######## imem_port_arbiter ########
### config.mk
export PLATFORM = sky130hd
export DESIGN_NAME = imem_port_arbiter
export DESIGN_NICKNAME = d
export VERILOG_FILES = /design/src/rtl/imem_port_arbiter.sv
export SDC_FILE = /design/constraint.sdc
export NUM_CORES = 1
export LEC_CHECK = 0
export CAP_MARGIN = 20
export CORE_AREA = 2 2 122 94
export CTS_CLUSTER_DIAMETER = 200
export CTS_CLUSTER_SIZE = 20
export DETAILED_ROUTE_END_ITERATION = 8
export DIE_AREA = 0 0 124 96
export PLACE_DENSITY = 0.71
export SYNTH_ARGS = -nofsm -noshare
export SYNTH_HDL_FRONTEND = slang
export SYNTH_SLANG_ARGS = --single-unit
### constraint.sdc
create_clock -name clk -period 3.4 [get_ports clk]
set_clock_uncertainty 0.1 [all_clocks]
set_input_delay 0.51 -clock clk [delete_from_list [all_inputs] [get_ports clk]]
set_output_delay 0.51 -clock clk [all_outputs]
set_load 0.005 [all_outputs]
### src/rtl/imem_port_arbiter.sv
// imem_port_arbiter: shares a single-port instruction memory between the
// IF stage (fetch, read-only) and a program loader (read/write).
//
// Optional feature: define IMEM_ARB_STATS_EN to add saturating grant
// counters stat_if_cnt / stat_ld_cnt.
//
// Ports:
//   clk, reset      rising-edge clock, synchronous active-low reset
//   if_req/if_addr  fetch request; if_gnt same-cycle accept
//   if_rvalid/if_rdata  fetch read return (1 cycle after if_gnt)
//   ld_req/ld_we/ld_addr/ld_wdata/ld_lock  loader request and lock mode
//   ld_gnt, ld_rvalid/ld_rdata, ld_err  loader accept, read return, OOR write pulse
//   cpu_hold        stall IF/PC this cycle
//   mem_addr/mem_we/mem_wdata/mem_rdata  memory side (1-cycle read latency)
module imem_port_arbiter #(
  parameter int unsigned ADDR_W      = 8,
  parameter int unsigned DEPTH       = 46,
  parameter int unsigned LD_MAX_WAIT = 4
) (
  input  logic              clk,
  input  logic              reset,
  input  logic              if_req,
  input  logic [ADDR_W-1:0] if_addr,
  output logic              if_gnt,
  output logic              if_rvalid,
  output logic [31:0]       if_rdata,
  input  logic              ld_req,
  input  logic              ld_we,
  input  logic [ADDR_W-1:0] ld_addr,
  input  logic [31:0]       ld_wdata,
  input  logic              ld_lock,
  output logic              ld_gnt,
  output logic              ld_rvalid,
  output logic [31:0]       ld_rdata,
  output logic              ld_err,
  output logic              cpu_hold,
  output logic [ADDR_W-1:0] mem_addr,
  output logic              mem_we,
  output logic [31:0]       mem_wdata,
  input  logic [31:0]       mem_rdata
`ifdef IMEM_ARB_STATS_EN
  ,
  output logic [15:0]       stat_if_cnt,
  output logic [15:0]       stat_ld_cnt
`endif
);

  localparam int unsigned CNT_W = $clog2(LD_MAX_WAIT + 1);

  typedef enum logic [1:0] {ST_RUN, ST_LOCKED, ST_RELEASE} state_t;
  typedef enum logic [1:0] {OWN_NONE, OWN_FETCH, OWN_LOAD} owner_t;

  state_t            state, state_nxt;
  owner_t            owner, owner_nxt;
  logic [CNT_W-1:0]  wait_cnt;
  logic [ADDR_W-1:0] last_addr;
  logic [31:0]       if_rdata_q, ld_rdata_q;
  logic              ld_in_range;
  logic              ld_starved;
  logic              ld_oor_wr;

  assign ld_in_range = 32'(ld_addr) < 32'(DEPTH);
  assign ld_starved  = ld_req && (wait_cnt == CNT_W'(LD_MAX_WAIT));

  // Next state, grants and memory drive
  always_comb begin
    state_nxt = state;
    if_gnt    = 1'b0;
    ld_gnt    = 1'b0;
    case (state)
      ST_RUN: begin
        if_gnt = if_req && !ld_starved;
        ld_gnt = ld_req && !if_gnt;
        if (ld_lock) state_nxt = ST_LOCKED;
      end
      ST_LOCKED: begin
        ld_gnt = ld_req;
        if (!ld_lock) state_nxt = ST_RELEASE;
      end
      ST_RELEASE: begin
        // Hold fetch off one cycle so the last loader write lands first
        ld_gnt    = ld_req;
        state_nxt = ld_lock ? ST_LOCKED : ST_RUN;
      end
      default: state_nxt = ST_RUN;
    endcase

    mem_we    = ld_gnt && ld_we && ld_in_range;
    mem_wdata = ld_wdata;
    if (if_gnt)      mem_addr = if_addr;
    else if (ld_gnt) mem_addr = ld_addr;
    else             mem_addr = last_addr;

    ld_oor_wr = ld_gnt && ld_we && !ld_in_range;

    owner_nxt = OWN_NONE;
    if (if_gnt)               owner_nxt = OWN_FETCH;
    else if (ld_gnt && !ld_we) owner_nxt = OWN_LOAD;

    cpu_hold = (state != ST_RUN) || (if_req && !if_gnt);
  end

  // State, owner, starvation counter and return-data holding registers
  always_ff @(posedge clk) begin
    if (!reset) begin
      state      <= ST_RUN;
      owner      <= OWN_NONE;
      wait_cnt   <= '0;
      last_addr  <= '0;
      ld_err     <= 1'b0;
      if_rdata_q <= '0;
      ld_rdata_q <= '0;
    end else begin
      state     <= state_nxt;
      owner     <= owner_nxt;
      last_addr <= mem_addr;
      ld_err    <= ld_oor_wr;
      if (!ld_req || ld_gnt)
        wait_cnt <= '0;
      else if (wait_cnt != CNT_W'(LD_MAX_WAIT))
        wait_cnt <= wait_cnt + CNT_W'(1);
      if (owner == OWN_FETCH) if_rdata_q <= mem_rdata;
      if (owner == OWN_LOAD)  ld_rdata_q <= mem_rdata;
    end
  end

  // Read data is steered to the owner of the previous cycle's grant
  assign if_rvalid = (owner == OWN_FETCH);
  assign ld_rvalid = (owner == OWN_LOAD);
  assign if_rdata  = if_rvalid ? mem_rdata : if_rdata_q;
  assign ld_rdata  = ld_rvalid ? mem_rdata : ld_rdata_q;

`ifdef IMEM_ARB_STATS_EN
  // Saturating grant counters
  always_ff @(posedge clk) begin
    if (!reset) begin
      stat_if_cnt <= '0;
      stat_ld_cnt <= '0;
    end else begin
      if (if_gnt && stat_if_cnt != 16'hFFFF) stat_if_cnt <= stat_if_cnt + 16'd1;
      if (ld_gnt && stat_ld_cnt != 16'hFFFF) stat_ld_cnt <= stat_ld_cnt + 16'd1;
    end
  end
`endif

endmodule

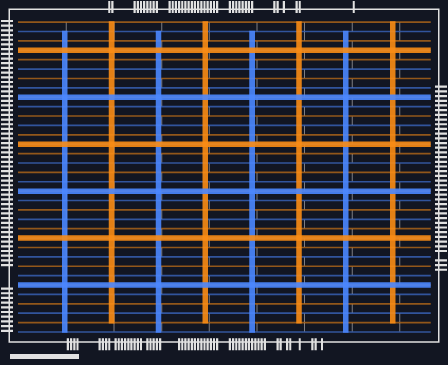
**Above:** imem_port_arbiter (supply network).
The bar under the picture is 20 um long. Pins as bars on the die edge. Tap cells in grey.
legend:
  orange:
    net: VDD
  blue:
    net: VSS
met5 straps: 6
signal pins: 197
met4 straps: 8
met1 rails: 34
tap cells: 140

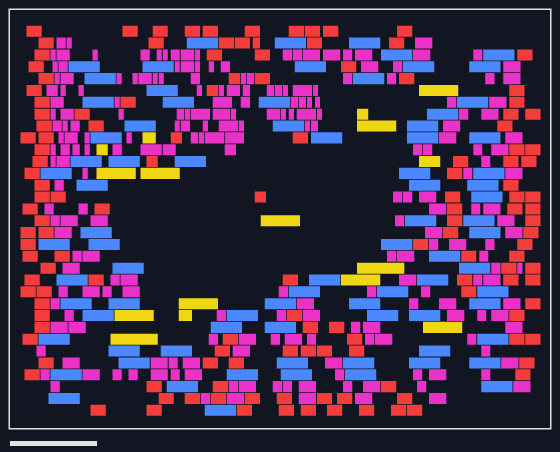
**Above:** imem_port_arbiter (cells coloured by class).
The bar under the picture is 20 um long.
legend:
  red:
    class: other buffers and delay cells
    cells: 137
    share_of_their_area: 27%
  blue:
    class: flip-flops
    cells: 80
    share_of_their_area: 32%
  yellow:
    class: clock drivers and dummy loads
    cells: 16
    share_of_their_area: 6.7%
  magenta:
    class: all other logic
    cells: 220
    share_of_their_area: 34%

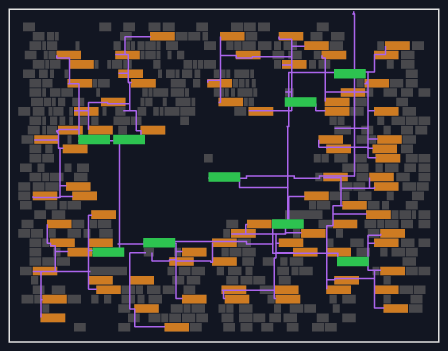
**Above:** imem_port_arbiter (routed clock nets over the placement).
legend:
  green:
    item: cells driving clock nets
    count: 9
  purple:
    item: clock wires
    length: 1030 um
  orange:
    item: flip-flops
    count: 80
routed clock nets: 10
flops lie: spread over the die

==> results.cfg <==
; synthesis and place-and-route metrics
[synth]
async_flop_share_pct = 0
mux_share_pct = 20.4
ys_seq_share_pct = 44.6

[timing]
final.setup.tns_ps = 0
rsz0062_at_grt = false
timing.final.crit_share_pct = 90.3

[critical_path]
critPathMaxFanout = 11

[route]
finalWirelength_um = 8110
drc = 0
drt-met1-wl_um = 3610
wl_met2_um = 3640

[global_route]
overflow = 0
grtUsageMet1_pct = 15.6

[power]
p_total_mw = 2.52

[run]
cap_violations = 0

[status]
status = complete, no violations

[cells_and_area]
top_regs = if_rdata_q (32), ld_rdata_q (32), last_addr (8)
[worst max-delay path, cell delays in order (launching register included)]
cell and delay [ps]:
dfxtp_1 400, inv_1 90, ha_1 300, nor2b_1 50, a211o_1 310, inv_2 170
nand2_1 100, a31oi_1 180, clkdlybuf4s50_1 520
[worst paths after layout]
path | start | endpoint | slack [ps]
max | state[0] | mem_addr[7] | 330
min reg2reg | last_addr[4] | last_addr[4] | 400
max reg2reg | state[0] | last_addr[4] | 1500
min | last_addr[4] | last_addr[4] | 400
[cells in the final DEF (no fill, tap or decap), types with 3 or more instances in the layout]
cell and instances:
and2_1 64, a31oi_1 8, clkdlybuf4s50_1 131, a311oi_1 8, inv_1 8, ha_1 7, nor2_1 15, mux2_1 64
nand3_1 5, clkbuf_16 9, nand2_1 21, a21oi_1 3, dfxtp_1 80, buf_4 5
[final cells by class]
class / count / area [um2] / area share, %
multi-input combinational: 210 / 1620 / 31.6
tap: 140 / 175 / 3.42
sequential: 80 / 1600 / 31.3
clock buffer: 10 / 239 / 4.67
clock inverter: 6 / 92.6 / 1.81
timing repair buffer: 137 / 1350 / 26.4
inverter: 10 / 37.5 / 0.733

######## data_path ########
[src/rtl/cpu_pkg.sv]
// cpu_pkg: shared encodings for the 8-bit CPU (ALU ops, bus selects, CCR bits, opcodes).
// Latency: none (constants, types and one pure function).
// Backpressure: none.
package cpu_pkg;

   localparam int DATA_W = 8;

   // ALU operation select
   typedef enum logic [2:0] {
      ALU_ADD = 3'b000,
      ALU_INC = 3'b001,
      ALU_SUB = 3'b010,
      ALU_AND = 3'b011,
      ALU_OR  = 3'b100,
      ALU_XOR = 3'b101,
      ALU_DEC = 3'b110,
      ALU_NOT = 3'b111
   } alu_sel_t;

   // Bus1 sources
   localparam logic [1:0] BUS1_PC   = 2'b00;
   localparam logic [1:0] BUS1_A    = 2'b01;
   localparam logic [1:0] BUS1_B    = 2'b10;
   localparam logic [1:0] BUS1_ZERO = 2'b11;

   // Bus2 sources
   localparam logic [1:0] BUS2_ALU  = 2'b00;
   localparam logic [1:0] BUS2_BUS1 = 2'b01;
   localparam logic [1:0] BUS2_MEM  = 2'b10;
   localparam logic [1:0] BUS2_ZERO = 2'b11;

   // CCR bit positions within {N,Z,V,C}
   localparam int CCR_N = 3;
   localparam int CCR_Z = 2;
   localparam int CCR_V = 1;
   localparam int CCR_C = 0;

   // Opcodes decoded by control_unit
   localparam logic [7:0] OP_LDA_IMM = 8'h86;
   localparam logic [7:0] OP_LDA_DIR = 8'h87;
   localparam logic [7:0] OP_LDB_IMM = 8'h88;
   localparam logic [7:0] OP_LDB_DIR = 8'h89;
   localparam logic [7:0] OP_STA_DIR = 8'h96;
   localparam logic [7:0] OP_STB_DIR = 8'h97;
   localparam logic [7:0] OP_ADD_AB  = 8'h42;
   localparam logic [7:0] OP_SUB_AB  = 8'h43;
   localparam logic [7:0] OP_AND_AB  = 8'h44;
   localparam logic [7:0] OP_OR_AB   = 8'h45;
   localparam logic [7:0] OP_INCA    = 8'h46;
   localparam logic [7:0] OP_INCB    = 8'h47;
   localparam logic [7:0] OP_DECA    = 8'h48;
   localparam logic [7:0] OP_DECB    = 8'h49;
   localparam logic [7:0] OP_BRA     = 8'h20;
   localparam logic [7:0] OP_BMI     = 8'h21;
   localparam logic [7:0] OP_BEQ     = 8'h23;

   // Arithmetic ops are the only ones that can produce V and C
   function automatic logic is_arith(input alu_sel_t op);
      return (op == ALU_ADD) || (op == ALU_INC) || (op == ALU_SUB) || (op == ALU_DEC);
   endfunction

endpackage

[src/rtl/data_path_alu.sv]
// alu: 8-bit combinational ALU with a 9-bit internal datapath and NZVC flags.
// Latency: purely combinational, zero cycles.
// Backpressure: none.
module alu
   import cpu_pkg::*;
(
   input  logic [7:0] X,
   input  logic [7:0] Y,
   input  logic [2:0] ALU_Sel,
   output logic [7:0] Result,
   output logic [3:0] NZVC
);

   alu_sel_t   op;
   logic [8:0] res9;
   logic       ovf;
   logic       cry;

   assign op = alu_sel_t'(ALU_Sel);

   // Compute result; bit 8 carries the carry-out (add/inc) or borrow (sub/dec)
   always_comb begin
      res9 = '0;
      ovf  = 1'b0;
      cry  = 1'b0;
      unique case (op)
         ALU_ADD: begin
            res9 = {1'b0, X} + {1'b0, Y};
            cry  = res9[8];
            ovf  = (X[7] == Y[7]) && (res9[7] != X[7]);
         end
         ALU_INC: begin
            res9 = {1'b0, X} + 9'd1;
            cry  = res9[8];
            ovf  = ~X[7] & res9[7];
         end
         ALU_SUB: begin
            res9 = {1'b0, X} - {1'b0, Y};
            cry  = res9[8];
            ovf  = (X[7] != Y[7]) && (res9[7] != X[7]);
         end
         ALU_DEC: begin
            res9 = {1'b0, X} - 9'd1;
            cry  = res9[8];
            ovf  = X[7] & ~res9[7];
         end
         ALU_AND: res9 = {1'b0, X & Y};
         ALU_OR:  res9 = {1'b0, X | Y};
         ALU_XOR: res9 = {1'b0, X ^ Y};
         ALU_NOT: res9 = {1'b0, ~X};
      endcase
   end

   assign Result = res9[7:0];
   assign NZVC   = {res9[7], (res9[7:0] == 8'h00), ovf, cry};

endmodule

[src/rtl/data_path.sv]
// data_path: 8-bit CPU datapath (IR, MAR, PC, A, B, CCR), two buses and ALU; DATA_PATH_DEBUG_EN adds register taps.
// Latency: every load visible one cycle after its enabling edge; to_memory is a mux of registers only.
// Backpressure: none; control_unit drives loads directly every cycle.
module data_path
   import cpu_pkg::*;
#(
   parameter int         WIDTH    = 8,
   parameter logic [7:0] PC_RESET = 8'h00
)(
   input  logic             Clk,
   input  logic             Reset,
   input  logic             IR_Load,
   input  logic             MAR_Load,
   input  logic             PC_Load,
   input  logic             PC_Inc,
   input  logic             A_Load,
   input  logic             B_Load,
   input  logic             CCR_Load,
   input  logic [2:0]       ALU_Sel,
   input  logic [1:0]       Bus1_Sel,
   input  logic [1:0]       Bus2_Sel,
   input  logic [WIDTH-1:0] from_memory,
   output logic [WIDTH-1:0] address,
   output logic [WIDTH-1:0] to_memory,
   output logic [WIDTH-1:0] IR,
   output logic [3:0]       CCR_Result
`ifdef DATA_PATH_DEBUG_EN
   ,
   output logic [WIDTH-1:0] dbg_PC,
   output logic [WIDTH-1:0] dbg_A,
   output logic [WIDTH-1:0] dbg_B,
   output logic [WIDTH-1:0] dbg_MAR
`endif
);

   logic [WIDTH-1:0] ir_q,  ir_d;
   logic [WIDTH-1:0] mar_q, mar_d;
   logic [WIDTH-1:0] pc_q,  pc_d;
   logic [WIDTH-1:0] a_q,   a_d;
   logic [WIDTH-1:0] b_q,   b_d;
   logic [3:0]       ccr_q, ccr_d;

   logic [WIDTH-1:0] bus1;
   logic [WIDTH-1:0] bus2;
   logic [WIDTH-1:0] alu_result;
   logic [3:0]       alu_nzvc;
   logic [3:0]       flags;
   logic             alu_on_bus2;

   // Bus1 source mux (also the memory write data)
   always_comb begin
      bus1 = '0;
      unique case (Bus1_Sel)
         BUS1_PC:   bus1 = pc_q;
         BUS1_A:    bus1 = a_q;
         BUS1_B:    bus1 = b_q;
         BUS1_ZERO: bus1 = '0;
      endcase
   end

   alu u_alu (
      .X       (bus1),
      .Y       (b_q),
      .ALU_Sel (ALU_Sel),
      .Result  (alu_result),
      .NZVC    (alu_nzvc)
   );

   // Bus2 source mux; every register load captures this value
   always_comb begin
      bus2 = '0;
      unique case (Bus2_Sel)
         BUS2_ALU:  bus2 = alu_result;
         BUS2_BUS1: bus2 = bus1;
         BUS2_MEM:  bus2 = from_memory;
         BUS2_ZERO: bus2 = '0;
      endcase
   end

   assign alu_on_bus2 = (Bus2_Sel == BUS2_ALU);

   // Flags follow Bus2; V and C only exist when an arithmetic result is on Bus2
   always_comb begin
      flags        = '0;
      flags[CCR_N] = alu_on_bus2 ? alu_nzvc[CCR_N] : bus2[WIDTH-1];
      flags[CCR_Z] = alu_on_bus2 ? alu_nzvc[CCR_Z] : (bus2 == '0);
      if (alu_on_bus2 && is_arith(alu_sel_t'(ALU_Sel))) begin
         flags[CCR_V] = alu_nzvc[CCR_V];
         flags[CCR_C] = alu_nzvc[CCR_C];
      end
   end

   // Next-state selection; PC_Load takes priority over PC_Inc
   always_comb begin
      ir_d  = IR_Load  ? bus2 : ir_q;
      mar_d = MAR_Load ? bus2 : mar_q;
      a_d   = A_Load   ? bus2 : a_q;
      b_d   = B_Load   ? bus2 : b_q;
      ccr_d = CCR_Load ? flags : ccr_q;
      pc_d  = pc_q;
      if (PC_Load)
         pc_d = bus2;
      else if (PC_Inc)
         pc_d = pc_q + WIDTH'(1);
   end

   // Register update; reset overrides any load in the same cycle
   always_ff @(posedge Clk) begin
      if (Reset) begin
         ir_q  <= '0;
         mar_q <= '0;
         pc_q  <= PC_RESET;
         a_q   <= '0;
         b_q   <= '0;
         ccr_q <= '0;
      end else begin
         ir_q  <= ir_d;
         mar_q <= mar_d;
         pc_q  <= pc_d;
         a_q   <= a_d;
         b_q   <= b_d;
         ccr_q <= ccr_d;
      end
   end

   assign address    = mar_q;
   assign to_memory  = bus1;
   assign IR         = ir_q;
   assign CCR_Result = ccr_q;

`ifdef DATA_PATH_DEBUG_EN
   assign dbg_PC  = pc_q;
   assign dbg_A   = a_q;
   assign dbg_B   = b_q;
   assign dbg_MAR = mar_q;
`endif

endmodule

[config.mk]
export PLATFORM = sky130hd
export DESIGN_NAME = data_path
export DESIGN_NICKNAME = d
export VERILOG_FILES = /design/src/rtl/cpu_pkg.sv /design/src/rtl/data_path_alu.sv /design/src/rtl/data_path.sv
export SDC_FILE = /design/constraint.sdc
export NUM_CORES = 1
export LEC_CHECK = 0
export CORE_AREA = 5 5 97 99
export CTS_CLUSTER_SIZE = 16
export DETAILED_ROUTE_END_ITERATION = 6
export DIE_AREA = 0 0 102 104
export PLACE_DENSITY = 0.8
export REMOVE_ABC_BUFFERS = 1
export SYNTH_ARGS = -nofsm -noshare
export SYNTH_HDL_FRONTEND = slang
export SYNTH_SLANG_ARGS = --single-unit
[constraint.sdc]
create_clock -name Clk -period 3.7 [get_ports Clk]
set_clock_uncertainty 0.1 [all_clocks]
set_input_delay 0.555 -clock Clk [delete_from_list [all_inputs] [get_ports Clk]]
set_output_delay 0.555 -clock Clk [all_outputs]
set_load 0.01 [all_outputs]
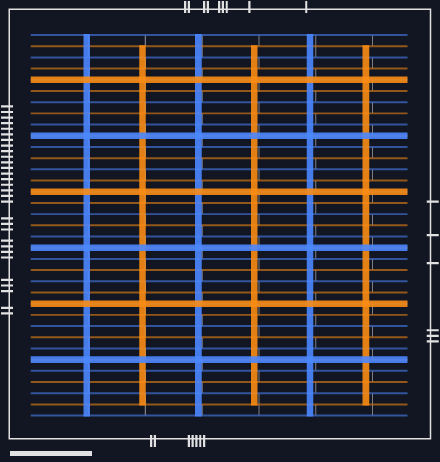
**Above:** data_path (supply network).
The bar under the picture is 20 um long. Pins as bars on the die edge. Tap cells in grey.
legend:
  orange:
    net: VDD
  blue:
    net: VSS
rows: 34
met1 rails: 35
signal pins: 52
met4 straps: 6

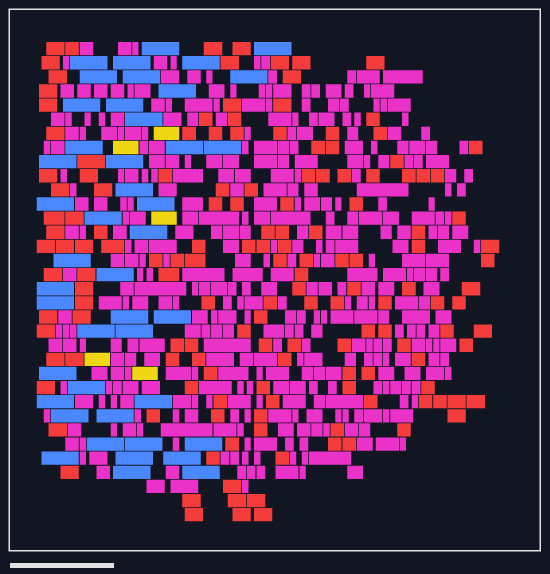
**Above:** data_path (cells coloured by class).
The bar under the picture is 20 um long.
legend:
  blue:
    class: flip-flops
    cells: 44
    share_of_their_area: 17%
  magenta:
    class: all other logic
    cells: 391
    share_of_their_area: 56%
  red:
    class: other buffers and delay cells
    cells: 150
    share_of_their_area: 25%
  yellow:
    class: cells driving clock nets
    cells: 5
    share_of_their_area: 1.4%

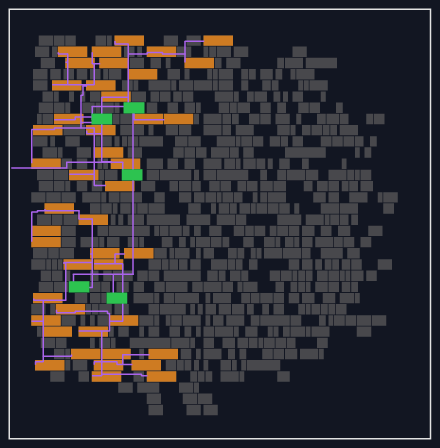
**Above:** data_path (routed clock nets over the placement).
legend:
  orange:
    item: flip-flops
    count: 44
  purple:
    item: clock wires
    length: 504 um
  green:
    item: cells driving clock nets
    count: 5
routed clock nets: 6

-- stage by stage --
stage | utilization (%) | hold slack [ps] | cell area, um2
floorplan | - | 358 | 3520
global placement | 57.1 | 371 | 4830
detailed placement | 57.1 | 378 | 4830
CTS | 59.7 | 389 | 5050
global route | 61.3 | 412 | 5190
finish | 61.3 | 389 | 5190
-- repair_timing --
action | 4_1_cts | 5_1_grt
setup endpoints to repair | 16 | 18
gates resized | 23 | 21
buffers inserted | 4 | 7
pin swaps | 13 | 16
-- synth_stat cells (4+ instances only) --
master	number
nand2b_1	6
o22a_1	4
dfxtp_1	44
xor2_1	4
or3_1	4
a21oi_1	36
xnor2_1	14
o22ai_1	7
inv_1	26
a22o_1	5
o21ai_0	16
ha_1	29
nor2_1	69
nand3_1	9
a211oi_1	38
clkbuf_1	21
nand2_1	20
buf_6	4
nand4_1	6
nor2b_1	7
mux2i_1	13
a31oi_1	7
nor3_1	6
-- state kept, by name, indices dropped and copies added, names as in the netlist --
name,flops
IR,8
CCR_Result,4
address,8
a_q,8
pc_q,8
b_q,8
-- per-layer routing --
layer  vias up  wire length (um)
met5         -                 0
met4         0               227
met3        20               701
met2       159              6010
met1      1919              5370
li1       1953                 -
==> results.cfg <==
; synthesis and place-and-route metrics
[status]
status = complete, no violations

[timing]
finalSetupViolCount = 0
final_max_slew_viol_count = 0
fmax_mhz = 277
slew_headroom_pct = 57.4
worst_slack_ps = 93.3

[cells_and_area]
logic_area_mm2 = 0.00273
drive_above_1_share_pct = 25.6
inverters = 28

[synth]
synth_cell_types = 69
synthAoiAreaFrac_pct = 30.6
top_logic_kind = AND-OR/OR-AND gates
largest_area_cell = dfxtp_1
dominantRegCellSynth = dfxtp_1
ys_sh_xor_pct = 4.29
ys_area_mm2 = 0.00367
edf_count = 0
synth.avg_cell_area_um2 = 7.88
synthCells = 466
ys_cells = 466

[critical_path]
reg2reg_depth = 15
endpoint = CCR_Result[2]
cp.depth = 17
r2r-end = CCR_Result[2]
crit_type = input port to register

[power]
power_density_mw_per_mm2 = 297
power_leakage_nw = 2.12
top_power_group = combinational cells
p_clk_share_pct = 17.7
comb-power_mw = 0.728

[global_route]
grt_max_degree = 45
antenna_found_initial = 0
first_global_vias = 4023

[route]
routedWlPerCell_um = 17.6
antenna_left = 0

[die]
die_w_um = 102
taps = 108
floorplan.core_util_pct = 43.4

[cts]
cts_tree = built
ctsHoldBuffers = 0
cts_made_buffers = 5

[min_path]
worstHoldStart = CCR_Result[0]
holdPathEnd = CCR_Result[0]

[run]
log.warning_count = 43

######## count_bits_pipe ########
`config.mk`:
```
export PLATFORM = sky130hd
export DESIGN_NAME = count_bits_pipe
export DESIGN_NICKNAME = d
export VERILOG_FILES = /design/src/rtl/count_bits_pkg.sv /design/src/rtl/count_bits_csa_tree.sv /design/src/rtl/count_bits_pipe.sv
export SDC_FILE = /design/constraint.sdc
export NUM_CORES = 1
export LEC_CHECK = 0
export CAP_MARGIN = 30
export CORE_MARGIN = 1
export CORE_UTILIZATION = 45
export DETAILED_ROUTE_END_ITERATION = 16
export PLACE_DENSITY = 0.7
export SETUP_SLACK_MARGIN = 0.5
export SYNTH_ARGS = -nofsm -noshare
export SYNTH_HDL_FRONTEND = slang
export SYNTH_SLANG_ARGS = --single-unit
```
`constraint.sdc`:
```
create_clock -name clk -period 12.86 [get_ports clk]
set_clock_uncertainty 0.2 [all_clocks]
set_input_delay 1.929 -clock clk [delete_from_list [all_inputs] [get_ports clk]]
set_output_delay 1.929 -clock clk [all_outputs]
set_load 0.03 [all_outputs]
```
`src/rtl/count_bits_pkg.sv`:
```
// count_bits_pkg: shared types and helpers for the count_bits_pipe unit.
//   mode_e        : per-beat operation (zeros, ones, leading zeros, trailing zeros)
//   nibble_cnt_t  : 3-bit count for a single nibble (0..4)
//   nibble_info   : zero / leading-zero / trailing-zero counts of a nibble
//   csa_3_2       : 3:2 carry-save compressor on CSA_MAX_W-bit words
package count_bits_pkg;

  typedef enum logic [1:0] {
    MODE_CZ = 2'd0,
    MODE_CO = 2'd1,
    MODE_LZ = 2'd2,
    MODE_TZ = 2'd3
  } mode_e;

  typedef logic [2:0] nibble_cnt_t;

  typedef struct packed {
    nibble_cnt_t zc;
    nibble_cnt_t lz;
    nibble_cnt_t tz;
  } nibble_info_t;

  // Wide enough for the largest count (W=256 -> 9 bits); callers truncate
  // back to their own CNT_W, which is safe because carry-save arithmetic is
  // exact modulo 2^CNT_W and the true total always fits in CNT_W.
  localparam int CSA_MAX_W = 16;
  typedef logic [CSA_MAX_W-1:0] csa_word_t;

  typedef struct packed {
    csa_word_t sum;
    csa_word_t carry;
  } csa_pair_t;

  function automatic nibble_info_t nibble_info(input logic [3:0] nib);
    nibble_info_t info;
    nibble_cnt_t  ones;
    ones = nibble_cnt_t'(nib[0]) + nibble_cnt_t'(nib[1]) +
           nibble_cnt_t'(nib[2]) + nibble_cnt_t'(nib[3]);
    info.zc = 3'd4 - ones;
    if (nib[3])      info.lz = 3'd0;
    else if (nib[2]) info.lz = 3'd1;
    else if (nib[1]) info.lz = 3'd2;
    else if (nib[0]) info.lz = 3'd3;
    else             info.lz = 3'd4;
    if (nib[0])      info.tz = 3'd0;
    else if (nib[1]) info.tz = 3'd1;
    else if (nib[2]) info.tz = 3'd2;
    else if (nib[3]) info.tz = 3'd3;
    else             info.tz = 3'd4;
    return info;
  endfunction

  function automatic csa_pair_t csa_3_2(input csa_word_t x, input csa_word_t y,
                                        input csa_word_t z);
    csa_pair_t p;
    p.sum   = x ^ y ^ z;
    p.carry = ((x & y) | (x & z) | (y & z)) << 1;
    return p;
  endfunction

endpackage

```
`src/rtl/count_bits_csa_tree.sv`:
```
// count_bits_csa_tree: combinational carry-save reduction of N CNT_W-bit
// operands down to a redundant (a, b) pair whose sum equals the operand sum
// modulo 2^CNT_W.
//   i_ops : N operands packed, operand k at [k*CNT_W +: CNT_W]
//   o_a   : carry-save sum word
//   o_b   : carry-save carry word
module count_bits_csa_tree
  import count_bits_pkg::*;
#(
  parameter int N     = 8,
  parameter int CNT_W = 6
) (
  input  logic [N*CNT_W-1:0] i_ops,
  output logic [CNT_W-1:0]   o_a,
  output logic [CNT_W-1:0]   o_b
);

  csa_word_t w_a;
  csa_word_t w_b;
  csa_pair_t w_pair;
  logic      w_unused_hi;

  // Each 3:2 stage folds one more operand into the running pair; no carry
  // propagation happens until the final adder in the pipeline.
  always_comb begin
    w_a    = csa_word_t'(i_ops[CNT_W-1:0]);
    w_b    = csa_word_t'(i_ops[2*CNT_W-1:CNT_W]);
    w_pair = '0;
    for (int i = 2; i < N; i++) begin
      w_pair = csa_3_2(w_a, w_b, csa_word_t'(i_ops[i*CNT_W +: CNT_W]));
      w_a    = w_pair.sum;
      w_b    = w_pair.carry;
    end
  end

  assign o_a = w_a[CNT_W-1:0];
  assign o_b = w_b[CNT_W-1:0];

  // Bits above CNT_W are modular overflow and intentionally discarded.
  assign w_unused_hi = ^{w_a[CSA_MAX_W-1:CNT_W], w_b[CSA_MAX_W-1:CNT_W], w_pair};

endmodule

```
`src/rtl/count_bits_pipe.sv`:
```
// count_bits_pipe: two-stage pipelined bit counter with valid/ready flow.
// Optional accumulator enabled by defining COUNT_BITS_PIPE_ACC_EN.
//   clk, rst_n          : clock, synchronous active-low reset
//   in_vld/in_rdy       : input handshake; in_mode selects operation, in_x operand
//   out_vld/out_rdy     : output handshake; out_y count (0..W), out_mode echo
//   in_last             : (ACC_EN) marks the last beat of a packet
//   out_acc/out_acc_vld : (ACC_EN) saturating packet total, valid on last beat
// Handshake: a beat moves when valid and ready are both high on a rising
// edge; a valid beat is held stable until it moves, and ready may depend
// combinationally on the downstream ready.
module count_bits_pipe
  import count_bits_pkg::*;
#(
  parameter  int W     = 32,
  localparam int CNT_W = $clog2(W) + 1
) (
  input  logic             clk,
  input  logic             rst_n,
  input  logic             in_vld,
  output logic             in_rdy,
  input  logic [1:0]       in_mode,
  input  logic [W-1:0]     in_x,
`ifdef COUNT_BITS_PIPE_ACC_EN
  input  logic             in_last,
  output logic [CNT_W+15:0] out_acc,
  output logic             out_acc_vld,
`endif
  output logic             out_vld,
  input  logic             out_rdy,
  output logic [CNT_W-1:0] out_y,
  output logic [1:0]       out_mode
);

  localparam int N = W / 4;

  mode_e              w_mode;
  nibble_info_t       w_info [N];
  logic [N*CNT_W-1:0] w_ops;
  logic [CNT_W-1:0]   w_tree_a;
  logic [CNT_W-1:0]   w_tree_b;
  logic [CNT_W-1:0]   w_lz;
  logic [CNT_W-1:0]   w_tz;
  logic               w_lz_found;
  logic               w_tz_found;
  logic               w_s1_adv;
  logic               w_s2_adv;

  logic               r_s1_vld;
  logic [CNT_W-1:0]   r_s1_a;
  logic [CNT_W-1:0]   r_s1_b;
  logic [1:0]         r_s1_mode;
  logic               r_s2_vld;
  logic [CNT_W-1:0]   r_s2_y;
  logic [1:0]         r_s2_mode;

  assign w_mode = mode_e'(in_mode);

  always_comb begin
    for (int i = 0; i < N; i++) begin
      w_info[i] = nibble_info(in_x[4*i +: 4]);
      if (w_mode == MODE_CO)
        w_ops[i*CNT_W +: CNT_W] = CNT_W'(3'd4 - w_info[i].zc);
      else
        w_ops[i*CNT_W +: CNT_W] = CNT_W'(w_info[i].zc);
    end
  end

  count_bits_csa_tree #(
    .N     (N),
    .CNT_W (CNT_W)
  ) u_tree (
    .i_ops (w_ops),
    .o_a   (w_tree_a),
    .o_b   (w_tree_b)
  );

  // Priority scans: every all-zero nibble ahead of the first nonzero one
  // contributes 4; the first nonzero nibble contributes its own lz/tz.
  // An all-zero word therefore totals 4*N = W.
  always_comb begin
    w_lz       = '0;
    w_lz_found = 1'b0;
    for (int i = N-1; i >= 0; i--) begin
      if (!w_lz_found) begin
        w_lz = w_lz + CNT_W'(w_info[i].lz);
        if (in_x[4*i +: 4] != 4'd0) w_lz_found = 1'b1;
      end
    end
  end

  always_comb begin
    w_tz       = '0;
    w_tz_found = 1'b0;
    for (int i = 0; i < N; i++) begin
      if (!w_tz_found) begin
        w_tz = w_tz + CNT_W'(w_info[i].tz);
        if (in_x[4*i +: 4] != 4'd0) w_tz_found = 1'b1;
      end
    end
  end

  // Stall chain: a stage may load when it is empty or its contents move on.
  assign w_s2_adv = !r_s2_vld || out_rdy;
  assign w_s1_adv = !r_s1_vld || w_s2_adv;
  assign in_rdy   = w_s1_adv;

  always_ff @(posedge clk) begin
    if (!rst_n) begin
      r_s1_vld <= 1'b0;
      r_s2_vld <= 1'b0;
    end else begin
      if (w_s1_adv) r_s1_vld <= in_vld;
      if (w_s2_adv) r_s2_vld <= r_s1_vld;
    end
  end

  always_ff @(posedge clk) begin
    if (w_s1_adv && in_vld) begin
      r_s1_mode <= in_mode;
      case (w_mode)
        MODE_LZ: begin r_s1_a <= w_lz;     r_s1_b <= '0;       end
        MODE_TZ: begin r_s1_a <= w_tz;     r_s1_b <= '0;       end
        default: begin r_s1_a <= w_tree_a; r_s1_b <= w_tree_b; end
      endcase
    end
    if (w_s2_adv && r_s1_vld) begin
      r_s2_y    <= r_s1_a + r_s1_b;
      r_s2_mode <= r_s1_mode;
    end
  end

  assign out_vld  = r_s2_vld;
  assign out_y    = r_s2_y;
  assign out_mode = r_s2_mode;

`ifdef COUNT_BITS_PIPE_ACC_EN
  logic                r_s1_last;
  logic                r_s2_last;
  logic [CNT_W+15:0]   r_acc;
  logic [CNT_W+16:0]   w_acc_ext;
  logic [CNT_W+15:0]   w_acc_sum;
  logic                w_out_xfer;

  always_ff @(posedge clk) begin
    if (w_s1_adv && in_vld)   r_s1_last <= in_last;
    if (w_s2_adv && r_s1_vld) r_s2_last <= r_s1_last;
  end

  assign w_out_xfer = r_s2_vld && out_rdy;
  assign w_acc_ext  = {1'b0, r_acc} + (CNT_W+17)'(r_s2_y);
  assign w_acc_sum  = w_acc_ext[CNT_W+16] ? '1 : w_acc_ext[CNT_W+15:0];

  always_ff @(posedge clk) begin
    if (!rst_n) begin
      r_acc <= '0;
    end else if (w_out_xfer) begin
      r_acc <= r_s2_last ? '0 : w_acc_sum;
    end
  end

  // The total including the transferring beat is presented combinationally.
  assign out_acc     = w_acc_sum;
  assign out_acc_vld = w_out_xfer && r_s2_last;
`endif

`ifndef SYNTHESIS
  always @(posedge clk) begin
    if (rst_n && in_vld)
      assert (!$isunknown(in_mode)) else $error("in_mode unknown while in_vld");
  end
`endif

endmodule

```
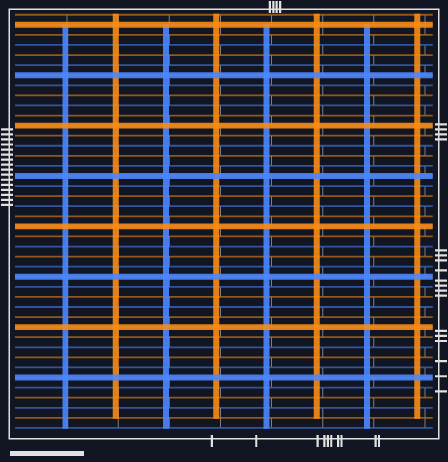
**Above:** count_bits_pipe (supply network).
The bar under the picture is 20 um long. Pins as bars on the die edge. Tap cells in grey.
legend:
  orange:
    net: VDD
  blue:
    net: VSS
met4 straps: 8
met1 rails: 42
met5 straps: 8
rows: 41
tap cells: 172

==> results.cfg <==
; synthesis and place-and-route metrics
[route]
drt_iter0_markers = 234

[cells_and_area]
nNetsFinal = 896
fillers = 1186

[critical_path]
cp_slowest_stage_delay_ps = 560
cp-end-kind = register
cp-start-kind = input port
cp_top_family = adder cells

[global_route]
grtUsageMet1_pct = 27.9
met3_usage_pct = 1.26

[timing]
whs_ps = 226
final.setup.tns_ps = 0
period_needed_ps = 10100

[cts]
cts-root-buf = clkbuf_16

[run]
cap_violations = 0

[synth]
synth.avg_cell_area_um2 = 8.36
synth_flops = 23

[status]
status = complete, no violations
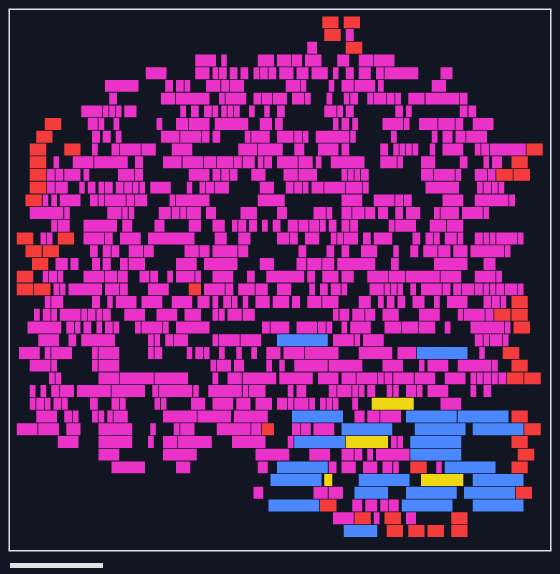
**Above:** count_bits_pipe (cells coloured by class).
The bar under the picture is 20 um long.
legend:
  yellow:
    class: clock drivers and dummy loads
    cells: 4
    share_of_their_area: 1.3%
  magenta:
    class: all other logic
    cells: 653
    share_of_their_area: 80%
  blue:
    class: flip-flops
    cells: 23
    share_of_their_area: 11%
  red:
    class: other buffers and delay cells
    cells: 49
    share_of_their_area: 7.7%

-- state kept, by name, summed over array words and instances (netlist names) --
| register | count |
|---|---|
| out_mode | 2 |
| out_vld | 1 |
| out_y | 6 |
| r_s1_a | 6 |
| r_s1_b | 5 |
| r_s1_mode | 2 |
| r_s1_vld | 1 |
-- path summary, 6_finish.rpt --
check	startpoint	to	slack (ps)	depth (start not counted)
min	r_s1_mode[0]	out_mode[0]	230	0
max	in_x[2]	r_s1_a[5]	2760	34
max reg2reg	r_s1_a[1]	out_y[5]	11070	7
min reg2reg	r_s1_mode[0]	out_mode[0]	230	0
-- worst reg2reg max path: stages, from the launching register on --
cell	delay [ps]
edfxtp_1	330
ha_1	180
inv_1	60
fa_1	390
inv_1	70
a21o_1	100
a21oi_1	70
xnor2_1	130
-- report_power, final --
part           total (mW)  internal (mW)  leakage, nW  switching (mW)
clock              0.0662         0.0418       0.0409          0.0244
combinational       0.455          0.208         2.83           0.247
sequential          0.130          0.122        0.222         0.00763
-- area by class of cell --
class | count | area share [%]
inverters | 99 | 5.87
well taps | 172 | 3.32
repair buffers | 49 | 7.49
clock buffers | 3 | 1.16
flip-flops and latches | 23 | 10.3
multi-input cells | 554 | 71.7
clock inverters | 1 | 0.0772

######## usb_command_decoder ########
[config.mk]
export PLATFORM = sky130hd
export DESIGN_NAME = usb_command_decoder
export DESIGN_NICKNAME = d
export VERILOG_FILES = /design/src/rtl/usb_command_decoder.sv
export SDC_FILE = /design/constraint.sdc
export NUM_CORES = 1
export LEC_CHECK = 0
export ABC_AREA = 1
export ABC_CLOCK_PERIOD_IN_PS = 5600
export CORE_ASPECT_RATIO = 1.75
export CORE_MARGIN = 1.5
export CORE_UTILIZATION = 30
export DETAILED_ROUTE_END_ITERATION = 10
export SYNTH_ARGS = -nofsm -noshare
export SYNTH_HDL_FRONTEND = slang
export SYNTH_SLANG_ARGS = --single-unit
[constraint.sdc]
create_clock -name CLK_48 -period 5.6 [get_ports CLK_48]
set_input_delay 1.12 -clock CLK_48 [delete_from_list [all_inputs] [get_ports CLK_48]]
set_output_delay 1.12 -clock CLK_48 [all_outputs]
set_load 0.05 [all_outputs]
[src/rtl/usb_command_decoder.sv]
// Command decoder behind the USB command/reply FIFO: executes 32-bit command words
// against a bank of 16-bit control registers and returns one reply per executed command.
module usb_command_decoder #(
    parameter int unsigned NUM_REGS      = 16,
    parameter int unsigned REPLY_TIMEOUT = 4800
) (
    input  logic                     CLK_48,
    input  logic                     RESET_N,
    input  logic                     i_command,
    input  logic [31:0]              i_cmd_data,
    input  logic                     i_busy,
    output logic                     o_reply,
    output logic [31:0]              o_reply_data,
    output logic [NUM_REGS*16-1:0]   o_regs,
    output logic                     o_wr_strobe,
    output logic [7:0]               o_wr_addr,
    output logic                     o_timeout
);

    localparam int unsigned RW = 16;
    localparam int unsigned DW = 32;
    localparam int unsigned AW = (NUM_REGS > 1) ? $clog2(NUM_REGS) : 1;
    localparam int unsigned TW = $clog2(REPLY_TIMEOUT + 1);
    localparam logic [TW-1:0] TIMEOUT_LAST = TW'(REPLY_TIMEOUT - 1);

    localparam logic [7:0] OP_NOP    = 8'h00;
    localparam logic [7:0] OP_WRITE  = 8'h01;
    localparam logic [7:0] OP_READ   = 8'h02;
    localparam logic [7:0] OP_STATUS = 8'h03;

    typedef struct packed {
        logic [7:0]    opcode;
        logic [7:0]    addr;
        logic [RW-1:0] value;
    } cmd_t;

    typedef enum logic [1:0] {
        ST_IDLE = 2'd0,
        ST_PEND = 2'd1,
        ST_GAP  = 2'd2
    } state_t;

    state_t          r_state;
    logic            r_skid_vld;
    logic [DW-1:0]   r_skid_data;
    logic [7:0]      r_cmd_cnt;
    logic [7:0]      r_drop_cnt;
    logic [TW-1:0]   r_tcnt;
    logic            r_reply;
    logic [DW-1:0]   r_reply_data;
    logic            r_wr_strobe;
    logic [7:0]      r_wr_addr;
    logic            r_timeout;
    logic [RW-1:0]   r_regs [NUM_REGS];

    state_t          w_state_n;
    logic            w_skid_vld_n;
    logic [DW-1:0]   w_skid_data_n;
    logic [7:0]      w_cmd_cnt_n;
    logic [7:0]      w_drop_cnt_n;
    logic [TW-1:0]   w_tcnt_n;
    logic            w_reply_n;
    logic [DW-1:0]   w_reply_data_n;
    logic            w_timeout_n;
    logic            w_wr_en;
    logic [7:0]      w_wr_addr_n;
    cmd_t            w_cmd;
    logic            w_in_range;
    logic [RW-1:0]   w_rd_val;
    logic [DW-1:0]   w_reply_word;
    logic            w_wr_ok;

    // Decode of the command that would execute this cycle (skid has priority)
    always_comb begin
        w_cmd        = cmd_t'(r_skid_vld ? r_skid_data : i_cmd_data);
        w_in_range   = (9'(w_cmd.addr) < 9'(NUM_REGS));
        w_rd_val     = w_in_range ? r_regs[AW'(w_cmd.addr)] : '0;
        w_wr_ok      = 1'b0;
        w_reply_word = {8'hFF, w_cmd.addr, w_cmd.value};
        case (w_cmd.opcode)
            OP_NOP:    w_reply_word = {8'h80, w_cmd.addr, 16'h0000};
            OP_WRITE: begin
                if (w_in_range) begin
                    w_wr_ok      = 1'b1;
                    w_reply_word = {8'h81, w_cmd.addr, w_cmd.value};
                end
            end
            OP_READ: begin
                if (w_in_range) w_reply_word = {8'h82, w_cmd.addr, w_rd_val};
                else            w_reply_word = {8'hFF, w_cmd.addr, 16'h0000};
            end
            OP_STATUS: w_reply_word = {8'h83, 8'h00, r_cmd_cnt, r_drop_cnt};
            default:   w_reply_word = {8'hFF, w_cmd.addr, w_cmd.value};
        endcase
    end

    // Next-state and next-output logic
    always_comb begin
        w_state_n      = r_state;
        w_skid_vld_n   = r_skid_vld;
        w_skid_data_n  = r_skid_data;
        w_cmd_cnt_n    = r_cmd_cnt;
        w_drop_cnt_n   = r_drop_cnt;
        w_tcnt_n       = r_tcnt;
        w_reply_n      = r_reply;
        w_reply_data_n = r_reply_data;
        w_timeout_n    = 1'b0;
        w_wr_en        = 1'b0;
        w_wr_addr_n    = r_wr_addr;

        case (r_state)
            ST_IDLE: begin
                if (r_skid_vld || i_command) begin
                    w_state_n      = ST_PEND;
                    w_reply_n      = 1'b1;
                    w_reply_data_n = w_reply_word;
                    w_tcnt_n       = '0;
                    w_cmd_cnt_n    = r_cmd_cnt + 8'd1;
                    w_wr_en        = w_wr_ok;
                    if (w_wr_ok) w_wr_addr_n = w_cmd.addr;
                    // Skid drained this cycle; a simultaneous strobe refills it
                    if (r_skid_vld) begin
                        w_skid_vld_n = i_command;
                        if (i_command) w_skid_data_n = i_cmd_data;
                    end
                end
            end
            ST_PEND: begin
                if (!i_busy) begin
                    w_reply_n = 1'b0;
                    w_state_n = ST_GAP;
                end else if (r_tcnt == TIMEOUT_LAST) begin
                    w_reply_n   = 1'b0;
                    w_timeout_n = 1'b1;
                    w_state_n   = ST_GAP;
                end else begin
                    w_tcnt_n = r_tcnt + TW'(1);
                end
            end
            ST_GAP:  w_state_n = ST_IDLE;
            default: w_state_n = ST_IDLE;
        endcase

        if (i_command && (r_state != ST_IDLE)) begin
            if (!r_skid_vld) begin
                w_skid_vld_n  = 1'b1;
                w_skid_data_n = i_cmd_data;
            end else begin
                w_drop_cnt_n = r_drop_cnt + 8'd1;
            end
        end
    end

    always_ff @(posedge CLK_48 or negedge RESET_N) begin
        if (!RESET_N) begin
            r_state      <= ST_IDLE;
            r_skid_vld   <= 1'b0;
            r_skid_data  <= '0;
            r_cmd_cnt    <= '0;
            r_drop_cnt   <= '0;
            r_tcnt       <= '0;
            r_reply      <= 1'b0;
            r_reply_data <= '0;
            r_wr_strobe  <= 1'b0;
            r_wr_addr    <= '0;
            r_timeout    <= 1'b0;
            for (int unsigned k = 0; k < NUM_REGS; k++) r_regs[k] <= '0;
        end else begin
            r_state      <= w_state_n;
            r_skid_vld   <= w_skid_vld_n;
            r_skid_data  <= w_skid_data_n;
            r_cmd_cnt    <= w_cmd_cnt_n;
            r_drop_cnt   <= w_drop_cnt_n;
            r_tcnt       <= w_tcnt_n;
            r_reply      <= w_reply_n;
            r_reply_data <= w_reply_data_n;
            r_wr_strobe  <= w_wr_en;
            r_wr_addr    <= w_wr_addr_n;
            r_timeout    <= w_timeout_n;
            if (w_wr_en) r_regs[AW'(w_cmd.addr)] <= w_cmd.value;
        end
    end

    always_comb begin
        for (int unsigned k = 0; k < NUM_REGS; k++) o_regs[k*RW +: RW] = r_regs[k];
    end

    assign o_reply      = r_reply;
    assign o_reply_data = r_reply_data;
    assign o_wr_strobe  = r_wr_strobe;
    assign o_wr_addr    = r_wr_addr;
    assign o_timeout    = r_timeout;

endmodule

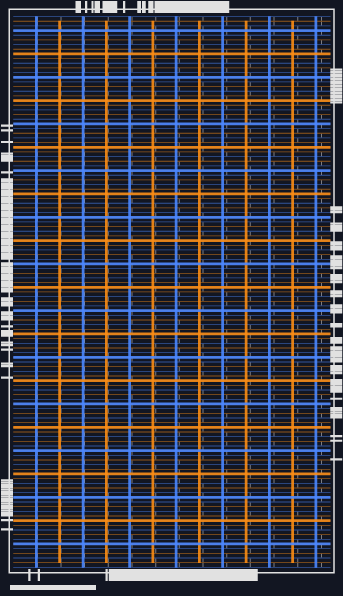
**Above:** usb_command_decoder (supply network).
The bar under the picture is 50 um long. Pins as bars on the die edge. Tap cells in grey.
legend:
  blue:
    net: VSS
  orange:
    net: VDD
rows: 118
met5 straps: 23

==> results.cfg <==
; synthesis and place-and-route metrics
[status]
status = complete, no violations

[timing]
final.setup.tns_ps = 0
finalSetupViolCount = 0

[cts]
clk_latency_ps = 560
cts-resized-gates = 0
post_cts_buffers = 0

[critical_path]
cp-end-kind = register

[global_route]
antenna_found_initial = 0

[cells_and_area]
nClkBuffers = 59
final_cell_count_no_fill = 3475
regArea_mm2 = 0.00898
postLayoutCoreUtil_pct = 39.0

[synth]
ys_area_mm2 = 0.0181
top_logic_kind = simple AND/OR/NAND/NOR gates
synth.avg_cell_area_um2 = 7.44

[power]
power_leakage_nw = 10.3

[route]
finalWirelength_um = 75500
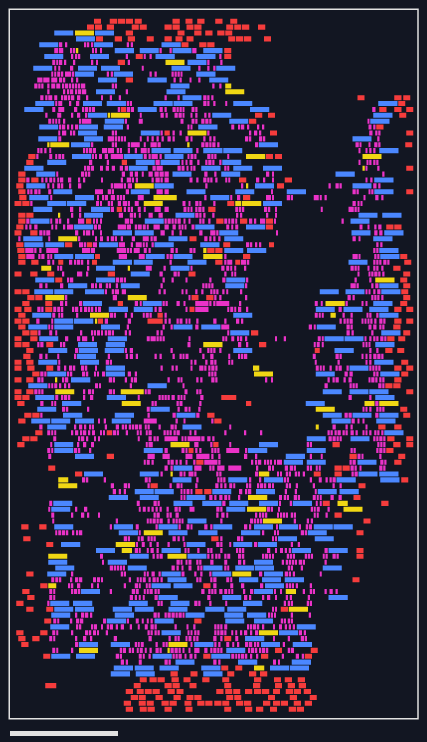
**Above:** usb_command_decoder (cells coloured by class).
The bar under the picture is 50 um long.
legend:
  magenta:
    class: all other logic
    cells: 1912
    share_of_their_area: 38%
  red:
    class: other buffers and delay cells
    cells: 356
    share_of_their_area: 16%
  yellow:
    class: clock drivers and dummy loads
    cells: 68
    share_of_their_area: 5.6%
  blue:
    class: flip-flops
    cells: 359
    share_of_their_area: 41%

flip-flops by register name, indices dropped and copies added (netlist names):
register	count
o_regs	256
r_skid_data	32
o_reply_data	28
r_tcnt	13
o_wr_addr	8
r_cmd_cnt	8
r_drop_cnt	8
r_state	2
o_reply	1
o_timeout	1
o_wr_strobe	1
r_skid_vld	1
metal layers:
layer | up-vias | wire, um | GRT usage (%)
li1 | 8050 | - | -
met3 | 177 | 4030 | 3.45
met1 | 8117 | 28000 | 27.4
met2 | 633 | 38200 | 43.0
met5 | - | 0 | 0
met4 | 0 | 5230 | 15.7
worst reg2reg max path: cells and delay by family, from the launching register on:
kind / cells / cell delay, ps
compound gates: 1 / 90
buf+inv: 2 / 920
flops: 1 / 390
simple gates: 6 / 2250
worst paths after layout:
| kind | end | start | cells after the start |
|---|---|---|---|
| setup / recovery | o_regs[78] | i_cmd_data[28] | 10 |
| hold / removal | o_reply_data[20] | o_reply_data[20] | 2 |
| setup reg to reg | o_regs[78] | r_skid_vld | 9 |
| hold reg to reg | o_reply_data[20] | o_reply_data[20] | 2 |
| max in group asynchronous | o_reply_data[22] | RESET_N | 2 |
| min in group asynchronous | o_regs[7] | RESET_N | 1 |

######## nrzi_rx_decoder ########
**nrzi_rx_decoder: supply network**

The bar under the picture is 20 um long. Pins as bars on the die edge. Tap cells in grey.
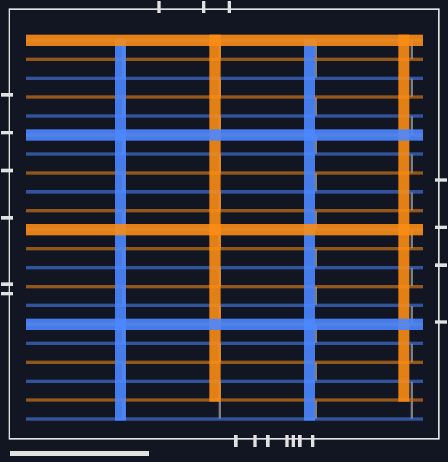
**nrzi_rx_decoder: cells coloured by class**

The bar under the picture is 20 um long.
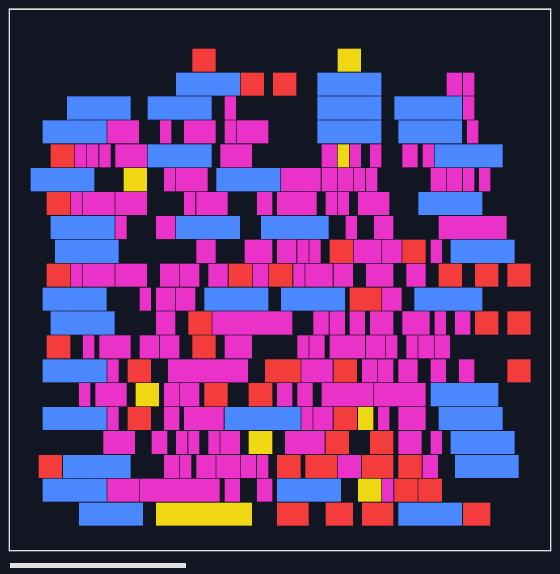
$ cat config.mk
export PLATFORM = sky130hd
export DESIGN_NAME = nrzi_rx_decoder
export DESIGN_NICKNAME = d
export VERILOG_FILES = /design/src/rtl/nrzi_pkg.sv /design/src/rtl/nrzi_bit_unstuff.sv /design/src/rtl/nrzi_rx_decoder.sv
export SDC_FILE = /design/constraint.sdc
export NUM_CORES = 1
export LEC_CHECK = 0
export CAP_MARGIN = 20
export CORE_MARGIN = 2
export CORE_UTILIZATION = 49
export DETAILED_ROUTE_END_ITERATION = 8
export GPL_ROUTABILITY_DRIVEN = 0
export HOLD_SLACK_MARGIN = 0.03
export PLACE_DENSITY = 0.75
export SETUP_SLACK_MARGIN = 0.1
export SYNTH_ARGS = -nofsm -noshare
export SYNTH_HDL_FRONTEND = slang
export SYNTH_SLANG_ARGS = --single-unit
$ cat constraint.sdc
create_clock -name clk -period 1.7 [get_ports clk]
set_input_delay 0.255 -clock clk [delete_from_list [all_inputs] [get_ports clk]]
set_output_delay 0.255 -clock clk [all_outputs]
set_load 0.05 [all_outputs]
$ cat src/rtl/nrzi_pkg.sv
// Shared types and defaults for the NRZI receive path.
package nrzi_pkg;

  typedef enum logic [1:0] {
    IDLE = 2'd0,
    RX   = 2'd1,
    DROP = 2'd2
  } state_t;

  localparam logic [7:0] SYNC_BYTE_DEF = 8'h80;
  localparam int         STUFF_LEN_DEF = 6;
  localparam logic       LEVEL_J       = 1'b1;
  localparam logic       LEVEL_K       = 1'b0;

endpackage

$ cat src/rtl/nrzi_bit_unstuff.sv
// NRZI decode of each sampled level plus the run-of-ones counter that
// classifies the current bit as data, stuffed or a stuffing violation.
module nrzi_bit_unstuff
  import nrzi_pkg::*;
#(
  parameter int   STUFF_LEN = STUFF_LEN_DEF,
  parameter logic LINE_IDLE = LEVEL_J
) (
  input  logic clk,
  input  logic rst_n,
  input  logic din_en,
  input  logic din,
  input  logic se0,
  input  logic active,
  output logic bit_valid,
  output logic bit_data,
  output logic stuffed,
  output logic stuff_violation
);

  localparam int              OW       = $clog2(STUFF_LEN + 1);
  localparam logic [OW-1:0]   ONES_MAX = OW'(STUFF_LEN);

  logic          prev_level_reg, prev_level_next;
  logic [OW-1:0] ones_reg, ones_next;
  logic          at_limit;

  always_comb begin
    bit_valid       = din_en && !se0;
    bit_data        = ~(din ^ prev_level_reg);
    at_limit        = active && (ones_reg == ONES_MAX);
    stuffed         = bit_valid && at_limit && !bit_data;
    stuff_violation = bit_valid && at_limit && bit_data;
    prev_level_next = prev_level_reg;
    ones_next       = ones_reg;
    if (din_en) begin
      prev_level_next = se0 ? LINE_IDLE : din;
    end
    // The run only matters inside a packet; outside RX it is held at zero.
    if (!active) begin
      ones_next = '0;
    end else if (bit_valid) begin
      if (at_limit || !bit_data) begin
        ones_next = '0;
      end else begin
        ones_next = ones_reg + 1'b1;
      end
    end
  end

  always_ff @(posedge clk) begin
    if (!rst_n) begin
      prev_level_reg <= LINE_IDLE;
      ones_reg       <= '0;
    end else begin
      prev_level_reg <= prev_level_next;
      ones_reg       <= ones_next;
    end
  end

endmodule

$ cat src/rtl/nrzi_rx_decoder.sv
// NRZI receiver: sync hunt, LSB-first byte assembly and a single-entry
// valid/ready holding register, with EOP and error pulses.
module nrzi_rx_decoder
  import nrzi_pkg::*;
#(
  parameter int         STUFF_LEN = STUFF_LEN_DEF,
  parameter logic [7:0] SYNC_BYTE = SYNC_BYTE_DEF,
  parameter logic       LINE_IDLE = LEVEL_J
) (
  input  logic       clk,
  input  logic       rst_n,
  input  logic       din_en,
  input  logic       din,
  input  logic       se0,
  output logic [7:0] out_data,
  output logic       out_valid,
  input  logic       out_ready,
  output logic       out_eop,
  output logic       stuff_err,
  output logic       align_err,
  output logic       overrun,
  output logic       busy
);

  state_t     state_reg, state_next;
  logic [7:0] sync_reg, sync_next, sync_shift;
  logic [2:0] bitcnt_reg, bitcnt_next;
  logic [6:0] byte_reg, byte_next;
  logic [7:0] data_reg, data_next, full_byte;
  logic       valid_reg, valid_next;
  logic       eop_reg, eop_next;
  logic       stuff_err_reg, stuff_err_next;
  logic       align_reg, align_next;
  logic       overrun_reg, overrun_next;
  logic       bit_valid, bit_data, stuffed, stuff_violation;

  nrzi_bit_unstuff #(
    .STUFF_LEN (STUFF_LEN),
    .LINE_IDLE (LINE_IDLE)
  ) u_unstuff (
    .clk             (clk),
    .rst_n           (rst_n),
    .din_en          (din_en),
    .din             (din),
    .se0             (se0),
    .active          (state_reg == RX),
    .bit_valid       (bit_valid),
    .bit_data        (bit_data),
    .stuffed         (stuffed),
    .stuff_violation (stuff_violation)
  );

  always_comb begin
    state_next     = state_reg;
    sync_next      = sync_reg;
    bitcnt_next    = bitcnt_reg;
    byte_next      = byte_reg;
    data_next      = data_reg;
    valid_next     = valid_reg;
    eop_next       = 1'b0;
    stuff_err_next = 1'b0;
    align_next     = 1'b0;
    overrun_next   = 1'b0;
    sync_shift     = {bit_data, sync_reg[7:1]};
    full_byte      = {bit_data, byte_reg};
    if (valid_reg && out_ready) begin
      valid_next = 1'b0;
    end
    if (din_en) begin
      unique case (state_reg)
        IDLE: begin
          if (bit_valid) begin
            sync_next = sync_shift;
            if (sync_shift == SYNC_BYTE) begin
              state_next  = RX;
              bitcnt_next = '0;
            end
          end
        end
        RX: begin
          if (se0) begin
            eop_next   = 1'b1;
            align_next = (bitcnt_reg != 3'd0);
            state_next = IDLE;
          end else if (stuff_violation) begin
            stuff_err_next = 1'b1;
            state_next     = DROP;
          end else if (!stuffed) begin
            bitcnt_next = bitcnt_reg + 3'd1;
            if (bitcnt_reg == 3'd7) begin
              // A byte accepted this very edge frees the register for the new one.
              if (!valid_reg || out_ready) begin
                data_next  = full_byte;
                valid_next = 1'b1;
              end else begin
                overrun_next = 1'b1;
                state_next   = DROP;
              end
            end else begin
              byte_next[bitcnt_reg] = bit_data;
            end
          end
        end
        DROP: begin
          if (se0) begin
            state_next = IDLE;
          end
        end
        default: state_next = IDLE;
      endcase
    end
  end

  always_ff @(posedge clk) begin
    if (!rst_n) begin
      state_reg     <= IDLE;
      sync_reg      <= '0;
      bitcnt_reg    <= '0;
      byte_reg      <= '0;
      data_reg      <= 8'h00;
      valid_reg     <= 1'b0;
      eop_reg       <= 1'b0;
      stuff_err_reg <= 1'b0;
      align_reg     <= 1'b0;
      overrun_reg   <= 1'b0;
    end else begin
      state_reg     <= state_next;
      sync_reg      <= sync_next;
      bitcnt_reg    <= bitcnt_next;
      byte_reg      <= byte_next;
      data_reg      <= data_next;
      valid_reg     <= valid_next;
      eop_reg       <= eop_next;
      stuff_err_reg <= stuff_err_next;
      align_reg     <= align_next;
      overrun_reg   <= overrun_next;
    end
  end

  assign out_data  = data_reg;
  assign out_valid = valid_reg;
  assign out_eop   = eop_reg;
  assign stuff_err = stuff_err_reg;
  assign align_err = align_reg;
  assign overrun   = overrun_reg;
  assign busy      = (state_reg != IDLE);

endmodule

==> results.cfg <==
; synthesis and place-and-route metrics
[cells_and_area]
largest_register_ffs = 8
lay_top_cells = 32 x buf_4, 29 x dfxtp_1, 22 x nand2_1
final_common_cell = buf_4

[place]
port_buffers = 19

[status]
status = complete, no violations

[synth]
dominantRegCellSynth = dfxtp_1
ys_warn_count = 0
synth.avg_cell_area_um2 = 8.99
synthCells = 180

[min_path]
min_delay_path_depth = 2

[critical_path]
endpoint = byte_reg[2]
crit_type = register to register
critPathMaxFanout = 4
required_ps = 1940
r2r_slack_ps = 120
cp.depth = 7

[global_route]
grt_first_pass_wirelength_um = 5840
grt_util_met2_pct = 35.8
grtUsageTotal_pct = 21.9
overflow = 0

[route]
top_layer_used = met4
finalWirelength_um = 3550
drt_iter0_markers = 64
routedWlPerCell_um = 13.4
wl_met2_um = 1740
num_vias = 1429

[timing]
whs_ps = 481
tightest_slew_ps = 497

[power]
p_total_mw = 1.60

[die]
die_w_um = 61.5
floorplan.core_util_pct = 52.2

[cts]
cts_tree = built
## Picture notes: 'supply network' of nrzi_rx_decoder
legend:
  orange:
    net: VDD
  blue:
    net: VSS
rows: 20
met5 straps: 4
met1 rails: 21
met4 straps: 4

## Picture notes: 'cells coloured by class' of nrzi_rx_decoder
legend:
  yellow:
    class: clock drivers and dummy loads
    cells: 8
    share_of_their_area: 3.7%
  magenta:
    class: all other logic
    cells: 137
    share_of_their_area: 45%
  red:
    class: other buffers and delay cells
    cells: 40
    share_of_their_area: 16%
  blue:
    class: flip-flops
    cells: 36
    share_of_their_area: 36%

metrics by stage:
stage	TNS (ps)	area, um2	std cells
detailed placement	-300	1950	256
CTS	0	2060	265
global route	0	2090	265
global placement	-28.4	1950	256
finish	0	2090	265
floorplan	0	1620	180
power by group through the flow:
stage               sequential [mW]  clock [mW]  combinational, mW
floorplan                     0.874           0             0.0779
global placement              0.875           0              0.137
detailed placement            0.875           0              0.139
CTS                           0.856       0.617              0.140
global route                  0.857       0.654              0.154
finish                        0.856       0.597              0.144
final cells by class:
class,instances,share of cell area [%]
clock buffer,6,1.97
clock inverter,2,1.67
inverter,5,0.896
multi-input combinational,132,42.7
sequential,36,34.9
tap,44,2.63
timing repair buffer,40,15.2
cell families after synthesis:
family          share of synthesized area, %
mux                                     9.27
compound gates                          10.7
buf+inv                                 3.32
flops                                   44.5
simple gates                            26.8
xor+xnor                                1.55
fa+ha+maj                               3.86
timing repair:
item | in CTS | in global routing
resized | 10 | 11
endpoints found under the hold margin | 0 | 0
pin swaps | 1 | 6
endpoints found under the setup margin | 17 | 15
setup buffers | 1 | 0

######## fadd_arbiter_flat ########
### src/rtl/fadd_arbiter_if.sv
// Requester-side bus of fadd_arbiter: request handshake and operands in,
// per-requester response handshake and data out.
//   req_valid/req_ready/req_sub : one bit per requester
//   req_op1/req_op2/resp_data   : 32 bits per requester, requester i at [32i+31:32i]
//   resp_valid/resp_ready       : one bit per requester
// master = requester side, slave = arbiter side.
interface fadd_arbiter_if #(
    parameter int unsigned N_REQ = 4
);
    logic [N_REQ-1:0]    req_valid;
    logic [N_REQ-1:0]    req_ready;
    logic [N_REQ-1:0]    req_sub;
    logic [32*N_REQ-1:0] req_op1;
    logic [32*N_REQ-1:0] req_op2;
    logic [N_REQ-1:0]    resp_valid;
    logic [N_REQ-1:0]    resp_ready;
    logic [32*N_REQ-1:0] resp_data;

    modport master (
        output req_valid, req_sub, req_op1, req_op2, resp_ready,
        input  req_ready, resp_valid, resp_data
    );

    modport slave (
        input  req_valid, req_sub, req_op1, req_op2, resp_ready,
        output req_ready, resp_valid, resp_data
    );
endinterface

### src/rtl/fadd_arbiter.sv
// Round-robin sharing of one fixed-latency fadd pipeline among N_REQ requesters.
// A tag pipeline follows each operation through the fadd so the result lands in
// the issuing requester's response FIFO; per-requester credits equal to the FIFO
// depth guarantee a result always has room, since the fadd cannot be stalled.
// Ports:
//   clk, reset   : clock, synchronous active-high reset
//   bus          : requester request/response bus (slave modport)
//   fadd_op1/op2 : registered operands to the fadd (op2 sign flipped for subtract)
//   fadd_reset   : active-low reset to the fadd, combinational ~reset
//   fadd_result  : fadd output, valid FADD_LATENCY+1 cycles after the grant
module fadd_arbiter #(
    parameter int unsigned N_REQ        = 4,
    parameter int unsigned FADD_LATENCY = 3,
    parameter int unsigned RESP_DEPTH   = 2
) (
    input  logic          clk,
    input  logic          reset,
    fadd_arbiter_if.slave bus,
    output logic [31:0]   fadd_op1,
    output logic [31:0]   fadd_op2,
    output logic          fadd_reset,
    input  logic [31:0]   fadd_result
);
    localparam int unsigned TW = (N_REQ > 1) ? $clog2(N_REQ) : 1;
    localparam int unsigned CW = $clog2(RESP_DEPTH + 1);
    localparam int unsigned PW = (RESP_DEPTH > 1) ? $clog2(RESP_DEPTH) : 1;

    logic [TW-1:0]                 rr_ptr;
    logic [N_REQ-1:0]              credit_nz;
    logic [N_REQ-1:0]              eligible;
    logic [N_REQ-1:0]              ready_c;
    logic [N_REQ-1:0]              grant;
    logic                          grant_any;
    logic [TW-1:0]                 grant_idx;
    logic [31:0]                   sel_op1;
    logic [31:0]                   sel_op2;
    logic [FADD_LATENCY:0]         tag_v;
    logic [FADD_LATENCY:0][TW-1:0] tag_id;
    logic                          tail_v;
    logic [TW-1:0]                 tail_id;
    logic [N_REQ-1:0]              resp_valid_c;
    logic [32*N_REQ-1:0]           resp_data_c;

    assign fadd_reset = ~reset;

    // No grants while in reset so nothing is issued into a clearing pipeline.
    assign eligible = bus.req_valid & credit_nz & {N_REQ{~reset}};

    // Round-robin pick: search starts just after the last granted requester.
    always_comb begin
        int unsigned cand;
        ready_c   = '0;
        grant_idx = '0;
        cand      = 0;
        for (int unsigned off = 1; off <= N_REQ; off++) begin
            cand = 32'(rr_ptr) + off;
            if (cand >= N_REQ) cand = cand - N_REQ;
            if (ready_c == '0 && eligible[TW'(cand)]) begin
                ready_c[TW'(cand)] = 1'b1;
                grant_idx          = TW'(cand);
            end
        end
    end

    assign bus.req_ready = ready_c;
    assign grant         = bus.req_valid & ready_c;
    assign grant_any     = |grant;

    // Operand mux; subtract is an add with op2's sign bit inverted.
    always_comb begin
        sel_op1 = '0;
        sel_op2 = '0;
        for (int unsigned i = 0; i < N_REQ; i++) begin
            if (grant[i]) begin
                sel_op1 = bus.req_op1[32*i +: 32];
                sel_op2 = bus.req_op2[32*i +: 32] ^ {bus.req_sub[i], 31'd0};
            end
        end
    end

    // Operand register, arbitration pointer and tag pipeline.
    always_ff @(posedge clk) begin
        if (reset) begin
            rr_ptr   <= TW'(N_REQ - 1);
            fadd_op1 <= '0;
            fadd_op2 <= '0;
            tag_v    <= '0;
            tag_id   <= '0;
        end else begin
            if (grant_any) rr_ptr <= grant_idx;
            fadd_op1 <= sel_op1;
            fadd_op2 <= sel_op2;
            tag_v    <= {tag_v[FADD_LATENCY-1:0], grant_any};
            tag_id   <= {tag_id[FADD_LATENCY-1:0], grant_idx};
        end
    end

    // Tail lines up with fadd_result of the same operation.
    assign tail_v  = tag_v[FADD_LATENCY];
    assign tail_id = tag_id[FADD_LATENCY];

    for (genvar g = 0; g < N_REQ; g++) begin : g_req
        logic [31:0]   mem [RESP_DEPTH];
        logic [PW-1:0] wr_ptr;
        logic [PW-1:0] rd_ptr;
        logic [CW-1:0] count;
        logic [CW-1:0] credit;
        logic          wr;
        logic          pop;

        assign wr           = tail_v && (tail_id == TW'(g));
        assign pop          = (count != '0) && bus.resp_ready[g];
        assign credit_nz[g] = (credit != '0);
        assign resp_valid_c[g]          = (count != '0);
        assign resp_data_c[32*g +: 32]  = mem[rd_ptr];

        // Response storage; credits make a write into a full FIFO impossible.
        always_ff @(posedge clk) begin
            if (!reset && wr) mem[wr_ptr] <= fadd_result;
        end

        always_ff @(posedge clk) begin
            if (reset) begin
                wr_ptr <= '0;
                rd_ptr <= '0;
                count  <= '0;
                credit <= CW'(RESP_DEPTH);
            end else begin
                if (wr)  wr_ptr <= (wr_ptr == PW'(RESP_DEPTH - 1)) ? '0 : wr_ptr + PW'(1);
                if (pop) rd_ptr <= (rd_ptr == PW'(RESP_DEPTH - 1)) ? '0 : rd_ptr + PW'(1);
                case ({wr, pop})
                    2'b10:   count <= count + CW'(1);
                    2'b01:   count <= count - CW'(1);
                    default: ;
                endcase
                // A credit leaves on grant and returns when its result is consumed.
                case ({grant[g], pop})
                    2'b10:   credit <= credit - CW'(1);
                    2'b01:   credit <= credit + CW'(1);
                    default: ;
                endcase
            end
        end
    end

    assign bus.resp_valid = resp_valid_c;
    assign bus.resp_data  = resp_data_c;
endmodule

### src/flat_wrapper.sv
// flat-port wrapper written by rule: the top's interface ports become plain ports
module fadd_arbiter_flat 
#(
    parameter int unsigned N_REQ        = 4,
    parameter int unsigned FADD_LATENCY = 3,
    parameter int unsigned RESP_DEPTH   = 2
)
  (clk, reset, fadd_op1, fadd_op2, fadd_reset, fadd_result, bus_req_valid, bus_req_sub, bus_req_op1, bus_req_op2, bus_resp_ready, bus_req_ready, bus_resp_valid, bus_resp_data);
  fadd_arbiter_if #(.N_REQ(N_REQ)) bus_i ();
  input  logic clk;
  input  logic reset;
  output logic [31:0] fadd_op1;
  output logic [31:0] fadd_op2;
  output logic fadd_reset;
  input  logic [31:0] fadd_result;
  input wire logic [$bits(bus_i.req_valid)-1:0] bus_req_valid;
  input wire logic [$bits(bus_i.req_sub)-1:0] bus_req_sub;
  input wire logic [$bits(bus_i.req_op1)-1:0] bus_req_op1;
  input wire logic [$bits(bus_i.req_op2)-1:0] bus_req_op2;
  input wire logic [$bits(bus_i.resp_ready)-1:0] bus_resp_ready;
  output wire logic [$bits(bus_i.req_ready)-1:0] bus_req_ready;
  output wire logic [$bits(bus_i.resp_valid)-1:0] bus_resp_valid;
  output wire logic [$bits(bus_i.resp_data)-1:0] bus_resp_data;
  assign bus_i.req_valid = bus_req_valid;
  assign bus_i.req_sub = bus_req_sub;
  assign bus_i.req_op1 = bus_req_op1;
  assign bus_i.req_op2 = bus_req_op2;
  assign bus_i.resp_ready = bus_resp_ready;
  assign bus_req_ready = bus_i.req_ready;
  assign bus_resp_valid = bus_i.resp_valid;
  assign bus_resp_data = bus_i.resp_data;
  fadd_arbiter #(.N_REQ(N_REQ), .FADD_LATENCY(FADD_LATENCY), .RESP_DEPTH(RESP_DEPTH)) u_core (.clk(clk), .reset(reset), .bus(bus_i), .fadd_op1(fadd_op1), .fadd_op2(fadd_op2), .fadd_reset(fadd_reset), .fadd_result(fadd_result));
endmodule
### config.mk
export PLATFORM = sky130hd
export DESIGN_NAME = fadd_arbiter_flat
export DESIGN_NICKNAME = d
export VERILOG_FILES = /design/src/rtl/fadd_arbiter_if.sv /design/src/rtl/fadd_arbiter.sv /design/src/flat_wrapper.sv
export SDC_FILE = /design/constraint.sdc
export NUM_CORES = 1
export LEC_CHECK = 0
export CAP_MARGIN = 10
export CORE_AREA = 2 2 196 198
export CTS_CLUSTER_DIAMETER = 100
export DETAILED_ROUTE_END_ITERATION = 12
export DIE_AREA = 0 0 198 200
export HOLD_SLACK_MARGIN = 0.1
export PLACE_DENSITY_LB_ADDON = 0.05
export SYNTH_ARGS = -nofsm -noshare
export SYNTH_HDL_FRONTEND = slang
export SYNTH_SLANG_ARGS = --single-unit
### constraint.sdc
create_clock -name clk -period 6.26 [get_ports clk]
set_input_delay 0.939 -clock clk [delete_from_list [all_inputs] [get_ports clk]]
set_output_delay 0.939 -clock clk [all_outputs]
set_load 0.01 [all_outputs]
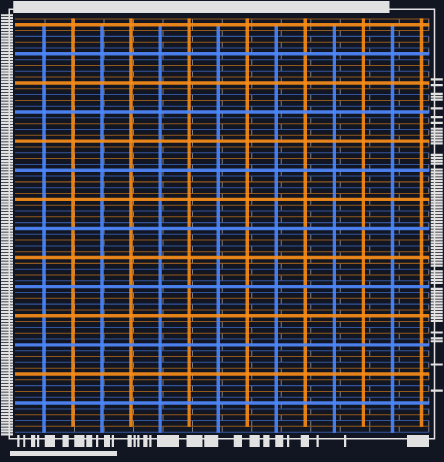
**Above:** fadd_arbiter_flat (supply network).
The bar under the picture is 50 um long. Pins as bars on the die edge. Tap cells in grey.
legend:
  blue:
    net: VSS
  orange:
    net: VDD
met5 straps: 14
rows: 71
tap cells: 511
signal pins: 503

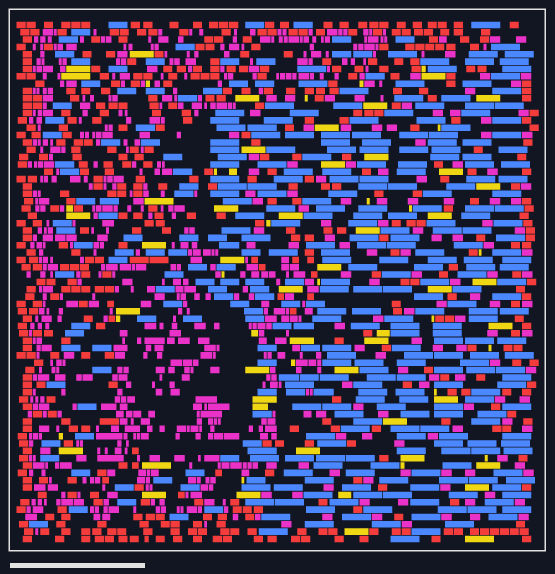
**Above:** fadd_arbiter_flat (cells coloured by class).
The bar under the picture is 50 um long.
legend:
  red:
    class: other buffers and delay cells
    cells: 520
    share_of_their_area: 24%
  yellow:
    class: clock drivers and dummy loads
    cells: 71
    share_of_their_area: 5.9%
  magenta:
    class: all other logic
    cells: 727
    share_of_their_area: 25%
  blue:
    class: flip-flops
    cells: 362
    share_of_their_area: 45%

cell usage in the layout, fill, tap and decap left out, types with 3 or more instances in the layout:
cell type and n:
mux2_2 153, nor4_1 5, clkdlybuf4s50_1 501, bufinv_16 4
a22o_1 3, a21oi_1 68, nand3_1 70, nor3b_2 4
nand4_1 4, edfxtp_1 256, and2_1 7, xor2_1 19
ha_1 15, nor3_1 3, inv_1 70, or3_1 8
clkbuf_16 40, clkinv_1 3, buf_4 15, clkbuf_1 10
buf_12 3, o21ai_0 10, a31oi_2 10, nor2b_1 10
xnor2_1 9, o21ai_4 4, dfxtp_2 4, diode_2 6
or2_2 4, mux2_1 40, nand2_1 73, a31oi_1 55
dfxtp_1 102, clkinv_2 8, mux2i_1 4, nor3_2 4
nor2_1 29
worst max-delay path: stages (launching register included):
cell,delay [ps]
dfxtp_1,690
inv_4,160
ha_1,400
nor2b_1,360
a22oi_2,230
o21a_1,300
a22o_1,250
nand2b_2,260
nor3_1,510
a211o_1,210
clkdlybuf4s50_1,540
==> results.cfg <==
; synthesis and place-and-route metrics
[synth]
top_cells_by_count = 256 x edfxtp_1, 153 x mux2_2, 106 x dfxtp_1
netlist_area_mm2 = 0.0156
ys_area_mm2 = 0.0156
yosys.area_share.simple_pct = 7.34

[cells_and_area]
nNonClkBuffers = 520
buffer_area_share_pct = 23.2
area_growth_pct = 43.4
regArea_mm2 = 0.00981
seq_share_pct = 43.9
clock_area_share_pct = 5.71
logic_area_mm2 = 0.00514

[status]
status = complete, no violations

[critical_path]
crit_start = u_core.rr_ptr[0]

[die]
rows = 71
taps = 511

[route]
num_vias = 11300
vias_per_cell = 5.14

[global_route]
antenna_found_initial = 8

[cts]
htree_num_levels = 2

######## mc_control_flat ########
**mc_control_flat: supply network**

The bar under the picture is 20 um long. Pins as bars on the die edge. Tap cells in grey.
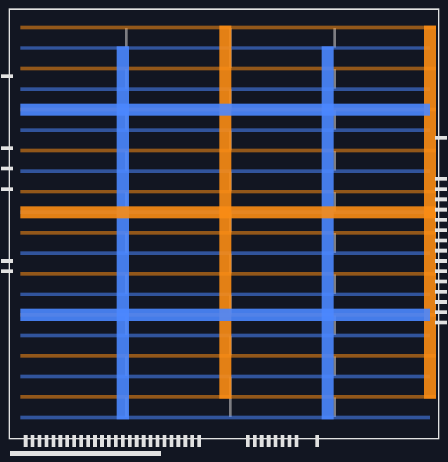
**mc_control_flat: cells coloured by class**

The bar under the picture is 20 um long.
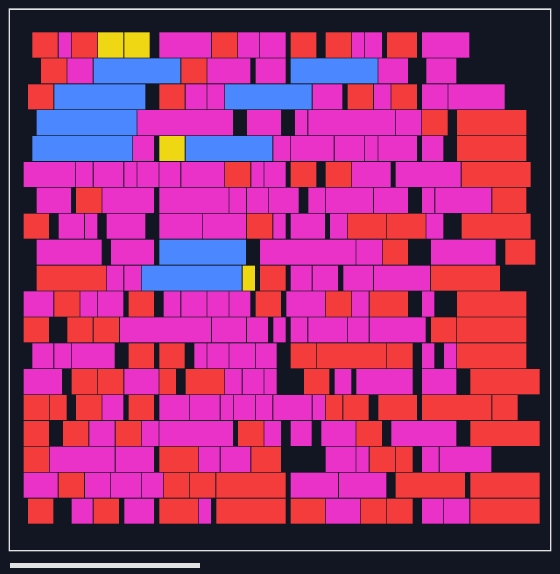
File: src/rtl/mc_control_if.sv
// Control-to-datapath bundle for the multicycle MIPS controller.
// The master side is the controller; the slave side is the datapath or the memory side.
interface mc_control_if;
    logic [31:0] instru;
    logic        zero;
    logic        mem_ready;
    logic        ir_write;
    logic        pc_write;
    logic [1:0]  pc_src;
    logic        i_or_d;
    logic        mem_read;
    logic        mem_write;
    logic        ALUSrc;
    logic [3:0]  ALUcontrol;
    logic        reg_dst;
    logic        mem_to_reg;
    logic        reg_write;
    logic        illegal;
    logic        bus_err;
    logic [3:0]  state;

    modport master (
        input  instru, zero, mem_ready,
        output ir_write, pc_write, pc_src, i_or_d, mem_read, mem_write,
               ALUSrc, ALUcontrol, reg_dst, mem_to_reg, reg_write,
               illegal, bus_err, state
    );

    modport slave (
        output instru, zero, mem_ready,
        input  ir_write, pc_write, pc_src, i_or_d, mem_read, mem_write,
               ALUSrc, ALUcontrol, reg_dst, mem_to_reg, reg_write,
               illegal, bus_err, state
    );
endinterface

File: src/rtl/mc_control.sv
// Multicycle MIPS control FSM: fetch/decode/execute/memory/writeback sequencing
// with a variable-latency memory handshake, illegal-opcode trap and bus timeout.
module mc_control #(
    parameter int TIMEOUT = 16,
    parameter int TW      = 5
) (
    input logic          clk,
    input logic          reset,
    mc_control_if.master bus
);
    typedef enum logic [3:0] {
        S_FETCH    = 4'd0,
        S_DECODE   = 4'd1,
        S_EXEC_R   = 4'd2,
        S_WB_R     = 4'd3,
        S_EXEC_I   = 4'd4,
        S_WB_I     = 4'd5,
        S_MEM_ADDR = 4'd6,
        S_MEM_RD   = 4'd7,
        S_MEM_WB   = 4'd8,
        S_MEM_WR   = 4'd9,
        S_BRANCH   = 4'd10,
        S_JUMP     = 4'd11,
        S_ILLEGAL  = 4'd14,
        S_BUSERR   = 4'd15
    } state_e;

    localparam logic [3:0] ALU_AND = 4'b0000;
    localparam logic [3:0] ALU_OR  = 4'b0001;
    localparam logic [3:0] ALU_ADD = 4'b0010;
    localparam logic [3:0] ALU_SUB = 4'b0110;
    localparam logic [3:0] ALU_SLT = 4'b0111;
    localparam logic [3:0] ALU_NOR = 4'b1100;
    localparam logic [TW-1:0] CNT_LAST = TW'(TIMEOUT - 1);

    state_e        state_q, state_d;
    logic [TW-1:0] cnt_q, cnt_d;
    logic [5:0]    op, fn;
    logic          r_ok;
    logic [3:0]    r_alu, i_alu;
    logic          waiting, timed_out;
    logic          unused_instru;

    assign op            = bus.instru[31:26];
    assign fn            = bus.instru[5:0];
    assign unused_instru = ^bus.instru[25:6];

    always_comb begin
        r_ok  = 1'b1;
        r_alu = ALU_ADD;
        case (fn)
            6'h20:   r_alu = ALU_ADD;
            6'h22:   r_alu = ALU_SUB;
            6'h24:   r_alu = ALU_AND;
            6'h25:   r_alu = ALU_OR;
            6'h27:   r_alu = ALU_NOR;
            6'h2A:   r_alu = ALU_SLT;
            default: r_ok  = 1'b0;
        endcase
    end

    always_comb begin
        case (op)
            6'h0C:   i_alu = ALU_AND;
            6'h0D:   i_alu = ALU_OR;
            6'h0A:   i_alu = ALU_SLT;
            default: i_alu = ALU_ADD;
        endcase
    end

    // A ready in the last allowed cycle still completes the access.
    assign waiting   = state_q inside {S_FETCH, S_MEM_RD, S_MEM_WR};
    assign timed_out = (TIMEOUT != 0) && waiting && !bus.mem_ready && (cnt_q == CNT_LAST);

    always_comb begin
        state_d        = state_q;
        bus.ir_write   = 1'b0;
        bus.pc_write   = 1'b0;
        bus.pc_src     = 2'b00;
        bus.i_or_d     = 1'b0;
        bus.mem_read   = 1'b0;
        bus.mem_write  = 1'b0;
        bus.ALUSrc     = 1'b0;
        bus.ALUcontrol = ALU_ADD;
        bus.reg_dst    = 1'b0;
        bus.mem_to_reg = 1'b0;
        bus.reg_write  = 1'b0;
        // Reset masks every strobe so an abandoned instruction cannot write.
        if (!reset) begin
            case (state_q)
                S_FETCH: begin
                    bus.mem_read = 1'b1;
                    if (bus.mem_ready) begin
                        bus.ir_write = 1'b1;
                        bus.pc_write = 1'b1;
                        state_d      = S_DECODE;
                    end
                end
                S_DECODE: begin
                    case (op)
                        6'h00:                      state_d = r_ok ? S_EXEC_R : S_ILLEGAL;
                        6'h23, 6'h2B:               state_d = S_MEM_ADDR;
                        6'h04:                      state_d = S_BRANCH;
                        6'h08, 6'h0C, 6'h0D, 6'h0A: state_d = S_EXEC_I;
                        6'h02:                      state_d = S_JUMP;
                        default:                    state_d = S_ILLEGAL;
                    endcase
                end
                S_EXEC_R: begin
                    bus.ALUcontrol = r_alu;
                    state_d        = S_WB_R;
                end
                S_WB_R: begin
                    bus.ALUcontrol = r_alu;
                    bus.reg_write  = 1'b1;
                    bus.reg_dst    = 1'b1;
                    state_d        = S_FETCH;
                end
                S_EXEC_I: begin
                    bus.ALUSrc     = 1'b1;
                    bus.ALUcontrol = i_alu;
                    state_d        = S_WB_I;
                end
                S_WB_I: begin
                    bus.ALUSrc     = 1'b1;
                    bus.ALUcontrol = i_alu;
                    bus.reg_write  = 1'b1;
                    state_d        = S_FETCH;
                end
                S_MEM_ADDR: begin
                    bus.ALUSrc = 1'b1;
                    state_d    = (op == 6'h2B) ? S_MEM_WR : S_MEM_RD;
                end
                S_MEM_RD: begin
                    bus.ALUSrc   = 1'b1;
                    bus.mem_read = 1'b1;
                    bus.i_or_d   = 1'b1;
                    if (bus.mem_ready) state_d = S_MEM_WB;
                end
                S_MEM_WB: begin
                    bus.reg_write  = 1'b1;
                    bus.mem_to_reg = 1'b1;
                    state_d        = S_FETCH;
                end
                S_MEM_WR: begin
                    bus.ALUSrc    = 1'b1;
                    bus.mem_write = 1'b1;
                    bus.i_or_d    = 1'b1;
                    if (bus.mem_ready) state_d = S_FETCH;
                end
                S_BRANCH: begin
                    bus.ALUcontrol = ALU_SUB;
                    bus.pc_src     = 2'b01;
                    bus.pc_write   = bus.zero;
                    state_d        = S_FETCH;
                end
                S_JUMP: begin
                    bus.pc_write = 1'b1;
                    bus.pc_src   = 2'b10;
                    state_d      = S_FETCH;
                end
                S_ILLEGAL: state_d = S_ILLEGAL;
                S_BUSERR:  state_d = S_BUSERR;
                default:   state_d = S_ILLEGAL;
            endcase
            if (timed_out) state_d = S_BUSERR;
        end
    end

    always_comb begin
        if (state_d != state_q)
            cnt_d = '0;
        else if (waiting && !bus.mem_ready)
            cnt_d = cnt_q + 1'b1;
        else
            cnt_d = cnt_q;
    end

    always_ff @(posedge clk or posedge reset) begin
        if (reset) begin
            state_q <= S_FETCH;
            cnt_q   <= '0;
        end else begin
            state_q <= state_d;
            cnt_q   <= cnt_d;
        end
    end

    assign bus.state   = state_q;
    assign bus.illegal = (state_q == S_ILLEGAL);
    assign bus.bus_err = (state_q == S_BUSERR);
endmodule

File: src/flat_wrapper.sv
// flat-port wrapper written by rule: the top's interface ports become plain ports
module mc_control_flat 
#(
    parameter int TIMEOUT = 16,
    parameter int TW      = 5
)
  (clk, reset, bus_instru, bus_zero, bus_mem_ready, bus_ir_write, bus_pc_write, bus_pc_src, bus_i_or_d, bus_mem_read, bus_mem_write, bus_ALUSrc, bus_ALUcontrol, bus_reg_dst, bus_mem_to_reg, bus_reg_write, bus_illegal, bus_bus_err, bus_state);
  mc_control_if bus_i ();
  input logic clk;
  input logic reset;
  input wire logic [$bits(bus_i.instru)-1:0] bus_instru;
  input wire logic [$bits(bus_i.zero)-1:0] bus_zero;
  input wire logic [$bits(bus_i.mem_ready)-1:0] bus_mem_ready;
  output wire logic [$bits(bus_i.ir_write)-1:0] bus_ir_write;
  output wire logic [$bits(bus_i.pc_write)-1:0] bus_pc_write;
  output wire logic [$bits(bus_i.pc_src)-1:0] bus_pc_src;
  output wire logic [$bits(bus_i.i_or_d)-1:0] bus_i_or_d;
  output wire logic [$bits(bus_i.mem_read)-1:0] bus_mem_read;
  output wire logic [$bits(bus_i.mem_write)-1:0] bus_mem_write;
  output wire logic [$bits(bus_i.ALUSrc)-1:0] bus_ALUSrc;
  output wire logic [$bits(bus_i.ALUcontrol)-1:0] bus_ALUcontrol;
  output wire logic [$bits(bus_i.reg_dst)-1:0] bus_reg_dst;
  output wire logic [$bits(bus_i.mem_to_reg)-1:0] bus_mem_to_reg;
  output wire logic [$bits(bus_i.reg_write)-1:0] bus_reg_write;
  output wire logic [$bits(bus_i.illegal)-1:0] bus_illegal;
  output wire logic [$bits(bus_i.bus_err)-1:0] bus_bus_err;
  output wire logic [$bits(bus_i.state)-1:0] bus_state;
  assign bus_i.instru = bus_instru;
  assign bus_i.zero = bus_zero;
  assign bus_i.mem_ready = bus_mem_ready;
  assign bus_ir_write = bus_i.ir_write;
  assign bus_pc_write = bus_i.pc_write;
  assign bus_pc_src = bus_i.pc_src;
  assign bus_i_or_d = bus_i.i_or_d;
  assign bus_mem_read = bus_i.mem_read;
  assign bus_mem_write = bus_i.mem_write;
  assign bus_ALUSrc = bus_i.ALUSrc;
  assign bus_ALUcontrol = bus_i.ALUcontrol;
  assign bus_reg_dst = bus_i.reg_dst;
  assign bus_mem_to_reg = bus_i.mem_to_reg;
  assign bus_reg_write = bus_i.reg_write;
  assign bus_illegal = bus_i.illegal;
  assign bus_bus_err = bus_i.bus_err;
  assign bus_state = bus_i.state;
  mc_control #(.TIMEOUT(TIMEOUT), .TW(TW)) u_core (.clk(clk), .reset(reset), .bus(bus_i));
endmodule
File: config.mk
export PLATFORM = sky130hd
export DESIGN_NAME = mc_control_flat
export DESIGN_NICKNAME = d
export VERILOG_FILES = /design/src/rtl/mc_control_if.sv /design/src/rtl/mc_control.sv /design/src/flat_wrapper.sv
export SDC_FILE = /design/constraint.sdc
export NUM_CORES = 1
export LEC_CHECK = 0
export CAP_MARGIN = 20
export CORE_UTILIZATION = 42
export CTS_CLUSTER_DIAMETER = 200
export DETAILED_ROUTE_END_ITERATION = 8
export PLACE_DENSITY = 0.81
export SYNTH_ARGS = -nofsm -noshare
export SYNTH_HDL_FRONTEND = slang
export SYNTH_SLANG_ARGS = --single-unit
File: constraint.sdc
create_clock -name clk -period 2.4 [get_ports clk]
set_input_delay 0.6 -clock clk [delete_from_list [all_inputs] [get_ports clk]]
set_output_delay 0.6 -clock clk [all_outputs]
set_load 0.05 [all_outputs]
==> results.cfg <==
; synthesis and place-and-route metrics
[status]
status = complete, but fails checks
violations = design-rule violations, negative setup slack

[power]
combPwrFrac_pct = 78.6
power_leakage_nw = 1.02
switching_power_mw = 1.49
peakVddDrop_v = 0.00138

[cells_and_area]
area_growth_pct = 98.0

[timing]
rsz0062_at_grt = true
worst_slack_ps = -76.2
finalSetupViolCount = 6

[place]
dp.cells = 254
post-place-ws_ps = -452
hpwl_um = 3440

[synth]
ys_seq_share_pct = 17.9
synthCells = 168
top_cell_area_share_pct = 17.9
netlist_area_mm2 = 0.00126
ys_warn_count = 0
largest_area_cell = dfrtp_1

[cts]
cts-root-buf = clkbuf_4

[route]
routedWlPerCell_um = 22.4
num_vias = 1850
drc = 8

[die]
die_w_um = 56.7

[critical_path]
r2r-end = u_core.cnt_q[4]

[run]
log.warning_count = 49
cap_violations = 0

[global_route]
overflow = 0
About 'supply network' of mc_control_flat:
legend:
  blue:
    net: VSS
  orange:
    net: VDD
met5 straps: 3
signal pins: 57
rows: 19
met4 straps: 4
tap cells: 31

About 'cells coloured by class' of mc_control_flat:
legend:
  yellow:
    class: clock drivers and dummy loads
    cells: 4
    share_of_their_area: 1.1%
  blue:
    class: flip-flops
    cells: 9
    share_of_their_area: 9.7%
  red:
    class: other buffers and delay cells
    cells: 88
    share_of_their_area: 37%
  magenta:
    class: all other logic
    cells: 142
    share_of_their_area: 52%

## sequential cells by signal, summed over array words and instances, names as in the netlist
name	cells
u_core.cnt_q	5
u_core.bus.state	4
## per-layer routing
metal  wire length [um]  share of wire, %  up-vias
met4                215               3.5        0
li1                   -                 -      789
met2               3140                51      134
met3                524               8.5       28
met5                  0                 0        -
met1               2250                37      899
## critical path, cell delays in order, from the launching register on
cell      delay [ps]
dfrtp_1          400
ha_1             190
and3_1           220
ha_4             170
nand2b_4          70
nor4_1           470
nor4_2           130
buf_4            180
xor2_4           150
o22ai_4          120
nor4b_2          270
## timing repair
action,CTS,global route
pin swaps,17,11
hold buffers,0,0
gates resized,68,21
endpoints found under the setup margin,19,11
buffers inserted,16,1
## cells by family after synthesis
| logic type | synth area share, % |
|---|---|
| XOR/XNOR | 4.08 |
| AND/OR/NAND/NOR | 40.8 |
| AND-OR/OR-AND | 24.1 |
| flip-flops | 17.9 |
| multiplexers | 3.28 |
| adder cells (fa/ha/maj) | 1.99 |
| buffers and inverters | 7.86 |
## area by class of cell
cell class              count  share of cell area [%]
multi-input cells         138                    50.7
clock buffers               4                    1.06
well taps                  31                    1.56
inverters                   4                   0.603
repair buffers             88                    36.6
flip-flops and latches      9                    9.55

######## fetch_unit_flat ########
**fetch_unit_flat: supply network**

The bar under the picture is 50 um long. Pins as bars on the die edge. Tap cells in grey.
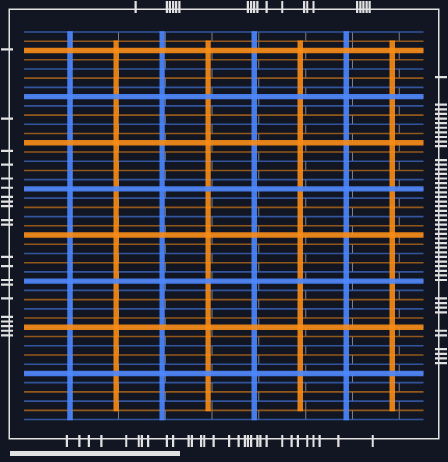
==> config.mk <==
export PLATFORM = sky130hd
export DESIGN_NAME = fetch_unit_flat
export DESIGN_NICKNAME = d
export VERILOG_FILES = /design/src/rtl/fetch_unit_if.sv /design/src/rtl/fetch_unit.sv /design/src/flat_wrapper.sv
export SDC_FILE = /design/constraint.sdc
export NUM_CORES = 1
export LEC_CHECK = 0
export CELL_PAD_IN_SITES_DETAIL_PLACEMENT = 0
export CELL_PAD_IN_SITES_GLOBAL_PLACEMENT = 1
export CORE_MARGIN = 4
export CORE_UTILIZATION = 40
export DETAILED_ROUTE_END_ITERATION = 8
export MAX_ROUTING_LAYER = met4
export PLACE_DENSITY_LB_ADDON = 0.12
export SETUP_SLACK_MARGIN = 0.5
export SLEW_MARGIN = 20
export SYNTH_ARGS = -nofsm -noshare
export SYNTH_HDL_FRONTEND = slang
export SYNTH_SLANG_ARGS = --single-unit
==> constraint.sdc <==
create_clock -name clk -period 5.8 [get_ports clk]
set_input_delay 1.16 -clock clk [delete_from_list [all_inputs] [get_ports clk]]
set_output_delay 1.16 -clock clk [all_outputs]
set_load 0.05 [all_outputs]
==> src/rtl/fetch_unit_if.sv <==
// Instruction-memory read bus between the fetch unit and instruction memory.
//   i_read_m    : read request, held high until the read completes
//   i_address   : read address, stable for as long as i_read_m is high
//   i_data      : read data, meaningful only in the input_ready cycle
//   input_ready : one-cycle completion pulse from memory
// Handshake: a read is outstanding from the first cycle i_read_m=1 until the
// cycle input_ready=1 (inclusive); the address is held throughout, and
// input_ready seen while i_read_m=0 carries no meaning.
interface fetch_unit_if #(
  parameter int WORD_SIZE = 16
) ();
  logic                 i_read_m;
  logic [WORD_SIZE-1:0] i_address;
  logic [WORD_SIZE-1:0] i_data;
  logic                 input_ready;

  modport master (
    output i_read_m,
    output i_address,
    input  i_data,
    input  input_ready
  );

  modport slave (
    input  i_read_m,
    input  i_address,
    output i_data,
    output input_ready
  );
endinterface

==> src/rtl/fetch_unit.sv <==
// Instruction-fetch front end. Owns the PC, issues reads to instruction
// memory over `bus`, and buffers returned words in a small FIFO so memory
// latency and ID stalls are decoupled. A redirect flushes the FIFO and
// squashes any read still in flight.
// Ports:
//   clk, reset    : clock, asynchronous active-high reset
//   bus           : instruction memory read bus (master side)
//   stall         : ID cannot accept the head entry this cycle
//   redirect      : flush and restart fetch at redirect_pc
//   redirect_pc   : new fetch PC
//   inst          : head instruction (0 when inst_valid=0)
//   inst_pc       : PC of inst (0 when inst_valid=0)
//   inst_npc      : inst_pc + 1
//   inst_valid    : head entry valid; it is consumed when stall=0
//   num_fetched   : count of instructions handed to ID (wraps)
//   state_dbg     : current FSM state (0=IDLE, 1=REQ)
module fetch_unit #(
  parameter int                   WORD_SIZE  = 16,
  parameter int                   FIFO_DEPTH = 2,
  parameter logic [WORD_SIZE-1:0] RESET_PC   = '0
) (
  input  logic                 clk,
  input  logic                 reset,
  fetch_unit_if.master         bus,
  input  logic                 stall,
  input  logic                 redirect,
  input  logic [WORD_SIZE-1:0] redirect_pc,
  output logic [WORD_SIZE-1:0] inst,
  output logic [WORD_SIZE-1:0] inst_pc,
  output logic [WORD_SIZE-1:0] inst_npc,
  output logic                 inst_valid,
  output logic [WORD_SIZE-1:0] num_fetched,
  output logic                 state_dbg
);
  localparam int PTR_W = $clog2(FIFO_DEPTH);
  localparam int CNT_W = PTR_W + 1;

  typedef enum logic {IDLE = 1'b0, REQ = 1'b1} state_t;

  state_t               state, state_nxt;
  logic [WORD_SIZE-1:0] pc;      // next PC to fetch
  logic [WORD_SIZE-1:0] addr;    // address on the bus; equals pc unless squashing
  logic                 squash;  // in-flight read belongs to a redirected-away path
  logic [CNT_W-1:0]     count, count_nxt;
  logic [PTR_W-1:0]     rd_ptr, wr_ptr;
  logic [WORD_SIZE-1:0] fifo_inst [FIFO_DEPTH];
  logic [WORD_SIZE-1:0] fifo_pc   [FIFO_DEPTH];

  logic done, push, pop, credit;

  assign done = (state == REQ) && bus.input_ready;
  assign push = done && !squash && !redirect;
  assign pop  = (count != '0) && !stall && !redirect;

  always_comb begin
    count_nxt = count;
    if (redirect) count_nxt = '0;
    else          count_nxt = count + CNT_W'(push) - CNT_W'(pop);
  end

  // A new read may start only if a FIFO slot is guaranteed for its data,
  // so a read in flight can never overflow the queue.
  assign credit = count_nxt < CNT_W'(FIFO_DEPTH);

  always_comb begin
    state_nxt = state;
    case (state)
      IDLE: if (!redirect && credit) state_nxt = REQ;
      REQ:  if (done) state_nxt = credit ? REQ : IDLE;
      default: state_nxt = IDLE;
    endcase
  end

  always_ff @(posedge clk or posedge reset) begin
    if (reset) state <= IDLE;
    else       state <= state_nxt;
  end

  // PC / bus address / squash tracking. During a squash the bus address is
  // frozen on the abandoned read while pc already holds the redirect target.
  always_ff @(posedge clk or posedge reset) begin
    if (reset) begin
      pc     <= RESET_PC;
      addr   <= RESET_PC;
      squash <= 1'b0;
    end else if (redirect) begin
      pc <= redirect_pc;
      if ((state == REQ) && !bus.input_ready) begin
        squash <= 1'b1;
      end else begin
        squash <= 1'b0;
        addr   <= redirect_pc;
      end
    end else if (done) begin
      if (squash) begin
        squash <= 1'b0;
        addr   <= pc;
      end else begin
        pc   <= pc + 1'b1;
        addr <= pc + 1'b1;
      end
    end
  end

  always_ff @(posedge clk or posedge reset) begin
    if (reset) begin
      count       <= '0;
      rd_ptr      <= '0;
      wr_ptr      <= '0;
      num_fetched <= '0;
    end else begin
      count <= count_nxt;
      if (redirect) begin
        rd_ptr <= '0;
        wr_ptr <= '0;
      end else begin
        if (push) wr_ptr <= wr_ptr + 1'b1;
        if (pop)  rd_ptr <= rd_ptr + 1'b1;
      end
      if (pop) num_fetched <= num_fetched + 1'b1;
    end
  end

  // Storage needs no reset: outputs are gated by the occupancy count.
  always_ff @(posedge clk) begin
    if (push) begin
      fifo_inst[wr_ptr] <= bus.i_data;
      fifo_pc[wr_ptr]   <= addr;
    end
  end

  assign bus.i_read_m  = (state == REQ);
  assign bus.i_address = addr;
  assign inst_valid    = (count != '0);
  assign inst          = inst_valid ? fifo_inst[rd_ptr] : '0;
  assign inst_pc       = inst_valid ? fifo_pc[rd_ptr] : '0;
  assign inst_npc      = inst_pc + 1'b1;
  assign state_dbg     = state;
endmodule
==> src/flat_wrapper.sv <==
// flat-port wrapper written by rule: the top's interface ports become plain ports
module fetch_unit_flat 
#(
  parameter int                   WORD_SIZE  = 16,
  parameter int                   FIFO_DEPTH = 2,
  parameter logic [WORD_SIZE-1:0] RESET_PC   = '0
)
  (clk, reset, stall, redirect, redirect_pc, inst, inst_pc, inst_npc, inst_valid, num_fetched, state_dbg, bus_i_read_m, bus_i_address, bus_i_data, bus_input_ready);
  fetch_unit_if #(.WORD_SIZE(WORD_SIZE)) bus_i ();
  input  logic clk;
  input  logic reset;
  input  logic stall;
  input  logic redirect;
  input  logic [WORD_SIZE-1:0] redirect_pc;
  output logic [WORD_SIZE-1:0] inst;
  output logic [WORD_SIZE-1:0] inst_pc;
  output logic [WORD_SIZE-1:0] inst_npc;
  output logic inst_valid;
  output logic [WORD_SIZE-1:0] num_fetched;
  output logic state_dbg;
  output wire logic [$bits(bus_i.i_read_m)-1:0] bus_i_read_m;
  output wire logic [$bits(bus_i.i_address)-1:0] bus_i_address;
  input wire logic [$bits(bus_i.i_data)-1:0] bus_i_data;
  input wire logic [$bits(bus_i.input_ready)-1:0] bus_input_ready;
  assign bus_i_read_m = bus_i.i_read_m;
  assign bus_i_address = bus_i.i_address;
  assign bus_i.i_data = bus_i_data;
  assign bus_i.input_ready = bus_input_ready;
  fetch_unit #(.WORD_SIZE(WORD_SIZE), .FIFO_DEPTH(FIFO_DEPTH), .RESET_PC(RESET_PC)) u_core (.clk(clk), .reset(reset), .bus(bus_i), .stall(stall), .redirect(redirect), .redirect_pc(redirect_pc), .inst(inst), .inst_pc(inst_pc), .inst_npc(inst_npc), .inst_valid(inst_valid), .num_fetched(num_fetched), .state_dbg(state_dbg));
endmodule
==> results.cfg <==
; synthesis and place-and-route metrics
[synth]
ys_area_mm2 = 0.00559
syn_nets = 508
async_flop_share_pct = 45.8
yosys.area_share.simple_pct = 15.2
mux_share_pct = 8.31

[route]
num_vias = 3815

[power]
combPwrFrac_pct = 29.6
power_density_mw_per_mm2 = 398

[cts]
post_cts_buffers = 0
clockBufferDepth = 2
clk_pin_slew_ps = 60
ctsHoldBuffers = 0
htree_num_levels = 4
cts_tree = built

[timing]
final_hold_viol_count = 0

[die]
die_w_um = 126

[cells_and_area]
area_growth_pct = 35.2

[status]
status = complete, no violations

[min_path]
worstHoldStart = u_core.num_fetched[15]
## Picture notes: 'supply network' of fetch_unit_flat
legend:
  orange:
    net: VDD
  blue:
    net: VSS
met5 straps: 8
met1 rails: 43
signal pins: 120

[how the worst max path moves through the flow]
stage,to,startpoint,depth (start not counted)
floorplan,u_core.fifo_inst[0][0],redirect,3
global route,inst_npc[14],u_core.rd_ptr,7
detailed placement,inst_npc[14],u_core.rd_ptr,7
CTS,inst_npc[14],u_core.rd_ptr,7
global placement,inst_npc[14],u_core.rd_ptr,7
finish,inst_npc[14],u_core.rd_ptr,7
[per-layer routing]
layer	wire, um	global-route usage, %	vias to the layer above
li1	-	-	1909
met1	6070	22.2	1803
met2	5420	23.5	93
met3	521	4.70	10
met4	112	4.54	0
met5	0	-	-
[flip-flops by register name (all words and copies together) (netlist names)]
name	cells
u_core.rd_ptr	1
u_core.bus.i_read_m	1
u_core.fifo_inst	32
u_core.bus.i_address	16
u_core.pc	16
u_core.fifo_pc	32
u_core.squash	1
u_core.num_fetched	16
u_core.wr_ptr	1
u_core.count	2
[cell type report]
class                           instances  area [um2]  share of cell area, %
Sequential cell                       118        3270                   43.3
Multi-Input combinational cell        322        2180                   28.9
Timing Repair Buffer                  127        1250                   16.6
Clock buffer                           25         507                   6.71
Tap cell                              176         220                   2.91
Clock inverter                          7        92.6                   1.23
Inverter                                7        26.3                  0.348

######## fetch_controller ########
**fetch_controller: supply network**

The bar under the picture is 20 um long. Pins as bars on the die edge. Tap cells in grey.
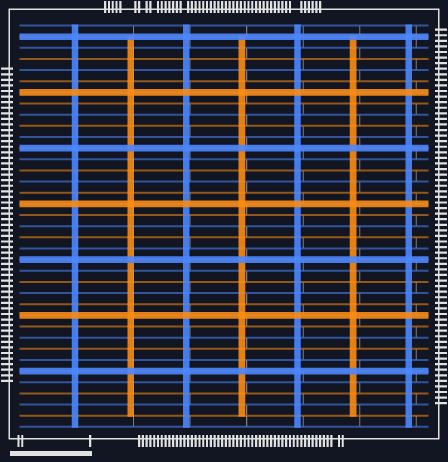
**fetch_controller: cells coloured by class**

The bar under the picture is 20 um long.
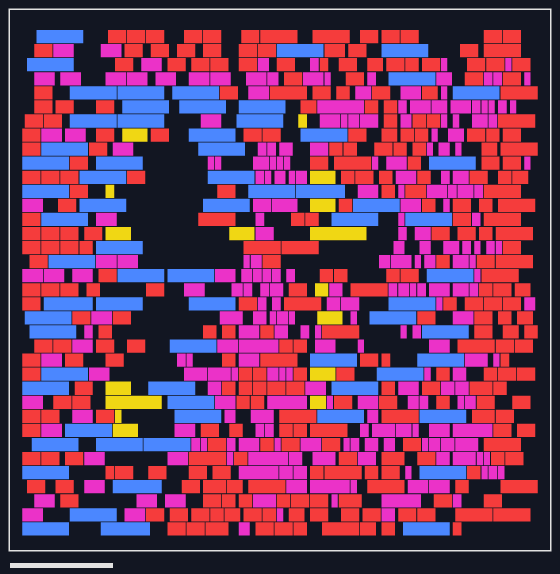
`src/rtl/fetch_pkg.sv`:
```
// fetch_pkg: shared types and constants for the instruction fetch controller.
//   fetch_state_e       - controller state encoding (IDLE, REQ, WAIT, HOLD, DRAIN)
//   INSTR_NOP           - instruction buffer reset value (addi x0, x0, 0)
//   INSTR_BYTES_DEFAULT - default PC increment per accepted instruction
package fetch_pkg;

    typedef enum logic [2:0] {
        IDLE,
        REQ,
        WAIT,
        HOLD,
        DRAIN
    } fetch_state_e;

    localparam logic [31:0] INSTR_NOP           = 32'h0000_0013;
    localparam logic [31:0] INSTR_BYTES_DEFAULT = 32'd4;

endpackage

```
`src/rtl/fetch_controller.sv`:
```
// fetch_controller: sequences instruction fetch between the program counter,
// instruction memory and decode. One memory request outstanding at a time;
// the returned word is held in a one-entry buffer behind a valid/ready
// handshake. Branch/jump redirects are absorbed, and a response that was
// already in flight when a redirect arrived is dropped.
//
// Ports:
//   clk, rst_n           clock (rising edge), asynchronous active-low reset
//   pc                   current PC from the program counter
//   pc_next              next PC to the program counter (combinational)
//   imem_req_valid/addr  fetch request; address is always pc
//   imem_req_ready       memory accepts the request
//   imem_rsp_valid/data  one-cycle response pulse with the instruction word
//   instr_valid/instr/instr_pc  buffered instruction towards decode
//   instr_ready          decode accepts the buffered instruction
//   redirect_valid/pc    taken branch/jump, one-cycle pulse, and its target
//   fetch_misaligned     one-cycle pulse after a misaligned redirect
//                        (only when FETCH_MISALIGN_CHECK_EN is defined)
//
// Build option FETCH_MISALIGN_CHECK_EN: a redirect to a target with
// redirect_pc[1:0] != 0 leaves the PC unchanged, pulses fetch_misaligned and
// parks the controller in IDLE until an aligned redirect or reset. Without it
// the low two target bits are simply forced to zero.
module fetch_controller
    import fetch_pkg::*;
#(
    parameter logic [31:0] INSTR_BYTES = INSTR_BYTES_DEFAULT
) (
    input  logic        clk,
    input  logic        rst_n,
    input  logic [31:0] pc,
    output logic [31:0] pc_next,
    output logic        imem_req_valid,
    output logic [31:0] imem_req_addr,
    input  logic        imem_req_ready,
    input  logic        imem_rsp_valid,
    input  logic [31:0] imem_rsp_data,
    output logic        instr_valid,
    output logic [31:0] instr,
    output logic [31:0] instr_pc,
    input  logic        instr_ready,
    input  logic        redirect_valid,
    input  logic [31:0] redirect_pc
`ifdef FETCH_MISALIGN_CHECK_EN
    ,
    output logic        fetch_misaligned
`endif
);

    fetch_state_e state, state_n;
    logic         req_hs;
    logic         accept;
    logic         redir_ok;
    logic         redir_bad;
    logic         parked;
    logic         parked_n;

    assign imem_req_addr = pc;
    assign req_hs        = imem_req_valid && imem_req_ready;
    assign accept        = instr_valid && instr_ready;

`ifdef FETCH_MISALIGN_CHECK_EN
    assign redir_bad = redirect_valid && (redirect_pc[1:0] != 2'b00);
    assign redir_ok  = redirect_valid && !redir_bad;
    // Park state as it will be after this edge; steers the states that
    // would otherwise go to REQ towards IDLE instead.
    assign parked_n  = redir_bad ? 1'b1 : (redir_ok ? 1'b0 : parked);

    always_ff @(posedge clk or negedge rst_n) begin
        if (!rst_n) begin
            parked           <= 1'b0;
            fetch_misaligned <= 1'b0;
        end else begin
            parked           <= parked_n;
            fetch_misaligned <= redir_bad;
        end
    end
`else
    assign redir_bad = 1'b0;
    assign redir_ok  = redirect_valid;
    assign parked    = 1'b0;
    assign parked_n  = 1'b0;
`endif

    // A misaligned redirect holds the PC; an accept coinciding with any
    // redirect still completes but the redirect decides the next PC.
    always_comb begin
        if (redir_ok) begin
            pc_next = {redirect_pc[31:2], 2'b00};
        end else if (redirect_valid) begin
            pc_next = pc;
        end else if (accept) begin
            pc_next = pc + INSTR_BYTES;
        end else begin
            pc_next = pc;
        end
    end

    always_comb begin
        state_n = state;
        case (state)
            IDLE:  state_n = parked_n ? IDLE : REQ;
            // Redirect without handshake passes through IDLE so valid drops
            // for a cycle and the address never changes under valid.
            REQ: begin
                if (redirect_valid) begin
                    state_n = req_hs ? DRAIN : IDLE;
                end else if (req_hs) begin
                    state_n = WAIT;
                end
            end
            WAIT: begin
                if (redirect_valid) begin
                    if (imem_rsp_valid) begin
                        state_n = parked_n ? IDLE : REQ;
                    end else begin
                        state_n = DRAIN;
                    end
                end else if (imem_rsp_valid) begin
                    state_n = HOLD;
                end
            end
            HOLD: begin
                if (redirect_valid) begin
                    state_n = parked_n ? IDLE : REQ;
                end else if (instr_ready) begin
                    state_n = REQ;
                end
            end
            DRAIN: begin
                if (imem_rsp_valid) begin
                    state_n = parked_n ? IDLE : REQ;
                end
            end
            default: state_n = IDLE;
        endcase
    end

    // Outputs are registered from the next state so they are glitch-free
    // and align exactly with the state they belong to.
    always_ff @(posedge clk or negedge rst_n) begin
        if (!rst_n) begin
            state          <= IDLE;
            imem_req_valid <= 1'b0;
            instr_valid    <= 1'b0;
            instr          <= INSTR_NOP;
            instr_pc       <= '0;
        end else begin
            state          <= state_n;
            imem_req_valid <= (state_n == REQ);
            instr_valid    <= (state_n == HOLD);
            if (state == WAIT && imem_rsp_valid && !redirect_valid) begin
                instr    <= imem_rsp_data;
                instr_pc <= pc;
            end
        end
    end

endmodule

```
`config.mk`:
```
export PLATFORM = sky130hd
export DESIGN_NAME = fetch_controller
export DESIGN_NICKNAME = d
export VERILOG_FILES = /design/src/rtl/fetch_pkg.sv /design/src/rtl/fetch_controller.sv
export SDC_FILE = /design/constraint.sdc
export NUM_CORES = 1
export LEC_CHECK = 0
export CAP_MARGIN = 20
export CORE_MARGIN = 2
export CORE_UTILIZATION = 38
export DETAILED_ROUTE_END_ITERATION = 12
export PLACE_DENSITY = 0.82
export SLEW_MARGIN = 30
export SYNTH_ARGS = -nofsm -noshare
export SYNTH_HDL_FRONTEND = slang
export SYNTH_SLANG_ARGS = --single-unit
```
`constraint.sdc`:
```
create_clock -name clk -period 2.84 [get_ports clk]
set_input_delay 0.426 -clock clk [delete_from_list [all_inputs] [get_ports clk]]
set_output_delay 0.426 -clock clk [all_outputs]
set_load 0.05 [all_outputs]
```
==> results.cfg <==
; synthesis and place-and-route metrics
[status]
status = complete, but fails checks
violations = negative setup slack

[cells_and_area]
lay_top_cells = 170 x clkdlybuf4s50_1, 73 x buf_4, 65 x dfrtp_1
final_cell_count_no_fill = 777
post-route-cell-area_mm2 = 0.00729
final_common_cell = clkdlybuf4s50_1
fillers = 656
drive_above_1_share_pct = 35.1
antenna_cells = 0

[min_path]
min_path_type = input port to asynchronous set/reset pin

[global_route]
first_global_vias = 4167
grt_first_pass_wirelength_um = 21100
grtUsageMet1_pct = 27.0
busiest_layer = met2

[route]
routedWlPerCell_um = 17.4
antenna_left = 0

[run]
log.warning_count = 30
cap_violations = 0

[critical_path]
r2r-end = instr[14]
critPathMaxFanout = 7
r2r-start = state[0]
endpoint = pc_next[26]
crit_chain = clkdlybuf4s15_2, ha_4, nand3_2, or4_4, buf_6, or4_4, a31oi_4, buf_12

[synth]
ys_seq_share_pct = 45.2
ys_cells = 375
netlist_area_mm2 = 0.00383
synthAoiAreaFrac_pct = 9.17
ys_sh_xor_pct = 2.74
synth.avg_cell_area_um2 = 10.2
synthCells = 375
topCellsByArea = dfrtp_1 43%, mux2_2 17%, buf_4 6.3%, o21ai_0 3.7%, nand2_1 3.3%

[timing]
finalSetupViolCount = 1
final_hold_viol_count = 0
worst_slack_ps = -27.8
clock_skew_ps = 9.71
fmax_mhz = 349

[power]
p_total_mw = 6.05
peakVddDrop_v = 0.000680

[place]
post-place-ws_ps = -415
place_area_mm2 = 0.00693

[die]
rows = 36
die_w_um = 104

[cts]
clk_pin_slew_ps = 80
cts_tree = built
ctsHoldBuffers = 0
About 'supply network' of fetch_controller:
legend:
  blue:
    net: VSS
  orange:
    net: VDD
met1 rails: 37
tap cells: 133

About 'cells coloured by class' of fetch_controller:
legend:
  blue:
    class: flip-flops
    cells: 69
    share_of_their_area: 24%
  yellow:
    class: clock drivers and dummy loads
    cells: 16
    share_of_their_area: 3.0%
  magenta:
    class: all other logic
    cells: 254
    share_of_their_area: 28%
  red:
    class: other buffers and delay cells
    cells: 305
    share_of_their_area: 45%

==> Yosys cell counts (all sizes together) <==
master and number:
a211oi 1, a21oi 1, a221o 1, a22oi 2
a31oi 13, a32o 1, and3 1, and4 1
buf 38, clkbuf 12, dfrtp 66, dfstp 3
dlygate4sd1 1, dlygate4sd3 1, ha 1, inv 9
mux2 58, mux2i 1, nand2 34, nand2b 1
nand3 14, nand4 9, nand4b 1, nor2 20
nor2b 5, nor3 3, nor4 5, o211ai 2
o21ai 28, o31ai 9, or2 1, or3 6
or4 13, or4b 1, xnor2 10, xor2 2
==> area by class of cell <==
class	instances	area [um2]	share of cell area [%]
clock buffer	10	128	1.75
clock inverter	6	86.3	1.18
inverter	9	33.8	0.463
multi-input combinational	245	1960	26.9
sequential	69	1730	23.7
tap	133	166	2.28
timing repair buffer	305	3190	43.7
==> power groups by stage <==
stage	sequential, mW	combinational [mW]	clock [mW]
floorplan	3.04	0.748	0
global placement	1.61	3.50	0
detailed placement	1.64	3.55	0
CTS	1.63	3.55	0.903
global route	1.68	3.66	0.938
finish	1.63	3.54	0.883
==> state kept, by name, summed over array words and instances (netlist names) <==
signal,flops
imem_req_valid,1
state,3
instr,32
instr_valid,1
instr_pc,32

######## xgmii_tx_arbiter ########
File: src/rtl/xgmii_tx_arbiter.sv
// xgmii_tx_arbiter: round-robin frame arbiter sharing one XGMII TX link, with idle-word inter-frame gap.
// Optional frame-length watchdog enabled by defining XGMII_ARB_WATCHDOG_EN.
module xgmii_tx_arbiter #(
   parameter int DATA_WIDTH      = 64,
   parameter int CTRL_WIDTH      = DATA_WIDTH/8,
   parameter int PORTS           = 2,
   parameter int IFG_WORDS       = 2,
   parameter int MAX_FRAME_WORDS = 256
) (
   input  logic                             clk,
   input  logic                             rst,
   input  logic [PORTS-1:0]                 s_req,
   input  logic [PORTS*DATA_WIDTH-1:0]      s_xgmii_d,
   input  logic [PORTS*CTRL_WIDTH-1:0]      s_xgmii_c,
   output logic [PORTS-1:0]                 s_grant,
   output logic [PORTS-1:0]                 s_ready,
   output logic [DATA_WIDTH-1:0]            xgmii_d,
   output logic [CTRL_WIDTH-1:0]            xgmii_c,
   input  logic                             xgmii_clk_en,
   output logic                             busy,
   output logic                             wdog_trip
);
   localparam int PW = PORTS > 1 ? $clog2(PORTS) : 1;
   localparam int IW = IFG_WORDS > 1 ? $clog2(IFG_WORDS) : 1;
   localparam logic [DATA_WIDTH-1:0] IDLE_D  = {CTRL_WIDTH{8'h07}};
   localparam logic [DATA_WIDTH-1:0] ABORT_D = {{(CTRL_WIDTH-2){8'h07}}, 8'hFD, 8'hFE};
   typedef enum logic [1:0] {IDLE, XFER, IFG} state_t;
   state_t                r_state;
   logic [PW-1:0]         r_rr;
   logic [PW-1:0]         r_gidx;
   logic [IW-1:0]         r_ifg;
   logic                  w_found;
   logic [PW-1:0]         w_win;
   logic [PW-1:0]         w_idx;
   logic                  w_term;
   logic                  w_abort;
   logic                  w_xfer;
   logic [DATA_WIDTH-1:0] w_d;
   logic [CTRL_WIDTH-1:0] w_c;
   assign w_xfer  = xgmii_clk_en && r_state == XFER && !w_abort;
   assign s_ready = w_xfer ? s_grant : '0;
   assign busy    = r_state != IDLE;
   always_comb begin
      w_found = 1'b0;
      w_win   = '0;
      w_idx   = '0;
      w_d     = '0;
      w_c     = '0;
      w_term  = 1'b0;
      for (int k = 0; k < PORTS; k++) begin
         w_idx = PW'((int'(r_rr) + k) % PORTS);
         if (!w_found && s_req[w_idx]) begin
            w_found = 1'b1;
            w_win   = w_idx;
         end
         if (r_gidx == PW'(k)) begin
            w_d = s_xgmii_d[k*DATA_WIDTH +: DATA_WIDTH];
            w_c = s_xgmii_c[k*CTRL_WIDTH +: CTRL_WIDTH];
         end
      end
      for (int k = 0; k < CTRL_WIDTH; k++)
         w_term = w_term | (w_c[k] && w_d[8*k +: 8] == 8'hFD);
   end
`ifdef XGMII_ARB_WATCHDOG_EN
   localparam int CW = $clog2(MAX_FRAME_WORDS + 1);
   logic [CW-1:0] r_wcnt;
   always_ff @(posedge clk) begin
      if (rst || r_state != XFER)
         r_wcnt <= '0;
      else if (xgmii_clk_en)
         r_wcnt <= r_wcnt + 1'b1;
   end
   // The abort cycle replaces the MAX_FRAME_WORDS-th word, which stays with the source
   assign w_abort = r_state == XFER && r_wcnt == CW'(MAX_FRAME_WORDS - 1);
`else
   assign w_abort = MAX_FRAME_WORDS < 0;
`endif
   always_ff @(posedge clk) begin
      if (rst) begin
         r_state   <= IDLE;
         r_rr      <= '0;
         r_gidx    <= '0;
         r_ifg     <= '0;
         s_grant   <= '0;
         xgmii_d   <= IDLE_D;
         xgmii_c   <= '1;
         wdog_trip <= 1'b0;
      end else if (xgmii_clk_en) begin
         xgmii_d   <= IDLE_D;
         xgmii_c   <= '1;
         wdog_trip <= 1'b0;
         case (r_state)
            IDLE: if (w_found) begin
               s_grant <= PORTS'(1) << w_win;
               r_gidx  <= w_win;
               r_rr    <= w_win == PW'(PORTS - 1) ? '0 : w_win + 1'b1;
               r_state <= XFER;
            end
            XFER: if (w_abort) begin
               xgmii_d   <= ABORT_D;
               wdog_trip <= 1'b1;
               s_grant   <= '0;
               r_ifg     <= IW'(IFG_WORDS - 1);
               r_state   <= IFG_WORDS == 0 ? IDLE : IFG;
            end else begin
               xgmii_d <= w_d;
               xgmii_c <= w_c;
               if (w_term) begin
                  s_grant <= '0;
                  r_ifg   <= IW'(IFG_WORDS - 1);
                  r_state <= IFG_WORDS == 0 ? IDLE : IFG;
               end
            end
            default: begin
               if (r_ifg == '0)
                  r_state <= IDLE;
               else
                  r_ifg <= r_ifg - 1'b1;
            end
         endcase
      end
   end
endmodule

File: config.mk
export PLATFORM = sky130hd
export DESIGN_NAME = xgmii_tx_arbiter
export DESIGN_NICKNAME = d
export VERILOG_FILES = /design/src/rtl/xgmii_tx_arbiter.sv
export SDC_FILE = /design/constraint.sdc
export NUM_CORES = 1
export LEC_CHECK = 0
export CAP_MARGIN = 15
export CORE_MARGIN = 2
export CORE_UTILIZATION = 42
export DETAILED_ROUTE_END_ITERATION = 7
export PLACE_DENSITY = 0.87
export SETUP_SLACK_MARGIN = 0.05
export SKIP_CTS_REPAIR_TIMING = 1
export SYNTH_ARGS = -nofsm -noshare
export SYNTH_HDL_FRONTEND = slang
export SYNTH_SLANG_ARGS = --single-unit
File: constraint.sdc
create_clock -name clk -period 4.56 [get_ports clk]
set_input_delay 1.368 -clock clk [delete_from_list [all_inputs] [get_ports clk]]
set_output_delay 1.368 -clock clk [all_outputs]
set_load 0.005 [all_outputs]
==> results.cfg <==
; synthesis and place-and-route metrics
[route]
num_vias = 4375
drc = 0
routedWlPerCell_um = 19.4
finalWirelength_um = 15400
antenna_left = 0
wl_met2_um = 7470
drt-met1-wl_um = 6560

[cells_and_area]
final_common_cell = clkdlybuf4s50_1
logic_area_mm2 = 0.00223

[power]
combPwrFrac_pct = 21.2
sw_frac_of_total_pct = 24.2
clk-power_mw = 0.597
p_clk_share_pct = 35.3
top_power_group = sequential cells
p_seq_share_pct = 43.5

[critical_path]
crit_slowest_cell = clkdlybuf4s50_1
r2r-start = r_gidx
cp-end-kind = output port
arrival_ps = 2890
reg2reg_depth = 7

[die]
rows = 35

[global_route]
met3_usage_pct = 6.07
overflow = 0
grt_max_degree = 73
grt_first_pass_wirelength_um = 23200

[synth]
synth.avg_cell_area_um2 = 8.83
largest_area_cell = dfxtp_1
ys_seq_share_pct = 39.4
top_cell_area_share_pct = 39.4
top_cells_by_count = 79 x dfxtp_1, 54 x nor2_1, 43 x nand2_1
edf_count = 0
synth_cell_types = 42
async_flop_share_pct = 0
netlist_area_mm2 = 0.00402

[cts]
htree_num_levels = 3
cts_tree = built
clk_latency_ps = 350

[timing]
period_needed_ps = 4260
finalSetupViolCount = 0

[place]
gp_congestion = 0.924
place_area_mm2 = 0.00628

[status]
status = complete, no violations

[min_path]
worstHoldStart = xgmii_d[20]
==> per-stage QoR <==
stage	instances	setup slack (ps)	utilization [%]	power, mW
after global routing	791	161	70.5	1.75
after CTS	791	284	70.5	1.69
after detailed placement	777	282	68.0	1.10
after floorplan	455	1330	-	0.889
after global placement	777	306	68.0	1.10
final	791	299	70.5	1.69
==> sequential cells by signal, indices dropped and copies added (netlist names) <==
| signal | flops |
|---|---|
| xgmii_d | 64 |
| xgmii_c | 8 |
| r_state | 2 |
| s_grant | 2 |
| r_gidx | 1 |
| r_ifg | 1 |
| r_rr | 1 |
==> critical path, delay by kind of cell <==
family,cells,cell delay (ps)
buffers and inverters,3,1050
AND/OR/NAND/NOR,2,460
==> cells by family (layout without fill, tap and decap cells) <==
kind of cell	after synthesis	after routing	share of synthesized area [%]
DFF	79	79	39.4
AOI/OAI and AO/OA	110	110	17.8
and+or+nand+nor	159	159	19.6
muxes	64	64	18.1
other	1	1	0.0933
buffers and inverters	42	249	5.08
==> area by class of cell <==
type                       instances  area share, %
clock buffer                      11           2.50
clock inverter                     3          0.999
inverter                           5          0.288
multi-input combinational        334           34.3
sequential                        79           24.3
tap                              129           2.48
timing repair buffer             230           35.1
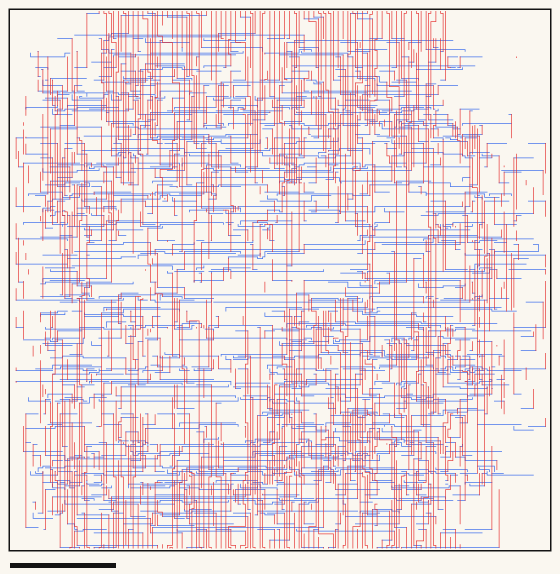
**Above:** xgmii_tx_arbiter (metal layers overlaid).
The bar under the picture is 20 um long. Only two layers are drawn.
legend:
  red:
    layer: met2
    wire_length: 7470 um
  blue:
    layer: met1
    wire_length: 6560 um

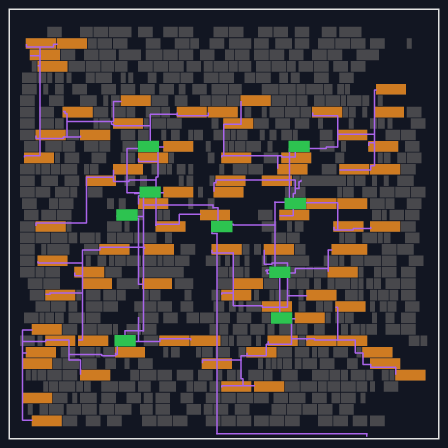
**Above:** xgmii_tx_arbiter (routed clock nets over the placement).
legend:
  purple:
    item: clock wires
    length: 948 um
  green:
    item: cells driving clock nets
    count: 9
  orange:
    item: flip-flops
    count: 79
routed clock nets: 10


######## warp_scheduler_gto_flat ########
**warp_scheduler_gto_flat: supply network**

The bar under the picture is 50 um long. Pins as bars on the die edge. Tap cells in grey.
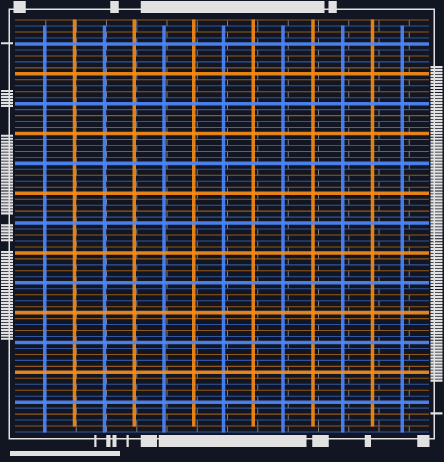
[src/rtl/pkg_opengpu.sv]
// Shared OpenGPU core types: warp geometry, per-warp context record and status codes.
package pkg_opengpu;

   localparam int WARPS_PER_CORE = 4;
   localparam int WARP_ID_WIDTH  = 2;
   localparam int DATA_WIDTH     = 32;
   localparam int WARP_SIZE      = 32;
   localparam int AGE_WIDTH      = 8;

   typedef enum logic [1:0] {
      WARP_IDLE    = 2'd0,
      WARP_READY   = 2'd1,
      WARP_STALLED = 2'd2,
      WARP_DONE    = 2'd3
   } warp_status_t;

   typedef struct packed {
      logic [DATA_WIDTH-1:0] pc;
      logic [WARP_SIZE-1:0]  active_mask;
      warp_status_t          status;
      logic [AGE_WIDTH-1:0]  age;
      logic                  valid;
   } warp_context_t;

endpackage

[src/rtl/warp_scheduler_gto_pkg.sv]
// Scheduler-local definitions: issue-slot FSM encoding and default greedy limit.
package warp_scheduler_gto_pkg;

   typedef enum logic [0:0] {
      S_EMPTY = 1'b0,
      S_HOLD  = 1'b1
   } sched_state_t;

   localparam int GTO_MAX_GREEDY = 4;

endpackage

[src/rtl/warp_scheduler_gto_if.sv]
// Issue-slot valid/ready channel between the GTO scheduler and the fetch stage.
interface warp_scheduler_gto_if;
   import pkg_opengpu::*;

   logic                     issue_valid;
   logic                     issue_ready;
   logic [WARP_ID_WIDTH-1:0] issue_warp_id;
   logic [DATA_WIDTH-1:0]    issue_pc;
   logic [WARP_SIZE-1:0]     issue_mask;

   modport master (
      output issue_valid,
      output issue_warp_id,
      output issue_pc,
      output issue_mask,
      input  issue_ready
   );

   modport slave (
      input  issue_valid,
      input  issue_warp_id,
      input  issue_pc,
      input  issue_mask,
      output issue_ready
   );

endinterface

[src/rtl/warp_scheduler_gto_oldest.sv]
// Combinational argmax over warp age restricted to an eligibility mask.
// Strict greater-than comparison in ascending id order makes the lowest id win ties.
module warp_oldest_select
   import pkg_opengpu::*;
#(
   parameter int NUM_WARPS = WARPS_PER_CORE
) (
   input  logic [NUM_WARPS-1:0]     elig,
   input  logic [AGE_WIDTH-1:0]     ages [NUM_WARPS],
   output logic                     sel_valid,
   output logic [WARP_ID_WIDTH-1:0] sel_id
);

   logic [AGE_WIDTH-1:0] best_age_s;

   // Linear scan keeping the first eligible warp with the largest age.
   always_comb begin
      sel_valid  = 1'b0;
      sel_id     = '0;
      best_age_s = '0;
      for (int i = 0; i < NUM_WARPS; i++) begin
         if (elig[i] && (!sel_valid || (ages[i] > best_age_s))) begin
            sel_valid  = 1'b1;
            sel_id     = WARP_ID_WIDTH'(i);
            best_age_s = ages[i];
         end else begin
            best_age_s = best_age_s;
         end
      end
   end

endmodule

[src/rtl/warp_scheduler_gto.sv]
// Greedy-then-oldest warp issue stage: one registered issue slot, in-flight
// tracking so an issued warp is not reselected until downstream releases it.
module warp_scheduler_gto
   import pkg_opengpu::*;
   import warp_scheduler_gto_pkg::*;
#(
   parameter int NUM_WARPS  = WARPS_PER_CORE,
   parameter int MAX_GREEDY = GTO_MAX_GREEDY
) (
   input  logic                     clk,
   input  logic                     rst_n,
   input  logic                     enable,
   input  warp_context_t            contexts [NUM_WARPS],
   input  logic [NUM_WARPS-1:0]     sb_ready,
   warp_scheduler_gto_if.master     issue,
   output logic                     warp_issued,
   output logic [WARP_ID_WIDTH-1:0] issued_warp_id,
   input  logic                     release_valid,
   input  logic [WARP_ID_WIDTH-1:0] release_warp_id,
   input  logic                     flush,
   output logic [NUM_WARPS-1:0]     in_flight
);

   sched_state_t             state_r;
   logic                     issue_valid_r;
   logic [WARP_ID_WIDTH-1:0] issue_warp_id_r;
   logic [DATA_WIDTH-1:0]    issue_pc_r;
   logic [WARP_SIZE-1:0]     issue_mask_r;
   logic [NUM_WARPS-1:0]     in_flight_r;
   logic [WARP_ID_WIDTH-1:0] last_warp_r;
   logic [7:0]               greedy_cnt_r;

   logic [NUM_WARPS-1:0]     elig_s;
   logic [AGE_WIDTH-1:0]     ages_s [NUM_WARPS];
   logic                     old_valid_s;
   logic [WARP_ID_WIDTH-1:0] old_id_s;
   logic                     greedy_pick_s;
   logic                     pick_valid_s;
   logic [WARP_ID_WIDTH-1:0] pick_id_s;
   warp_context_t            pick_ctx_s;
   logic                     load_s;
   logic [NUM_WARPS-1:0]     in_flight_nxt_s;
   logic [7:0]               greedy_inc_s;

   // Per-warp eligibility and age vector for the oldest-first search.
   always_comb begin
      elig_s = '0;
      for (int i = 0; i < NUM_WARPS; i++) begin
         ages_s[i] = contexts[i].age;
         elig_s[i] = contexts[i].valid
                   && (contexts[i].status == WARP_READY)
                   && (contexts[i].active_mask != '0)
                   && sb_ready[i]
                   && !in_flight_r[i];
      end
   end

   warp_oldest_select #(
      .NUM_WARPS (NUM_WARPS)
   ) u_oldest (
      .elig      (elig_s),
      .ages      (ages_s),
      .sel_valid (old_valid_s),
      .sel_id    (old_id_s)
   );

   // Greedy-versus-oldest arbitration and the slot load decision.
   always_comb begin
      greedy_pick_s = (greedy_cnt_r != 8'd0)
                    && elig_s[last_warp_r]
                    && (greedy_cnt_r < 8'(MAX_GREEDY));
      if (greedy_pick_s) begin
         pick_id_s = last_warp_r;
      end else begin
         pick_id_s = old_id_s;
      end
      pick_valid_s = greedy_pick_s | old_valid_s;
      pick_ctx_s   = contexts[pick_id_s];
      load_s       = enable & pick_valid_s & (~issue_valid_r | issue.issue_ready) & ~flush;
      if (greedy_cnt_r < 8'(MAX_GREEDY)) begin
         greedy_inc_s = greedy_cnt_r + 8'd1;
      end else begin
         greedy_inc_s = greedy_cnt_r;
      end
   end

   // Next in-flight vector: release and flush clear, a load sets last so set wins.
   always_comb begin
      in_flight_nxt_s = in_flight_r;
      if (release_valid) begin
         in_flight_nxt_s[release_warp_id] = 1'b0;
      end else begin
         in_flight_nxt_s = in_flight_nxt_s;
      end
      if (flush && issue_valid_r) begin
         in_flight_nxt_s[issue_warp_id_r] = 1'b0;
      end else begin
         in_flight_nxt_s = in_flight_nxt_s;
      end
      if (load_s) begin
         in_flight_nxt_s[pick_id_s] = 1'b1;
      end else begin
         in_flight_nxt_s = in_flight_nxt_s;
      end
   end

   // Issue-slot FSM with registered slot contents, greedy history and in-flight bits.
   always_ff @(posedge clk or negedge rst_n) begin
      if (!rst_n) begin
         state_r         <= S_EMPTY;
         issue_valid_r   <= 1'b0;
         issue_warp_id_r <= '0;
         issue_pc_r      <= '0;
         issue_mask_r    <= '0;
         in_flight_r     <= '0;
         last_warp_r     <= '0;
         greedy_cnt_r    <= 8'd0;
      end else begin
         in_flight_r <= in_flight_nxt_s;
         if (flush) begin
            greedy_cnt_r <= 8'd0;
         end else if (load_s) begin
            last_warp_r  <= pick_id_s;
            greedy_cnt_r <= greedy_pick_s ? greedy_inc_s : 8'd1;
         end
         case (state_r)
            S_EMPTY: begin
               if (load_s) begin
                  state_r         <= S_HOLD;
                  issue_valid_r   <= 1'b1;
                  issue_warp_id_r <= pick_id_s;
                  issue_pc_r      <= pick_ctx_s.pc;
                  issue_mask_r    <= pick_ctx_s.active_mask;
               end
            end
            S_HOLD: begin
               if (flush) begin
                  state_r       <= S_EMPTY;
                  issue_valid_r <= 1'b0;
               end else if (issue.issue_ready) begin
                  if (load_s) begin
                     issue_warp_id_r <= pick_id_s;
                     issue_pc_r      <= pick_ctx_s.pc;
                     issue_mask_r    <= pick_ctx_s.active_mask;
                  end else begin
                     state_r       <= S_EMPTY;
                     issue_valid_r <= 1'b0;
                  end
               end
            end
            default: begin
               state_r       <= S_EMPTY;
               issue_valid_r <= 1'b0;
            end
         endcase
      end
   end

   assign issue.issue_valid   = issue_valid_r;
   assign issue.issue_warp_id = issue_warp_id_r;
   assign issue.issue_pc      = issue_pc_r;
   assign issue.issue_mask    = issue_mask_r;
   assign warp_issued         = issue_valid_r & issue.issue_ready;
   assign issued_warp_id      = issue_warp_id_r;
   assign in_flight           = in_flight_r;

endmodule

[src/flat_wrapper.sv]
// flat-port wrapper written by rule: the top's interface ports become plain ports
module warp_scheduler_gto_flat import pkg_opengpu::*; import warp_scheduler_gto_pkg::*;
#(
   parameter int NUM_WARPS  = WARPS_PER_CORE,
   parameter int MAX_GREEDY = GTO_MAX_GREEDY
)
  (clk, rst_n, enable, contexts, sb_ready, warp_issued, issued_warp_id, release_valid, release_warp_id, flush, in_flight, issue_issue_valid, issue_issue_warp_id, issue_issue_pc, issue_issue_mask, issue_issue_ready);
  warp_scheduler_gto_if issue_i ();
  input  logic clk;
  input  logic rst_n;
  input  logic enable;
  input  warp_context_t contexts[NUM_WARPS];
  input  logic [NUM_WARPS-1:0] sb_ready;
  output logic warp_issued;
  output logic [WARP_ID_WIDTH-1:0] issued_warp_id;
  input  logic release_valid;
  input  logic [WARP_ID_WIDTH-1:0] release_warp_id;
  input  logic flush;
  output logic [NUM_WARPS-1:0] in_flight;
  output wire logic [$bits(issue_i.issue_valid)-1:0] issue_issue_valid;
  output wire logic [$bits(issue_i.issue_warp_id)-1:0] issue_issue_warp_id;
  output wire logic [$bits(issue_i.issue_pc)-1:0] issue_issue_pc;
  output wire logic [$bits(issue_i.issue_mask)-1:0] issue_issue_mask;
  input wire logic [$bits(issue_i.issue_ready)-1:0] issue_issue_ready;
  assign issue_issue_valid = issue_i.issue_valid;
  assign issue_issue_warp_id = issue_i.issue_warp_id;
  assign issue_issue_pc = issue_i.issue_pc;
  assign issue_issue_mask = issue_i.issue_mask;
  assign issue_i.issue_ready = issue_issue_ready;
  warp_scheduler_gto #(.NUM_WARPS(NUM_WARPS), .MAX_GREEDY(MAX_GREEDY)) u_core (.clk(clk), .rst_n(rst_n), .enable(enable), .contexts(contexts), .sb_ready(sb_ready), .issue(issue_i), .warp_issued(warp_issued), .issued_warp_id(issued_warp_id), .release_valid(release_valid), .release_warp_id(release_warp_id), .flush(flush), .in_flight(in_flight));
endmodule
[config.mk]
export PLATFORM = sky130hd
export DESIGN_NAME = warp_scheduler_gto_flat
export DESIGN_NICKNAME = d
export VERILOG_FILES = /design/src/rtl/pkg_opengpu.sv /design/src/rtl/warp_scheduler_gto_pkg.sv /design/src/rtl/warp_scheduler_gto_if.sv /design/src/rtl/warp_scheduler_gto_oldest.sv /design/src/rtl/warp_scheduler_gto.sv /design/src/flat_wrapper.sv
export SDC_FILE = /design/constraint.sdc
export NUM_CORES = 1
export LEC_CHECK = 0
export CELL_PAD_IN_SITES_DETAIL_PLACEMENT = 2
export CELL_PAD_IN_SITES_GLOBAL_PLACEMENT = 2
export CORE_AREA = 2 2 191 193
export CTS_BUF_LIST = sky130_fd_sc_hd__clkbuf_8
export DETAILED_ROUTE_END_ITERATION = 6
export DIE_AREA = 0 0 193 195
export PLACE_DENSITY_LB_ADDON = 0.1
export SYNTH_ARGS = -nofsm -noshare
export SYNTH_HDL_FRONTEND = slang
export SYNTH_HIERARCHICAL = 1
export SYNTH_SLANG_ARGS = --single-unit
[constraint.sdc]
create_clock -name clk -period 6.5 [get_ports clk]
set_input_delay 1.3 -clock clk [delete_from_list [all_inputs] [get_ports clk]]
set_output_delay 1.3 -clock clk [all_outputs]
set_load 0.01 [all_outputs]
==> results.cfg <==
; synthesis and place-and-route metrics
[status]
status = complete, but fails checks
violations = negative setup slack

[cts]
post_cts_buffers = 26
htree_num_levels = 3
ctsHoldBuffers = 0
cts_sinks = 82

[synth]
edf_count = 0
topCellsByArea = dfrtp_1 31%, a211oi_1 13%, and3_1 12%, o31ai_1 7.5%, nand2_1 4.9%
mux_share_pct = 1.89
ys_cells = 781
synthAoiAreaFrac_pct = 30.3
ys_warn_count = 6
synth_flops = 82
largest_area_cell = dfrtp_1
top_cells_by_count = 129 x and3_1, 120 x a211oi_1, 87 x nand2_1
netlist_area_mm2 = 0.00669

[global_route]
grtUsageTotal_pct = 21.7

[power]
p_seq_share_pct = 29.6
pg_seq_mw = 0.751

[die]
rows = 69
ios = 386

[min_path]
holdPathEnd = u_core/issue.issue_valid

[timing]
finalSetupViolCount = 72
worst_slack_ps = -1100
tightest_slew_ps = 846

[critical_path]
cp.depth = 39
cp_top_family = AND-OR/OR-AND gates
crit_type = input port to register

[cells_and_area]
post-route-cell-area_mm2 = 0.0138

[route]
vias_per_cell = 4.91
drc = 0
## Picture notes: 'supply network' of warp_scheduler_gto_flat
legend:
  blue:
    net: VSS
  orange:
    net: VDD
met5 straps: 13
signal pins: 386
tap cells: 461

stage by stage:
| stage | hold WS (ps) | std cells | util [%] | worst slack (ps) |
|---|---|---|---|---|
| floorplan | 435 | 781 | - | -606 |
| finish | 471 | 1727 | 38.9 | -1100 |
| global route | 499 | 1727 | 38.9 | -1470 |
| detailed placement | 465 | 1657 | 34.4 | -2060 |
| global placement | 460 | 1657 | 34.4 | -1760 |
| CTS | 480 | 1711 | 37.8 | -948 |
worst reg2reg max path, delay by kind of cell, from the launching register on:
family | cells | cell delay, ps
and+or+nand+nor | 6 | 670
DFF | 1 | 430
muxes | 1 | 340
AOI/OAI and AO/OA | 16 | 2960
buffers and inverters | 10 | 1270
adders and majority gates | 3 | 830
cell type report:
class	count	share of cell area [%]
antenna	6	0.109
clock buffer	9	0.900
clock inverter	7	0.909
inverter	23	0.627
multi-input combinational	603	38.6
sequential	82	14.9
tap	461	4.19
timing repair buffer	536	39.8
registers in the layout, summed over array words and instances, names as in the netlist:
signal,flops
u_core/greedy_cnt_r,8
u_core/in_flight,4
u_core/issue.issue_mask,32
u_core/issue.issue_pc,32
u_core/issue.issue_valid,1
u_core/issue.issue_warp_id,2
u_core/last_warp_r,2
u_core/state_r,1

######## sprite_rom_arbiter ########
**sprite_rom_arbiter: supply network**

The bar under the picture is 20 um long. Pins as bars on the die edge. Tap cells in grey.
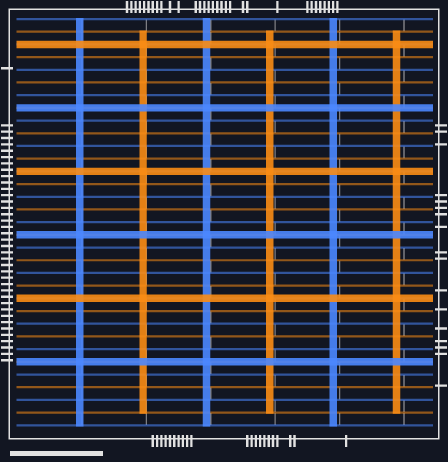
### config.mk
export PLATFORM = sky130hd
export DESIGN_NAME = sprite_rom_arbiter
export DESIGN_NICKNAME = d
export VERILOG_FILES = /design/src/rtl/sprite_rom_arbiter.sv
export SDC_FILE = /design/constraint.sdc
export NUM_CORES = 1
export LEC_CHECK = 0
export ABC_CLOCK_PERIOD_IN_PS = 2760
export CAP_MARGIN = 20
export CELL_PAD_IN_SITES_DETAIL_PLACEMENT = 1
export CELL_PAD_IN_SITES_GLOBAL_PLACEMENT = 2
export CORE_UTILIZATION = 24
export CTS_CLUSTER_DIAMETER = 100
export DETAILED_ROUTE_END_ITERATION = 6
export HOLD_SLACK_MARGIN = 0.08
export PLACE_DENSITY_LB_ADDON = 0.1
export SLEW_MARGIN = 20
export SYNTH_ARGS = -nofsm -noshare
export SYNTH_HDL_FRONTEND = slang
export SYNTH_SLANG_ARGS = --single-unit
### constraint.sdc
create_clock -name vga_clk -period 2.76 [get_ports vga_clk]
set_clock_uncertainty 0.1 [all_clocks]
set_input_delay 0.69 -clock vga_clk [delete_from_list [all_inputs] [get_ports vga_clk]]
set_output_delay 0.69 -clock vga_clk [all_outputs]
set_load 0.02 [all_outputs]
### src/rtl/sprite_rom_arbiter.sv
// sprite_rom_arbiter: shares one registered-address sprite ROM among NUM_REQ
// draw requesters in the vga_clk domain. It issues one grant per cycle by
// round-robin, drives the winner's address to the ROM, and returns the ROM
// word tagged with the requester id ROM_LAT+1 cycles after the grant.
// Optional build macro SPRITE_ARB_PRIO0_EN: requester 0 always wins when it
// is eligible. Requesters 1..NUM_REQ-1 round-robin among themselves.
module sprite_rom_arbiter #(
  parameter int NUM_REQ = 4,
  parameter int ADDR_W  = 17,
  parameter int DATA_W  = 4,
  parameter int ROM_LAT = 1,
  parameter int ID_W    = $clog2(NUM_REQ)
) (
  input  logic                      vga_clk,
  input  logic                      reset_n,
  input  logic                      en,
  input  logic [NUM_REQ-1:0]        req,
  input  logic [NUM_REQ*ADDR_W-1:0] req_addr,
  output logic [NUM_REQ-1:0]        gnt,
  output logic [ADDR_W-1:0]         rom_address,
  input  logic [DATA_W-1:0]         rom_q,
  output logic                      rd_valid,
  output logic [ID_W-1:0]           rd_id,
  output logic [DATA_W-1:0]         rd_data,
  output logic                      busy
);

  localparam logic [ID_W-1:0] LAST_RST = ID_W'(NUM_REQ - 1);

  logic [ID_W-1:0]    last;
  logic [NUM_REQ-1:0] elig;
  logic [ID_W:0]      pick;
  logic               win_vld;
  logic [ID_W-1:0]    win_id;
  logic               upd_last;
  logic               fire;
  logic [NUM_REQ-1:0] gnt_nxt;
  logic [ADDR_W-1:0]  addr_sel;
  logic [ROM_LAT:0]   vld_nxt;
  logic [ROM_LAT:0]   vld_p;
  logic [ID_W-1:0]    id_p [ROM_LAT+1];

  // First eligible index after ptr, searching ptr+1, ptr+2, ... modulo NUM_REQ.
  // Result is {found, index}. Walking the offsets from far to near lets the
  // nearest candidate overwrite the others.
  function automatic logic [ID_W:0] pick_rr(input logic [NUM_REQ-1:0] el,
                                            input logic [ID_W-1:0]    ptr);
    logic [ID_W:0] res;
    int            cand;
    res = '0;
    for (int k = NUM_REQ; k >= 1; k--) begin
      cand = (int'(ptr) + k) % NUM_REQ;
      if (el[ID_W'(cand)]) res = {1'b1, ID_W'(cand)};
    end
    return res;
  endfunction

`ifdef SPRITE_ARB_PRIO0_EN
  // Round-robin restricted to indices 1..NUM_REQ-1; ptr is always in that range.
  function automatic logic [ID_W:0] pick_rr_hi(input logic [NUM_REQ-1:0] el,
                                               input logic [ID_W-1:0]    ptr);
    logic [ID_W:0] res;
    int            cand;
    res = '0;
    for (int k = NUM_REQ - 1; k >= 1; k--) begin
      cand = ((int'(ptr) - 1 + k) % (NUM_REQ - 1)) + 1;
      if (el[ID_W'(cand)]) res = {1'b1, ID_W'(cand)};
    end
    return res;
  endfunction
`endif

  // Arbitration: the requester granted this cycle is masked out so a level
  // request held through its gnt cycle is not granted twice.
  always_comb begin
    elig     = req & ~gnt;
    pick     = '0;
    win_vld  = 1'b0;
    win_id   = '0;
    upd_last = 1'b0;
`ifdef SPRITE_ARB_PRIO0_EN
    if (elig[0]) begin
      win_vld = 1'b1;
    end else begin
      pick     = pick_rr_hi(elig, last);
      win_vld  = pick[ID_W];
      win_id   = pick[ID_W-1:0];
      upd_last = pick[ID_W];
    end
`else
    pick     = pick_rr(elig, last);
    win_vld  = pick[ID_W];
    win_id   = pick[ID_W-1:0];
    upd_last = pick[ID_W];
`endif
    fire = en & win_vld;
  end

  always_comb begin
    gnt_nxt  = '0;
    addr_sel = '0;
    for (int i = 0; i < NUM_REQ; i++) begin
      if (win_id == ID_W'(i)) begin
        addr_sel = req_addr[i*ADDR_W +: ADDR_W];
        if (fire) gnt_nxt[i] = 1'b1;
      end
    end
    vld_nxt    = '0;
    vld_nxt[0] = fire;
    for (int k = 1; k <= ROM_LAT; k++) begin
      vld_nxt[k] = vld_p[k-1];
    end
  end

  // Stage p0: grant pulse, ROM address and round-robin pointer.
  always_ff @(posedge vga_clk or negedge reset_n) begin
    if (!reset_n) begin
      gnt         <= '0;
      rom_address <= '0;
      last        <= LAST_RST;
    end else begin
      gnt <= gnt_nxt;
      if (fire) begin
        rom_address <= addr_sel;
        if (upd_last) last <= win_id;
      end
    end
  end

  // Stages p1..pROM_LAT: tag valid bits track the ROM latency.
  always_ff @(posedge vga_clk or negedge reset_n) begin
    if (!reset_n) begin
      vld_p <= '0;
    end else begin
      vld_p <= vld_nxt;
    end
  end

  always_ff @(posedge vga_clk) begin
    id_p[0] <= win_id;
    for (int k = 1; k <= ROM_LAT; k++) begin
      id_p[k] <= id_p[k-1];
    end
  end

  // Output stage: capture rom_q alongside the tag leaving the pipeline.
  always_ff @(posedge vga_clk or negedge reset_n) begin
    if (!reset_n) begin
      rd_valid <= 1'b0;
      rd_id    <= '0;
      rd_data  <= '0;
      busy     <= 1'b0;
    end else begin
      rd_valid <= vld_p[ROM_LAT];
      busy     <= |vld_nxt;
      if (vld_p[ROM_LAT]) begin
        rd_id   <= id_p[ROM_LAT];
        rd_data <= rom_q;
      end
    end
  end

endmodule

==> results.cfg <==
; synthesis and place-and-route metrics
[status]
status = complete, no violations

[global_route]
grtUsageMet1_pct = 18.7
met3_usage_pct = 4.81
antenna_found_initial = 0
grt_util_met2_pct = 23.4
grtUsageTotal_pct = 14.4

[place]
gp_congestion = 0.781
place_area_mm2 = 0.00319
dp.cells = 371
post-place-ws_ps = -225

[synth]
dominantRegCellSynth = dfrtp_1
ys_area_mm2 = 0.00193
syn_nets = 238
netlist_area_mm2 = 0.00193
ys_cells = 159
synth.avg_cell_area_um2 = 12.1

[die]
core_region_area_mm2 = 0.00777
die_h_um = 91.7
ios = 108
die_w_um = 91.7

[cells_and_area]
inverters = 6
fillers = 858
regArea_um2 = 908
area_growth_pct = 71.5
buffer_area_share_pct = 36.0
post-route-cell-area_mm2 = 0.00331
flops = 37
logic_area_um2 = 945
nClkBuffers = 5
nNonClkBuffers = 119
final_common_cell = clkdlybuf4s50_1

[timing]
finalSetupViolCount = 0
timing.final.crit_share_pct = 91.0
whs_ps = 237
fmax_mhz = 398
period_needed_ps = 2510
final.setup.tns_ps = 0

[cts]
clk_pin_slew_ps = 80
cts-resized-gates = 0
clk_latency_ps = 290
cts_sinks = 37
cts_tree = built

[critical_path]
cp-end-kind = register

[min_path]
min_delay_path_depth = 0
## Picture notes: 'supply network' of sprite_rom_arbiter
legend:
  orange:
    net: VDD
  blue:
    net: VSS
met5 straps: 6
met1 rails: 33
signal pins: 108
met4 straps: 6
tap cells: 102

[registers in the layout (all words and copies together), names as in the netlist]
| signal | flops |
|---|---|
| rom_address | 17 |
| gnt | 4 |
| id_p | 4 |
| rd_data | 4 |
| last | 2 |
| rd_id | 2 |
| vld_p | 2 |
| busy | 1 |
| rd_valid | 1 |
[where the power goes]
part           total (mW)  internal, mW  switching (mW)  leakage, nW
combinational        1.77         0.907           0.862        0.933
sequential          0.889         0.767           0.123        0.415
clock               0.481         0.271           0.211       0.0543
total                3.14          1.94            1.20         1.40
[critical path: stages]
cell and delay (ps):
clkdlybuf4s50_1 420, and2b_1 250, o41ai_4 460, buf_4 260
nor2_2 70, buf_12 150, a221oi_1 290
[Yosys cell counts (4+ instances only)]
cell type,n,share of area [%]
dfrtp_1,31,40
nand2_1,8,1.6
dfxtp_1,4,4.1
a221oi_2,11,8.6
mux2_2,6,3.5
nor2_1,17,3.3
inv_1,4,0.78
a221oi_1,4,1.8
mux2i_1,28,15
[cell families (layout without fill, tap and decap cells)]
family	after synthesis	in the layout	share of synthesized area, %
AOI/OAI and AO/OA	36	36	21.3
buffers and inverters	15	133	4.54
DFF	37	37	47.1
muxes	34	34	18.0
and+or+nand+nor	37	37	9.07

######## limit_dispatch_controller ########
**limit_dispatch_controller: supply network**

The bar under the picture is 50 um long. Pins as bars on the die edge. Tap cells in grey.
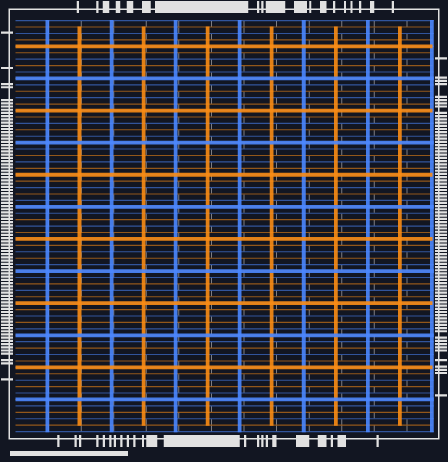
**limit_dispatch_controller: cells coloured by class**

The bar under the picture is 50 um long.
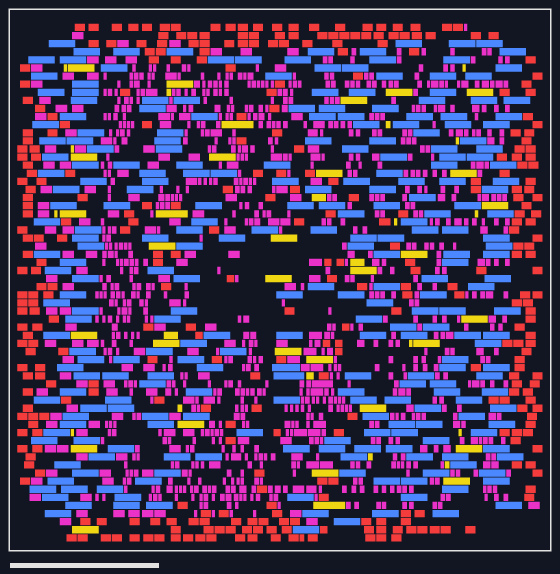
File: src/rtl/limit_dispatch_controller.sv
// Sequences CHANNELS single-precision operands through a downstream float unit, one at a time,
// and collects the results. Optional WAIT timeout enabled by defining LIMIT_DISPATCH_TIMEOUT_EN.
module limit_dispatch_controller #(
    parameter int CHANNELS = 4,
    parameter int TIMEOUT  = 15
) (
    input  logic                  clk,
    input  logic                  rst,
    input  logic                  start,
    input  logic [CHANNELS*32-1:0] x_vec,
    output logic                  busy,
    output logic                  done,
    output logic [CHANNELS*32-1:0] y_vec,
    output logic [CHANNELS-1:0]   sat_flags,
    output logic                  err,
    output logic                  m_sta,
    output logic [31:0]           m_x,
    input  logic [31:0]           m_y,
    input  logic                  m_done
);

    localparam int KW = (CHANNELS > 1) ? $clog2(CHANNELS) : 1;

    typedef enum logic [1:0] {S_IDLE, S_ISSUE, S_WAIT, S_DONE} state_t;

    state_t                state_q, state_d;
    logic [KW-1:0]         k_q, k_d;
    logic [CHANNELS*32-1:0] x_q, x_d;
    logic [CHANNELS*32-1:0] y_q, y_d;
    logic [CHANNELS-1:0]   sat_q, sat_d;

    logic [31:0] op_k;
    logic [31:0] cap_val;
    logic        timeout;
    logic        capture;
    logic        last_ch;

    assign op_k    = x_q[32*k_q +: 32];
    assign last_ch = (k_q == KW'(CHANNELS - 1));
    // A timed-out channel captures its own operand, so its sat flag naturally comes out 0.
    assign cap_val = m_done ? m_y : op_k;
    assign capture = (state_q == S_WAIT) && (m_done || timeout);

`ifdef LIMIT_DISPATCH_TIMEOUT_EN
    localparam int TW = $clog2(TIMEOUT + 1);

    logic [TW-1:0] wait_cnt_q, wait_cnt_d;
    logic          err_q, err_d;

    // Expires at the end of the TIMEOUT-th WAIT cycle; a coincident m_done wins.
    assign timeout = (state_q == S_WAIT) && !m_done && (wait_cnt_q == TW'(TIMEOUT - 1));

    always_comb begin
        wait_cnt_d = (state_q == S_WAIT) ? wait_cnt_q + 1'b1 : '0;
        err_d      = err_q;
        if (state_q == S_IDLE && start) begin
            err_d = 1'b0;
        end else if (timeout) begin
            err_d = 1'b1;
        end
    end

    always_ff @(posedge clk or posedge rst) begin
        if (rst) begin
            wait_cnt_q <= '0;
            err_q      <= 1'b0;
        end else begin
            wait_cnt_q <= wait_cnt_d;
            err_q      <= err_d;
        end
    end

    assign err = err_q;
`else
    assign timeout = 1'b0;
    assign err     = 1'b0;
`endif

    always_comb begin
        // NOTE: every next-state signal gets its hold value first; a path that misses an assignment would otherwise infer a latch.
        state_d = state_q;
        k_d     = k_q;
        x_d     = x_q;
        y_d     = y_q;
        sat_d   = sat_q;
        case (state_q)
            S_IDLE: begin
                if (start) begin
                    x_d     = x_vec;
                    sat_d   = '0;
                    k_d     = '0;
                    state_d = S_ISSUE;
                end
            end
            S_ISSUE: state_d = S_WAIT;
            S_WAIT: begin
                if (capture) begin
                    y_d[32*k_q +: 32] = cap_val;
                    sat_d[k_q]        = (cap_val != op_k);
                    if (last_ch) begin
                        state_d = S_DONE;
                    end else begin
                        k_d     = k_q + 1'b1;
                        state_d = S_ISSUE;
                    end
                end
            end
            S_DONE:  state_d = S_IDLE;
            default: state_d = S_IDLE;
        endcase
    end

    always_ff @(posedge clk or posedge rst) begin
        // NOTE: result registers are reset too, because y_vec/sat_flags are visible outputs that must read 0 after reset.
        if (rst) begin
            state_q <= S_IDLE;
            k_q     <= '0;
            x_q     <= '0;
            y_q     <= '0;
            sat_q   <= '0;
        end else begin
            // NOTE: non-blocking assignments so every register samples the pre-edge values.
            state_q <= state_d;
            k_q     <= k_d;
            x_q     <= x_d;
            y_q     <= y_d;
            sat_q   <= sat_d;
        end
    end

    assign busy      = (state_q != S_IDLE);
    assign done      = (state_q == S_DONE);
    assign m_sta     = (state_q == S_ISSUE);
    assign m_x       = (state_q == S_ISSUE || state_q == S_WAIT) ? op_k : 32'h0;
    assign y_vec     = y_q;
    assign sat_flags = sat_q;

endmodule
File: config.mk
export PLATFORM = sky130hd
export DESIGN_NAME = limit_dispatch_controller
export DESIGN_NICKNAME = d
export VERILOG_FILES = /design/src/rtl/limit_dispatch_controller.sv
export SDC_FILE = /design/constraint.sdc
export NUM_CORES = 1
export LEC_CHECK = 0
export ABC_AREA = 1
export CORE_MARGIN = 2
export CORE_UTILIZATION = 40
export DETAILED_ROUTE_END_ITERATION = 10
export PLACE_DENSITY_LB_ADDON = 0.05
export SLEW_MARGIN = 20
export SYNTH_ARGS = -nofsm -noshare
export SYNTH_HDL_FRONTEND = slang
export SYNTH_SLANG_ARGS = --single-unit
export TNS_END_PERCENT = 100
File: constraint.sdc
create_clock -name clk -period 13.04 [get_ports clk]
set_input_delay 1.956 -clock clk [delete_from_list [all_inputs] [get_ports clk]]
set_output_delay 1.956 -clock clk [all_outputs]
set_load 0.05 [all_outputs]
==> results.cfg <==
; synthesis and place-and-route metrics
[status]
status = complete, no violations

[synth]
ys_seq_share_pct = 52.5
mux_share_pct = 11.5
synthAoiAreaFrac_pct = 12.0
synth.avg_cell_area_um2 = 9.42

[cts]
post_cts_buffers = 0
clk_latency_ps = 540
clk_pin_slew_ps = 60
htree_num_levels = 1

[timing]
final.setup.tns_ps = 0
slew_headroom_pct = 25.6
final_hold_viol_count = 0
clock_skew_ps = 8.37
finalSetupViolCount = 0
period_needed_ps = 5550
rsz0062_at_grt = false

[cells_and_area]
post-route-cell-area_mm2 = 0.0169
nNetsFinal = 1784
area_growth_pct = 34.5
logic_area_mm2 = 0.00529

[route]
vias_per_cell = 5.40
drt-met1-wl_um = 19600
finalWirelength_um = 41400
antenna_left = 0
routedWlPerCell_um = 20.4
drt-pass1-iter-count = 7
num_vias = 11000

[power]
p_total_mw = 4.16
power_density_mw_per_mm2 = 246

[critical_path]
cp_num_buf_inv = 3
r2r-start = k_q[0]
r2r_slack_ps = 9160
cp.depth = 7
crit_type = register to output port
critPathMaxFanout = 71
cpMostUsedCell = nand2_1
arrival_ps = 3600
cp-end-kind = output port

[global_route]
grt_max_degree = 131
first_global_vias = 10600
antenna_found_initial = 8

[die]
ios = 332

[run]
log.warning_count = 41
cap_violations = 0

[min_path]
worstHoldStart = y_vec[90]
About 'supply network' of limit_dispatch_controller:
legend:
  orange:
    net: VDD
  blue:
    net: VSS
met1 rails: 65
met5 straps: 12
rows: 64
met4 straps: 13

About 'cells coloured by class' of limit_dispatch_controller:
legend:
  blue:
    class: flip-flops
    cells: 264
    share_of_their_area: 40%
  yellow:
    class: clock drivers and dummy loads
    cells: 51
    share_of_their_area: 5.7%
  magenta:
    class: all other logic
    cells: 973
    share_of_their_area: 33%
  red:
    class: other buffers and delay cells
    cells: 341
    share_of_their_area: 21%

synth_stat cells (all sizes together):
cell | n | area, um2
or2 | 16 | 100
o211ai | 1 | 7.51
o32ai | 1 | 8.76
nand4 | 3 | 18.8
nand3 | 158 | 821
mux2 | 128 | 1440
inv | 49 | 191
o21ai | 236 | 1180
o31ai | 32 | 240
clkbuf | 56 | 211
nand2 | 252 | 961
nor2 | 71 | 272
a21oi | 14 | 70.1
dfrtp | 264 | 6610
ha | 11 | 138
buf | 42 | 303
conb | 1 | 3.75
layout make-up:
type | instances | share of cell area, %
Tap cell | 396 | 2.93
Sequential cell | 264 | 39.1
Antenna cell | 5 | 0.0740
Timing Repair Buffer | 341 | 20.0
Multi-Input combinational cell | 924 | 31.3
Inverter | 49 | 1.18
Clock buffer | 42 | 4.76
Clock inverter | 9 | 0.725
report_power, final:
group / total [mW] / internal (mW) / switching, mW
Clock: 0.808 / 0.484 / 0.325
Sequential: 1.29 / 1.10 / 0.186
Combinational: 2.06 / 0.711 / 1.35
Total: 4.16 / 2.30 / 1.86

######## hc194_deser_flat ########
**hc194_deser_flat: supply network**

The bar under the picture is 10 um long. Pins as bars on the die edge. Tap cells in grey.
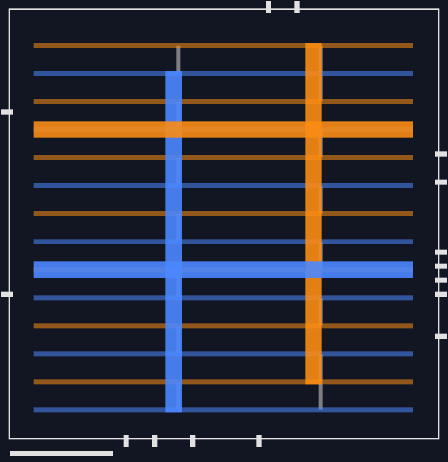
**hc194_deser_flat: cells coloured by class**

The bar under the picture is 10 um long.
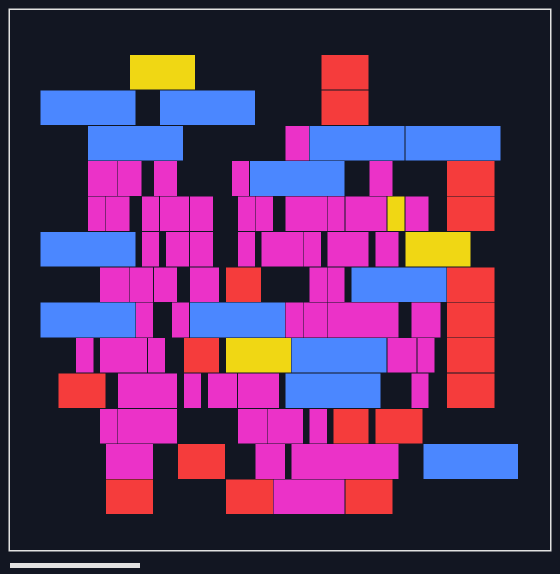
<file path="src/rtl/hc194_deser_if.sv">
// Bundle for the deserializer: serial line and strobes in, held word and status out.
// The master side drives the serial line and READY; the slave side is the receiver.
interface hc194_deser_if #(
    parameter int WIDTH = 4
) ();
    localparam int CW = $clog2(WIDTH);

    logic             ds;
    logic             sen;
    logic             dir;
    logic             sync;
    logic             ready;
    logic [WIDTH-1:0] q;
    logic             valid;
    logic             ovr;
    logic [CW-1:0]    cnt;

    modport master (
        output ds, sen, dir, sync, ready,
        input  q, valid, ovr, cnt
    );

    modport slave (
        input  ds, sen, dir, sync, ready,
        output q, valid, ovr, cnt
    );
endinterface

</file>
<file path="src/rtl/hc194_deser.sv">
// Serial-to-parallel receiver for an HC194-style link.
// It presents each completed word on a one-entry valid/ready register and flags overruns.
//
// state | meaning
// EMPTY | no unconsumed word held, valid=0
// FULL  | q holds an unconsumed word, valid=1
module hc194_deser #(
    parameter int WIDTH = 4
) (
    input  logic clk,
    input  logic mr,
    hc194_deser_if.slave bus
);
    localparam int CW = $clog2(WIDTH);

    typedef enum logic {EMPTY, FULL} state_t;

    state_t           state;
    logic [WIDTH-1:0] sr;
    logic [WIDTH-1:0] q_r;
    logic [CW-1:0]    bc;
    logic             ldir;
    logic             ovr_r;

    logic             dir_eff;
    logic             last_bit;
    logic             word_done;
    logic [WIDTH-1:0] shifted;

    // Direction is captured on the first bit of a frame, so it is taken live only while bc=0.
    always_comb begin
        dir_eff   = (bc == '0) ? bus.dir : ldir;
        shifted   = dir_eff ? {bus.ds, sr[WIDTH-1:1]} : {sr[WIDTH-2:0], bus.ds};
        last_bit  = (bc == CW'(WIDTH - 1));
        word_done = bus.sen && !bus.sync && last_bit;
    end

    always_ff @(posedge clk) begin
        if (mr) begin
            sr    <= '0;
            bc    <= '0;
            ldir  <= 1'b0;
            q_r   <= '0;
            ovr_r <= 1'b0;
            state <= EMPTY;
        end else begin
            if (bus.sync) begin
                sr <= '0;
                bc <= '0;
            end else if (bus.sen) begin
                if (bc == '0)
                    ldir <= bus.dir;
                if (last_bit) begin
                    sr <= '0;
                    bc <= '0;
                end else begin
                    sr <= shifted;
                    bc <= bc + CW'(1);
                end
            end

            case (state)
                EMPTY: begin
                    if (word_done) begin
                        q_r   <= shifted;
                        state <= FULL;
                    end
                end
                FULL: begin
                    // A word landing on the consume edge replaces the held one without a bubble.
                    if (word_done) begin
                        if (bus.ready)
                            q_r <= shifted;
                        else
                            ovr_r <= 1'b1;
                    end else if (bus.ready) begin
                        state <= EMPTY;
                    end
                end
                default: state <= EMPTY;
            endcase
        end
    end

    assign bus.q     = q_r;
    assign bus.valid = (state == FULL);
    assign bus.ovr   = ovr_r;
    assign bus.cnt   = bc;
endmodule

</file>
<file path="src/flat_wrapper.sv">
// flat-port wrapper written by rule: the top's interface ports become plain ports
module hc194_deser_flat 
#(
    parameter int WIDTH = 4
)
  (clk, mr, bus_ds, bus_sen, bus_dir, bus_sync, bus_ready, bus_q, bus_valid, bus_ovr, bus_cnt);
  hc194_deser_if #(.WIDTH(WIDTH)) bus_i ();
  input  logic clk;
  input  logic mr;
  input wire logic [$bits(bus_i.ds)-1:0] bus_ds;
  input wire logic [$bits(bus_i.sen)-1:0] bus_sen;
  input wire logic [$bits(bus_i.dir)-1:0] bus_dir;
  input wire logic [$bits(bus_i.sync)-1:0] bus_sync;
  input wire logic [$bits(bus_i.ready)-1:0] bus_ready;
  output wire logic [$bits(bus_i.q)-1:0] bus_q;
  output wire logic [$bits(bus_i.valid)-1:0] bus_valid;
  output wire logic [$bits(bus_i.ovr)-1:0] bus_ovr;
  output wire logic [$bits(bus_i.cnt)-1:0] bus_cnt;
  assign bus_i.ds = bus_ds;
  assign bus_i.sen = bus_sen;
  assign bus_i.dir = bus_dir;
  assign bus_i.sync = bus_sync;
  assign bus_i.ready = bus_ready;
  assign bus_q = bus_i.q;
  assign bus_valid = bus_i.valid;
  assign bus_ovr = bus_i.ovr;
  assign bus_cnt = bus_i.cnt;
  hc194_deser #(.WIDTH(WIDTH)) u_core (.clk(clk), .mr(mr), .bus(bus_i));
endmodule
</file>
<file path="config.mk">
export PLATFORM = sky130hd
export DESIGN_NAME = hc194_deser_flat
export DESIGN_NICKNAME = d
export VERILOG_FILES = /design/src/rtl/hc194_deser_if.sv /design/src/rtl/hc194_deser.sv /design/src/flat_wrapper.sv
export SDC_FILE = /design/constraint.sdc
export NUM_CORES = 1
export LEC_CHECK = 0
export CORE_MARGIN = 2
export CORE_UTILIZATION = 45
export CTS_BUF_LIST = sky130_fd_sc_hd__clkbuf_8
export CTS_CLUSTER_SIZE = 8
export DETAILED_ROUTE_END_ITERATION = 8
export PLACE_DENSITY = 0.73
export SLEW_MARGIN = 20
export SYNTH_ARGS = -nofsm -noshare
export SYNTH_HDL_FRONTEND = slang
export SYNTH_SLANG_ARGS = --single-unit
</file>
<file path="constraint.sdc">
create_clock -name clk -period 1.8 [get_ports clk]
set_clock_uncertainty 0.1 [all_clocks]
set_input_delay 0.36 -clock clk [delete_from_list [all_inputs] [get_ports clk]]
set_output_delay 0.36 -clock clk [all_outputs]
set_load 0.005 [all_outputs]
</file>
==> results.cfg <==
; synthesis and place-and-route metrics
[route]
drc = 0
dr_wl_met3_um = 73
antenna_left = 0
top_layer_used = met4

[cells_and_area]
inverters = 5
flops = 13
post-route-cell-area_um2 = 836
seq_share_pct = 31.1
final_cell_count_no_fill = 105
clock_area_share_pct = 5.39
nNetsFinal = 100
nNonClkBuffers = 17
nClkBuffers = 3

[synth]
top_cell_area_share_pct = 41.1
synth_cell_types = 22

[power]
p_total_mw = 0.618
power_leakage_nw = 0.305
sw_frac_of_total_pct = 22.7
combPwrFrac_pct = 10.7

[cts]
cts_sinks = 13
clk_latency_ps = 250
post_cts_buffers = 0

[timing]
slew_headroom_pct = 80.3
fmax_mhz = 625
rsz0062_at_grt = false
timing.final.crit_share_pct = 88.9
worst_slack_ps = 200

[die]
die_w_um = 41.5
rows = 13
die_h_um = 41.5

[run]
log.warning_count = 27
cap_violations = 0

[status]
status = complete, no violations

[critical_path]
cp-end-kind = output port
crit_start = u_core.bus.cnt[1]
r2r-start = u_core.bus.cnt[0]
critPathMaxFanout = 4

[global_route]
overflow = 0
first_global_vias = 520

[min_path]
holdPathEnd = u_core.bus.ovr
About 'supply network' of hc194_deser_flat:
legend:
  orange:
    net: VDD
  blue:
    net: VSS
rows: 13
met4 straps: 2
tap cells: 15

About 'cells coloured by class' of hc194_deser_flat:
legend:
  yellow:
    class: clock drivers and dummy loads
    cells: 4
    share_of_their_area: 5.5%
  red:
    class: other buffers and delay cells
    cells: 17
    share_of_their_area: 20%
  magenta:
    class: all other logic
    cells: 56
    share_of_their_area: 43%
  blue:
    class: flip-flops
    cells: 13
    share_of_their_area: 32%

## power by group through the flow
| stage | clock (mW) | sequential [mW] | combinational [mW] |
|---|---|---|---|
| after global placement | 0 | 0.302 | 0.0664 |
| after global routing | 0.275 | 0.296 | 0.0730 |
| final | 0.255 | 0.296 | 0.0664 |
| after floorplan | 0 | 0.302 | 0.0374 |
| after CTS | 0.264 | 0.296 | 0.0664 |
| after detailed placement | 0 | 0.302 | 0.0660 |
## registers in the layout (all words and copies together), names as in the netlist
signal,flops
u_core.bus.q,4
u_core.ldir,1
u_core.sr,4
u_core.bus.ovr,1
u_core.bus.cnt,2
u_core.bus.valid,1
## worst reg2reg max path: stages (launching register included)
cell,delay [ps]
dfxtp_1,320
inv_1,90
ha_1,270
mux2i_4,380
nand2_1,90
a311oi_1,250
## cells by family (layout without fill, tap and decap cells)
| family | after synthesis | count (layout) | share of synthesized area [%] |
|---|---|---|---|
| and+or+nand+nor | 30 | 30 | 22.5 |
| muxes | 4 | 4 | 9.09 |
| adders and majority gates | 2 | 2 | 3.95 |
| buffers and inverters | 9 | 26 | 6.72 |
| DFF | 13 | 13 | 41.1 |
| AOI/OAI and AO/OA | 15 | 15 | 16.6 |

######## dlfloat_link_host_flat ########
**dlfloat_link_host_flat: supply network**

The bar under the picture is 20 um long. Pins as bars on the die edge. Tap cells in grey.
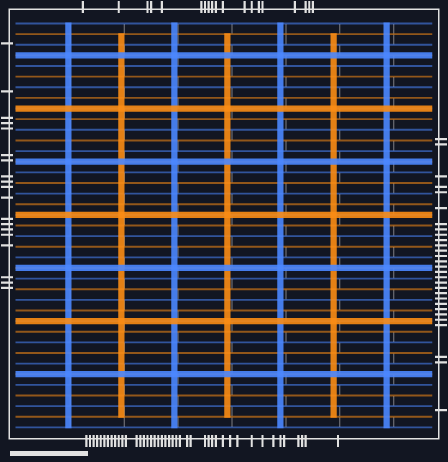
===== config.mk =====
export PLATFORM = sky130hd
export DESIGN_NAME = dlfloat_link_host_flat
export DESIGN_NICKNAME = d
export VERILOG_FILES = /design/src/rtl/dlfloat_pkg.sv /design/src/rtl/dlfloat_link_host_if.sv /design/src/rtl/dlfloat_op_fifo.sv /design/src/rtl/dlfloat_link_host.sv /design/src/flat_wrapper.sv
export SDC_FILE = /design/constraint.sdc
export NUM_CORES = 1
export LEC_CHECK = 0
export ABC_AREA = 0
export ABC_CLOCK_PERIOD_IN_PS = 1900
export CORE_UTILIZATION = 50
export DETAILED_ROUTE_END_ITERATION = 10
export DONT_BUFFER_PORTS = 1
export GPL_TIMING_DRIVEN = 0
export PLACE_DENSITY = 0.75
export SYNTH_ARGS = -nofsm -noshare
export SYNTH_HDL_FRONTEND = slang
export SYNTH_SLANG_ARGS = --single-unit
export TNS_END_PERCENT = 50

===== constraint.sdc =====
create_clock -name clk -period 1.9 [get_ports clk]
set_input_delay 0.475 -clock clk [delete_from_list [all_inputs] [get_ports clk]]
set_output_delay 0.475 -clock clk [all_outputs]
set_load 0.05 [all_outputs]

===== src/rtl/dlfloat_pkg.sv =====
`default_nettype none
// ============================================================================
// Module   : dlfloat_pkg
// Purpose  : DLFloat16 field layout, well-known constants and the operand
//            pair type shared by the link host and its operand buffer.
// Revision : 1.0  initial release
// ============================================================================
package dlfloat_pkg;

   // DLFloat16 layout: {sign, exp[5:0] bias 31, mant[8:0]}
   localparam int SIGN_BIT  = 15;
   localparam int EXP_MSB   = 14;
   localparam int EXP_LSB   = 9;
   localparam int MANT_MSB  = 8;
   localparam int MANT_LSB  = 0;
   localparam int EXP_BIAS  = 31;

   localparam logic [15:0] DLF_NAN = 16'hFFFF;
   localparam logic [15:0] DLF_ONE = 16'h3E00;

   // Cycles per link frame (operand A phase, operand B phase)
   localparam int FRAME_LEN = 2;

   typedef logic [15:0] dlf16_t;

   typedef struct packed {
      dlf16_t a;
      dlf16_t b;
   } dlf_pair_t;

endpackage
`default_nettype wire


===== src/rtl/dlfloat_link_host_if.sv =====
`default_nettype none
// ============================================================================
// Module   : dlfloat_link_host_if
// Purpose  : System-side operand (valid/ready) and result (pulse) channels
//            of the DLFloat16 link host.
// Revision : 1.0  initial release
// ============================================================================
interface dlfloat_link_host_if;
   import dlfloat_pkg::*;

   logic   op_valid;
   logic   op_ready;
   dlf16_t op_a;
   dlf16_t op_b;
   logic   res_valid;
   dlf16_t res_data;

   // Producer/consumer side
   modport master (
      output op_valid, op_a, op_b,
      input  op_ready, res_valid, res_data
   );

   // Link host side
   modport slave (
      input  op_valid, op_a, op_b,
      output op_ready, res_valid, res_data
   );

endinterface
`default_nettype wire


===== src/rtl/dlfloat_op_fifo.sv =====
`default_nettype none
// ============================================================================
// Module   : dlfloat_op_fifo
// Purpose  : 2-entry operand-pair FIFO. Entry 0 is always the head; a pop
//            shifts entry 1 down. Also exposes the entry behind the head so
//            the caller can look one pop ahead.
// Revision : 1.0  initial release
// ============================================================================
module dlfloat_op_fifo
   import dlfloat_pkg::*;
(
   input  wire logic      clk,
   input  wire logic      rst_n,
   input  wire logic      i_push,
   input  wire logic      i_pop,
   input  wire dlf_pair_t i_wdata,
   output dlf_pair_t      o_head,
   output dlf_pair_t      o_second,
   output logic [1:0]     o_count,
   output logic           o_full,
   output logic           o_empty
);

   dlf_pair_t  r_mem0;
   dlf_pair_t  r_mem1;
   logic [1:0] r_count;
   logic       w_push;
   logic       w_pop;

   assign o_full   = (r_count == 2'd2);
   assign o_empty  = (r_count == 2'd0);
   assign o_count  = r_count;
   assign o_head   = r_mem0;
   assign o_second = r_mem1;

   // Requests that would overflow or underflow are dropped
   assign w_push = i_push & ~o_full;
   assign w_pop  = i_pop  & ~o_empty;

   // Storage and occupancy update
   always_ff @(posedge clk or negedge rst_n) begin
      if (!rst_n) begin
         r_mem0  <= '0;
         r_mem1  <= '0;
         r_count <= 2'd0;
      end else begin
         if (w_push && w_pop) begin
            // Only reachable with one entry held: replace it in place
            r_mem0 <= i_wdata;
         end else if (w_pop) begin
            r_mem0  <= r_mem1;
            r_count <= r_count - 2'd1;
         end else if (w_push) begin
            if (r_count == 2'd0) r_mem0 <= i_wdata;
            else                 r_mem1 <= i_wdata;
            r_count <= r_count + 2'd1;
         end
      end
   end

endmodule
`default_nettype wire


===== src/rtl/dlfloat_link_host.sv =====
`default_nettype none
// ============================================================================
// Module   : dlfloat_link_host
// Purpose  : Host-side link controller for the byte-serial DLFloat16 MAC
//            tile. Frames buffered operand pairs onto the 16-bit device bus,
//            tracks real/idle frames through a tag pipeline and reassembles
//            the tile's byte-serial accumulator results.
// Revision : 1.0  initial release
// ============================================================================
module dlfloat_link_host
   import dlfloat_pkg::*;
#(
   parameter int RESULT_LAT = 3,   // frames from operand commit to result frame, 1..15
   parameter int CNT_W      = 16
)(
   input  wire logic             clk,
   input  wire logic             rst_n,
   dlfloat_link_host_if.slave    bus,
   output logic [15:0]           link_out,
   input  wire logic [7:0]       dev_byte,
   output logic                  busy,
   output logic [CNT_W-1:0]      ops_issued,
   output logic [CNT_W-1:0]      ops_returned
);

   logic                  r_phase;     // 0: operand A cycle, 1: operand B cycle
   logic                  r_real;      // current frame carries a buffered op
   logic [15:0]           r_link;
   logic [RESULT_LAT-1:0] r_tag;
   logic [7:0]            r_low;
   logic                  r_pend;      // result high byte is on dev_byte this cycle
   logic [CNT_W-1:0]      r_issued;
   logic [CNT_W-1:0]      r_returned;

   logic                  w_push;
   logic                  w_pop;
   logic                  w_full;
   logic                  w_empty;
   logic [1:0]            w_count;
   logic [1:0]            w_rem;
   logic                  w_launch;
   dlf_pair_t             w_head;
   dlf_pair_t             w_second;
   dlf_pair_t             w_wdata;
   dlf_pair_t             w_next_head;
   logic [RESULT_LAT-1:0] w_tag_shift;

   assign w_wdata = '{a: bus.op_a, b: bus.op_b};
   assign w_push  = bus.op_valid & ~w_full;
   // The launched entry leaves the buffer once its B phase has been driven
   assign w_pop   = r_phase & r_real;

   dlfloat_op_fifo u_fifo (
      .clk      (clk),
      .rst_n    (rst_n),
      .i_push   (w_push),
      .i_pop    (w_pop),
      .i_wdata  (w_wdata),
      .o_head   (w_head),
      .o_second (w_second),
      .o_count  (w_count),
      .o_full   (w_full),
      .o_empty  (w_empty)
   );

   // Look past this edge's pop and push so an op accepted in phase 1
   // launches in the very next phase 0.
   assign w_rem       = w_count - {1'b0, w_pop};
   assign w_launch    = (w_rem != 2'd0) | w_push;
   assign w_next_head = (w_rem == 2'd0) ? w_wdata : (w_pop ? w_second : w_head);

   generate
      if (RESULT_LAT == 1) begin : g_tag_single
         assign w_tag_shift = r_real;
      end else begin : g_tag_multi
         assign w_tag_shift = {r_tag[RESULT_LAT-2:0], r_real};
      end
   endgenerate

   // Frame sequencing, bus drive, capture, tag pipeline and counters
   always_ff @(posedge clk or negedge rst_n) begin
      if (!rst_n) begin
         r_phase    <= 1'b0;
         r_real     <= 1'b0;
         r_link     <= 16'h0000;
         r_tag      <= '0;
         r_low      <= 8'h00;
         r_pend     <= 1'b0;
         r_issued   <= '0;
         r_returned <= '0;
      end else begin
         r_phase <= ~r_phase;
         if (r_phase) begin
            // End of phase 1: decide the next frame, advance tags, take low byte
            r_real <= w_launch;
            r_link <= w_launch ? w_next_head.a : 16'h0000;
            r_tag  <= w_tag_shift;
            r_low  <= dev_byte;
            r_pend <= r_tag[RESULT_LAT-1];
         end else begin
            // End of phase 0: drive operand B, retire the emitted result
            r_link <= r_real ? w_head.b : 16'h0000;
            r_pend <= 1'b0;
            if (r_real) r_issued   <= r_issued + CNT_W'(1);
            if (r_pend) r_returned <= r_returned + CNT_W'(1);
         end
      end
   end

   // The high byte is forwarded in the cycle it is presented, which keeps
   // the result latency at 2*RESULT_LAT+2 cycles after launch.
   assign bus.res_valid = r_pend;
   assign bus.res_data  = r_pend ? {dev_byte, r_low} : 16'h0000;
   assign bus.op_ready  = ~w_full;

   assign link_out     = r_link;
   assign busy         = ~w_empty | (|r_tag) | r_pend;
   assign ops_issued   = r_issued;
   assign ops_returned = r_returned;

endmodule
`default_nettype wire


===== src/flat_wrapper.sv =====
// flat-port wrapper written by rule: the top's interface ports become plain ports
module dlfloat_link_host_flat import dlfloat_pkg::*;
#(
   parameter int RESULT_LAT = 3,                                                       
   parameter int CNT_W      = 16
)
  (clk, rst_n, link_out, dev_byte, busy, ops_issued, ops_returned, bus_op_valid, bus_op_a, bus_op_b, bus_op_ready, bus_res_valid, bus_res_data);
  dlfloat_link_host_if bus_i ();
  input  wire logic clk;
  input  wire logic rst_n;
  output logic [15:0] link_out;
  input  wire logic [7:0] dev_byte;
  output logic busy;
  output logic [CNT_W-1:0] ops_issued;
  output logic [CNT_W-1:0] ops_returned;
  input wire logic [$bits(bus_i.op_valid)-1:0] bus_op_valid;
  input wire logic [$bits(bus_i.op_a)-1:0] bus_op_a;
  input wire logic [$bits(bus_i.op_b)-1:0] bus_op_b;
  output wire logic [$bits(bus_i.op_ready)-1:0] bus_op_ready;
  output wire logic [$bits(bus_i.res_valid)-1:0] bus_res_valid;
  output wire logic [$bits(bus_i.res_data)-1:0] bus_res_data;
  assign bus_i.op_valid = bus_op_valid;
  assign bus_i.op_a = bus_op_a;
  assign bus_i.op_b = bus_op_b;
  assign bus_op_ready = bus_i.op_ready;
  assign bus_res_valid = bus_i.res_valid;
  assign bus_res_data = bus_i.res_data;
  dlfloat_link_host #(.RESULT_LAT(RESULT_LAT), .CNT_W(CNT_W)) u_core (.clk(clk), .rst_n(rst_n), .bus(bus_i), .link_out(link_out), .dev_byte(dev_byte), .busy(busy), .ops_issued(ops_issued), .ops_returned(ops_returned));
endmodule

==> results.cfg <==
; synthesis and place-and-route metrics
[timing]
finalSetupViolCount = 40
slew_headroom_pct = 58.9
fmax_mhz = 502
worst_slack_ps = -90.5
whs_ps = -238
final_max_slew_viol_count = 0
final_hold_viol_count = 128

[route]
drt-pass1-iter-count = 5
routedWlPerCell_um = 19.7
drc = 0
antenna_left = 0

[status]
violations = negative hold slack, negative setup slack
status = complete, but fails checks

[synth]
edf_count = 0
ys_cells = 503
netlist_area_mm2 = 0.00578
synth.avg_cell_area_um2 = 11.5
ys_warn_count = 0
yosysMostFrequentCell = dfrtp_1
ys_seq_share_pct = 55.4

[power]
peakVddDrop_v = 0.00118
comb-power_mw = 5.13
combPwrFrac_pct = 37.4
p_seq_share_pct = 41.3

[cts]
clk_pin_slew_ps = 50
cts-resized-gates = 64

[cells_and_area]
inverters = 3
clock_area_share_pct = 7.74
nClkBuffers = 23
postLayoutCoreUtil_pct = 62.1

[critical_path]
arrival_ps = 1520
required_ps = 1420

[place]
gp_congestion = 0.834
hpwl_um = 8640

[global_route]
grtUsageTotal_pct = 24.7

[die]
floorplan.core_util_pct = 52.4
## Picture notes: 'supply network' of dlfloat_link_host_flat
legend:
  orange:
    net: VDD
  blue:
    net: VSS
signal pins: 110
met1 rails: 39
rows: 38

[per-layer routing]
metal / vias to the layer above / wire, um / track usage (%) / part of all wire (%)
li1: 1816 / - / - / -
met1: 2043 / 5540 / 30.6 / 41
met2: 147 / 6660 / 39.4 / 49
met3: 21 / 1130 / 9.37 / 8.3
met4: 0 / 243 / 9.33 / 1.8
met5: - / 0 / 0 / 0
[kinds of logic after synthesis]
group / count (synthesis)
AOI/OAI and AO/OA: 102
xor gates and xnor gates: 32
adders and majority gates: 3
buffers and inverters: 32
DFF: 128
muxes: 46
and+or+nand+nor: 160
[critical path: cells and delay by family (launching register included)]
kind / cells / cell delay, ps
DFF: 1 / 550
buffers and inverters: 2 / 310
and+or+nand+nor: 1 / 240
[worst min-delay path by stage]
stage	from	endpoint	slack, ps	cells after the start
6_report	rst_n	u_core.ops_returned[15]	-240	0
2_1_floorplan	rst_n	u_core.bus.res_valid	180	0
3_5_place_dp	rst_n	u_core.ops_returned[15]	180	0
4_1_cts	rst_n	u_core.r_low[3]	-260	0
3_3_place_gp	rst_n	u_core.ops_returned[15]	180	0
5_1_grt	rst_n	u_core.ops_returned[14]	-270	0

######## tnn_stream_classifier ########
<file path="src/rtl/tnn_stream_classifier.sv">
// Serial ternary-weight classifier: accumulates N_IN weighted features and thresholds the sum.
// Define TNN_ACC_SAT_EN to replace the wrapping accumulator with a saturating one that reports clamps on out_sat_o.
module tnn_stream_classifier #(
   parameter int                       IN_W    = 2,
   parameter int                       N_IN    = 8,
   parameter int                       ACC_W   = 8,
   parameter logic [2*N_IN-1:0]        WEIGHTS = 16'h777D,
   parameter logic signed [ACC_W-1:0]  THRESH  = '0
) (
   input  logic             clk,
   input  logic             rst,
   input  logic             flush,
   input  logic             in_valid,
   output logic             in_ready,
   input  logic [IN_W-1:0]  in_data,
   output logic             out_valid,
   input  logic             out_ready,
   output logic             out_class,
   output logic             out_sat,
   output logic [ACC_W-1:0] out_acc
);

   localparam int IDX_W = (N_IN > 1) ? $clog2(N_IN) : 1;
   localparam logic [1:0] ST_IDLE   = 2'd0;
   localparam logic [1:0] ST_ACCUM  = 2'd1;
   localparam logic [1:0] ST_RESULT = 2'd2;
   localparam logic [IDX_W-1:0] IDX_LAST = IDX_W'(N_IN - 1);

   logic [1:0]       state_q, state_d;
   logic [ACC_W-1:0] acc_q, acc_d;
   logic [IDX_W-1:0] idx_q, idx_d;
   logic             sat_q, sat_d;
   logic             out_valid_q, out_valid_d;
   logic             out_class_q, out_class_d;
   logic             out_sat_q, out_sat_d;
   logic [ACC_W-1:0] out_acc_q, out_acc_d;

   logic [1:0]       w_s;
   logic [ACC_W-1:0] feat_s;
   logic [ACC_W-1:0] term_s;
   logic [ACC_W-1:0] sum_s;
   logic             clamp_s;
   logic             xfer_s;

   assign in_ready  = (state_q != ST_RESULT);
   assign xfer_s    = in_valid && in_ready;
   assign out_valid = out_valid_q;
   assign out_class = out_class_q;
   assign out_sat   = out_sat_q;
   assign out_acc   = out_acc_q;

   always_comb begin
      feat_s = ACC_W'(in_data);
      w_s    = WEIGHTS[{idx_q, 1'b0} +: 2];
      case (w_s)
         2'b01:   term_s = feat_s;
         2'b11:   term_s = {ACC_W{1'b0}} - feat_s;
         default: term_s = {ACC_W{1'b0}};
      endcase
   end

`ifdef TNN_ACC_SAT_EN
   // Returns {clamped, value}; the add is done one bit wider so overflow is visible.
   function automatic logic [ACC_W:0] sat_add(input logic [ACC_W-1:0] a, input logic [ACC_W-1:0] b);
      logic [ACC_W:0] wide;
      wide = {a[ACC_W-1], a} + {b[ACC_W-1], b};
      if (wide[ACC_W] != wide[ACC_W-1])
         sat_add = {1'b1, wide[ACC_W], {(ACC_W-1){~wide[ACC_W]}}};
      else
         sat_add = {1'b0, wide[ACC_W-1:0]};
   endfunction

   assign {clamp_s, sum_s} = sat_add(acc_q, term_s);
`else
   assign sum_s   = acc_q + term_s;
   assign clamp_s = 1'b0;
`endif

   always_comb begin
      state_d     = state_q;
      acc_d       = acc_q;
      idx_d       = idx_q;
      sat_d       = sat_q;
      out_valid_d = out_valid_q;
      out_class_d = out_class_q;
      out_sat_d   = out_sat_q;
      out_acc_d   = out_acc_q;
      case (state_q)
         ST_IDLE, ST_ACCUM: begin
            if (flush) begin
               // Abort wins over a coincident transfer, which is dropped.
               state_d = ST_IDLE;
               acc_d   = {ACC_W{1'b0}};
               idx_d   = {IDX_W{1'b0}};
               sat_d   = 1'b0;
            end else if (xfer_s) begin
               acc_d = sum_s;
               sat_d = sat_q | clamp_s;
               if (idx_q == IDX_LAST) begin
                  state_d     = ST_RESULT;
                  out_valid_d = 1'b1;
                  out_class_d = ($signed(sum_s) > THRESH);
                  out_sat_d   = sat_q | clamp_s;
                  out_acc_d   = sum_s;
               end else begin
                  state_d = ST_ACCUM;
                  idx_d   = idx_q + IDX_W'(1);
               end
            end else begin
               state_d = state_q;
            end
         end
         ST_RESULT: begin
            if (out_ready) begin
               state_d     = ST_IDLE;
               out_valid_d = 1'b0;
               acc_d       = {ACC_W{1'b0}};
               idx_d       = {IDX_W{1'b0}};
               sat_d       = 1'b0;
            end else begin
               state_d = ST_RESULT;
            end
         end
         default: begin
            state_d     = ST_IDLE;
            acc_d       = {ACC_W{1'b0}};
            idx_d       = {IDX_W{1'b0}};
            sat_d       = 1'b0;
            out_valid_d = 1'b0;
         end
      endcase
   end

   always_ff @(posedge clk or posedge rst) begin
      if (rst) begin
         state_q     <= ST_IDLE;
         acc_q       <= {ACC_W{1'b0}};
         idx_q       <= {IDX_W{1'b0}};
         sat_q       <= 1'b0;
         out_valid_q <= 1'b0;
         out_class_q <= 1'b0;
         out_sat_q   <= 1'b0;
         out_acc_q   <= {ACC_W{1'b0}};
      end else begin
         state_q     <= state_d;
         acc_q       <= acc_d;
         idx_q       <= idx_d;
         sat_q       <= sat_d;
         out_valid_q <= out_valid_d;
         out_class_q <= out_class_d;
         out_sat_q   <= out_sat_d;
         out_acc_q   <= out_acc_d;
      end
   end

endmodule
</file>
<file path="config.mk">
export PLATFORM = sky130hd
export DESIGN_NAME = tnn_stream_classifier
export DESIGN_NICKNAME = d
export VERILOG_FILES = /design/src/rtl/tnn_stream_classifier.sv
export SDC_FILE = /design/constraint.sdc
export NUM_CORES = 1
export LEC_CHECK = 0
export ABC_CLOCK_PERIOD_IN_PS = 4000
export CORE_ASPECT_RATIO = 1.1
export CORE_MARGIN = 2
export CORE_UTILIZATION = 55
export CTS_BUF_LIST = sky130_fd_sc_hd__clkbuf_16
export DETAILED_ROUTE_END_ITERATION = 10
export PLACE_DENSITY_LB_ADDON = 0.15
export SKIP_LAST_GASP = 1
export SLEW_MARGIN = 10
export SYNTH_ARGS = -nofsm -noshare
export SYNTH_HDL_FRONTEND = slang
export SYNTH_SLANG_ARGS = --single-unit
</file>
<file path="constraint.sdc">
create_clock -name clk -period 4 [get_ports clk]
set_input_delay 1.2 -clock clk [delete_from_list [all_inputs] [get_ports clk]]
set_output_delay 1.2 -clock clk [all_outputs]
set_load 0.02 [all_outputs]
</file>
==> results.cfg <==
; synthesis and place-and-route metrics
[status]
status = complete, no violations

[cells_and_area]
clock_area_share_pct = 4.46
dominant_cells = combinational gates
seq_share_pct = 32.1
drive_above_1_share_pct = 11.5
flops = 23
inverters = 11

[critical_path]
crit_type = input port to register
endpoint = out_class

[global_route]
grtUsageTotal_pct = 23.9

[cts]
cts_tree = built
post_cts_buffers = 0
ctsHoldBuffers = 0
cts_sinks = 23

[timing]
clock_skew_ps = 4.18
rsz0062_at_grt = false

[route]
routedWlPerCell_um = 15.0
antenna_left = 0

[place]
gp_congestion = 0.917

[power]
power_leakage_nw = 0.793
pg_seq_mw = 0.283
power_density_mw_per_mm2 = 398
comb-power_mw = 0.213
p_seq_share_pct = 39.6

[synth]
topCellsByArea = dfrtp_1 38%, ha_1 6.6%, nand2_1 4.9%, o21ai_0 4.6%, nor2_1 2.7%
ys_seq_share_pct = 37.9
ys_warn_count = 0

[min_path]
min_delay_path_depth = 2

[die]
die_h_um = 59.1
through the flow:
stage / hold slack [ps] / total power [mW] / utilization [%] / area (um2) / std cells
after global routing: 525 / 0.756 / 69.9 / 1800 / 213
after CTS: 483 / 0.713 / 69.9 / 1800 / 213
after detailed placement: 470 / 0.498 / 66.8 / 1720 / 209
after floorplan: 454 / 0.448 / - / 1520 / 166
after global placement: 460 / 0.491 / 66.8 / 1720 / 209
final: 475 / 0.715 / 69.9 / 1800 / 213
layer usage:
layer | track usage (%) | wire, um
met1 | 32.7 | 1410
met2 | 38.0 | 1530
met3 | 2.53 | 215
met4 | 10.0 | 42
met5 | 0 | 0
cell usage in the layout (no fill, tap or decap), drive strengths merged, types with 4 or more instances in the layout:
cell type,n
o21ai,18
ha,8
nand2,21
nor2,12
buf,4
dfrtp,23
inv,11
clkdlybuf4s50,17
nand3,4
xnor2,5
cell families after synthesis:
logic type | after synthesis | share of synthesized area [%]
flip-flops | 23 | 37.9
XOR/XNOR | 8 | 5.85
buffers and inverters | 20 | 5.61
multiplexers | 1 | 0.742
other | 1 | 0.247
adder cells (fa/ha/maj) | 9 | 7.91
AND-OR/OR-AND | 48 | 21.8
AND/OR/NAND/NOR | 56 | 19.9
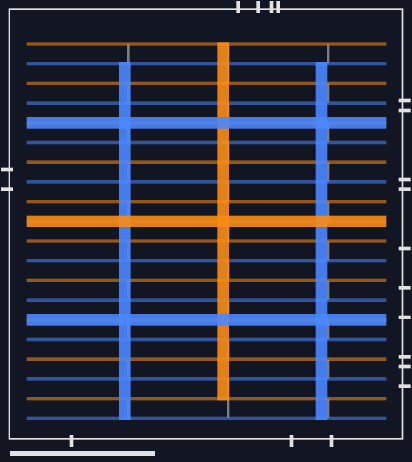
**Above:** tnn_stream_classifier (supply network).
The bar under the picture is 20 um long. Pins as bars on the die edge. Tap cells in grey.
legend:
  orange:
    net: VDD
  blue:
    net: VSS
met5 straps: 3
signal pins: 19

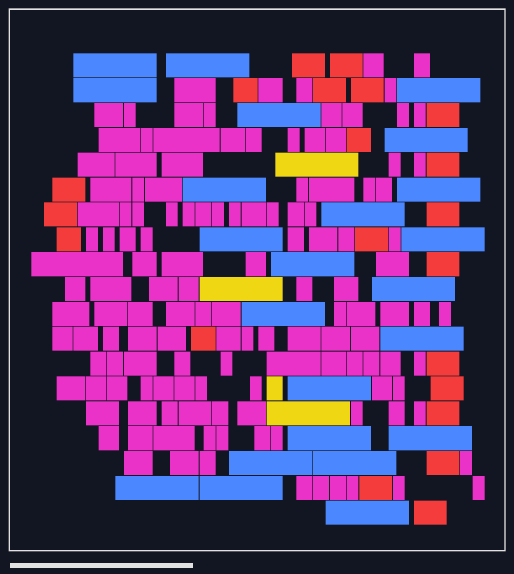
**Above:** tnn_stream_classifier (cells coloured by class).
The bar under the picture is 20 um long.
legend:
  red:
    class: other buffers and delay cells
    cells: 21
    share_of_their_area: 11%
  yellow:
    class: clock drivers and dummy loads
    cells: 4
    share_of_their_area: 4.6%
  blue:
    class: flip-flops
    cells: 23
    share_of_their_area: 33%
  magenta:
    class: all other logic
    cells: 134
    share_of_their_area: 51%


######## mem_port_arbiter ########
`src/rtl/mem_port_arbiter_pkg.sv`:
```
// Shared widths, bus IDs and payload types for the memory port arbiter.
package mem_port_arbiter_pkg;

  localparam int unsigned ADDR_W   = 32;
  localparam int unsigned DATA_W   = 32;
  localparam int unsigned HPL_W    = 2;
  localparam int unsigned SIZE_W   = 2;
  localparam int unsigned STREAK_W = 4;

  // Requester IDs stored in the ID FIFO.
  localparam logic RV_BUSID_INSTR = 1'b0;
  localparam logic RV_BUSID_DATA  = 1'b1;

  // Size code used for every instruction fetch.
  localparam logic [SIZE_W-1:0] RV_BUSSIZE_WORD = 2'b10;

  // Memory request payload.
  typedef struct packed {
    logic [SIZE_W-1:0] size;
    logic              dvalid;
    logic [HPL_W-1:0]  hpl;
    logic [ADDR_W-1:0] addr;
    logic [DATA_W-1:0] data;
  } mreq_t;

  // Saturating increment for the data streak counter.
  function automatic logic [STREAK_W-1:0] streak_inc(input logic [STREAK_W-1:0] v);
    return (v == '1) ? v : v + STREAK_W'(1);
  endfunction

endpackage

```
`src/rtl/arb_id_fifo.sv`:
```
// In-order FIFO of requester IDs for outstanding memory requests.
module arb_id_fifo #(
  parameter int unsigned WIDTH   = 1,
  parameter int unsigned DEPTH_X = 2
) (
  input  logic               clk_i,
  input  logic               resetb_i,
  input  logic               push_i,
  input  logic [WIDTH-1:0]   data_i,
  input  logic               pop_i,
  output logic [WIDTH-1:0]   head_o,
  output logic [DEPTH_X:0]   count_o,
  output logic               full_o,
  output logic               empty_o
);

  localparam int unsigned DEPTH = 1 << DEPTH_X;
  localparam int unsigned CNT_W = DEPTH_X + 1;

  logic [WIDTH-1:0]   mem_q [DEPTH];
  logic [WIDTH-1:0]   mem_d [DEPTH];
  logic [DEPTH_X-1:0] wr_ptr_q, wr_ptr_d;
  logic [DEPTH_X-1:0] rd_ptr_q, rd_ptr_d;
  logic [CNT_W-1:0]   count_q, count_d;
  logic               push_ok, pop_ok;

  assign full_o  = (count_q == CNT_W'(DEPTH));
  assign empty_o = (count_q == '0);
  assign count_o = count_q;
  assign head_o  = mem_q[rd_ptr_q];

  // Overflow/underflow are ignored rather than corrupting state.
  assign push_ok = push_i & ~full_o;
  assign pop_ok  = pop_i & ~empty_o;

  // Pointer, count and storage next-state.
  always_comb begin
    mem_d    = mem_q;
    wr_ptr_d = wr_ptr_q;
    rd_ptr_d = rd_ptr_q;
    count_d  = count_q;
    if (push_ok) begin
      mem_d[wr_ptr_q] = data_i;
      wr_ptr_d        = wr_ptr_q + DEPTH_X'(1);
    end
    if (pop_ok) begin
      rd_ptr_d = rd_ptr_q + DEPTH_X'(1);
    end
    case ({push_ok, pop_ok})
      2'b10:   count_d = count_q + CNT_W'(1);
      2'b01:   count_d = count_q - CNT_W'(1);
      default: count_d = count_q;
    endcase
  end

  // State registers.
  always_ff @(posedge clk_i or negedge resetb_i) begin
    if (!resetb_i) begin
      for (int i = 0; i < int'(DEPTH); i++) begin
        mem_q[i] <= '0;
      end
      wr_ptr_q <= '0;
      rd_ptr_q <= '0;
      count_q  <= '0;
    end else begin
      mem_q    <= mem_d;
      wr_ptr_q <= wr_ptr_d;
      rd_ptr_q <= rd_ptr_d;
      count_q  <= count_d;
    end
  end

endmodule

```
`src/rtl/mem_port_arbiter.sv`:
```
// Two-to-one instruction/data arbiter onto one memory port with in-order response routing.
module mem_port_arbiter
  import mem_port_arbiter_pkg::*;
#(
  parameter int unsigned C_OUTST_X     = 2,
  parameter int unsigned C_MAX_DSTREAK = 3
) (
  input  logic              clk_i,
  input  logic              resetb_i,
  input  logic              clk_en_i,
  // instruction request
  output logic              ireqready_o,
  input  logic              ireqvalid_i,
  input  logic [HPL_W-1:0]  ireqhpl_i,
  input  logic [ADDR_W-1:0] ireqaddr_i,
  // instruction response
  input  logic              irspready_i,
  output logic              irspvalid_o,
  output logic              irsprerr_o,
  output logic [DATA_W-1:0] irspdata_o,
  // data request
  output logic              dreqready_o,
  input  logic              dreqvalid_i,
  input  logic [SIZE_W-1:0] dreqsize_i,
  input  logic              dreqdvalid_i,
  input  logic [HPL_W-1:0]  dreqhpl_i,
  input  logic [ADDR_W-1:0] dreqaddr_i,
  input  logic [DATA_W-1:0] dreqdata_i,
  // data response
  input  logic              drspready_i,
  output logic              drspvalid_o,
  output logic              drsprerr_o,
  output logic              drspwerr_o,
  output logic [DATA_W-1:0] drspdata_o,
  // memory request
  input  logic              mreqready_i,
  output logic              mreqvalid_o,
  output logic [SIZE_W-1:0] mreqsize_o,
  output logic              mreqdvalid_o,
  output logic [HPL_W-1:0]  mreqhpl_o,
  output logic [ADDR_W-1:0] mreqaddr_o,
  output logic [DATA_W-1:0] mreqdata_o,
  // memory response
  output logic              mrspready_o,
  input  logic              mrspvalid_i,
  input  logic              mrsprerr_i,
  input  logic              mrspwerr_i,
  input  logic [DATA_W-1:0] mrspdata_i
);

  localparam logic [STREAK_W-1:0] MAX_STREAK = STREAK_W'(C_MAX_DSTREAK);

  logic                lock_q, lock_d;
  logic                owner_q, owner_d;
  logic [STREAK_W-1:0] dstreak_q, dstreak_d;

  logic                gnt_any, gnt_id, gnt_valid, req_ok;
  logic                mreq_hs, i_hs, d_hs, mrsp_hs;
  mreq_t               mreq;

  logic                fifo_head, fifo_full, fifo_empty;
  logic [C_OUTST_X:0]  fifo_count;
  logic                unused_fifo_count;

  assign unused_fifo_count = ^fifo_count;

  assign mreq_hs = mreqvalid_o & mreqready_i;
  assign i_hs    = ireqvalid_i & ireqready_o;
  assign d_hs    = dreqvalid_i & dreqready_o;
  assign mrsp_hs = mrspvalid_i & mrspready_o;

  assign mreqsize_o   = mreq.size;
  assign mreqdvalid_o = mreq.dvalid;
  assign mreqhpl_o    = mreq.hpl;
  assign mreqaddr_o   = mreq.addr;
  assign mreqdata_o   = mreq.data;

  // Owner of each accepted request, consumed in order by responses.
  arb_id_fifo #(
    .WIDTH   (1),
    .DEPTH_X (C_OUTST_X)
  ) u_id_fifo (
    .clk_i    (clk_i),
    .resetb_i (resetb_i),
    .push_i   (mreq_hs),
    .data_i   (gnt_id),
    .pop_i    (mrsp_hs),
    .head_o   (fifo_head),
    .count_o  (fifo_count),
    .full_o   (fifo_full),
    .empty_o  (fifo_empty)
  );

  // Lock, owner and streak registers.
  always_ff @(posedge clk_i or negedge resetb_i) begin
    if (!resetb_i) begin
      lock_q    <= 1'b0;
      owner_q   <= RV_BUSID_INSTR;
      dstreak_q <= '0;
    end else begin
      lock_q    <= lock_d;
      owner_q   <= owner_d;
      dstreak_q <= dstreak_d;
    end
  end

  // Next-state: hold grant across a stalled request, track data streak.
  always_comb begin
    lock_d    = lock_q;
    owner_d   = owner_q;
    dstreak_d = dstreak_q;
    if (clk_en_i) begin
      if (mreqvalid_o && !mreqready_i) begin
        lock_d  = 1'b1;
        owner_d = gnt_id;
      end else if (mreq_hs) begin
        lock_d  = 1'b0;
      end
      if (i_hs) begin
        dstreak_d = '0;
      end else if (d_hs) begin
        dstreak_d = ireqvalid_i ? streak_inc(dstreak_q) : '0;
      end
    end
  end

  // Outputs: grant selection, request mux and response routing.
  always_comb begin
    gnt_any     = 1'b0;
    gnt_id      = RV_BUSID_INSTR;
    gnt_valid   = 1'b0;
    mreq        = '0;
    mreqvalid_o = 1'b0;
    ireqready_o = 1'b0;
    dreqready_o = 1'b0;
    irspvalid_o = 1'b0;
    irsprerr_o  = 1'b0;
    irspdata_o  = '0;
    drspvalid_o = 1'b0;
    drsprerr_o  = 1'b0;
    drspwerr_o  = 1'b0;
    drspdata_o  = '0;
    mrspready_o = 1'b0;

    req_ok = clk_en_i & ~fifo_full;

    if (lock_q) begin
      gnt_any = 1'b1;
      gnt_id  = owner_q;
    end else if (dreqvalid_i && !((dstreak_q == MAX_STREAK) && ireqvalid_i)) begin
      gnt_any = 1'b1;
      gnt_id  = RV_BUSID_DATA;
    end else if (ireqvalid_i) begin
      gnt_any = 1'b1;
      gnt_id  = RV_BUSID_INSTR;
    end

    if (gnt_any) begin
      if (gnt_id == RV_BUSID_DATA) begin
        gnt_valid   = dreqvalid_i;
        dreqready_o = mreqready_i & req_ok;
        mreq.size   = dreqsize_i;
        mreq.dvalid = dreqdvalid_i;
        mreq.hpl    = dreqhpl_i;
        mreq.addr   = dreqaddr_i;
        mreq.data   = dreqdata_i;
      end else begin
        gnt_valid   = ireqvalid_i;
        ireqready_o = mreqready_i & req_ok;
        mreq.size   = RV_BUSSIZE_WORD;
        mreq.dvalid = 1'b0;
        mreq.hpl    = ireqhpl_i;
        mreq.addr   = ireqaddr_i;
        mreq.data   = '0;
      end
    end
    mreqvalid_o = gnt_valid & req_ok;

    // With no outstanding ID a response is stalled, never delivered.
    if (!fifo_empty) begin
      if (fifo_head == RV_BUSID_INSTR) begin
        irspvalid_o = mrspvalid_i & clk_en_i;
        mrspready_o = irspready_i & clk_en_i;
        irsprerr_o  = mrsprerr_i;
        irspdata_o  = mrspdata_i;
      end else begin
        drspvalid_o = mrspvalid_i & clk_en_i;
        mrspready_o = drspready_i & clk_en_i;
        drsprerr_o  = mrsprerr_i;
        drspwerr_o  = mrspwerr_i;
        drspdata_o  = mrspdata_i;
      end
    end
  end

endmodule
```
`config.mk`:
```
export PLATFORM = sky130hd
export DESIGN_NAME = mem_port_arbiter
export DESIGN_NICKNAME = d
export VERILOG_FILES = /design/src/rtl/mem_port_arbiter_pkg.sv /design/src/rtl/arb_id_fifo.sv /design/src/rtl/mem_port_arbiter.sv
export SDC_FILE = /design/constraint.sdc
export NUM_CORES = 1
export LEC_CHECK = 0
export CAP_MARGIN = 25
export CORE_AREA = 4 4 111 113
export CTS_CLUSTER_DIAMETER = 150
export DETAILED_ROUTE_END_ITERATION = 6
export DIE_AREA = 0 0 115 117
export PLACE_DENSITY = 0.63
export SYNTH_ARGS = -nofsm -noshare
export SYNTH_HDL_FRONTEND = slang
export SYNTH_HIERARCHICAL = 1
export SYNTH_SLANG_ARGS = --single-unit
```
`constraint.sdc`:
```
create_clock -name clk_i -period 3.14 [get_ports clk_i]
set_input_delay 0.785 -clock clk_i [delete_from_list [all_inputs] [get_ports clk_i]]
set_output_delay 0.785 -clock clk_i [all_outputs]
set_load 0.03 [all_outputs]
```
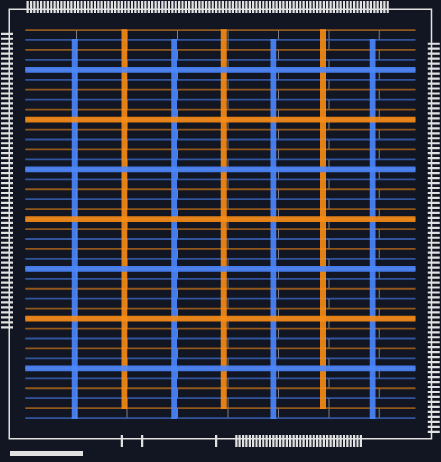
**Above:** mem_port_arbiter (supply network).
The bar under the picture is 20 um long. Pins as bars on the die edge. Tap cells in grey.
legend:
  blue:
    net: VSS
  orange:
    net: VDD
tap cells: 143
met4 straps: 7
met5 straps: 7
rows: 39
signal pins: 288

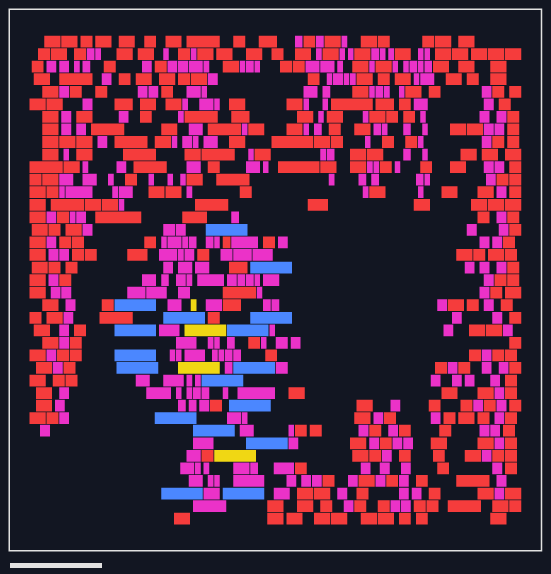
**Above:** mem_port_arbiter (cells coloured by class).
The bar under the picture is 20 um long.
legend:
  magenta:
    class: all other logic
    cells: 298
    share_of_their_area: 34%
  red:
    class: other buffers and delay cells
    cells: 311
    share_of_their_area: 56%
  blue:
    class: flip-flops
    cells: 17
    share_of_their_area: 8.0%
  yellow:
    class: clock drivers and dummy loads
    cells: 4
    share_of_their_area: 1.5%

-- worst max-delay path by stage --
stage / to / slack, ps / cells past startpoint
6_report: mrspready_o / 120 / 4
5_1_grt: mrspready_o / 30 / 4
4_1_cts: mreqdata_o[21] / -40 / 7
3_5_place_dp: u_id_fifo/count_o[2] / -90 / 13
3_3_place_gp: mreqaddr_o[16] / -50 / 8
2_1_floorplan: u_id_fifo/count_o[2] / 230 / 11
-- cell families (layout without fill, tap and decap cells) --
family | count (synthesis) | in the layout | synth area share, %
AOI/OAI and AO/OA | 57 | 57 | 14.2
xor gates and xnor gates | 6 | 6 | 2.32
adders and majority gates | 7 | 7 | 4.20
buffers and inverters | 31 | 323 | 6.36
DFF | 17 | 17 | 18.8
muxes | 8 | 8 | 4.42
and+or+nand+nor | 212 | 212 | 49.8
-- placed cells by master (no fill, tap or decap), types with 6 or more instances in the layout --
cell / instances
a21oi_1: 20
a21oi_2: 15
and2_1: 102
buf_12: 17
buf_4: 136
buf_6: 6
clkbuf_16: 6
clkdlybuf4s50_1: 144
dfrtp_1: 17
ha_1: 6
inv_1: 7
nand2_1: 79
nor2_1: 6
o21ai_0: 12
==> results.cfg <==
; synthesis and place-and-route metrics
[timing]
whs_ps = 490

[route]
wl_met2_um = 6200
top_layer_used = met4
dr_wl_met3_um = 1080

[synth]
edf_count = 0
synth.avg_cell_area_um2 = 6.70

[die]
die_w_um = 115
die_h_um = 117

[global_route]
grt_util_met2_pct = 27.9
grt_max_degree = 36
grt_first_pass_wirelength_um = 16100

[critical_path]
cp_slowest_stage_delay_ps = 700

[cts]
cts_sinks = 17
post_cts_buffers = 0

[cells_and_area]
fillers = 1101
drive_above_1_share_pct = 31.6

[power]
top_power_group = combinational cells
clk-power_mw = 0.255

[status]
status = complete, no violations

######## egress_link ########
[config.mk]
export PLATFORM = sky130hd
export DESIGN_NAME = egress_link
export DESIGN_NICKNAME = d
export VERILOG_FILES = /design/src/rtl/egress_link.sv
export SDC_FILE = /design/constraint.sdc
export NUM_CORES = 1
export LEC_CHECK = 0
export CORE_AREA = 2 2 138 140
export DETAILED_ROUTE_END_ITERATION = 10
export DIE_AREA = 0 0 140 142
export PLACE_DENSITY = 0.82
export REMOVE_ABC_BUFFERS = 1
export SLEW_MARGIN = 25
export SYNTH_ARGS = -nofsm -noshare
export SYNTH_HDL_FRONTEND = slang
export SYNTH_SLANG_ARGS = --single-unit
[constraint.sdc]
create_clock -name clk -period 5.6 [get_ports clk]
set_input_delay 1.12 -clock clk [delete_from_list [all_inputs] [get_ports clk]]
set_output_delay 1.12 -clock clk [all_outputs]
set_load 0.02 [all_outputs]
[src/rtl/egress_link.sv]
// egress_link: output buffer plus transmit serializer for dequeued packets.
// Accepted packets are queued in a small FIFO, then sent as a run of line
// beats (sop..eop) followed by an inter-frame gap of idle cycles.
// Optional statistics counters are built only when EGRESS_LINK_STATS_EN is defined.
module egress_link #(
    parameter int DATA_W          = 32,
    parameter int LEN_W           = 11,
    parameter int BYTES_PER_CYCLE = 8,
    parameter int OBUF_DEPTH      = 4,
    parameter int IFG_CYCLES      = 2
) (
    input  logic              clk,
    input  logic              reset,
    input  logic              i__packet_valid,
    input  logic [DATA_W-1:0] i__packet_data,
    input  logic [LEN_W-1:0]  i__packet_len,
    input  logic              i__drop,
    output logic              o__link_ready,
    output logic              o__tx_valid,
    output logic [DATA_W-1:0] o__tx_data,
    output logic              o__tx_sop,
    output logic              o__tx_eop,
    output logic [31:0]       o__tx_count,
    output logic [31:0]       o__drop_count,
    output logic [31:0]       o__overflow_count
);
    localparam int PTR_W  = $clog2(OBUF_DEPTH);
    localparam int OCC_W  = PTR_W + 1;
    localparam int SHIFT  = $clog2(BYTES_PER_CYCLE);
    localparam int BEAT_W = LEN_W + 1;
    localparam int GAP_W  = (IFG_CYCLES > 1) ? $clog2(IFG_CYCLES) : 1;

    typedef enum logic [1:0] {IDLE, LOAD, SEND, GAP} state_t;

    state_t            state;
    state_t            state_next;

    logic [DATA_W-1:0] buf_data [OBUF_DEPTH];
    logic [LEN_W-1:0]  buf_len  [OBUF_DEPTH];
    logic [PTR_W-1:0]  wr_ptr;
    logic [PTR_W-1:0]  rd_ptr;
    logic [OCC_W-1:0]  occ;

    logic              accept;
    logic              push;
    logic              pop;
    logic [BEAT_W-1:0] len_round;
    logic [BEAT_W-1:0] head_beats;
    logic [BEAT_W-1:0] beat_total;
    logic [BEAT_W-1:0] beat_idx;
    logic [GAP_W-1:0]  gap_cnt;
    logic [DATA_W-1:0] cur_data;
    logic              last_beat;
    logic              gap_done;

    // Ready comes only from registered occupancy and is held low during reset.
    always_comb begin
        o__link_ready = !reset && (occ < OCC_W'(OBUF_DEPTH));
        accept        = i__packet_valid && o__link_ready;
        push          = accept && !i__drop;
    end

    // Beat count of the head entry: ceil(len / BYTES_PER_CYCLE), minimum one.
    always_comb begin
        len_round  = BEAT_W'(buf_len[rd_ptr]) + BEAT_W'(BYTES_PER_CYCLE - 1);
        head_beats = len_round >> SHIFT;
        if (head_beats == '0) begin
            head_beats = BEAT_W'(1);
        end
        last_beat = (beat_idx + BEAT_W'(1)) == beat_total;
        gap_done  = (32'(gap_cnt) + 32'd1) >= 32'(IFG_CYCLES);
    end

    // FIFO storage; written only on a non-dropped accept.
    always_ff @(posedge clk) begin
        if (push) begin
            buf_data[wr_ptr] <= i__packet_data;
            buf_len[wr_ptr]  <= i__packet_len;
        end
    end

    // FIFO pointers and occupancy; pointers wrap naturally at OBUF_DEPTH.
    always_ff @(posedge clk) begin
        if (reset) begin
            wr_ptr <= '0;
            rd_ptr <= '0;
            occ    <= '0;
        end else begin
            if (push) wr_ptr <= wr_ptr + PTR_W'(1);
            if (pop)  rd_ptr <= rd_ptr + PTR_W'(1);
            occ <= occ + OCC_W'(push) - OCC_W'(pop);
        end
    end

    // Transmit FSM state register.
    always_ff @(posedge clk) begin
        if (reset) state <= IDLE;
        else       state <= state_next;
    end

    // Next-state and line outputs.
    always_comb begin
        state_next  = state;
        pop         = 1'b0;
        o__tx_valid = 1'b0;
        o__tx_sop   = 1'b0;
        o__tx_eop   = 1'b0;
        case (state)
            // Leaving IDLE also considers this cycle's push, so a packet
            // accepted into an empty buffer is loaded on the very next cycle.
            IDLE: if (occ != '0 || push) state_next = LOAD;
            LOAD: begin
                pop        = 1'b1;
                state_next = SEND;
            end
            SEND: begin
                o__tx_valid = 1'b1;
                o__tx_sop   = (beat_idx == '0);
                o__tx_eop   = last_beat;
                if (last_beat) state_next = (IFG_CYCLES > 0) ? GAP : IDLE;
            end
            GAP: if (gap_done) state_next = IDLE;
            default: state_next = IDLE;
        endcase
        o__tx_data = o__tx_valid ? cur_data : '0;
    end

    // Per-packet beat/gap counters and the descriptor held on the line.
    always_ff @(posedge clk) begin
        if (reset) begin
            beat_total <= '0;
            beat_idx   <= '0;
            gap_cnt    <= '0;
            cur_data   <= '0;
        end else begin
            case (state)
                LOAD: begin
                    beat_total <= head_beats;
                    beat_idx   <= '0;
                    gap_cnt    <= '0;
                    cur_data   <= buf_data[rd_ptr];
                end
                SEND:    beat_idx <= beat_idx + BEAT_W'(1);
                GAP:     gap_cnt  <= gap_cnt + GAP_W'(1);
                default: ;
            endcase
        end
    end

`ifdef EGRESS_LINK_STATS_EN
    logic [31:0] tx_count;
    logic [31:0] drop_count;
    logic [31:0] overflow_count;

    // Saturating statistics counters.
    always_ff @(posedge clk) begin
        if (reset) begin
            tx_count       <= '0;
            drop_count     <= '0;
            overflow_count <= '0;
        end else begin
            if (o__tx_eop && tx_count != '1)
                tx_count <= tx_count + 32'd1;
            if (accept && i__drop && drop_count != '1)
                drop_count <= drop_count + 32'd1;
            if (i__packet_valid && !o__link_ready && overflow_count != '1)
                overflow_count <= overflow_count + 32'd1;
        end
    end

    assign o__tx_count       = tx_count;
    assign o__drop_count     = drop_count;
    assign o__overflow_count = overflow_count;
`else
    assign o__tx_count       = '0;
    assign o__drop_count     = '0;
    assign o__overflow_count = '0;
`endif

endmodule

==> results.cfg <==
; synthesis and place-and-route metrics
[route]
drc = 25
routedWlPerCell_um = 17.8
drt-pass1-iter-count = 11

[global_route]
grtUsageTotal_pct = 19.1
antenna_found_initial = 0
met3_usage_pct = 3.13

[synth]
yosysMostFrequentCell = edfxtp_1
dominantRegCellSynth = edfxtp_1
netlist_area_mm2 = 0.0103
yosys.area_share.simple_pct = 9.30

[cts]
cts_made_buffers = 24

[status]
status = complete, but fails checks
violations = design-rule violations

[die]
ios = 179

[critical_path]
cp-start-kind = register
required_ps = 4480
endpoint = o__tx_eop
arrival_ps = 3250

[power]
power_leakage_nw = 4.16
power_density_mw_per_mm2 = 414

[cells_and_area]
buffer_area_share_pct = 7.42
dominant_cells = flip-flops and latches
## flip-flops by register name, indices dropped and copies added (netlist names), named ones only
| register | cells |
|---|---|
| gap_cnt | 1 |
| buf_len | 44 |
| buf_data | 128 |
| beat_total | 9 |
| beat_idx | 12 |
| cur_data | 32 |
| state | 2 |
| wr_ptr | 2 |
| rd_ptr | 2 |
| occ | 3 |
## power groups by stage
stage | sequential, mW | clock [mW] | combinational [mW]
floorplan | 2.19 | 0 | 0.787
global placement | 2.20 | 0 | 1.03
detailed placement | 2.20 | 0 | 1.06
CTS | 2.17 | 1.70 | 1.07
global route | 2.19 | 1.77 | 1.16
finish | 2.16 | 1.67 | 1.05
## stage by stage
step / hold WS, ps / instance area, um2 / worst slack [ps]
finish: 487 / 11800 / 1230
global route: 528 / 11800 / 1030
CTS: 494 / 11800 / 1240
detailed placement: 478 / 11000 / 1780
global placement: 464 / 11000 / 1890
floorplan: 452 / 9780 / 2320
## worst max-delay path, delay by kind of cell, from the launching register on
family / cells / cell delay [ps]
AOI/OAI and AO/OA: 1 / 170
adders and majority gates: 1 / 380
DFF: 1 / 490
xor gates and xnor gates: 1 / 200
and+or+nand+nor: 4 / 900
buffers and inverters: 1 / 600
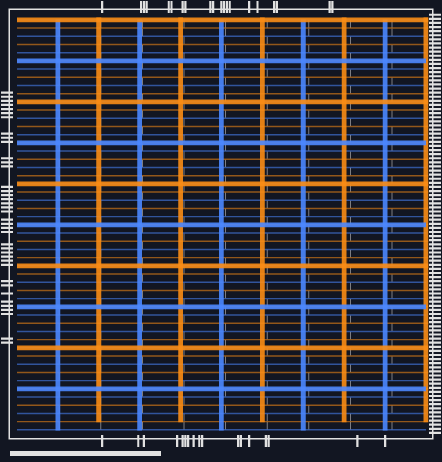
**Above:** egress_link (supply network).
The bar under the picture is 50 um long. Pins as bars on the die edge. Tap cells in grey.
legend:
  blue:
    net: VSS
  orange:
    net: VDD
met4 straps: 10
rows: 50
tap cells: 234
met5 straps: 10
met1 rails: 51


######## m_fm_modfeed ########
===== src/rtl/m_fm_modfeed.sv =====
// FM transmitter feeder: buffers signed audio samples, converts them at a programmable
// rate into addend words and writes those and control words to the transmitter.
module m_fm_modfeed #(
  parameter int FIFOAW = 4,
  parameter int DIVW   = 12,
  parameter int DEVSH  = 6
) (
  input  logic        CLK_I,
  input  logic        RST_I,
  input  logic        STB_I,
  input  logic        WE_I,
  input  logic [1:0]  ADR_I,
  input  logic [15:0] DAT_I,
  output logic        ACK_O,
  output logic [15:0] DAT_O,
  output logic        fmSTB_O,
  output logic        fmWE_O,
  output logic [14:0] fmDAT_O,
  input  logic        fmACK_I
);

  localparam int DEPTH = 1 << FIFOAW;
  localparam logic [FIFOAW:0] LVL_FULL = (FIFOAW+1)'(DEPTH);

  typedef enum logic {S_IDLE, S_REQ} state_t;

  logic [15:0]       r_ctrl;
  logic [DIVW-1:0]   r_div, r_divcnt;
  logic [7:0]        r_mem [DEPTH];
  logic [FIFOAW-1:0] r_wptr, r_rptr;
  logic [FIFOAW:0]   r_level;
  logic              r_underrun, r_overflow, r_late;
  logic              r_cfg_pend, r_smp_pend;
  logic [12:0]       r_smp_add;
  state_t            r_state;
  logic              r_stb;
  logic [14:0]       r_dat;

  logic w_wr, w_wr_ctrl, w_push, w_clr, w_full, w_empty, w_tick, w_pop, w_push_ok;
  logic w_take_cfg, w_take_smp;
  logic signed [7:0]  w_s;
  logic signed [14:0] w_sext, w_sum;
  logic [12:0]        w_add;
  logic [15:0]        w_status;

  assign w_wr      = STB_I & WE_I;
  assign w_wr_ctrl = w_wr & (ADR_I == 2'd0);
  assign w_push    = w_wr & (ADR_I == 2'd1);
  assign w_clr     = w_wr & (ADR_I == 2'd3);
  assign w_full    = (r_level == LVL_FULL);
  assign w_empty   = (r_level == '0);
  assign w_tick    = r_ctrl[15] & (r_divcnt == '0);
  assign w_pop     = w_tick & ~w_empty;
  assign w_push_ok = w_push & ~w_full;

  assign w_take_cfg = (r_state == S_IDLE) & r_cfg_pend;
  assign w_take_smp = (r_state == S_IDLE) & ~r_cfg_pend & r_smp_pend;

  // Underrun feeds a zero sample, so the carrier sits at base.
  assign w_s    = w_empty ? 8'sd0 : $signed(r_mem[r_rptr]);
  assign w_sext = {{7{w_s[7]}}, w_s};
  assign w_sum  = $signed({2'b00, r_ctrl[12:0]}) + (w_sext >>> DEVSH);
  assign w_add  = w_sum[14] ? 13'd0 : (w_sum[13] ? 13'h1fff : w_sum[12:0]);

  assign ACK_O   = STB_I;
  assign fmSTB_O = r_stb;
  assign fmWE_O  = r_stb;
  assign fmDAT_O = r_dat;

  always_comb begin
    w_status           = '0;
    w_status[FIFOAW:0] = r_level;
    w_status[11]       = w_empty;
    w_status[12]       = w_full;
    w_status[13]       = r_late;
    w_status[14]       = r_overflow;
    w_status[15]       = r_underrun;
  end

  always_comb begin
    DAT_O = '0;
    case (ADR_I)
      2'd0:    DAT_O = r_ctrl;
      2'd1:    DAT_O = w_status;
      2'd2:    DAT_O = 16'(r_div);
      default: DAT_O = '0;
    endcase
  end

  always_ff @(posedge CLK_I) begin
    if (w_push_ok) r_mem[r_wptr] <= DAT_I[7:0];
  end

  always_ff @(posedge CLK_I or posedge RST_I) begin
    if (RST_I) begin
      r_ctrl   <= '0;
      r_div    <= '0;
      r_divcnt <= '0;
      r_wptr   <= '0;
      r_rptr   <= '0;
      r_level  <= '0;
    end else begin
      if (w_wr_ctrl) r_ctrl <= DAT_I;
      if (w_wr && ADR_I == 2'd2) r_div <= DAT_I[DIVW-1:0];
      if (!r_ctrl[15] || r_divcnt == '0) r_divcnt <= r_div;
      else                               r_divcnt <= r_divcnt - 1'b1;
      if (w_push_ok) r_wptr <= r_wptr + 1'b1;
      if (w_pop)     r_rptr <= r_rptr + 1'b1;
      case ({w_push_ok, w_pop})
        2'b10:   r_level <= r_level + 1'b1;
        2'b01:   r_level <= r_level - 1'b1;
        default: r_level <= r_level;
      endcase
    end
  end

  // Sticky flags: a new event in the same cycle as a clear still sticks.
  always_ff @(posedge CLK_I or posedge RST_I) begin
    if (RST_I) begin
      r_underrun <= 1'b0;
      r_overflow <= 1'b0;
      r_late     <= 1'b0;
      r_smp_pend <= 1'b0;
      r_smp_add  <= '0;
      r_cfg_pend <= 1'b0;
    end else begin
      r_underrun <= (r_underrun & ~w_clr) | (w_tick & w_empty);
      r_overflow <= (r_overflow & ~w_clr) | (w_push & w_full);
      r_late     <= (r_late & ~w_clr) | (w_tick & r_smp_pend & ~w_take_smp);
      if (w_tick) begin
        r_smp_add  <= w_add;
        r_smp_pend <= 1'b1;
      end else if (w_take_smp) begin
        r_smp_pend <= 1'b0;
      end
      if (w_wr_ctrl)       r_cfg_pend <= 1'b1;
      else if (w_take_cfg) r_cfg_pend <= 1'b0;
    end
  end

  always_ff @(posedge CLK_I or posedge RST_I) begin
    if (RST_I) begin
      r_state <= S_IDLE;
      r_stb   <= 1'b0;
      r_dat   <= '0;
    end else begin
      case (r_state)
        S_IDLE: begin
          if (r_cfg_pend) begin
            r_dat   <= r_ctrl[14:0];
            r_stb   <= 1'b1;
            r_state <= S_REQ;
          end else if (r_smp_pend) begin
            r_dat   <= {r_ctrl[14:13], r_smp_add};
            r_stb   <= 1'b1;
            r_state <= S_REQ;
          end
        end
        S_REQ: begin
          if (fmACK_I) begin
            r_stb   <= 1'b0;
            r_state <= S_IDLE;
          end
        end
        default: r_state <= S_IDLE;
      endcase
    end
  end

endmodule


===== config.mk =====
export PLATFORM = sky130hd
export DESIGN_NAME = m_fm_modfeed
export DESIGN_NICKNAME = d
export VERILOG_FILES = /design/src/rtl/m_fm_modfeed.sv
export SDC_FILE = /design/constraint.sdc
export NUM_CORES = 1
export LEC_CHECK = 0
export CAP_MARGIN = 10
export CELL_PAD_IN_SITES_DETAIL_PLACEMENT = 1
export CELL_PAD_IN_SITES_GLOBAL_PLACEMENT = 1
export CORE_ASPECT_RATIO = 2
export CORE_MARGIN = 4
export CORE_UTILIZATION = 50
export CTS_CLUSTER_SIZE = 40
export DETAILED_ROUTE_END_ITERATION = 8
export PLACE_DENSITY_LB_ADDON = 0.1
export SKIP_LAST_GASP = 1
export SLEW_MARGIN = 40
export SYNTH_ARGS = -nofsm -noshare
export SYNTH_HDL_FRONTEND = slang
export SYNTH_SLANG_ARGS = --single-unit

===== constraint.sdc =====
create_clock -name CLK_I -period 10.25 [get_ports CLK_I]
set_input_delay 1.5375 -clock CLK_I [delete_from_list [all_inputs] [get_ports CLK_I]]
set_output_delay 1.5375 -clock CLK_I [all_outputs]
set_load 0.1 [all_outputs]

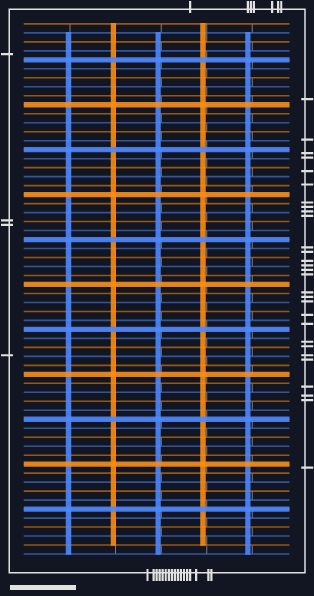
**Above:** m_fm_modfeed (supply network).
The bar under the picture is 20 um long. Pins as bars on the die edge. Tap cells in grey.
legend:
  orange:
    net: VDD
  blue:
    net: VSS
rows: 59
met5 straps: 11
met1 rails: 60
tap cells: 152

==> results.cfg <==
; synthesis and place-and-route metrics
[min_path]
min_path_type = register to register

[cts]
cts-resized-gates = 0

[place]
dp.cells = 788
gp_congestion = 0.875

[power]
p_int_mw = 1.35
power_density_mw_per_mm2 = 327
top_power_group = combinational cells

[cells_and_area]
multi_input_comb_cells = 436
area_growth_pct = 15.7
nNetsFinal = 705
antenna_cells = 0

[synth]
async_flop_share_pct = 73.3
mux_share_pct = 13.1
ys_sh_xor_pct = 3.60
yosysMostFrequentCell = dfrtp_1

[status]
status = complete, no violations

[critical_path]
r2r-start = r_rptr[0]
cp.depth = 6
cp_top_family = buffers and inverters
required_ps = 8710
cp-end-kind = output port

[run]
log.warning_count = 31

[global_route]
grt_first_pass_wirelength_um = 27900

[timing]
fmax_mhz = 203

[route]
drt_iter0_markers = 164
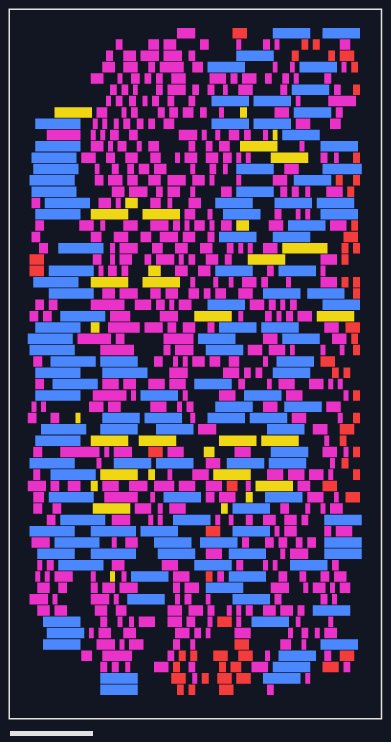
**Above:** m_fm_modfeed (cells coloured by class).
The bar under the picture is 20 um long.
legend:
  magenta:
    class: all other logic
    cells: 457
    share_of_their_area: 44%
  yellow:
    class: clock drivers and dummy loads
    cells: 32
    share_of_their_area: 7.5%
  red:
    class: other buffers and delay cells
    cells: 59
    share_of_their_area: 5.6%
  blue:
    class: flip-flops
    cells: 120
    share_of_their_area: 43%

-- cell usage in the layout, fill, tap and decap left out, types with 3 or more instances in the layout --
| cell | count |
|---|---|
| o21ai_0 | 40 |
| and2_1 | 20 |
| o21ai_1 | 15 |
| inv_1 | 20 |
| mux2_2 | 30 |
| and3_1 | 5 |
| nor3_1 | 8 |
| mux4_2 | 6 |
| nor2b_1 | 6 |
| buf_2 | 35 |
| nand4_1 | 6 |
| a21oi_1 | 25 |
| clkbuf_1 | 3 |
| a211o_1 | 5 |
| nor2_1 | 39 |
| clkbuf_16 | 18 |
| mux2i_1 | 35 |
| dfrtp_1 | 87 |
| xnor2_1 | 22 |
| ha_1 | 25 |
| o31ai_1 | 5 |
| a21o_1 | 12 |
| nand2_1 | 70 |
| o2bb2ai_1 | 3 |
| a221oi_1 | 4 |
| xor2_1 | 5 |
| edfxtp_1 | 32 |
| clkdlybuf4s50_1 | 21 |
| clkinv_2 | 6 |
| o21a_1 | 5 |
-- metal layers --
| metal | wire length, um | GRT usage, % |
|---|---|---|
| met4 | 719 | 11.2 |
| met3 | 476 | 4.46 |
| met2 | 9880 | 45.1 |
| met1 | 6410 | 26.4 |
| met5 | 0 | 0 |

######## mux16_scan_seq_flat ########
--- src/rtl/mux16_scan_seq_pkg.sv ---
// -----------------------------------------------------------------------------
// mux_scan_pkg
// Shared definitions for the mux16 scan sequencer: FSM state encoding and
// default word/select widths.
// -----------------------------------------------------------------------------
package mux_scan_pkg;

   localparam int WIDTH_DEF = 16;
   localparam int SEL_W_DEF = 4;

   typedef enum logic [1:0] {
      IDLE = 2'd0,
      SCAN = 2'd1,
      DONE = 2'd2
   } scan_state_e;

endpackage : mux_scan_pkg

--- src/rtl/mux16_scan_seq_if.sv ---
// -----------------------------------------------------------------------------
// mux16_scan_seq_if
// Handshake and mux-side signals of the scan sequencer.
//   master : requester side (drives start/data_in/first_sel/last_sel/hold/abort)
//   slave  : sequencer side (drives mux_in/mux_sel/bit_valid/ready/busy/done)
// -----------------------------------------------------------------------------
interface mux16_scan_seq_if
   import mux_scan_pkg::*;
#(
   parameter int WIDTH = WIDTH_DEF,
   parameter int SEL_W = SEL_W_DEF
);
   logic             start;
   logic [WIDTH-1:0] data_in;
   logic [SEL_W-1:0] first_sel;
   logic [SEL_W-1:0] last_sel;
   logic             hold;
   logic             abort;
   logic [WIDTH-1:0] mux_in;
   logic [SEL_W-1:0] mux_sel;
   logic             bit_valid;
   logic             ready;
   logic             busy;
   logic             done;

   modport master (
      output start, data_in, first_sel, last_sel, hold, abort,
      input  mux_in, mux_sel, bit_valid, ready, busy, done
   );

   modport slave (
      input  start, data_in, first_sel, last_sel, hold, abort,
      output mux_in, mux_sel, bit_valid, ready, busy, done
   );
endinterface : mux16_scan_seq_if

--- src/rtl/mux16_scan_seq_sel_ctr.sv ---
// -----------------------------------------------------------------------------
// mux_sel_ctr
// Loadable SEL_W-bit index counter that wraps modulo 2**SEL_W.
//   clk, rst_n  : clock, async active-low reset (count clears to 0)
//   load_i      : load load_val_i (priority over en_i)
//   load_val_i  : value to load
//   en_i        : increment by one
//   last_i      : compare value
//   cnt_o       : current index
//   eq_o        : cnt_o == last_i
// -----------------------------------------------------------------------------
module mux_sel_ctr #(
   parameter int SEL_W = 4
) (
   input  logic             clk,
   input  logic             rst_n,
   input  logic             load_i,
   input  logic [SEL_W-1:0] load_val_i,
   input  logic             en_i,
   input  logic [SEL_W-1:0] last_i,
   output logic [SEL_W-1:0] cnt_o,
   output logic             eq_o
);
   logic [SEL_W-1:0] cnt_q;
   logic [SEL_W-1:0] cnt_d;

   always_comb begin
      cnt_d = cnt_q;
      if (load_i) begin
         cnt_d = load_val_i;
      end else if (en_i) begin
         cnt_d = cnt_q + SEL_W'(1);
      end
   end

   always_ff @(posedge clk or negedge rst_n) begin
      if (!rst_n) begin
         cnt_q <= '0;
      end else begin
         cnt_q <= cnt_d;
      end
   end

   assign cnt_o = cnt_q;
   assign eq_o  = (cnt_q == last_i);
endmodule : mux_sel_ctr

--- src/rtl/mux16_scan_seq.sv ---
// -----------------------------------------------------------------------------
// mux16_scan_seq
// Parallel-to-serial scan sequencer for a 16-to-1 mux. A word is captured on
// an accepted start and held on mux_in; mux_sel then walks first_sel..last_sel
// (wrapping), one index per clock, with bit_valid qualifying each bit.
//   clk, rst_n : clock, async active-low reset
//   bus        : mux16_scan_seq_if.slave (handshake in, mux drive/status out)
//
//   state | meaning
//   IDLE  | ready, waiting for start
//   SCAN  | stepping mux_sel, bit_valid unless held or aborted
//   DONE  | one-cycle done pulse, then IDLE
// -----------------------------------------------------------------------------
module mux16_scan_seq
   import mux_scan_pkg::*;
#(
   parameter int WIDTH = WIDTH_DEF,
   parameter int SEL_W = SEL_W_DEF
) (
   input  logic            clk,
   input  logic            rst_n,
   mux16_scan_seq_if.slave bus
);
   scan_state_e      state_q, state_d;
   logic [WIDTH-1:0] mux_in_q;
   logic [SEL_W-1:0] last_q;
   logic             load;
   logic             step;
   logic             at_last;
   logic [SEL_W-1:0] sel_cnt;

   mux_sel_ctr #(.SEL_W(SEL_W)) u_sel_ctr (
      .clk        (clk),
      .rst_n      (rst_n),
      .load_i     (load),
      .load_val_i (bus.first_sel),
      .en_i       (step),
      .last_i     (last_q),
      .cnt_o      (sel_cnt),
      .eq_o       (at_last)
   );

   // abort outranks hold and the last-bit exit; the counter only advances
   // on a non-final, unheld, unaborted SCAN cycle so mux_sel stays on the
   // last index after DONE or an abort.
   always_comb begin
      state_d       = state_q;
      load          = 1'b0;
      step          = 1'b0;
      bus.ready     = 1'b0;
      bus.busy      = 1'b0;
      bus.done      = 1'b0;
      bus.bit_valid = 1'b0;
      case (state_q)
         IDLE: begin
            bus.ready = 1'b1;
            if (bus.start) begin
               load    = 1'b1;
               state_d = SCAN;
            end
         end
         SCAN: begin
            bus.busy = 1'b1;
            if (bus.abort) begin
               state_d = IDLE;
            end else if (!bus.hold) begin
               bus.bit_valid = 1'b1;
               if (at_last) begin
                  state_d = DONE;
               end else begin
                  step = 1'b1;
               end
            end
         end
         DONE: begin
            bus.done = 1'b1;
            state_d  = IDLE;
         end
         default: begin
            state_d = IDLE;
         end
      endcase
   end

   always_ff @(posedge clk or negedge rst_n) begin
      if (!rst_n) begin
         state_q  <= IDLE;
         mux_in_q <= '0;
         last_q   <= '0;
      end else begin
         state_q <= state_d;
         if (load) begin
            mux_in_q <= bus.data_in;
            last_q   <= bus.last_sel;
         end
      end
   end

   assign bus.mux_in  = mux_in_q;
   assign bus.mux_sel = sel_cnt;
endmodule : mux16_scan_seq

--- src/flat_wrapper.sv ---
// flat-port wrapper written by rule: the top's interface ports become plain ports
module mux16_scan_seq_flat import mux_scan_pkg::*;
#(
   parameter int WIDTH = WIDTH_DEF,
   parameter int SEL_W = SEL_W_DEF
)
  (clk, rst_n, bus_start, bus_data_in, bus_first_sel, bus_last_sel, bus_hold, bus_abort, bus_mux_in, bus_mux_sel, bus_bit_valid, bus_ready, bus_busy, bus_done);
  mux16_scan_seq_if #(.WIDTH(WIDTH), .SEL_W(SEL_W)) bus_i ();
  input  logic clk;
  input  logic rst_n;
  input wire logic [$bits(bus_i.start)-1:0] bus_start;
  input wire logic [$bits(bus_i.data_in)-1:0] bus_data_in;
  input wire logic [$bits(bus_i.first_sel)-1:0] bus_first_sel;
  input wire logic [$bits(bus_i.last_sel)-1:0] bus_last_sel;
  input wire logic [$bits(bus_i.hold)-1:0] bus_hold;
  input wire logic [$bits(bus_i.abort)-1:0] bus_abort;
  output wire logic [$bits(bus_i.mux_in)-1:0] bus_mux_in;
  output wire logic [$bits(bus_i.mux_sel)-1:0] bus_mux_sel;
  output wire logic [$bits(bus_i.bit_valid)-1:0] bus_bit_valid;
  output wire logic [$bits(bus_i.ready)-1:0] bus_ready;
  output wire logic [$bits(bus_i.busy)-1:0] bus_busy;
  output wire logic [$bits(bus_i.done)-1:0] bus_done;
  assign bus_i.start = bus_start;
  assign bus_i.data_in = bus_data_in;
  assign bus_i.first_sel = bus_first_sel;
  assign bus_i.last_sel = bus_last_sel;
  assign bus_i.hold = bus_hold;
  assign bus_i.abort = bus_abort;
  assign bus_mux_in = bus_i.mux_in;
  assign bus_mux_sel = bus_i.mux_sel;
  assign bus_bit_valid = bus_i.bit_valid;
  assign bus_ready = bus_i.ready;
  assign bus_busy = bus_i.busy;
  assign bus_done = bus_i.done;
  mux16_scan_seq #(.WIDTH(WIDTH), .SEL_W(SEL_W)) u_core (.clk(clk), .rst_n(rst_n), .bus(bus_i));
endmodule
--- config.mk ---
export PLATFORM = sky130hd
export DESIGN_NAME = mux16_scan_seq_flat
export DESIGN_NICKNAME = d
export VERILOG_FILES = /design/src/rtl/mux16_scan_seq_pkg.sv /design/src/rtl/mux16_scan_seq_if.sv /design/src/rtl/mux16_scan_seq_sel_ctr.sv /design/src/rtl/mux16_scan_seq.sv /design/src/flat_wrapper.sv
export SDC_FILE = /design/constraint.sdc
export NUM_CORES = 1
export LEC_CHECK = 0
export CORE_MARGIN = 5
export CORE_UTILIZATION = 41
export DETAILED_ROUTE_END_ITERATION = 8
export PLACE_DENSITY = 0.83
export SYNTH_ARGS = -nofsm -noshare
export SYNTH_HDL_FRONTEND = slang
export SYNTH_HIERARCHICAL = 1
export SYNTH_SLANG_ARGS = --single-unit
--- constraint.sdc ---
create_clock -name clk -period 2.6 [get_ports clk]
set_input_delay 0.52 -clock clk [delete_from_list [all_inputs] [get_ports clk]]
set_output_delay 0.52 -clock clk [all_outputs]
set_load 0.02 [all_outputs]
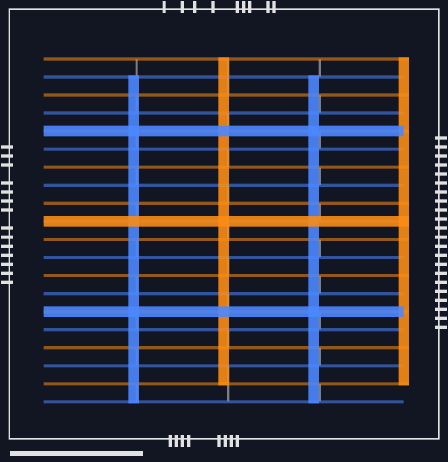
**Above:** mux16_scan_seq_flat (supply network).
The bar under the picture is 20 um long. Pins as bars on the die edge. Tap cells in grey.
legend:
  orange:
    net: VDD
  blue:
    net: VSS
met5 straps: 3
met1 rails: 20

==> results.cfg <==
; synthesis and place-and-route metrics
[cts]
clockBufferDepth = 2
cts_tree = built
clk_latency_ps = 310

[place]
gp_congestion = 0.768
dp.cells = 163
post-place-ws_ps = 264

[global_route]
antenna_found_initial = 0
grt_max_degree = 28
first_global_vias = 900

[die]
die_h_um = 64.5
floorplan.core_util_pct = 43.4

[synth]
synthCells = 80
top_cell_area_share_pct = 53.4
netlist_area_mm2 = 0.00122
mux_share_pct = 26.1
synth_adder_area_share_pct = 1.03
top_logic_kind = multiplexers
ys_seq_share_pct = 53.4
synth_cell_types = 22

[timing]
clock_skew_ps = 4.69

[run]
cap_violations = 0

[cells_and_area]
comb-cell-share_pct = 29.0
clock_area_share_pct = 2.03
nClkBuffers = 4

[critical_path]
r2r_slack_ps = 670
crit_type = input port to output port
crit_slowest_cell = clkdlybuf4s50_1

[min_path]
min_delay_path_depth = 1
min_path_type = register to register

[power]
power_density_mw_per_mm2 = 1050

[status]
status = complete, no violations
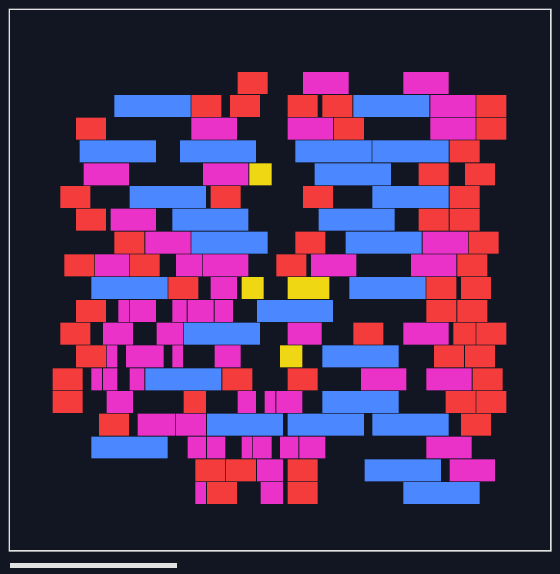
**Above:** mux16_scan_seq_flat (cells coloured by class).
The bar under the picture is 20 um long.
legend:
  yellow:
    class: clock drivers and dummy loads
    cells: 4
    share_of_their_area: 2.1%
  magenta:
    class: all other logic
    cells: 52
    share_of_their_area: 30%
  blue:
    class: flip-flops
    cells: 26
    share_of_their_area: 37%
  red:
    class: other buffers and delay cells
    cells: 54
    share_of_their_area: 31%

-- per-layer routing --
| layer | GRT usage [%] | part of all wire, % | wire, um | vias to the layer above |
|---|---|---|---|---|
| li1 | - | - | - | 387 |
| met1 | 14.3 | 42 | 1060 | 394 |
| met2 | 21.9 | 47 | 1190 | 36 |
| met3 | 4.49 | 10 | 254 | 2 |
| met4 | 3.17 | 0.36 | 9 | 0 |
| met5 | 0 | 0 | 0 | - |
-- report_power, final --
| part | switching [mW] | internal (mW) |
|---|---|---|
| Combinational | 0.408 | 0.560 |
| Sequential | 0.134 | 0.572 |
| Clock | 0.112 | 0.0855 |
-- worst max path at each step --
stage	cells after the start	start	slack, ps	end
after global placement	3	bus_abort	280	bus_bit_valid
after CTS	3	bus_abort	260	bus_bit_valid
after floorplan	6	u_core/u_sel_ctr/cnt_o[0]	510	u_core/u_sel_ctr/cnt_o[3]
after detailed placement	3	bus_abort	260	bus_bit_valid
final	3	bus_abort	260	bus_bit_valid
after global routing	3	u_core/state_q[0]	200	bus_bit_valid
-- worst register-to-register path: stages (launching register included) --
cell and delay, ps:
dfrtp_1 490, xor2_1 190, nor4_1 450, nor4_1 120
buf_4 180, nand4_2 90, xnor2_1 70, mux2_2 250

######## stream_cipher_xor ########
**stream_cipher_xor: supply network**

The bar under the picture is 20 um long. Pins as bars on the die edge. Tap cells in grey.
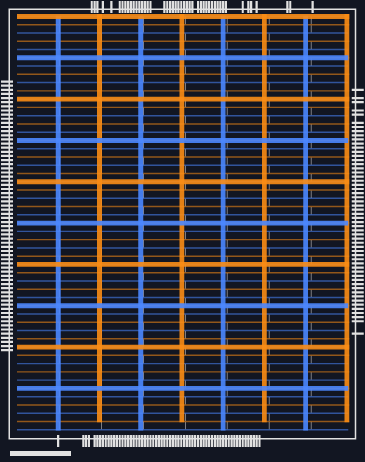
**stream_cipher_xor: cells coloured by class**

The bar under the picture is 20 um long.
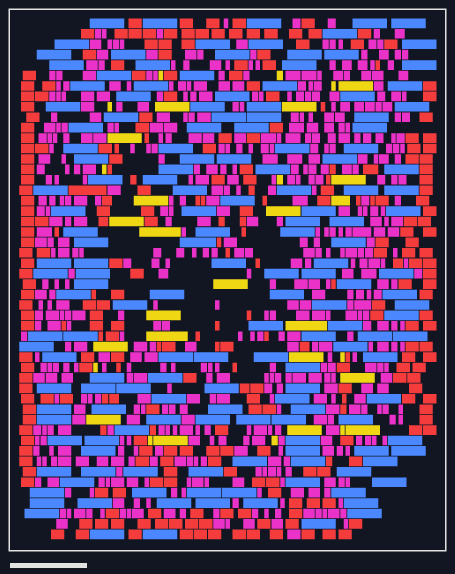
$ cat config.mk
export PLATFORM = sky130hd
export DESIGN_NAME = stream_cipher_xor
export DESIGN_NICKNAME = d
export VERILOG_FILES = /design/src/rtl/stream_cipher_xor.sv
export SDC_FILE = /design/constraint.sdc
export NUM_CORES = 1
export LEC_CHECK = 0
export CORE_ASPECT_RATIO = 1.25
export CORE_MARGIN = 2
export CORE_UTILIZATION = 51
export DETAILED_ROUTE_END_ITERATION = 8
export GPL_TIMING_DRIVEN = 0
export MAX_ROUTING_LAYER = met4
export PLACE_DENSITY = 0.86
export SYNTH_ARGS = -nofsm -noshare
export SYNTH_HDL_FRONTEND = slang
export SYNTH_SLANG_ARGS = --single-unit
$ cat constraint.sdc
create_clock -name clk -period 8.2 [get_ports clk]
set_input_delay 0.82 -clock clk [delete_from_list [all_inputs] [get_ports clk]]
set_output_delay 0.82 -clock clk [all_outputs]
set_load 0.03 [all_outputs]
$ cat src/rtl/stream_cipher_xor.sv
// stream_cipher_xor
//
// Purpose:
//   LFSR keystream cipher. Each accepted input word is XORed with the low
//   WIDTH bits of a 64-bit Galois LFSR, and the result is returned through
//   a one-deep registered valid/ready output stage. XOR is its own inverse,
//   so one block serves as both encryptor and decryptor. The keystream
//   advances only on accepted beats. As a result, two blocks that start
//   from the same seed stay in lock-step under any backpressure pattern.
//
// Parameters:
//   WIDTH  data word width (1..64); keystream = low WIDTH bits of the LFSR
//   TAPS   Galois feedback mask applied when the shifted-out bit is 1
//   SEED   reset state and replacement for an all-zero seed (nonzero)
//   CNT_W  width of the beat counter
//
// Ports:
//   clk        rising-edge clock
//   rst        asynchronous, active-high reset
//   seed_load  pulse: load seed_in into the LFSR on the next edge
//   seed_in    new 64-bit LFSR state (zero is replaced by SEED)
//   in_valid   input word present
//   in_ready   block can accept an input word this cycle
//   in_data    plaintext or ciphertext word
//   out_valid  out_data holds a result
//   out_ready  sink accepts out_data
//   out_data   in_data XOR keystream
//   beat_cnt   words accepted since reset or the last seed load (wraps)

module stream_cipher_xor #(
    parameter int          WIDTH = 64,
    parameter logic [63:0] TAPS  = 64'hD800_0000_0000_0000,
    parameter logic [63:0] SEED  = 64'h0000_0000_0000_0001,
    parameter int          CNT_W = 32
) (
    input  logic             clk,
    input  logic             rst,
    input  logic             seed_load,
    input  logic [63:0]      seed_in,
    input  logic             in_valid,
    output logic             in_ready,
    input  logic [WIDTH-1:0] in_data,
    output logic             out_valid,
    input  logic             out_ready,
    output logic [WIDTH-1:0] out_data,
    output logic [CNT_W-1:0] beat_cnt
);

    logic [63:0] s;
    logic [63:0] s_step;
    logic [63:0] seed_eff;
    logic        acc;

    // The output register is the only storage stage. A new word can enter
    // when the stage is empty, or when its current word leaves this cycle.
    assign in_ready = ~out_valid | out_ready;
    assign acc      = in_valid & in_ready;

    // One Galois step: shift right, fold the taps in when a 1 falls out.
    assign s_step = (s >> 1) ^ (s[0] ? TAPS : 64'd0);

    // An all-zero LFSR would lock up, so a zero seed falls back to SEED.
    assign seed_eff = (seed_in == 64'd0) ? SEED : seed_in;

    // LFSR state. A seed load takes priority over the step. The accepted
    // word of that cycle has already used the old state on the data path.
    always_ff @(posedge clk or posedge rst) begin
        if (rst) begin
            s <= SEED;
        end else if (seed_load) begin
            s <= seed_eff;
        end else if (acc) begin
            s <= s_step;
        end
    end

    // Beat counter. A seed load restarts the count at zero, even when a
    // word is accepted in the same cycle.
    always_ff @(posedge clk or posedge rst) begin
        if (rst) begin
            beat_cnt <= '0;
        end else if (seed_load) begin
            beat_cnt <= '0;
        end else if (acc) begin
            beat_cnt <= beat_cnt + CNT_W'(1);
        end
    end

    // Output stage. out_data keeps its last value after the word is
    // consumed, and a seed load never disturbs a pending word.
    always_ff @(posedge clk or posedge rst) begin
        if (rst) begin
            out_valid <= 1'b0;
            out_data  <= '0;
        end else if (acc) begin
            out_valid <= 1'b1;
            out_data  <= in_data ^ s[WIDTH-1:0];
        end else if (out_ready) begin
            out_valid <= 1'b0;
        end
    end

endmodule

==> results.cfg <==
; synthesis and place-and-route metrics
[status]
status = complete, no violations

[timing]
timing.final.crit_share_pct = 40.3
final_hold_viol_count = 0

[route]
num_vias = 6738
drc = 0
drt-pass1-iter-count = 5
drt_iter0_markers = 526

[critical_path]
cp-start-kind = input port
cp_num_buf_inv = 3
critPathMaxFanout = 7
cpMostUsedCell = clkdlybuf4s50_1
cp-end-kind = output port

[power]
p_int_mw = 1.63
switching_power_mw = 0.672
power_density_mw_per_mm2 = 214
power_leakage_nw = 4.57

[cells_and_area]
nNetsFinal = 1145
final_common_cell = clkdlybuf4s50_1
regArea_mm2 = 0.00403
antenna_cells = 0
post-route-cell-area_mm2 = 0.0108

[global_route]
grt_util_met2_pct = 48.3
antenna_found_initial = 0

[synth]
largest_area_cell = dfrtp_1

[cts]
cts_made_buffers = 17

[die]
taps = 182
die_w_um = 113
Notes on 'supply network' of stream_cipher_xor above:
legend:
  orange:
    net: VDD
  blue:
    net: VSS
tap cells: 182
rows: 50
met4 straps: 8
signal pins: 231

Notes on 'cells coloured by class' of stream_cipher_xor above:
legend:
  magenta:
    class: all other logic
    cells: 555
    share_of_their_area: 32%
  yellow:
    class: clock drivers and dummy loads
    cells: 32
    share_of_their_area: 5.5%
  red:
    class: other buffers and delay cells
    cells: 276
    share_of_their_area: 24%
  blue:
    class: flip-flops
    cells: 161
    share_of_their_area: 38%

[worst paths after layout]
check	endpoint	startpoint	slack, ps
max in group asynchronous	out_data[58]	rst	6520
max	in_ready	out_ready	4900
max reg2reg	out_data[27]	out_valid	5710
min	out_data[7]	out_data[7]	480
min reg2reg	out_data[7]	out_data[7]	480
min in group asynchronous	out_data[22]	rst	800
[stage by stage]
| step | worst slack (ps) | cells | total power, mW | util [%] | hold slack (ps) |
|---|---|---|---|---|---|
| finish | 4900 | 1206 | 2.30 | 72.6 | 478 |
| floorplan | 3030 | 763 | 1.26 | - | 558 |
| detailed placement | 4790 | 1174 | 1.53 | 68.7 | 469 |
| global placement | 863 | 1173 | 1.51 | 68.5 | 461 |
| global route | 4810 | 1206 | 2.40 | 72.6 | 502 |
| CTS | 4890 | 1206 | 2.31 | 72.6 | 482 |
[kinds of logic after synthesis]
logic type / count (synthesis) / share of synthesized area, %
AND-OR/OR-AND: 160 / 10.9
XOR/XNOR: 75 / 8.60
adder cells (fa/ha/maj): 1 / 0.164
buffers and inverters: 53 / 3.16
flip-flops: 161 / 52.7
multiplexers: 71 / 9.43
AND/OR/NAND/NOR: 242 / 15.0

######## ram_lsu_port ########
**ram_lsu_port: supply network**

The bar under the picture is 20 um long. Pins as bars on the die edge. Tap cells in grey.
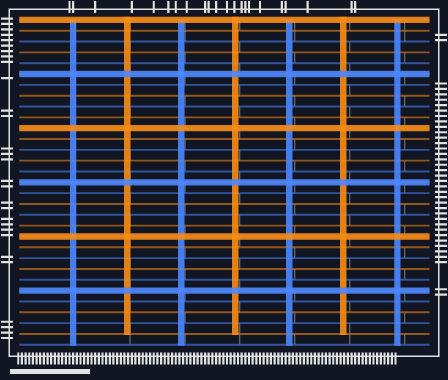
**ram_lsu_port: cells coloured by class**

The bar under the picture is 20 um long.
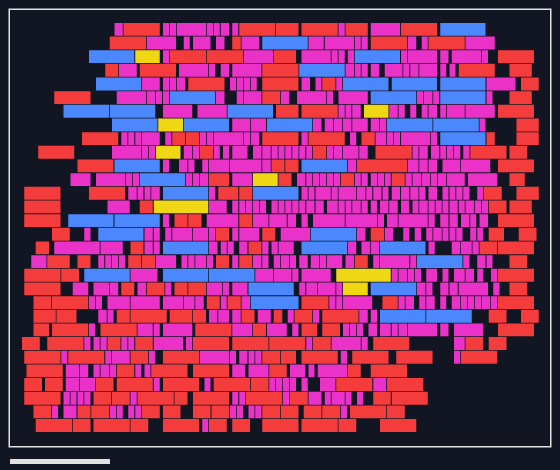
**ram_lsu_port: routed clock nets over the placement**

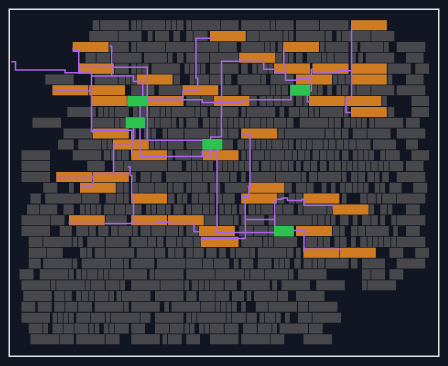
--- src/rtl/ram_lsu_port.sv ---
// LSU-side initiator for one port of the byte-masked data RAM: byte-addressed sized requests in,
// word-addressed RAM accesses out, aligned and extended responses back with one response outstanding.
//
// state | meaning
// IDLE  | no response pending
// RESP  | response presented from live ram_dout, the cycle after acceptance
// HOLD  | response presented from the capture register while the consumer stalls
module ram_lsu_port #(
   parameter int ADDR_W = 16
) (
   input  logic              clk,
   input  logic              rst_n,
   input  logic              req_vld,
   output logic              req_rdy,
   input  logic              req_we,
   input  logic [31:0]       req_addr,
   input  logic [1:0]        req_size,
   input  logic              req_unsigned,
   input  logic [31:0]       req_wdata,
   output logic              rsp_vld,
   input  logic              rsp_rdy,
   output logic [31:0]       rsp_rdata,
   output logic              rsp_err,
   output logic              ram_en,
   output logic              ram_we,
   output logic [3:0]        ram_wem,
   output logic [ADDR_W-1:0] ram_addr,
   output logic [31:0]       ram_din,
   input  logic [31:0]       ram_dout
);

   typedef enum logic [1:0] {
      IDLE = 2'd0,
      RESP = 2'd1,
      HOLD = 2'd2
   } state_t;

   state_t      state;
   state_t      state_nxt;
   logic        accept;
   logic        misaligned;
   logic [1:0]  off_q;
   logic [1:0]  size_q;
   logic        uns_q;
   logic        we_q;
   logic        err_q;
   logic [31:0] hold_rdata;
   logic        hold_err;
   logic [31:0] shifted;
   logic [31:0] fmt_rdata;
   logic        unused_addr_bits;

   assign unused_addr_bits = ^req_addr[31:ADDR_W+2];

   // req_rdy is combinational from rsp_rdy so a consumed response can overlap the next accept
   assign req_rdy = rst_n & ((state == IDLE) | rsp_rdy);
   assign accept  = req_vld & req_rdy;

   assign misaligned = ((req_size == 2'd1) & req_addr[0])
                     | ((req_size == 2'd2) & (req_addr[1:0] != 2'b00))
                     | (req_size == 2'd3);

   always_comb begin
      ram_en   = accept & ~misaligned;
      ram_we   = ram_en & req_we;
      ram_addr = req_addr[ADDR_W+1:2];
      ram_din  = req_wdata;
      ram_wem  = 4'b0000;
      case (req_size)
         2'd0: begin
            ram_din = {4{req_wdata[7:0]}};
            ram_wem = 4'b0001 << req_addr[1:0];
         end
         2'd1: begin
            ram_din = {2{req_wdata[15:0]}};
            ram_wem = 4'b0011 << req_addr[1:0];
         end
         default: begin
            ram_din = req_wdata;
            ram_wem = 4'b1111;
         end
      endcase
      if (!ram_we)
         ram_wem = 4'b0000;
   end

   always_ff @(posedge clk or negedge rst_n) begin
      if (!rst_n) begin
         off_q  <= 2'd0;
         size_q <= 2'd0;
         uns_q  <= 1'b0;
         we_q   <= 1'b0;
         err_q  <= 1'b0;
      end else if (accept) begin
         off_q  <= req_addr[1:0];
         size_q <= req_size;
         uns_q  <= req_unsigned;
         we_q   <= req_we;
         err_q  <= misaligned;
      end
   end

   always_comb begin
      shifted   = ram_dout >> {off_q, 3'b000};
      fmt_rdata = shifted;
      case (size_q)
         2'd0:    fmt_rdata = {{24{~uns_q & shifted[7]}}, shifted[7:0]};
         2'd1:    fmt_rdata = {{16{~uns_q & shifted[15]}}, shifted[15:0]};
         default: fmt_rdata = shifted;
      endcase
      if (we_q | err_q)
         fmt_rdata = 32'd0;
   end

   // ram_dout is only trustworthy in RESP, so a stalled response is frozen here
   always_ff @(posedge clk or negedge rst_n) begin
      if (!rst_n) begin
         hold_rdata <= 32'd0;
         hold_err   <= 1'b0;
      end else if ((state == RESP) && !rsp_rdy) begin
         hold_rdata <= fmt_rdata;
         hold_err   <= err_q;
      end
   end

   always_ff @(posedge clk or negedge rst_n) begin
      if (!rst_n)
         state <= IDLE;
      else
         state <= state_nxt;
   end

   always_comb begin
      state_nxt = state;
      case (state)
         IDLE: if (accept) state_nxt = RESP;
         RESP, HOLD: begin
            if (rsp_rdy)
               state_nxt = accept ? RESP : IDLE;
            else
               state_nxt = HOLD;
         end
         default: state_nxt = IDLE;
      endcase
   end

   always_comb begin
      rsp_vld   = 1'b0;
      rsp_rdata = 32'd0;
      rsp_err   = 1'b0;
      case (state)
         RESP: begin
            rsp_vld   = 1'b1;
            rsp_rdata = fmt_rdata;
            rsp_err   = err_q;
         end
         HOLD: begin
            rsp_vld   = 1'b1;
            rsp_rdata = hold_rdata;
            rsp_err   = hold_err;
         end
         default: begin
            rsp_vld   = 1'b0;
            rsp_rdata = 32'd0;
            rsp_err   = 1'b0;
         end
      endcase
   end

endmodule

--- config.mk ---
export PLATFORM = sky130hd
export DESIGN_NAME = ram_lsu_port
export DESIGN_NICKNAME = d
export VERILOG_FILES = /design/src/rtl/ram_lsu_port.sv
export SDC_FILE = /design/constraint.sdc
export NUM_CORES = 1
export LEC_CHECK = 0
export ABC_AREA = 1
export CAP_MARGIN = 20
export CORE_ASPECT_RATIO = 0.8
export CORE_MARGIN = 2
export CORE_UTILIZATION = 44
export DETAILED_ROUTE_END_ITERATION = 8
export PLACE_DENSITY = 0.88
export SYNTH_ARGS = -nofsm -noshare
export SYNTH_HDL_FRONTEND = slang
export SYNTH_SLANG_ARGS = --single-unit
--- constraint.sdc ---
create_clock -name clk -period 3.08 [get_ports clk]
set_clock_uncertainty 0.05 [all_clocks]
set_input_delay 0.77 -clock clk [delete_from_list [all_inputs] [get_ports clk]]
set_output_delay 0.77 -clock clk [all_outputs]
set_load 0.1 [all_outputs]
==> results.cfg <==
; synthesis and place-and-route metrics
[synth]
ys_seq_share_pct = 27.9
yosys.area_share.simple_pct = 42.5
dominantRegCellSynth = dfrtp_1
synthCells = 582
synthAoiAreaFrac_pct = 13.6
ys_cells = 582

[power]
comb-power_mw = 3.59
p_int_mw = 2.23
power_density_mw_per_mm2 = 745

[route]
routedWlPerCell_um = 21.9
drc = 0

[cells_and_area]
area_growth_pct = 81.2
inverters = 26
dominant_cells = combinational gates
largest_register_ffs = 32
flops = 42

[cts]
cts-root-buf = clkbuf_8
ctsHoldBuffers = 0
cts_tree = built
htree_num_levels = 2

[status]
violations = negative setup slack
status = complete, but fails checks

[timing]
final_hold_viol_count = 0
worst_slack_ps = -6.57
finalSetupViolCount = 2
slew_headroom_pct = 62.1

[die]
taps = 112
die-area_mm2 = 0.00933

[min_path]
min_delay_path_depth = 2

[place]
dp.cells = 811

[critical_path]
r2r_slack_ps = 600
reg2reg_depth = 8
cpMostUsedCell = buf_12
## Picture notes: 'supply network' of ram_lsu_port
legend:
  orange:
    net: VDD
  blue:
    net: VSS
signal pins: 193
met4 straps: 7

## Picture notes: 'cells coloured by class' of ram_lsu_port
legend:
  blue:
    class: flip-flops
    cells: 42
    share_of_their_area: 16%
  red:
    class: other buffers and delay cells
    cells: 195
    share_of_their_area: 40%
  magenta:
    class: all other logic
    cells: 474
    share_of_their_area: 43%
  yellow:
    class: clock drivers and dummy loads
    cells: 8
    share_of_their_area: 2.1%

## Picture notes: 'routed clock nets over the placement' of ram_lsu_port
legend:
  orange:
    item: flip-flops
    count: 42
  green:
    item: cells driving clock nets
    count: 5
  purple:
    item: clock wires
    length: 613 um
routed clock nets: 6

-- through the flow --
step | cell area [um2] | power, mW | util [%] | TNS [ps] | hold slack, ps
floorplan | 4220 | 3.24 | - | -3400 | 399
global placement | 6400 | 3.91 | 76.1 | -2460 | 411
detailed placement | 6400 | 4.04 | 76.1 | -3830 | 416
CTS | 6670 | 4.75 | 79.4 | 0 | 440
global route | 6830 | 5.23 | 81.2 | -441 | 459
finish | 6830 | 5.09 | 81.3 | -8.86 | 440
-- per-layer routing --
metal / vias up / GRT usage [%] / wire, um
met4: 0 / 14.3 / 1200
met2: 557 / 57.7 / 8510
met5: - / 0 / 0
met3: 179 / 7.52 / 2210
met1: 2408 / 44.0 / 6330
li1: 2159 / - / -
-- cells in the final DEF (no fill, tap or decap), types with 8 or more instances in the layout --
cell,instances
a21oi_1,11
a21oi_2,9
a21oi_4,36
buf_12,76
buf_4,41
clkdlybuf4s50_1,50
dfrtp_1,41
dlymetal6s2s_1,13
inv_1,15
nand2_1,230
nand3_1,77
nand3_2,19
o21ai_0,14
o21ai_2,8


==> notes/layouts.md <==
Pictures saved along the way, in no particular order.

Placement view.
panel A
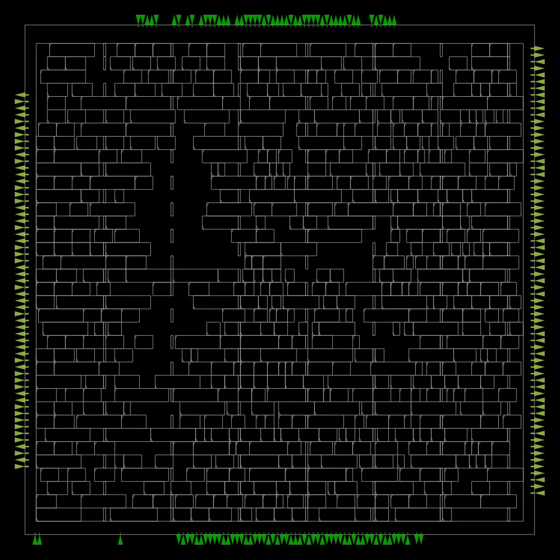
panel B
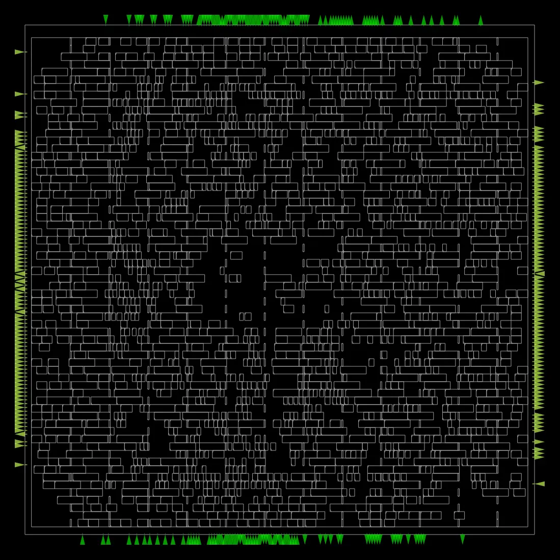
panel C
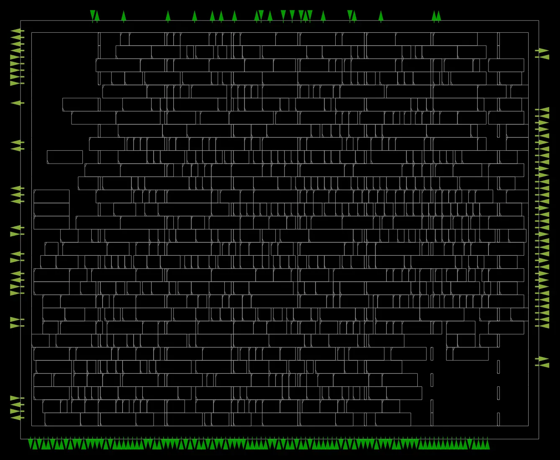
panel D
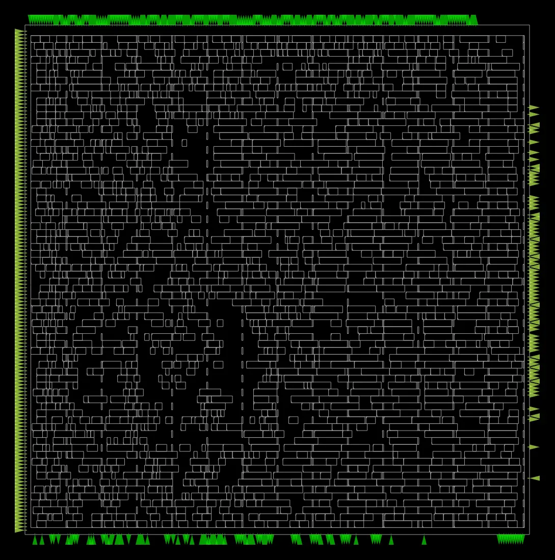
panel E
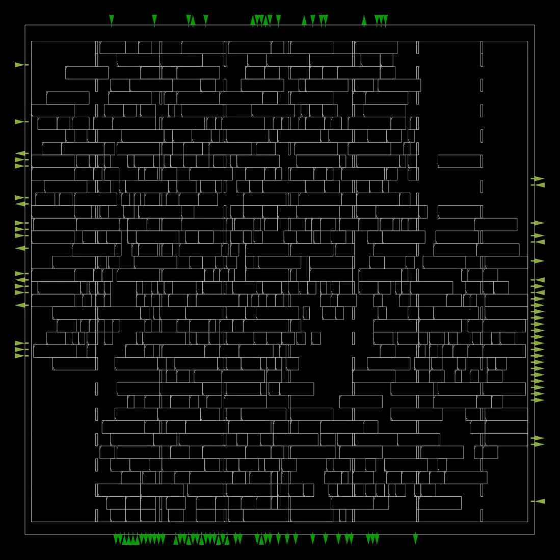
panel F
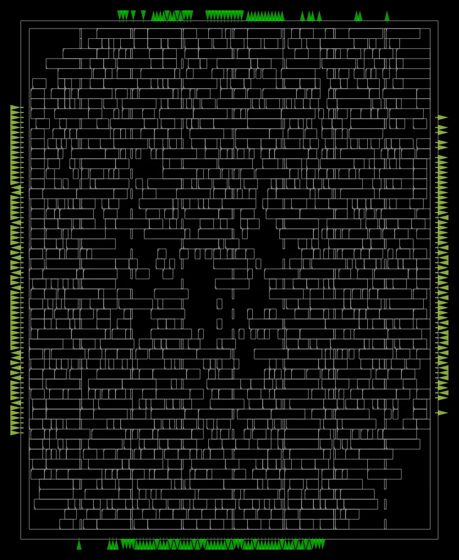
| picture | from |
|---|---|
| panel E | dlfloat_link_host_flat |
| panel B | limit_dispatch_controller |
| panel D | fadd_arbiter_flat |
| panel F | stream_cipher_xor |
| panel C | ram_lsu_port |
| panel A | fetch_controller |
The one with the most sequential cells is panel D.
The one with the fewest sequential cells is panel C.


==> gallery <==
Metal layers overlaid.
image #1
The bar under the picture is 50 um long. Only two layers are drawn.
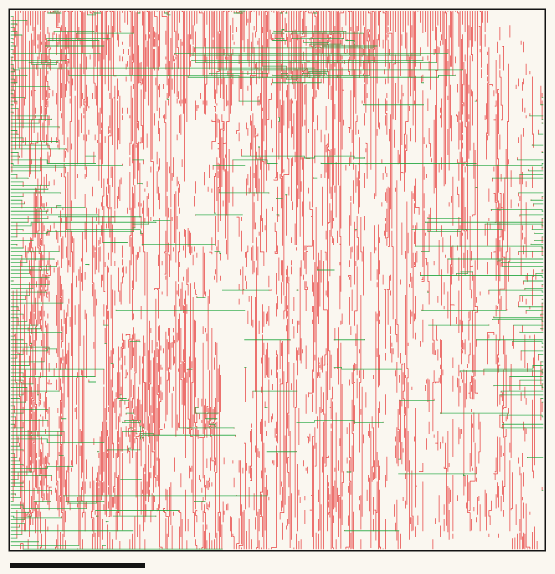
image #2
The bar under the picture is 20 um long. Only two layers are drawn.
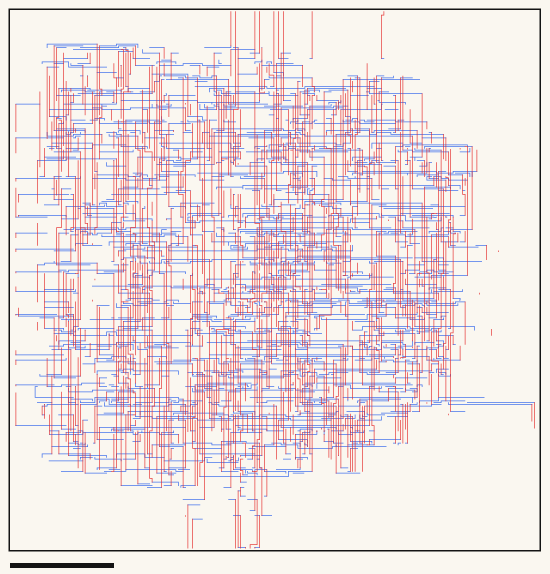
image #3
The bar under the picture is 20 um long. Only two layers are drawn.
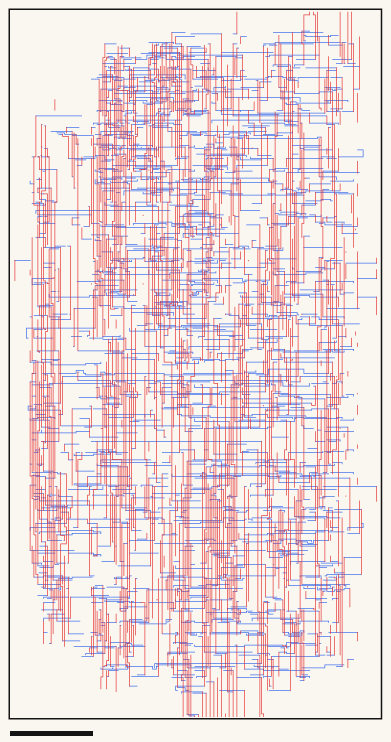
image #4
The bar under the picture is 20 um long. Only two layers are drawn.
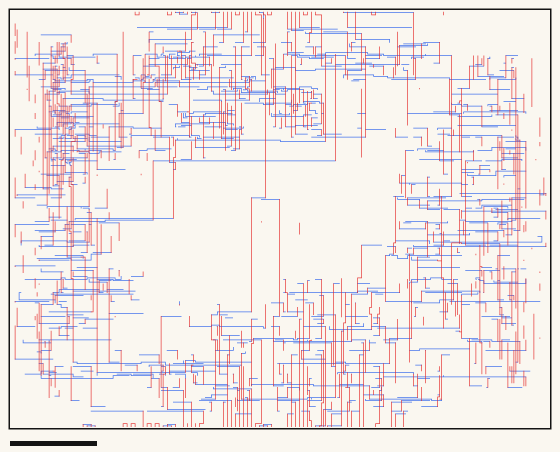
image #5
The bar under the picture is 20 um long. Only two layers are drawn.
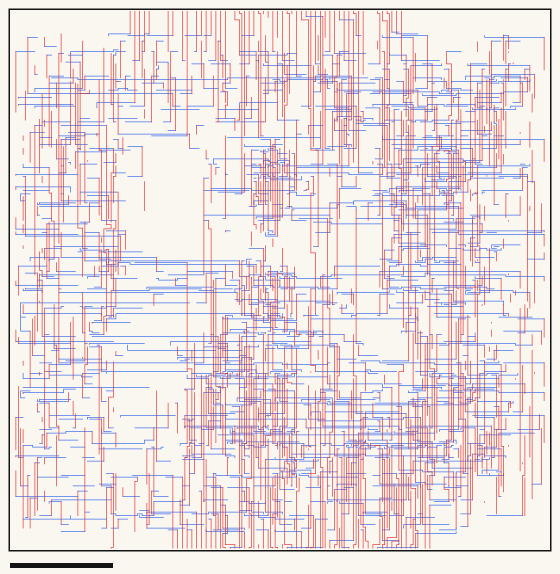
image #6
The bar under the picture is 20 um long. Only two layers are drawn.
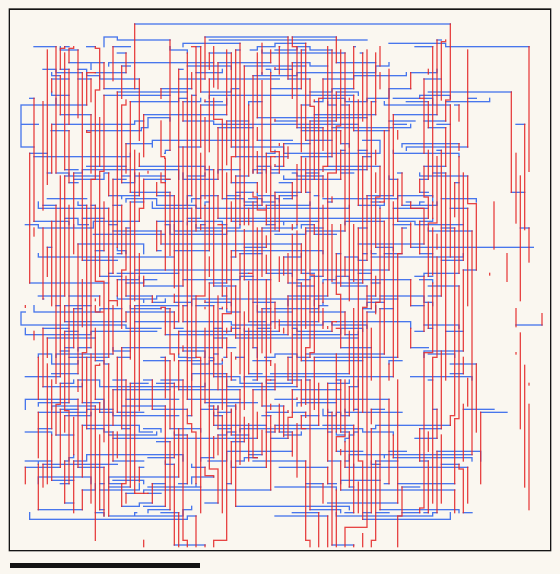
Of these, largest die: image #1
| picture | from |
|---|---|
| image #5 | fetch_controller |
| image #6 | mc_control_flat |
| image #3 | m_fm_modfeed |
| image #4 | imem_port_arbiter |
| image #2 | data_path |
| image #1 | fadd_arbiter_flat |

Power and IR drop assume default switching activity.
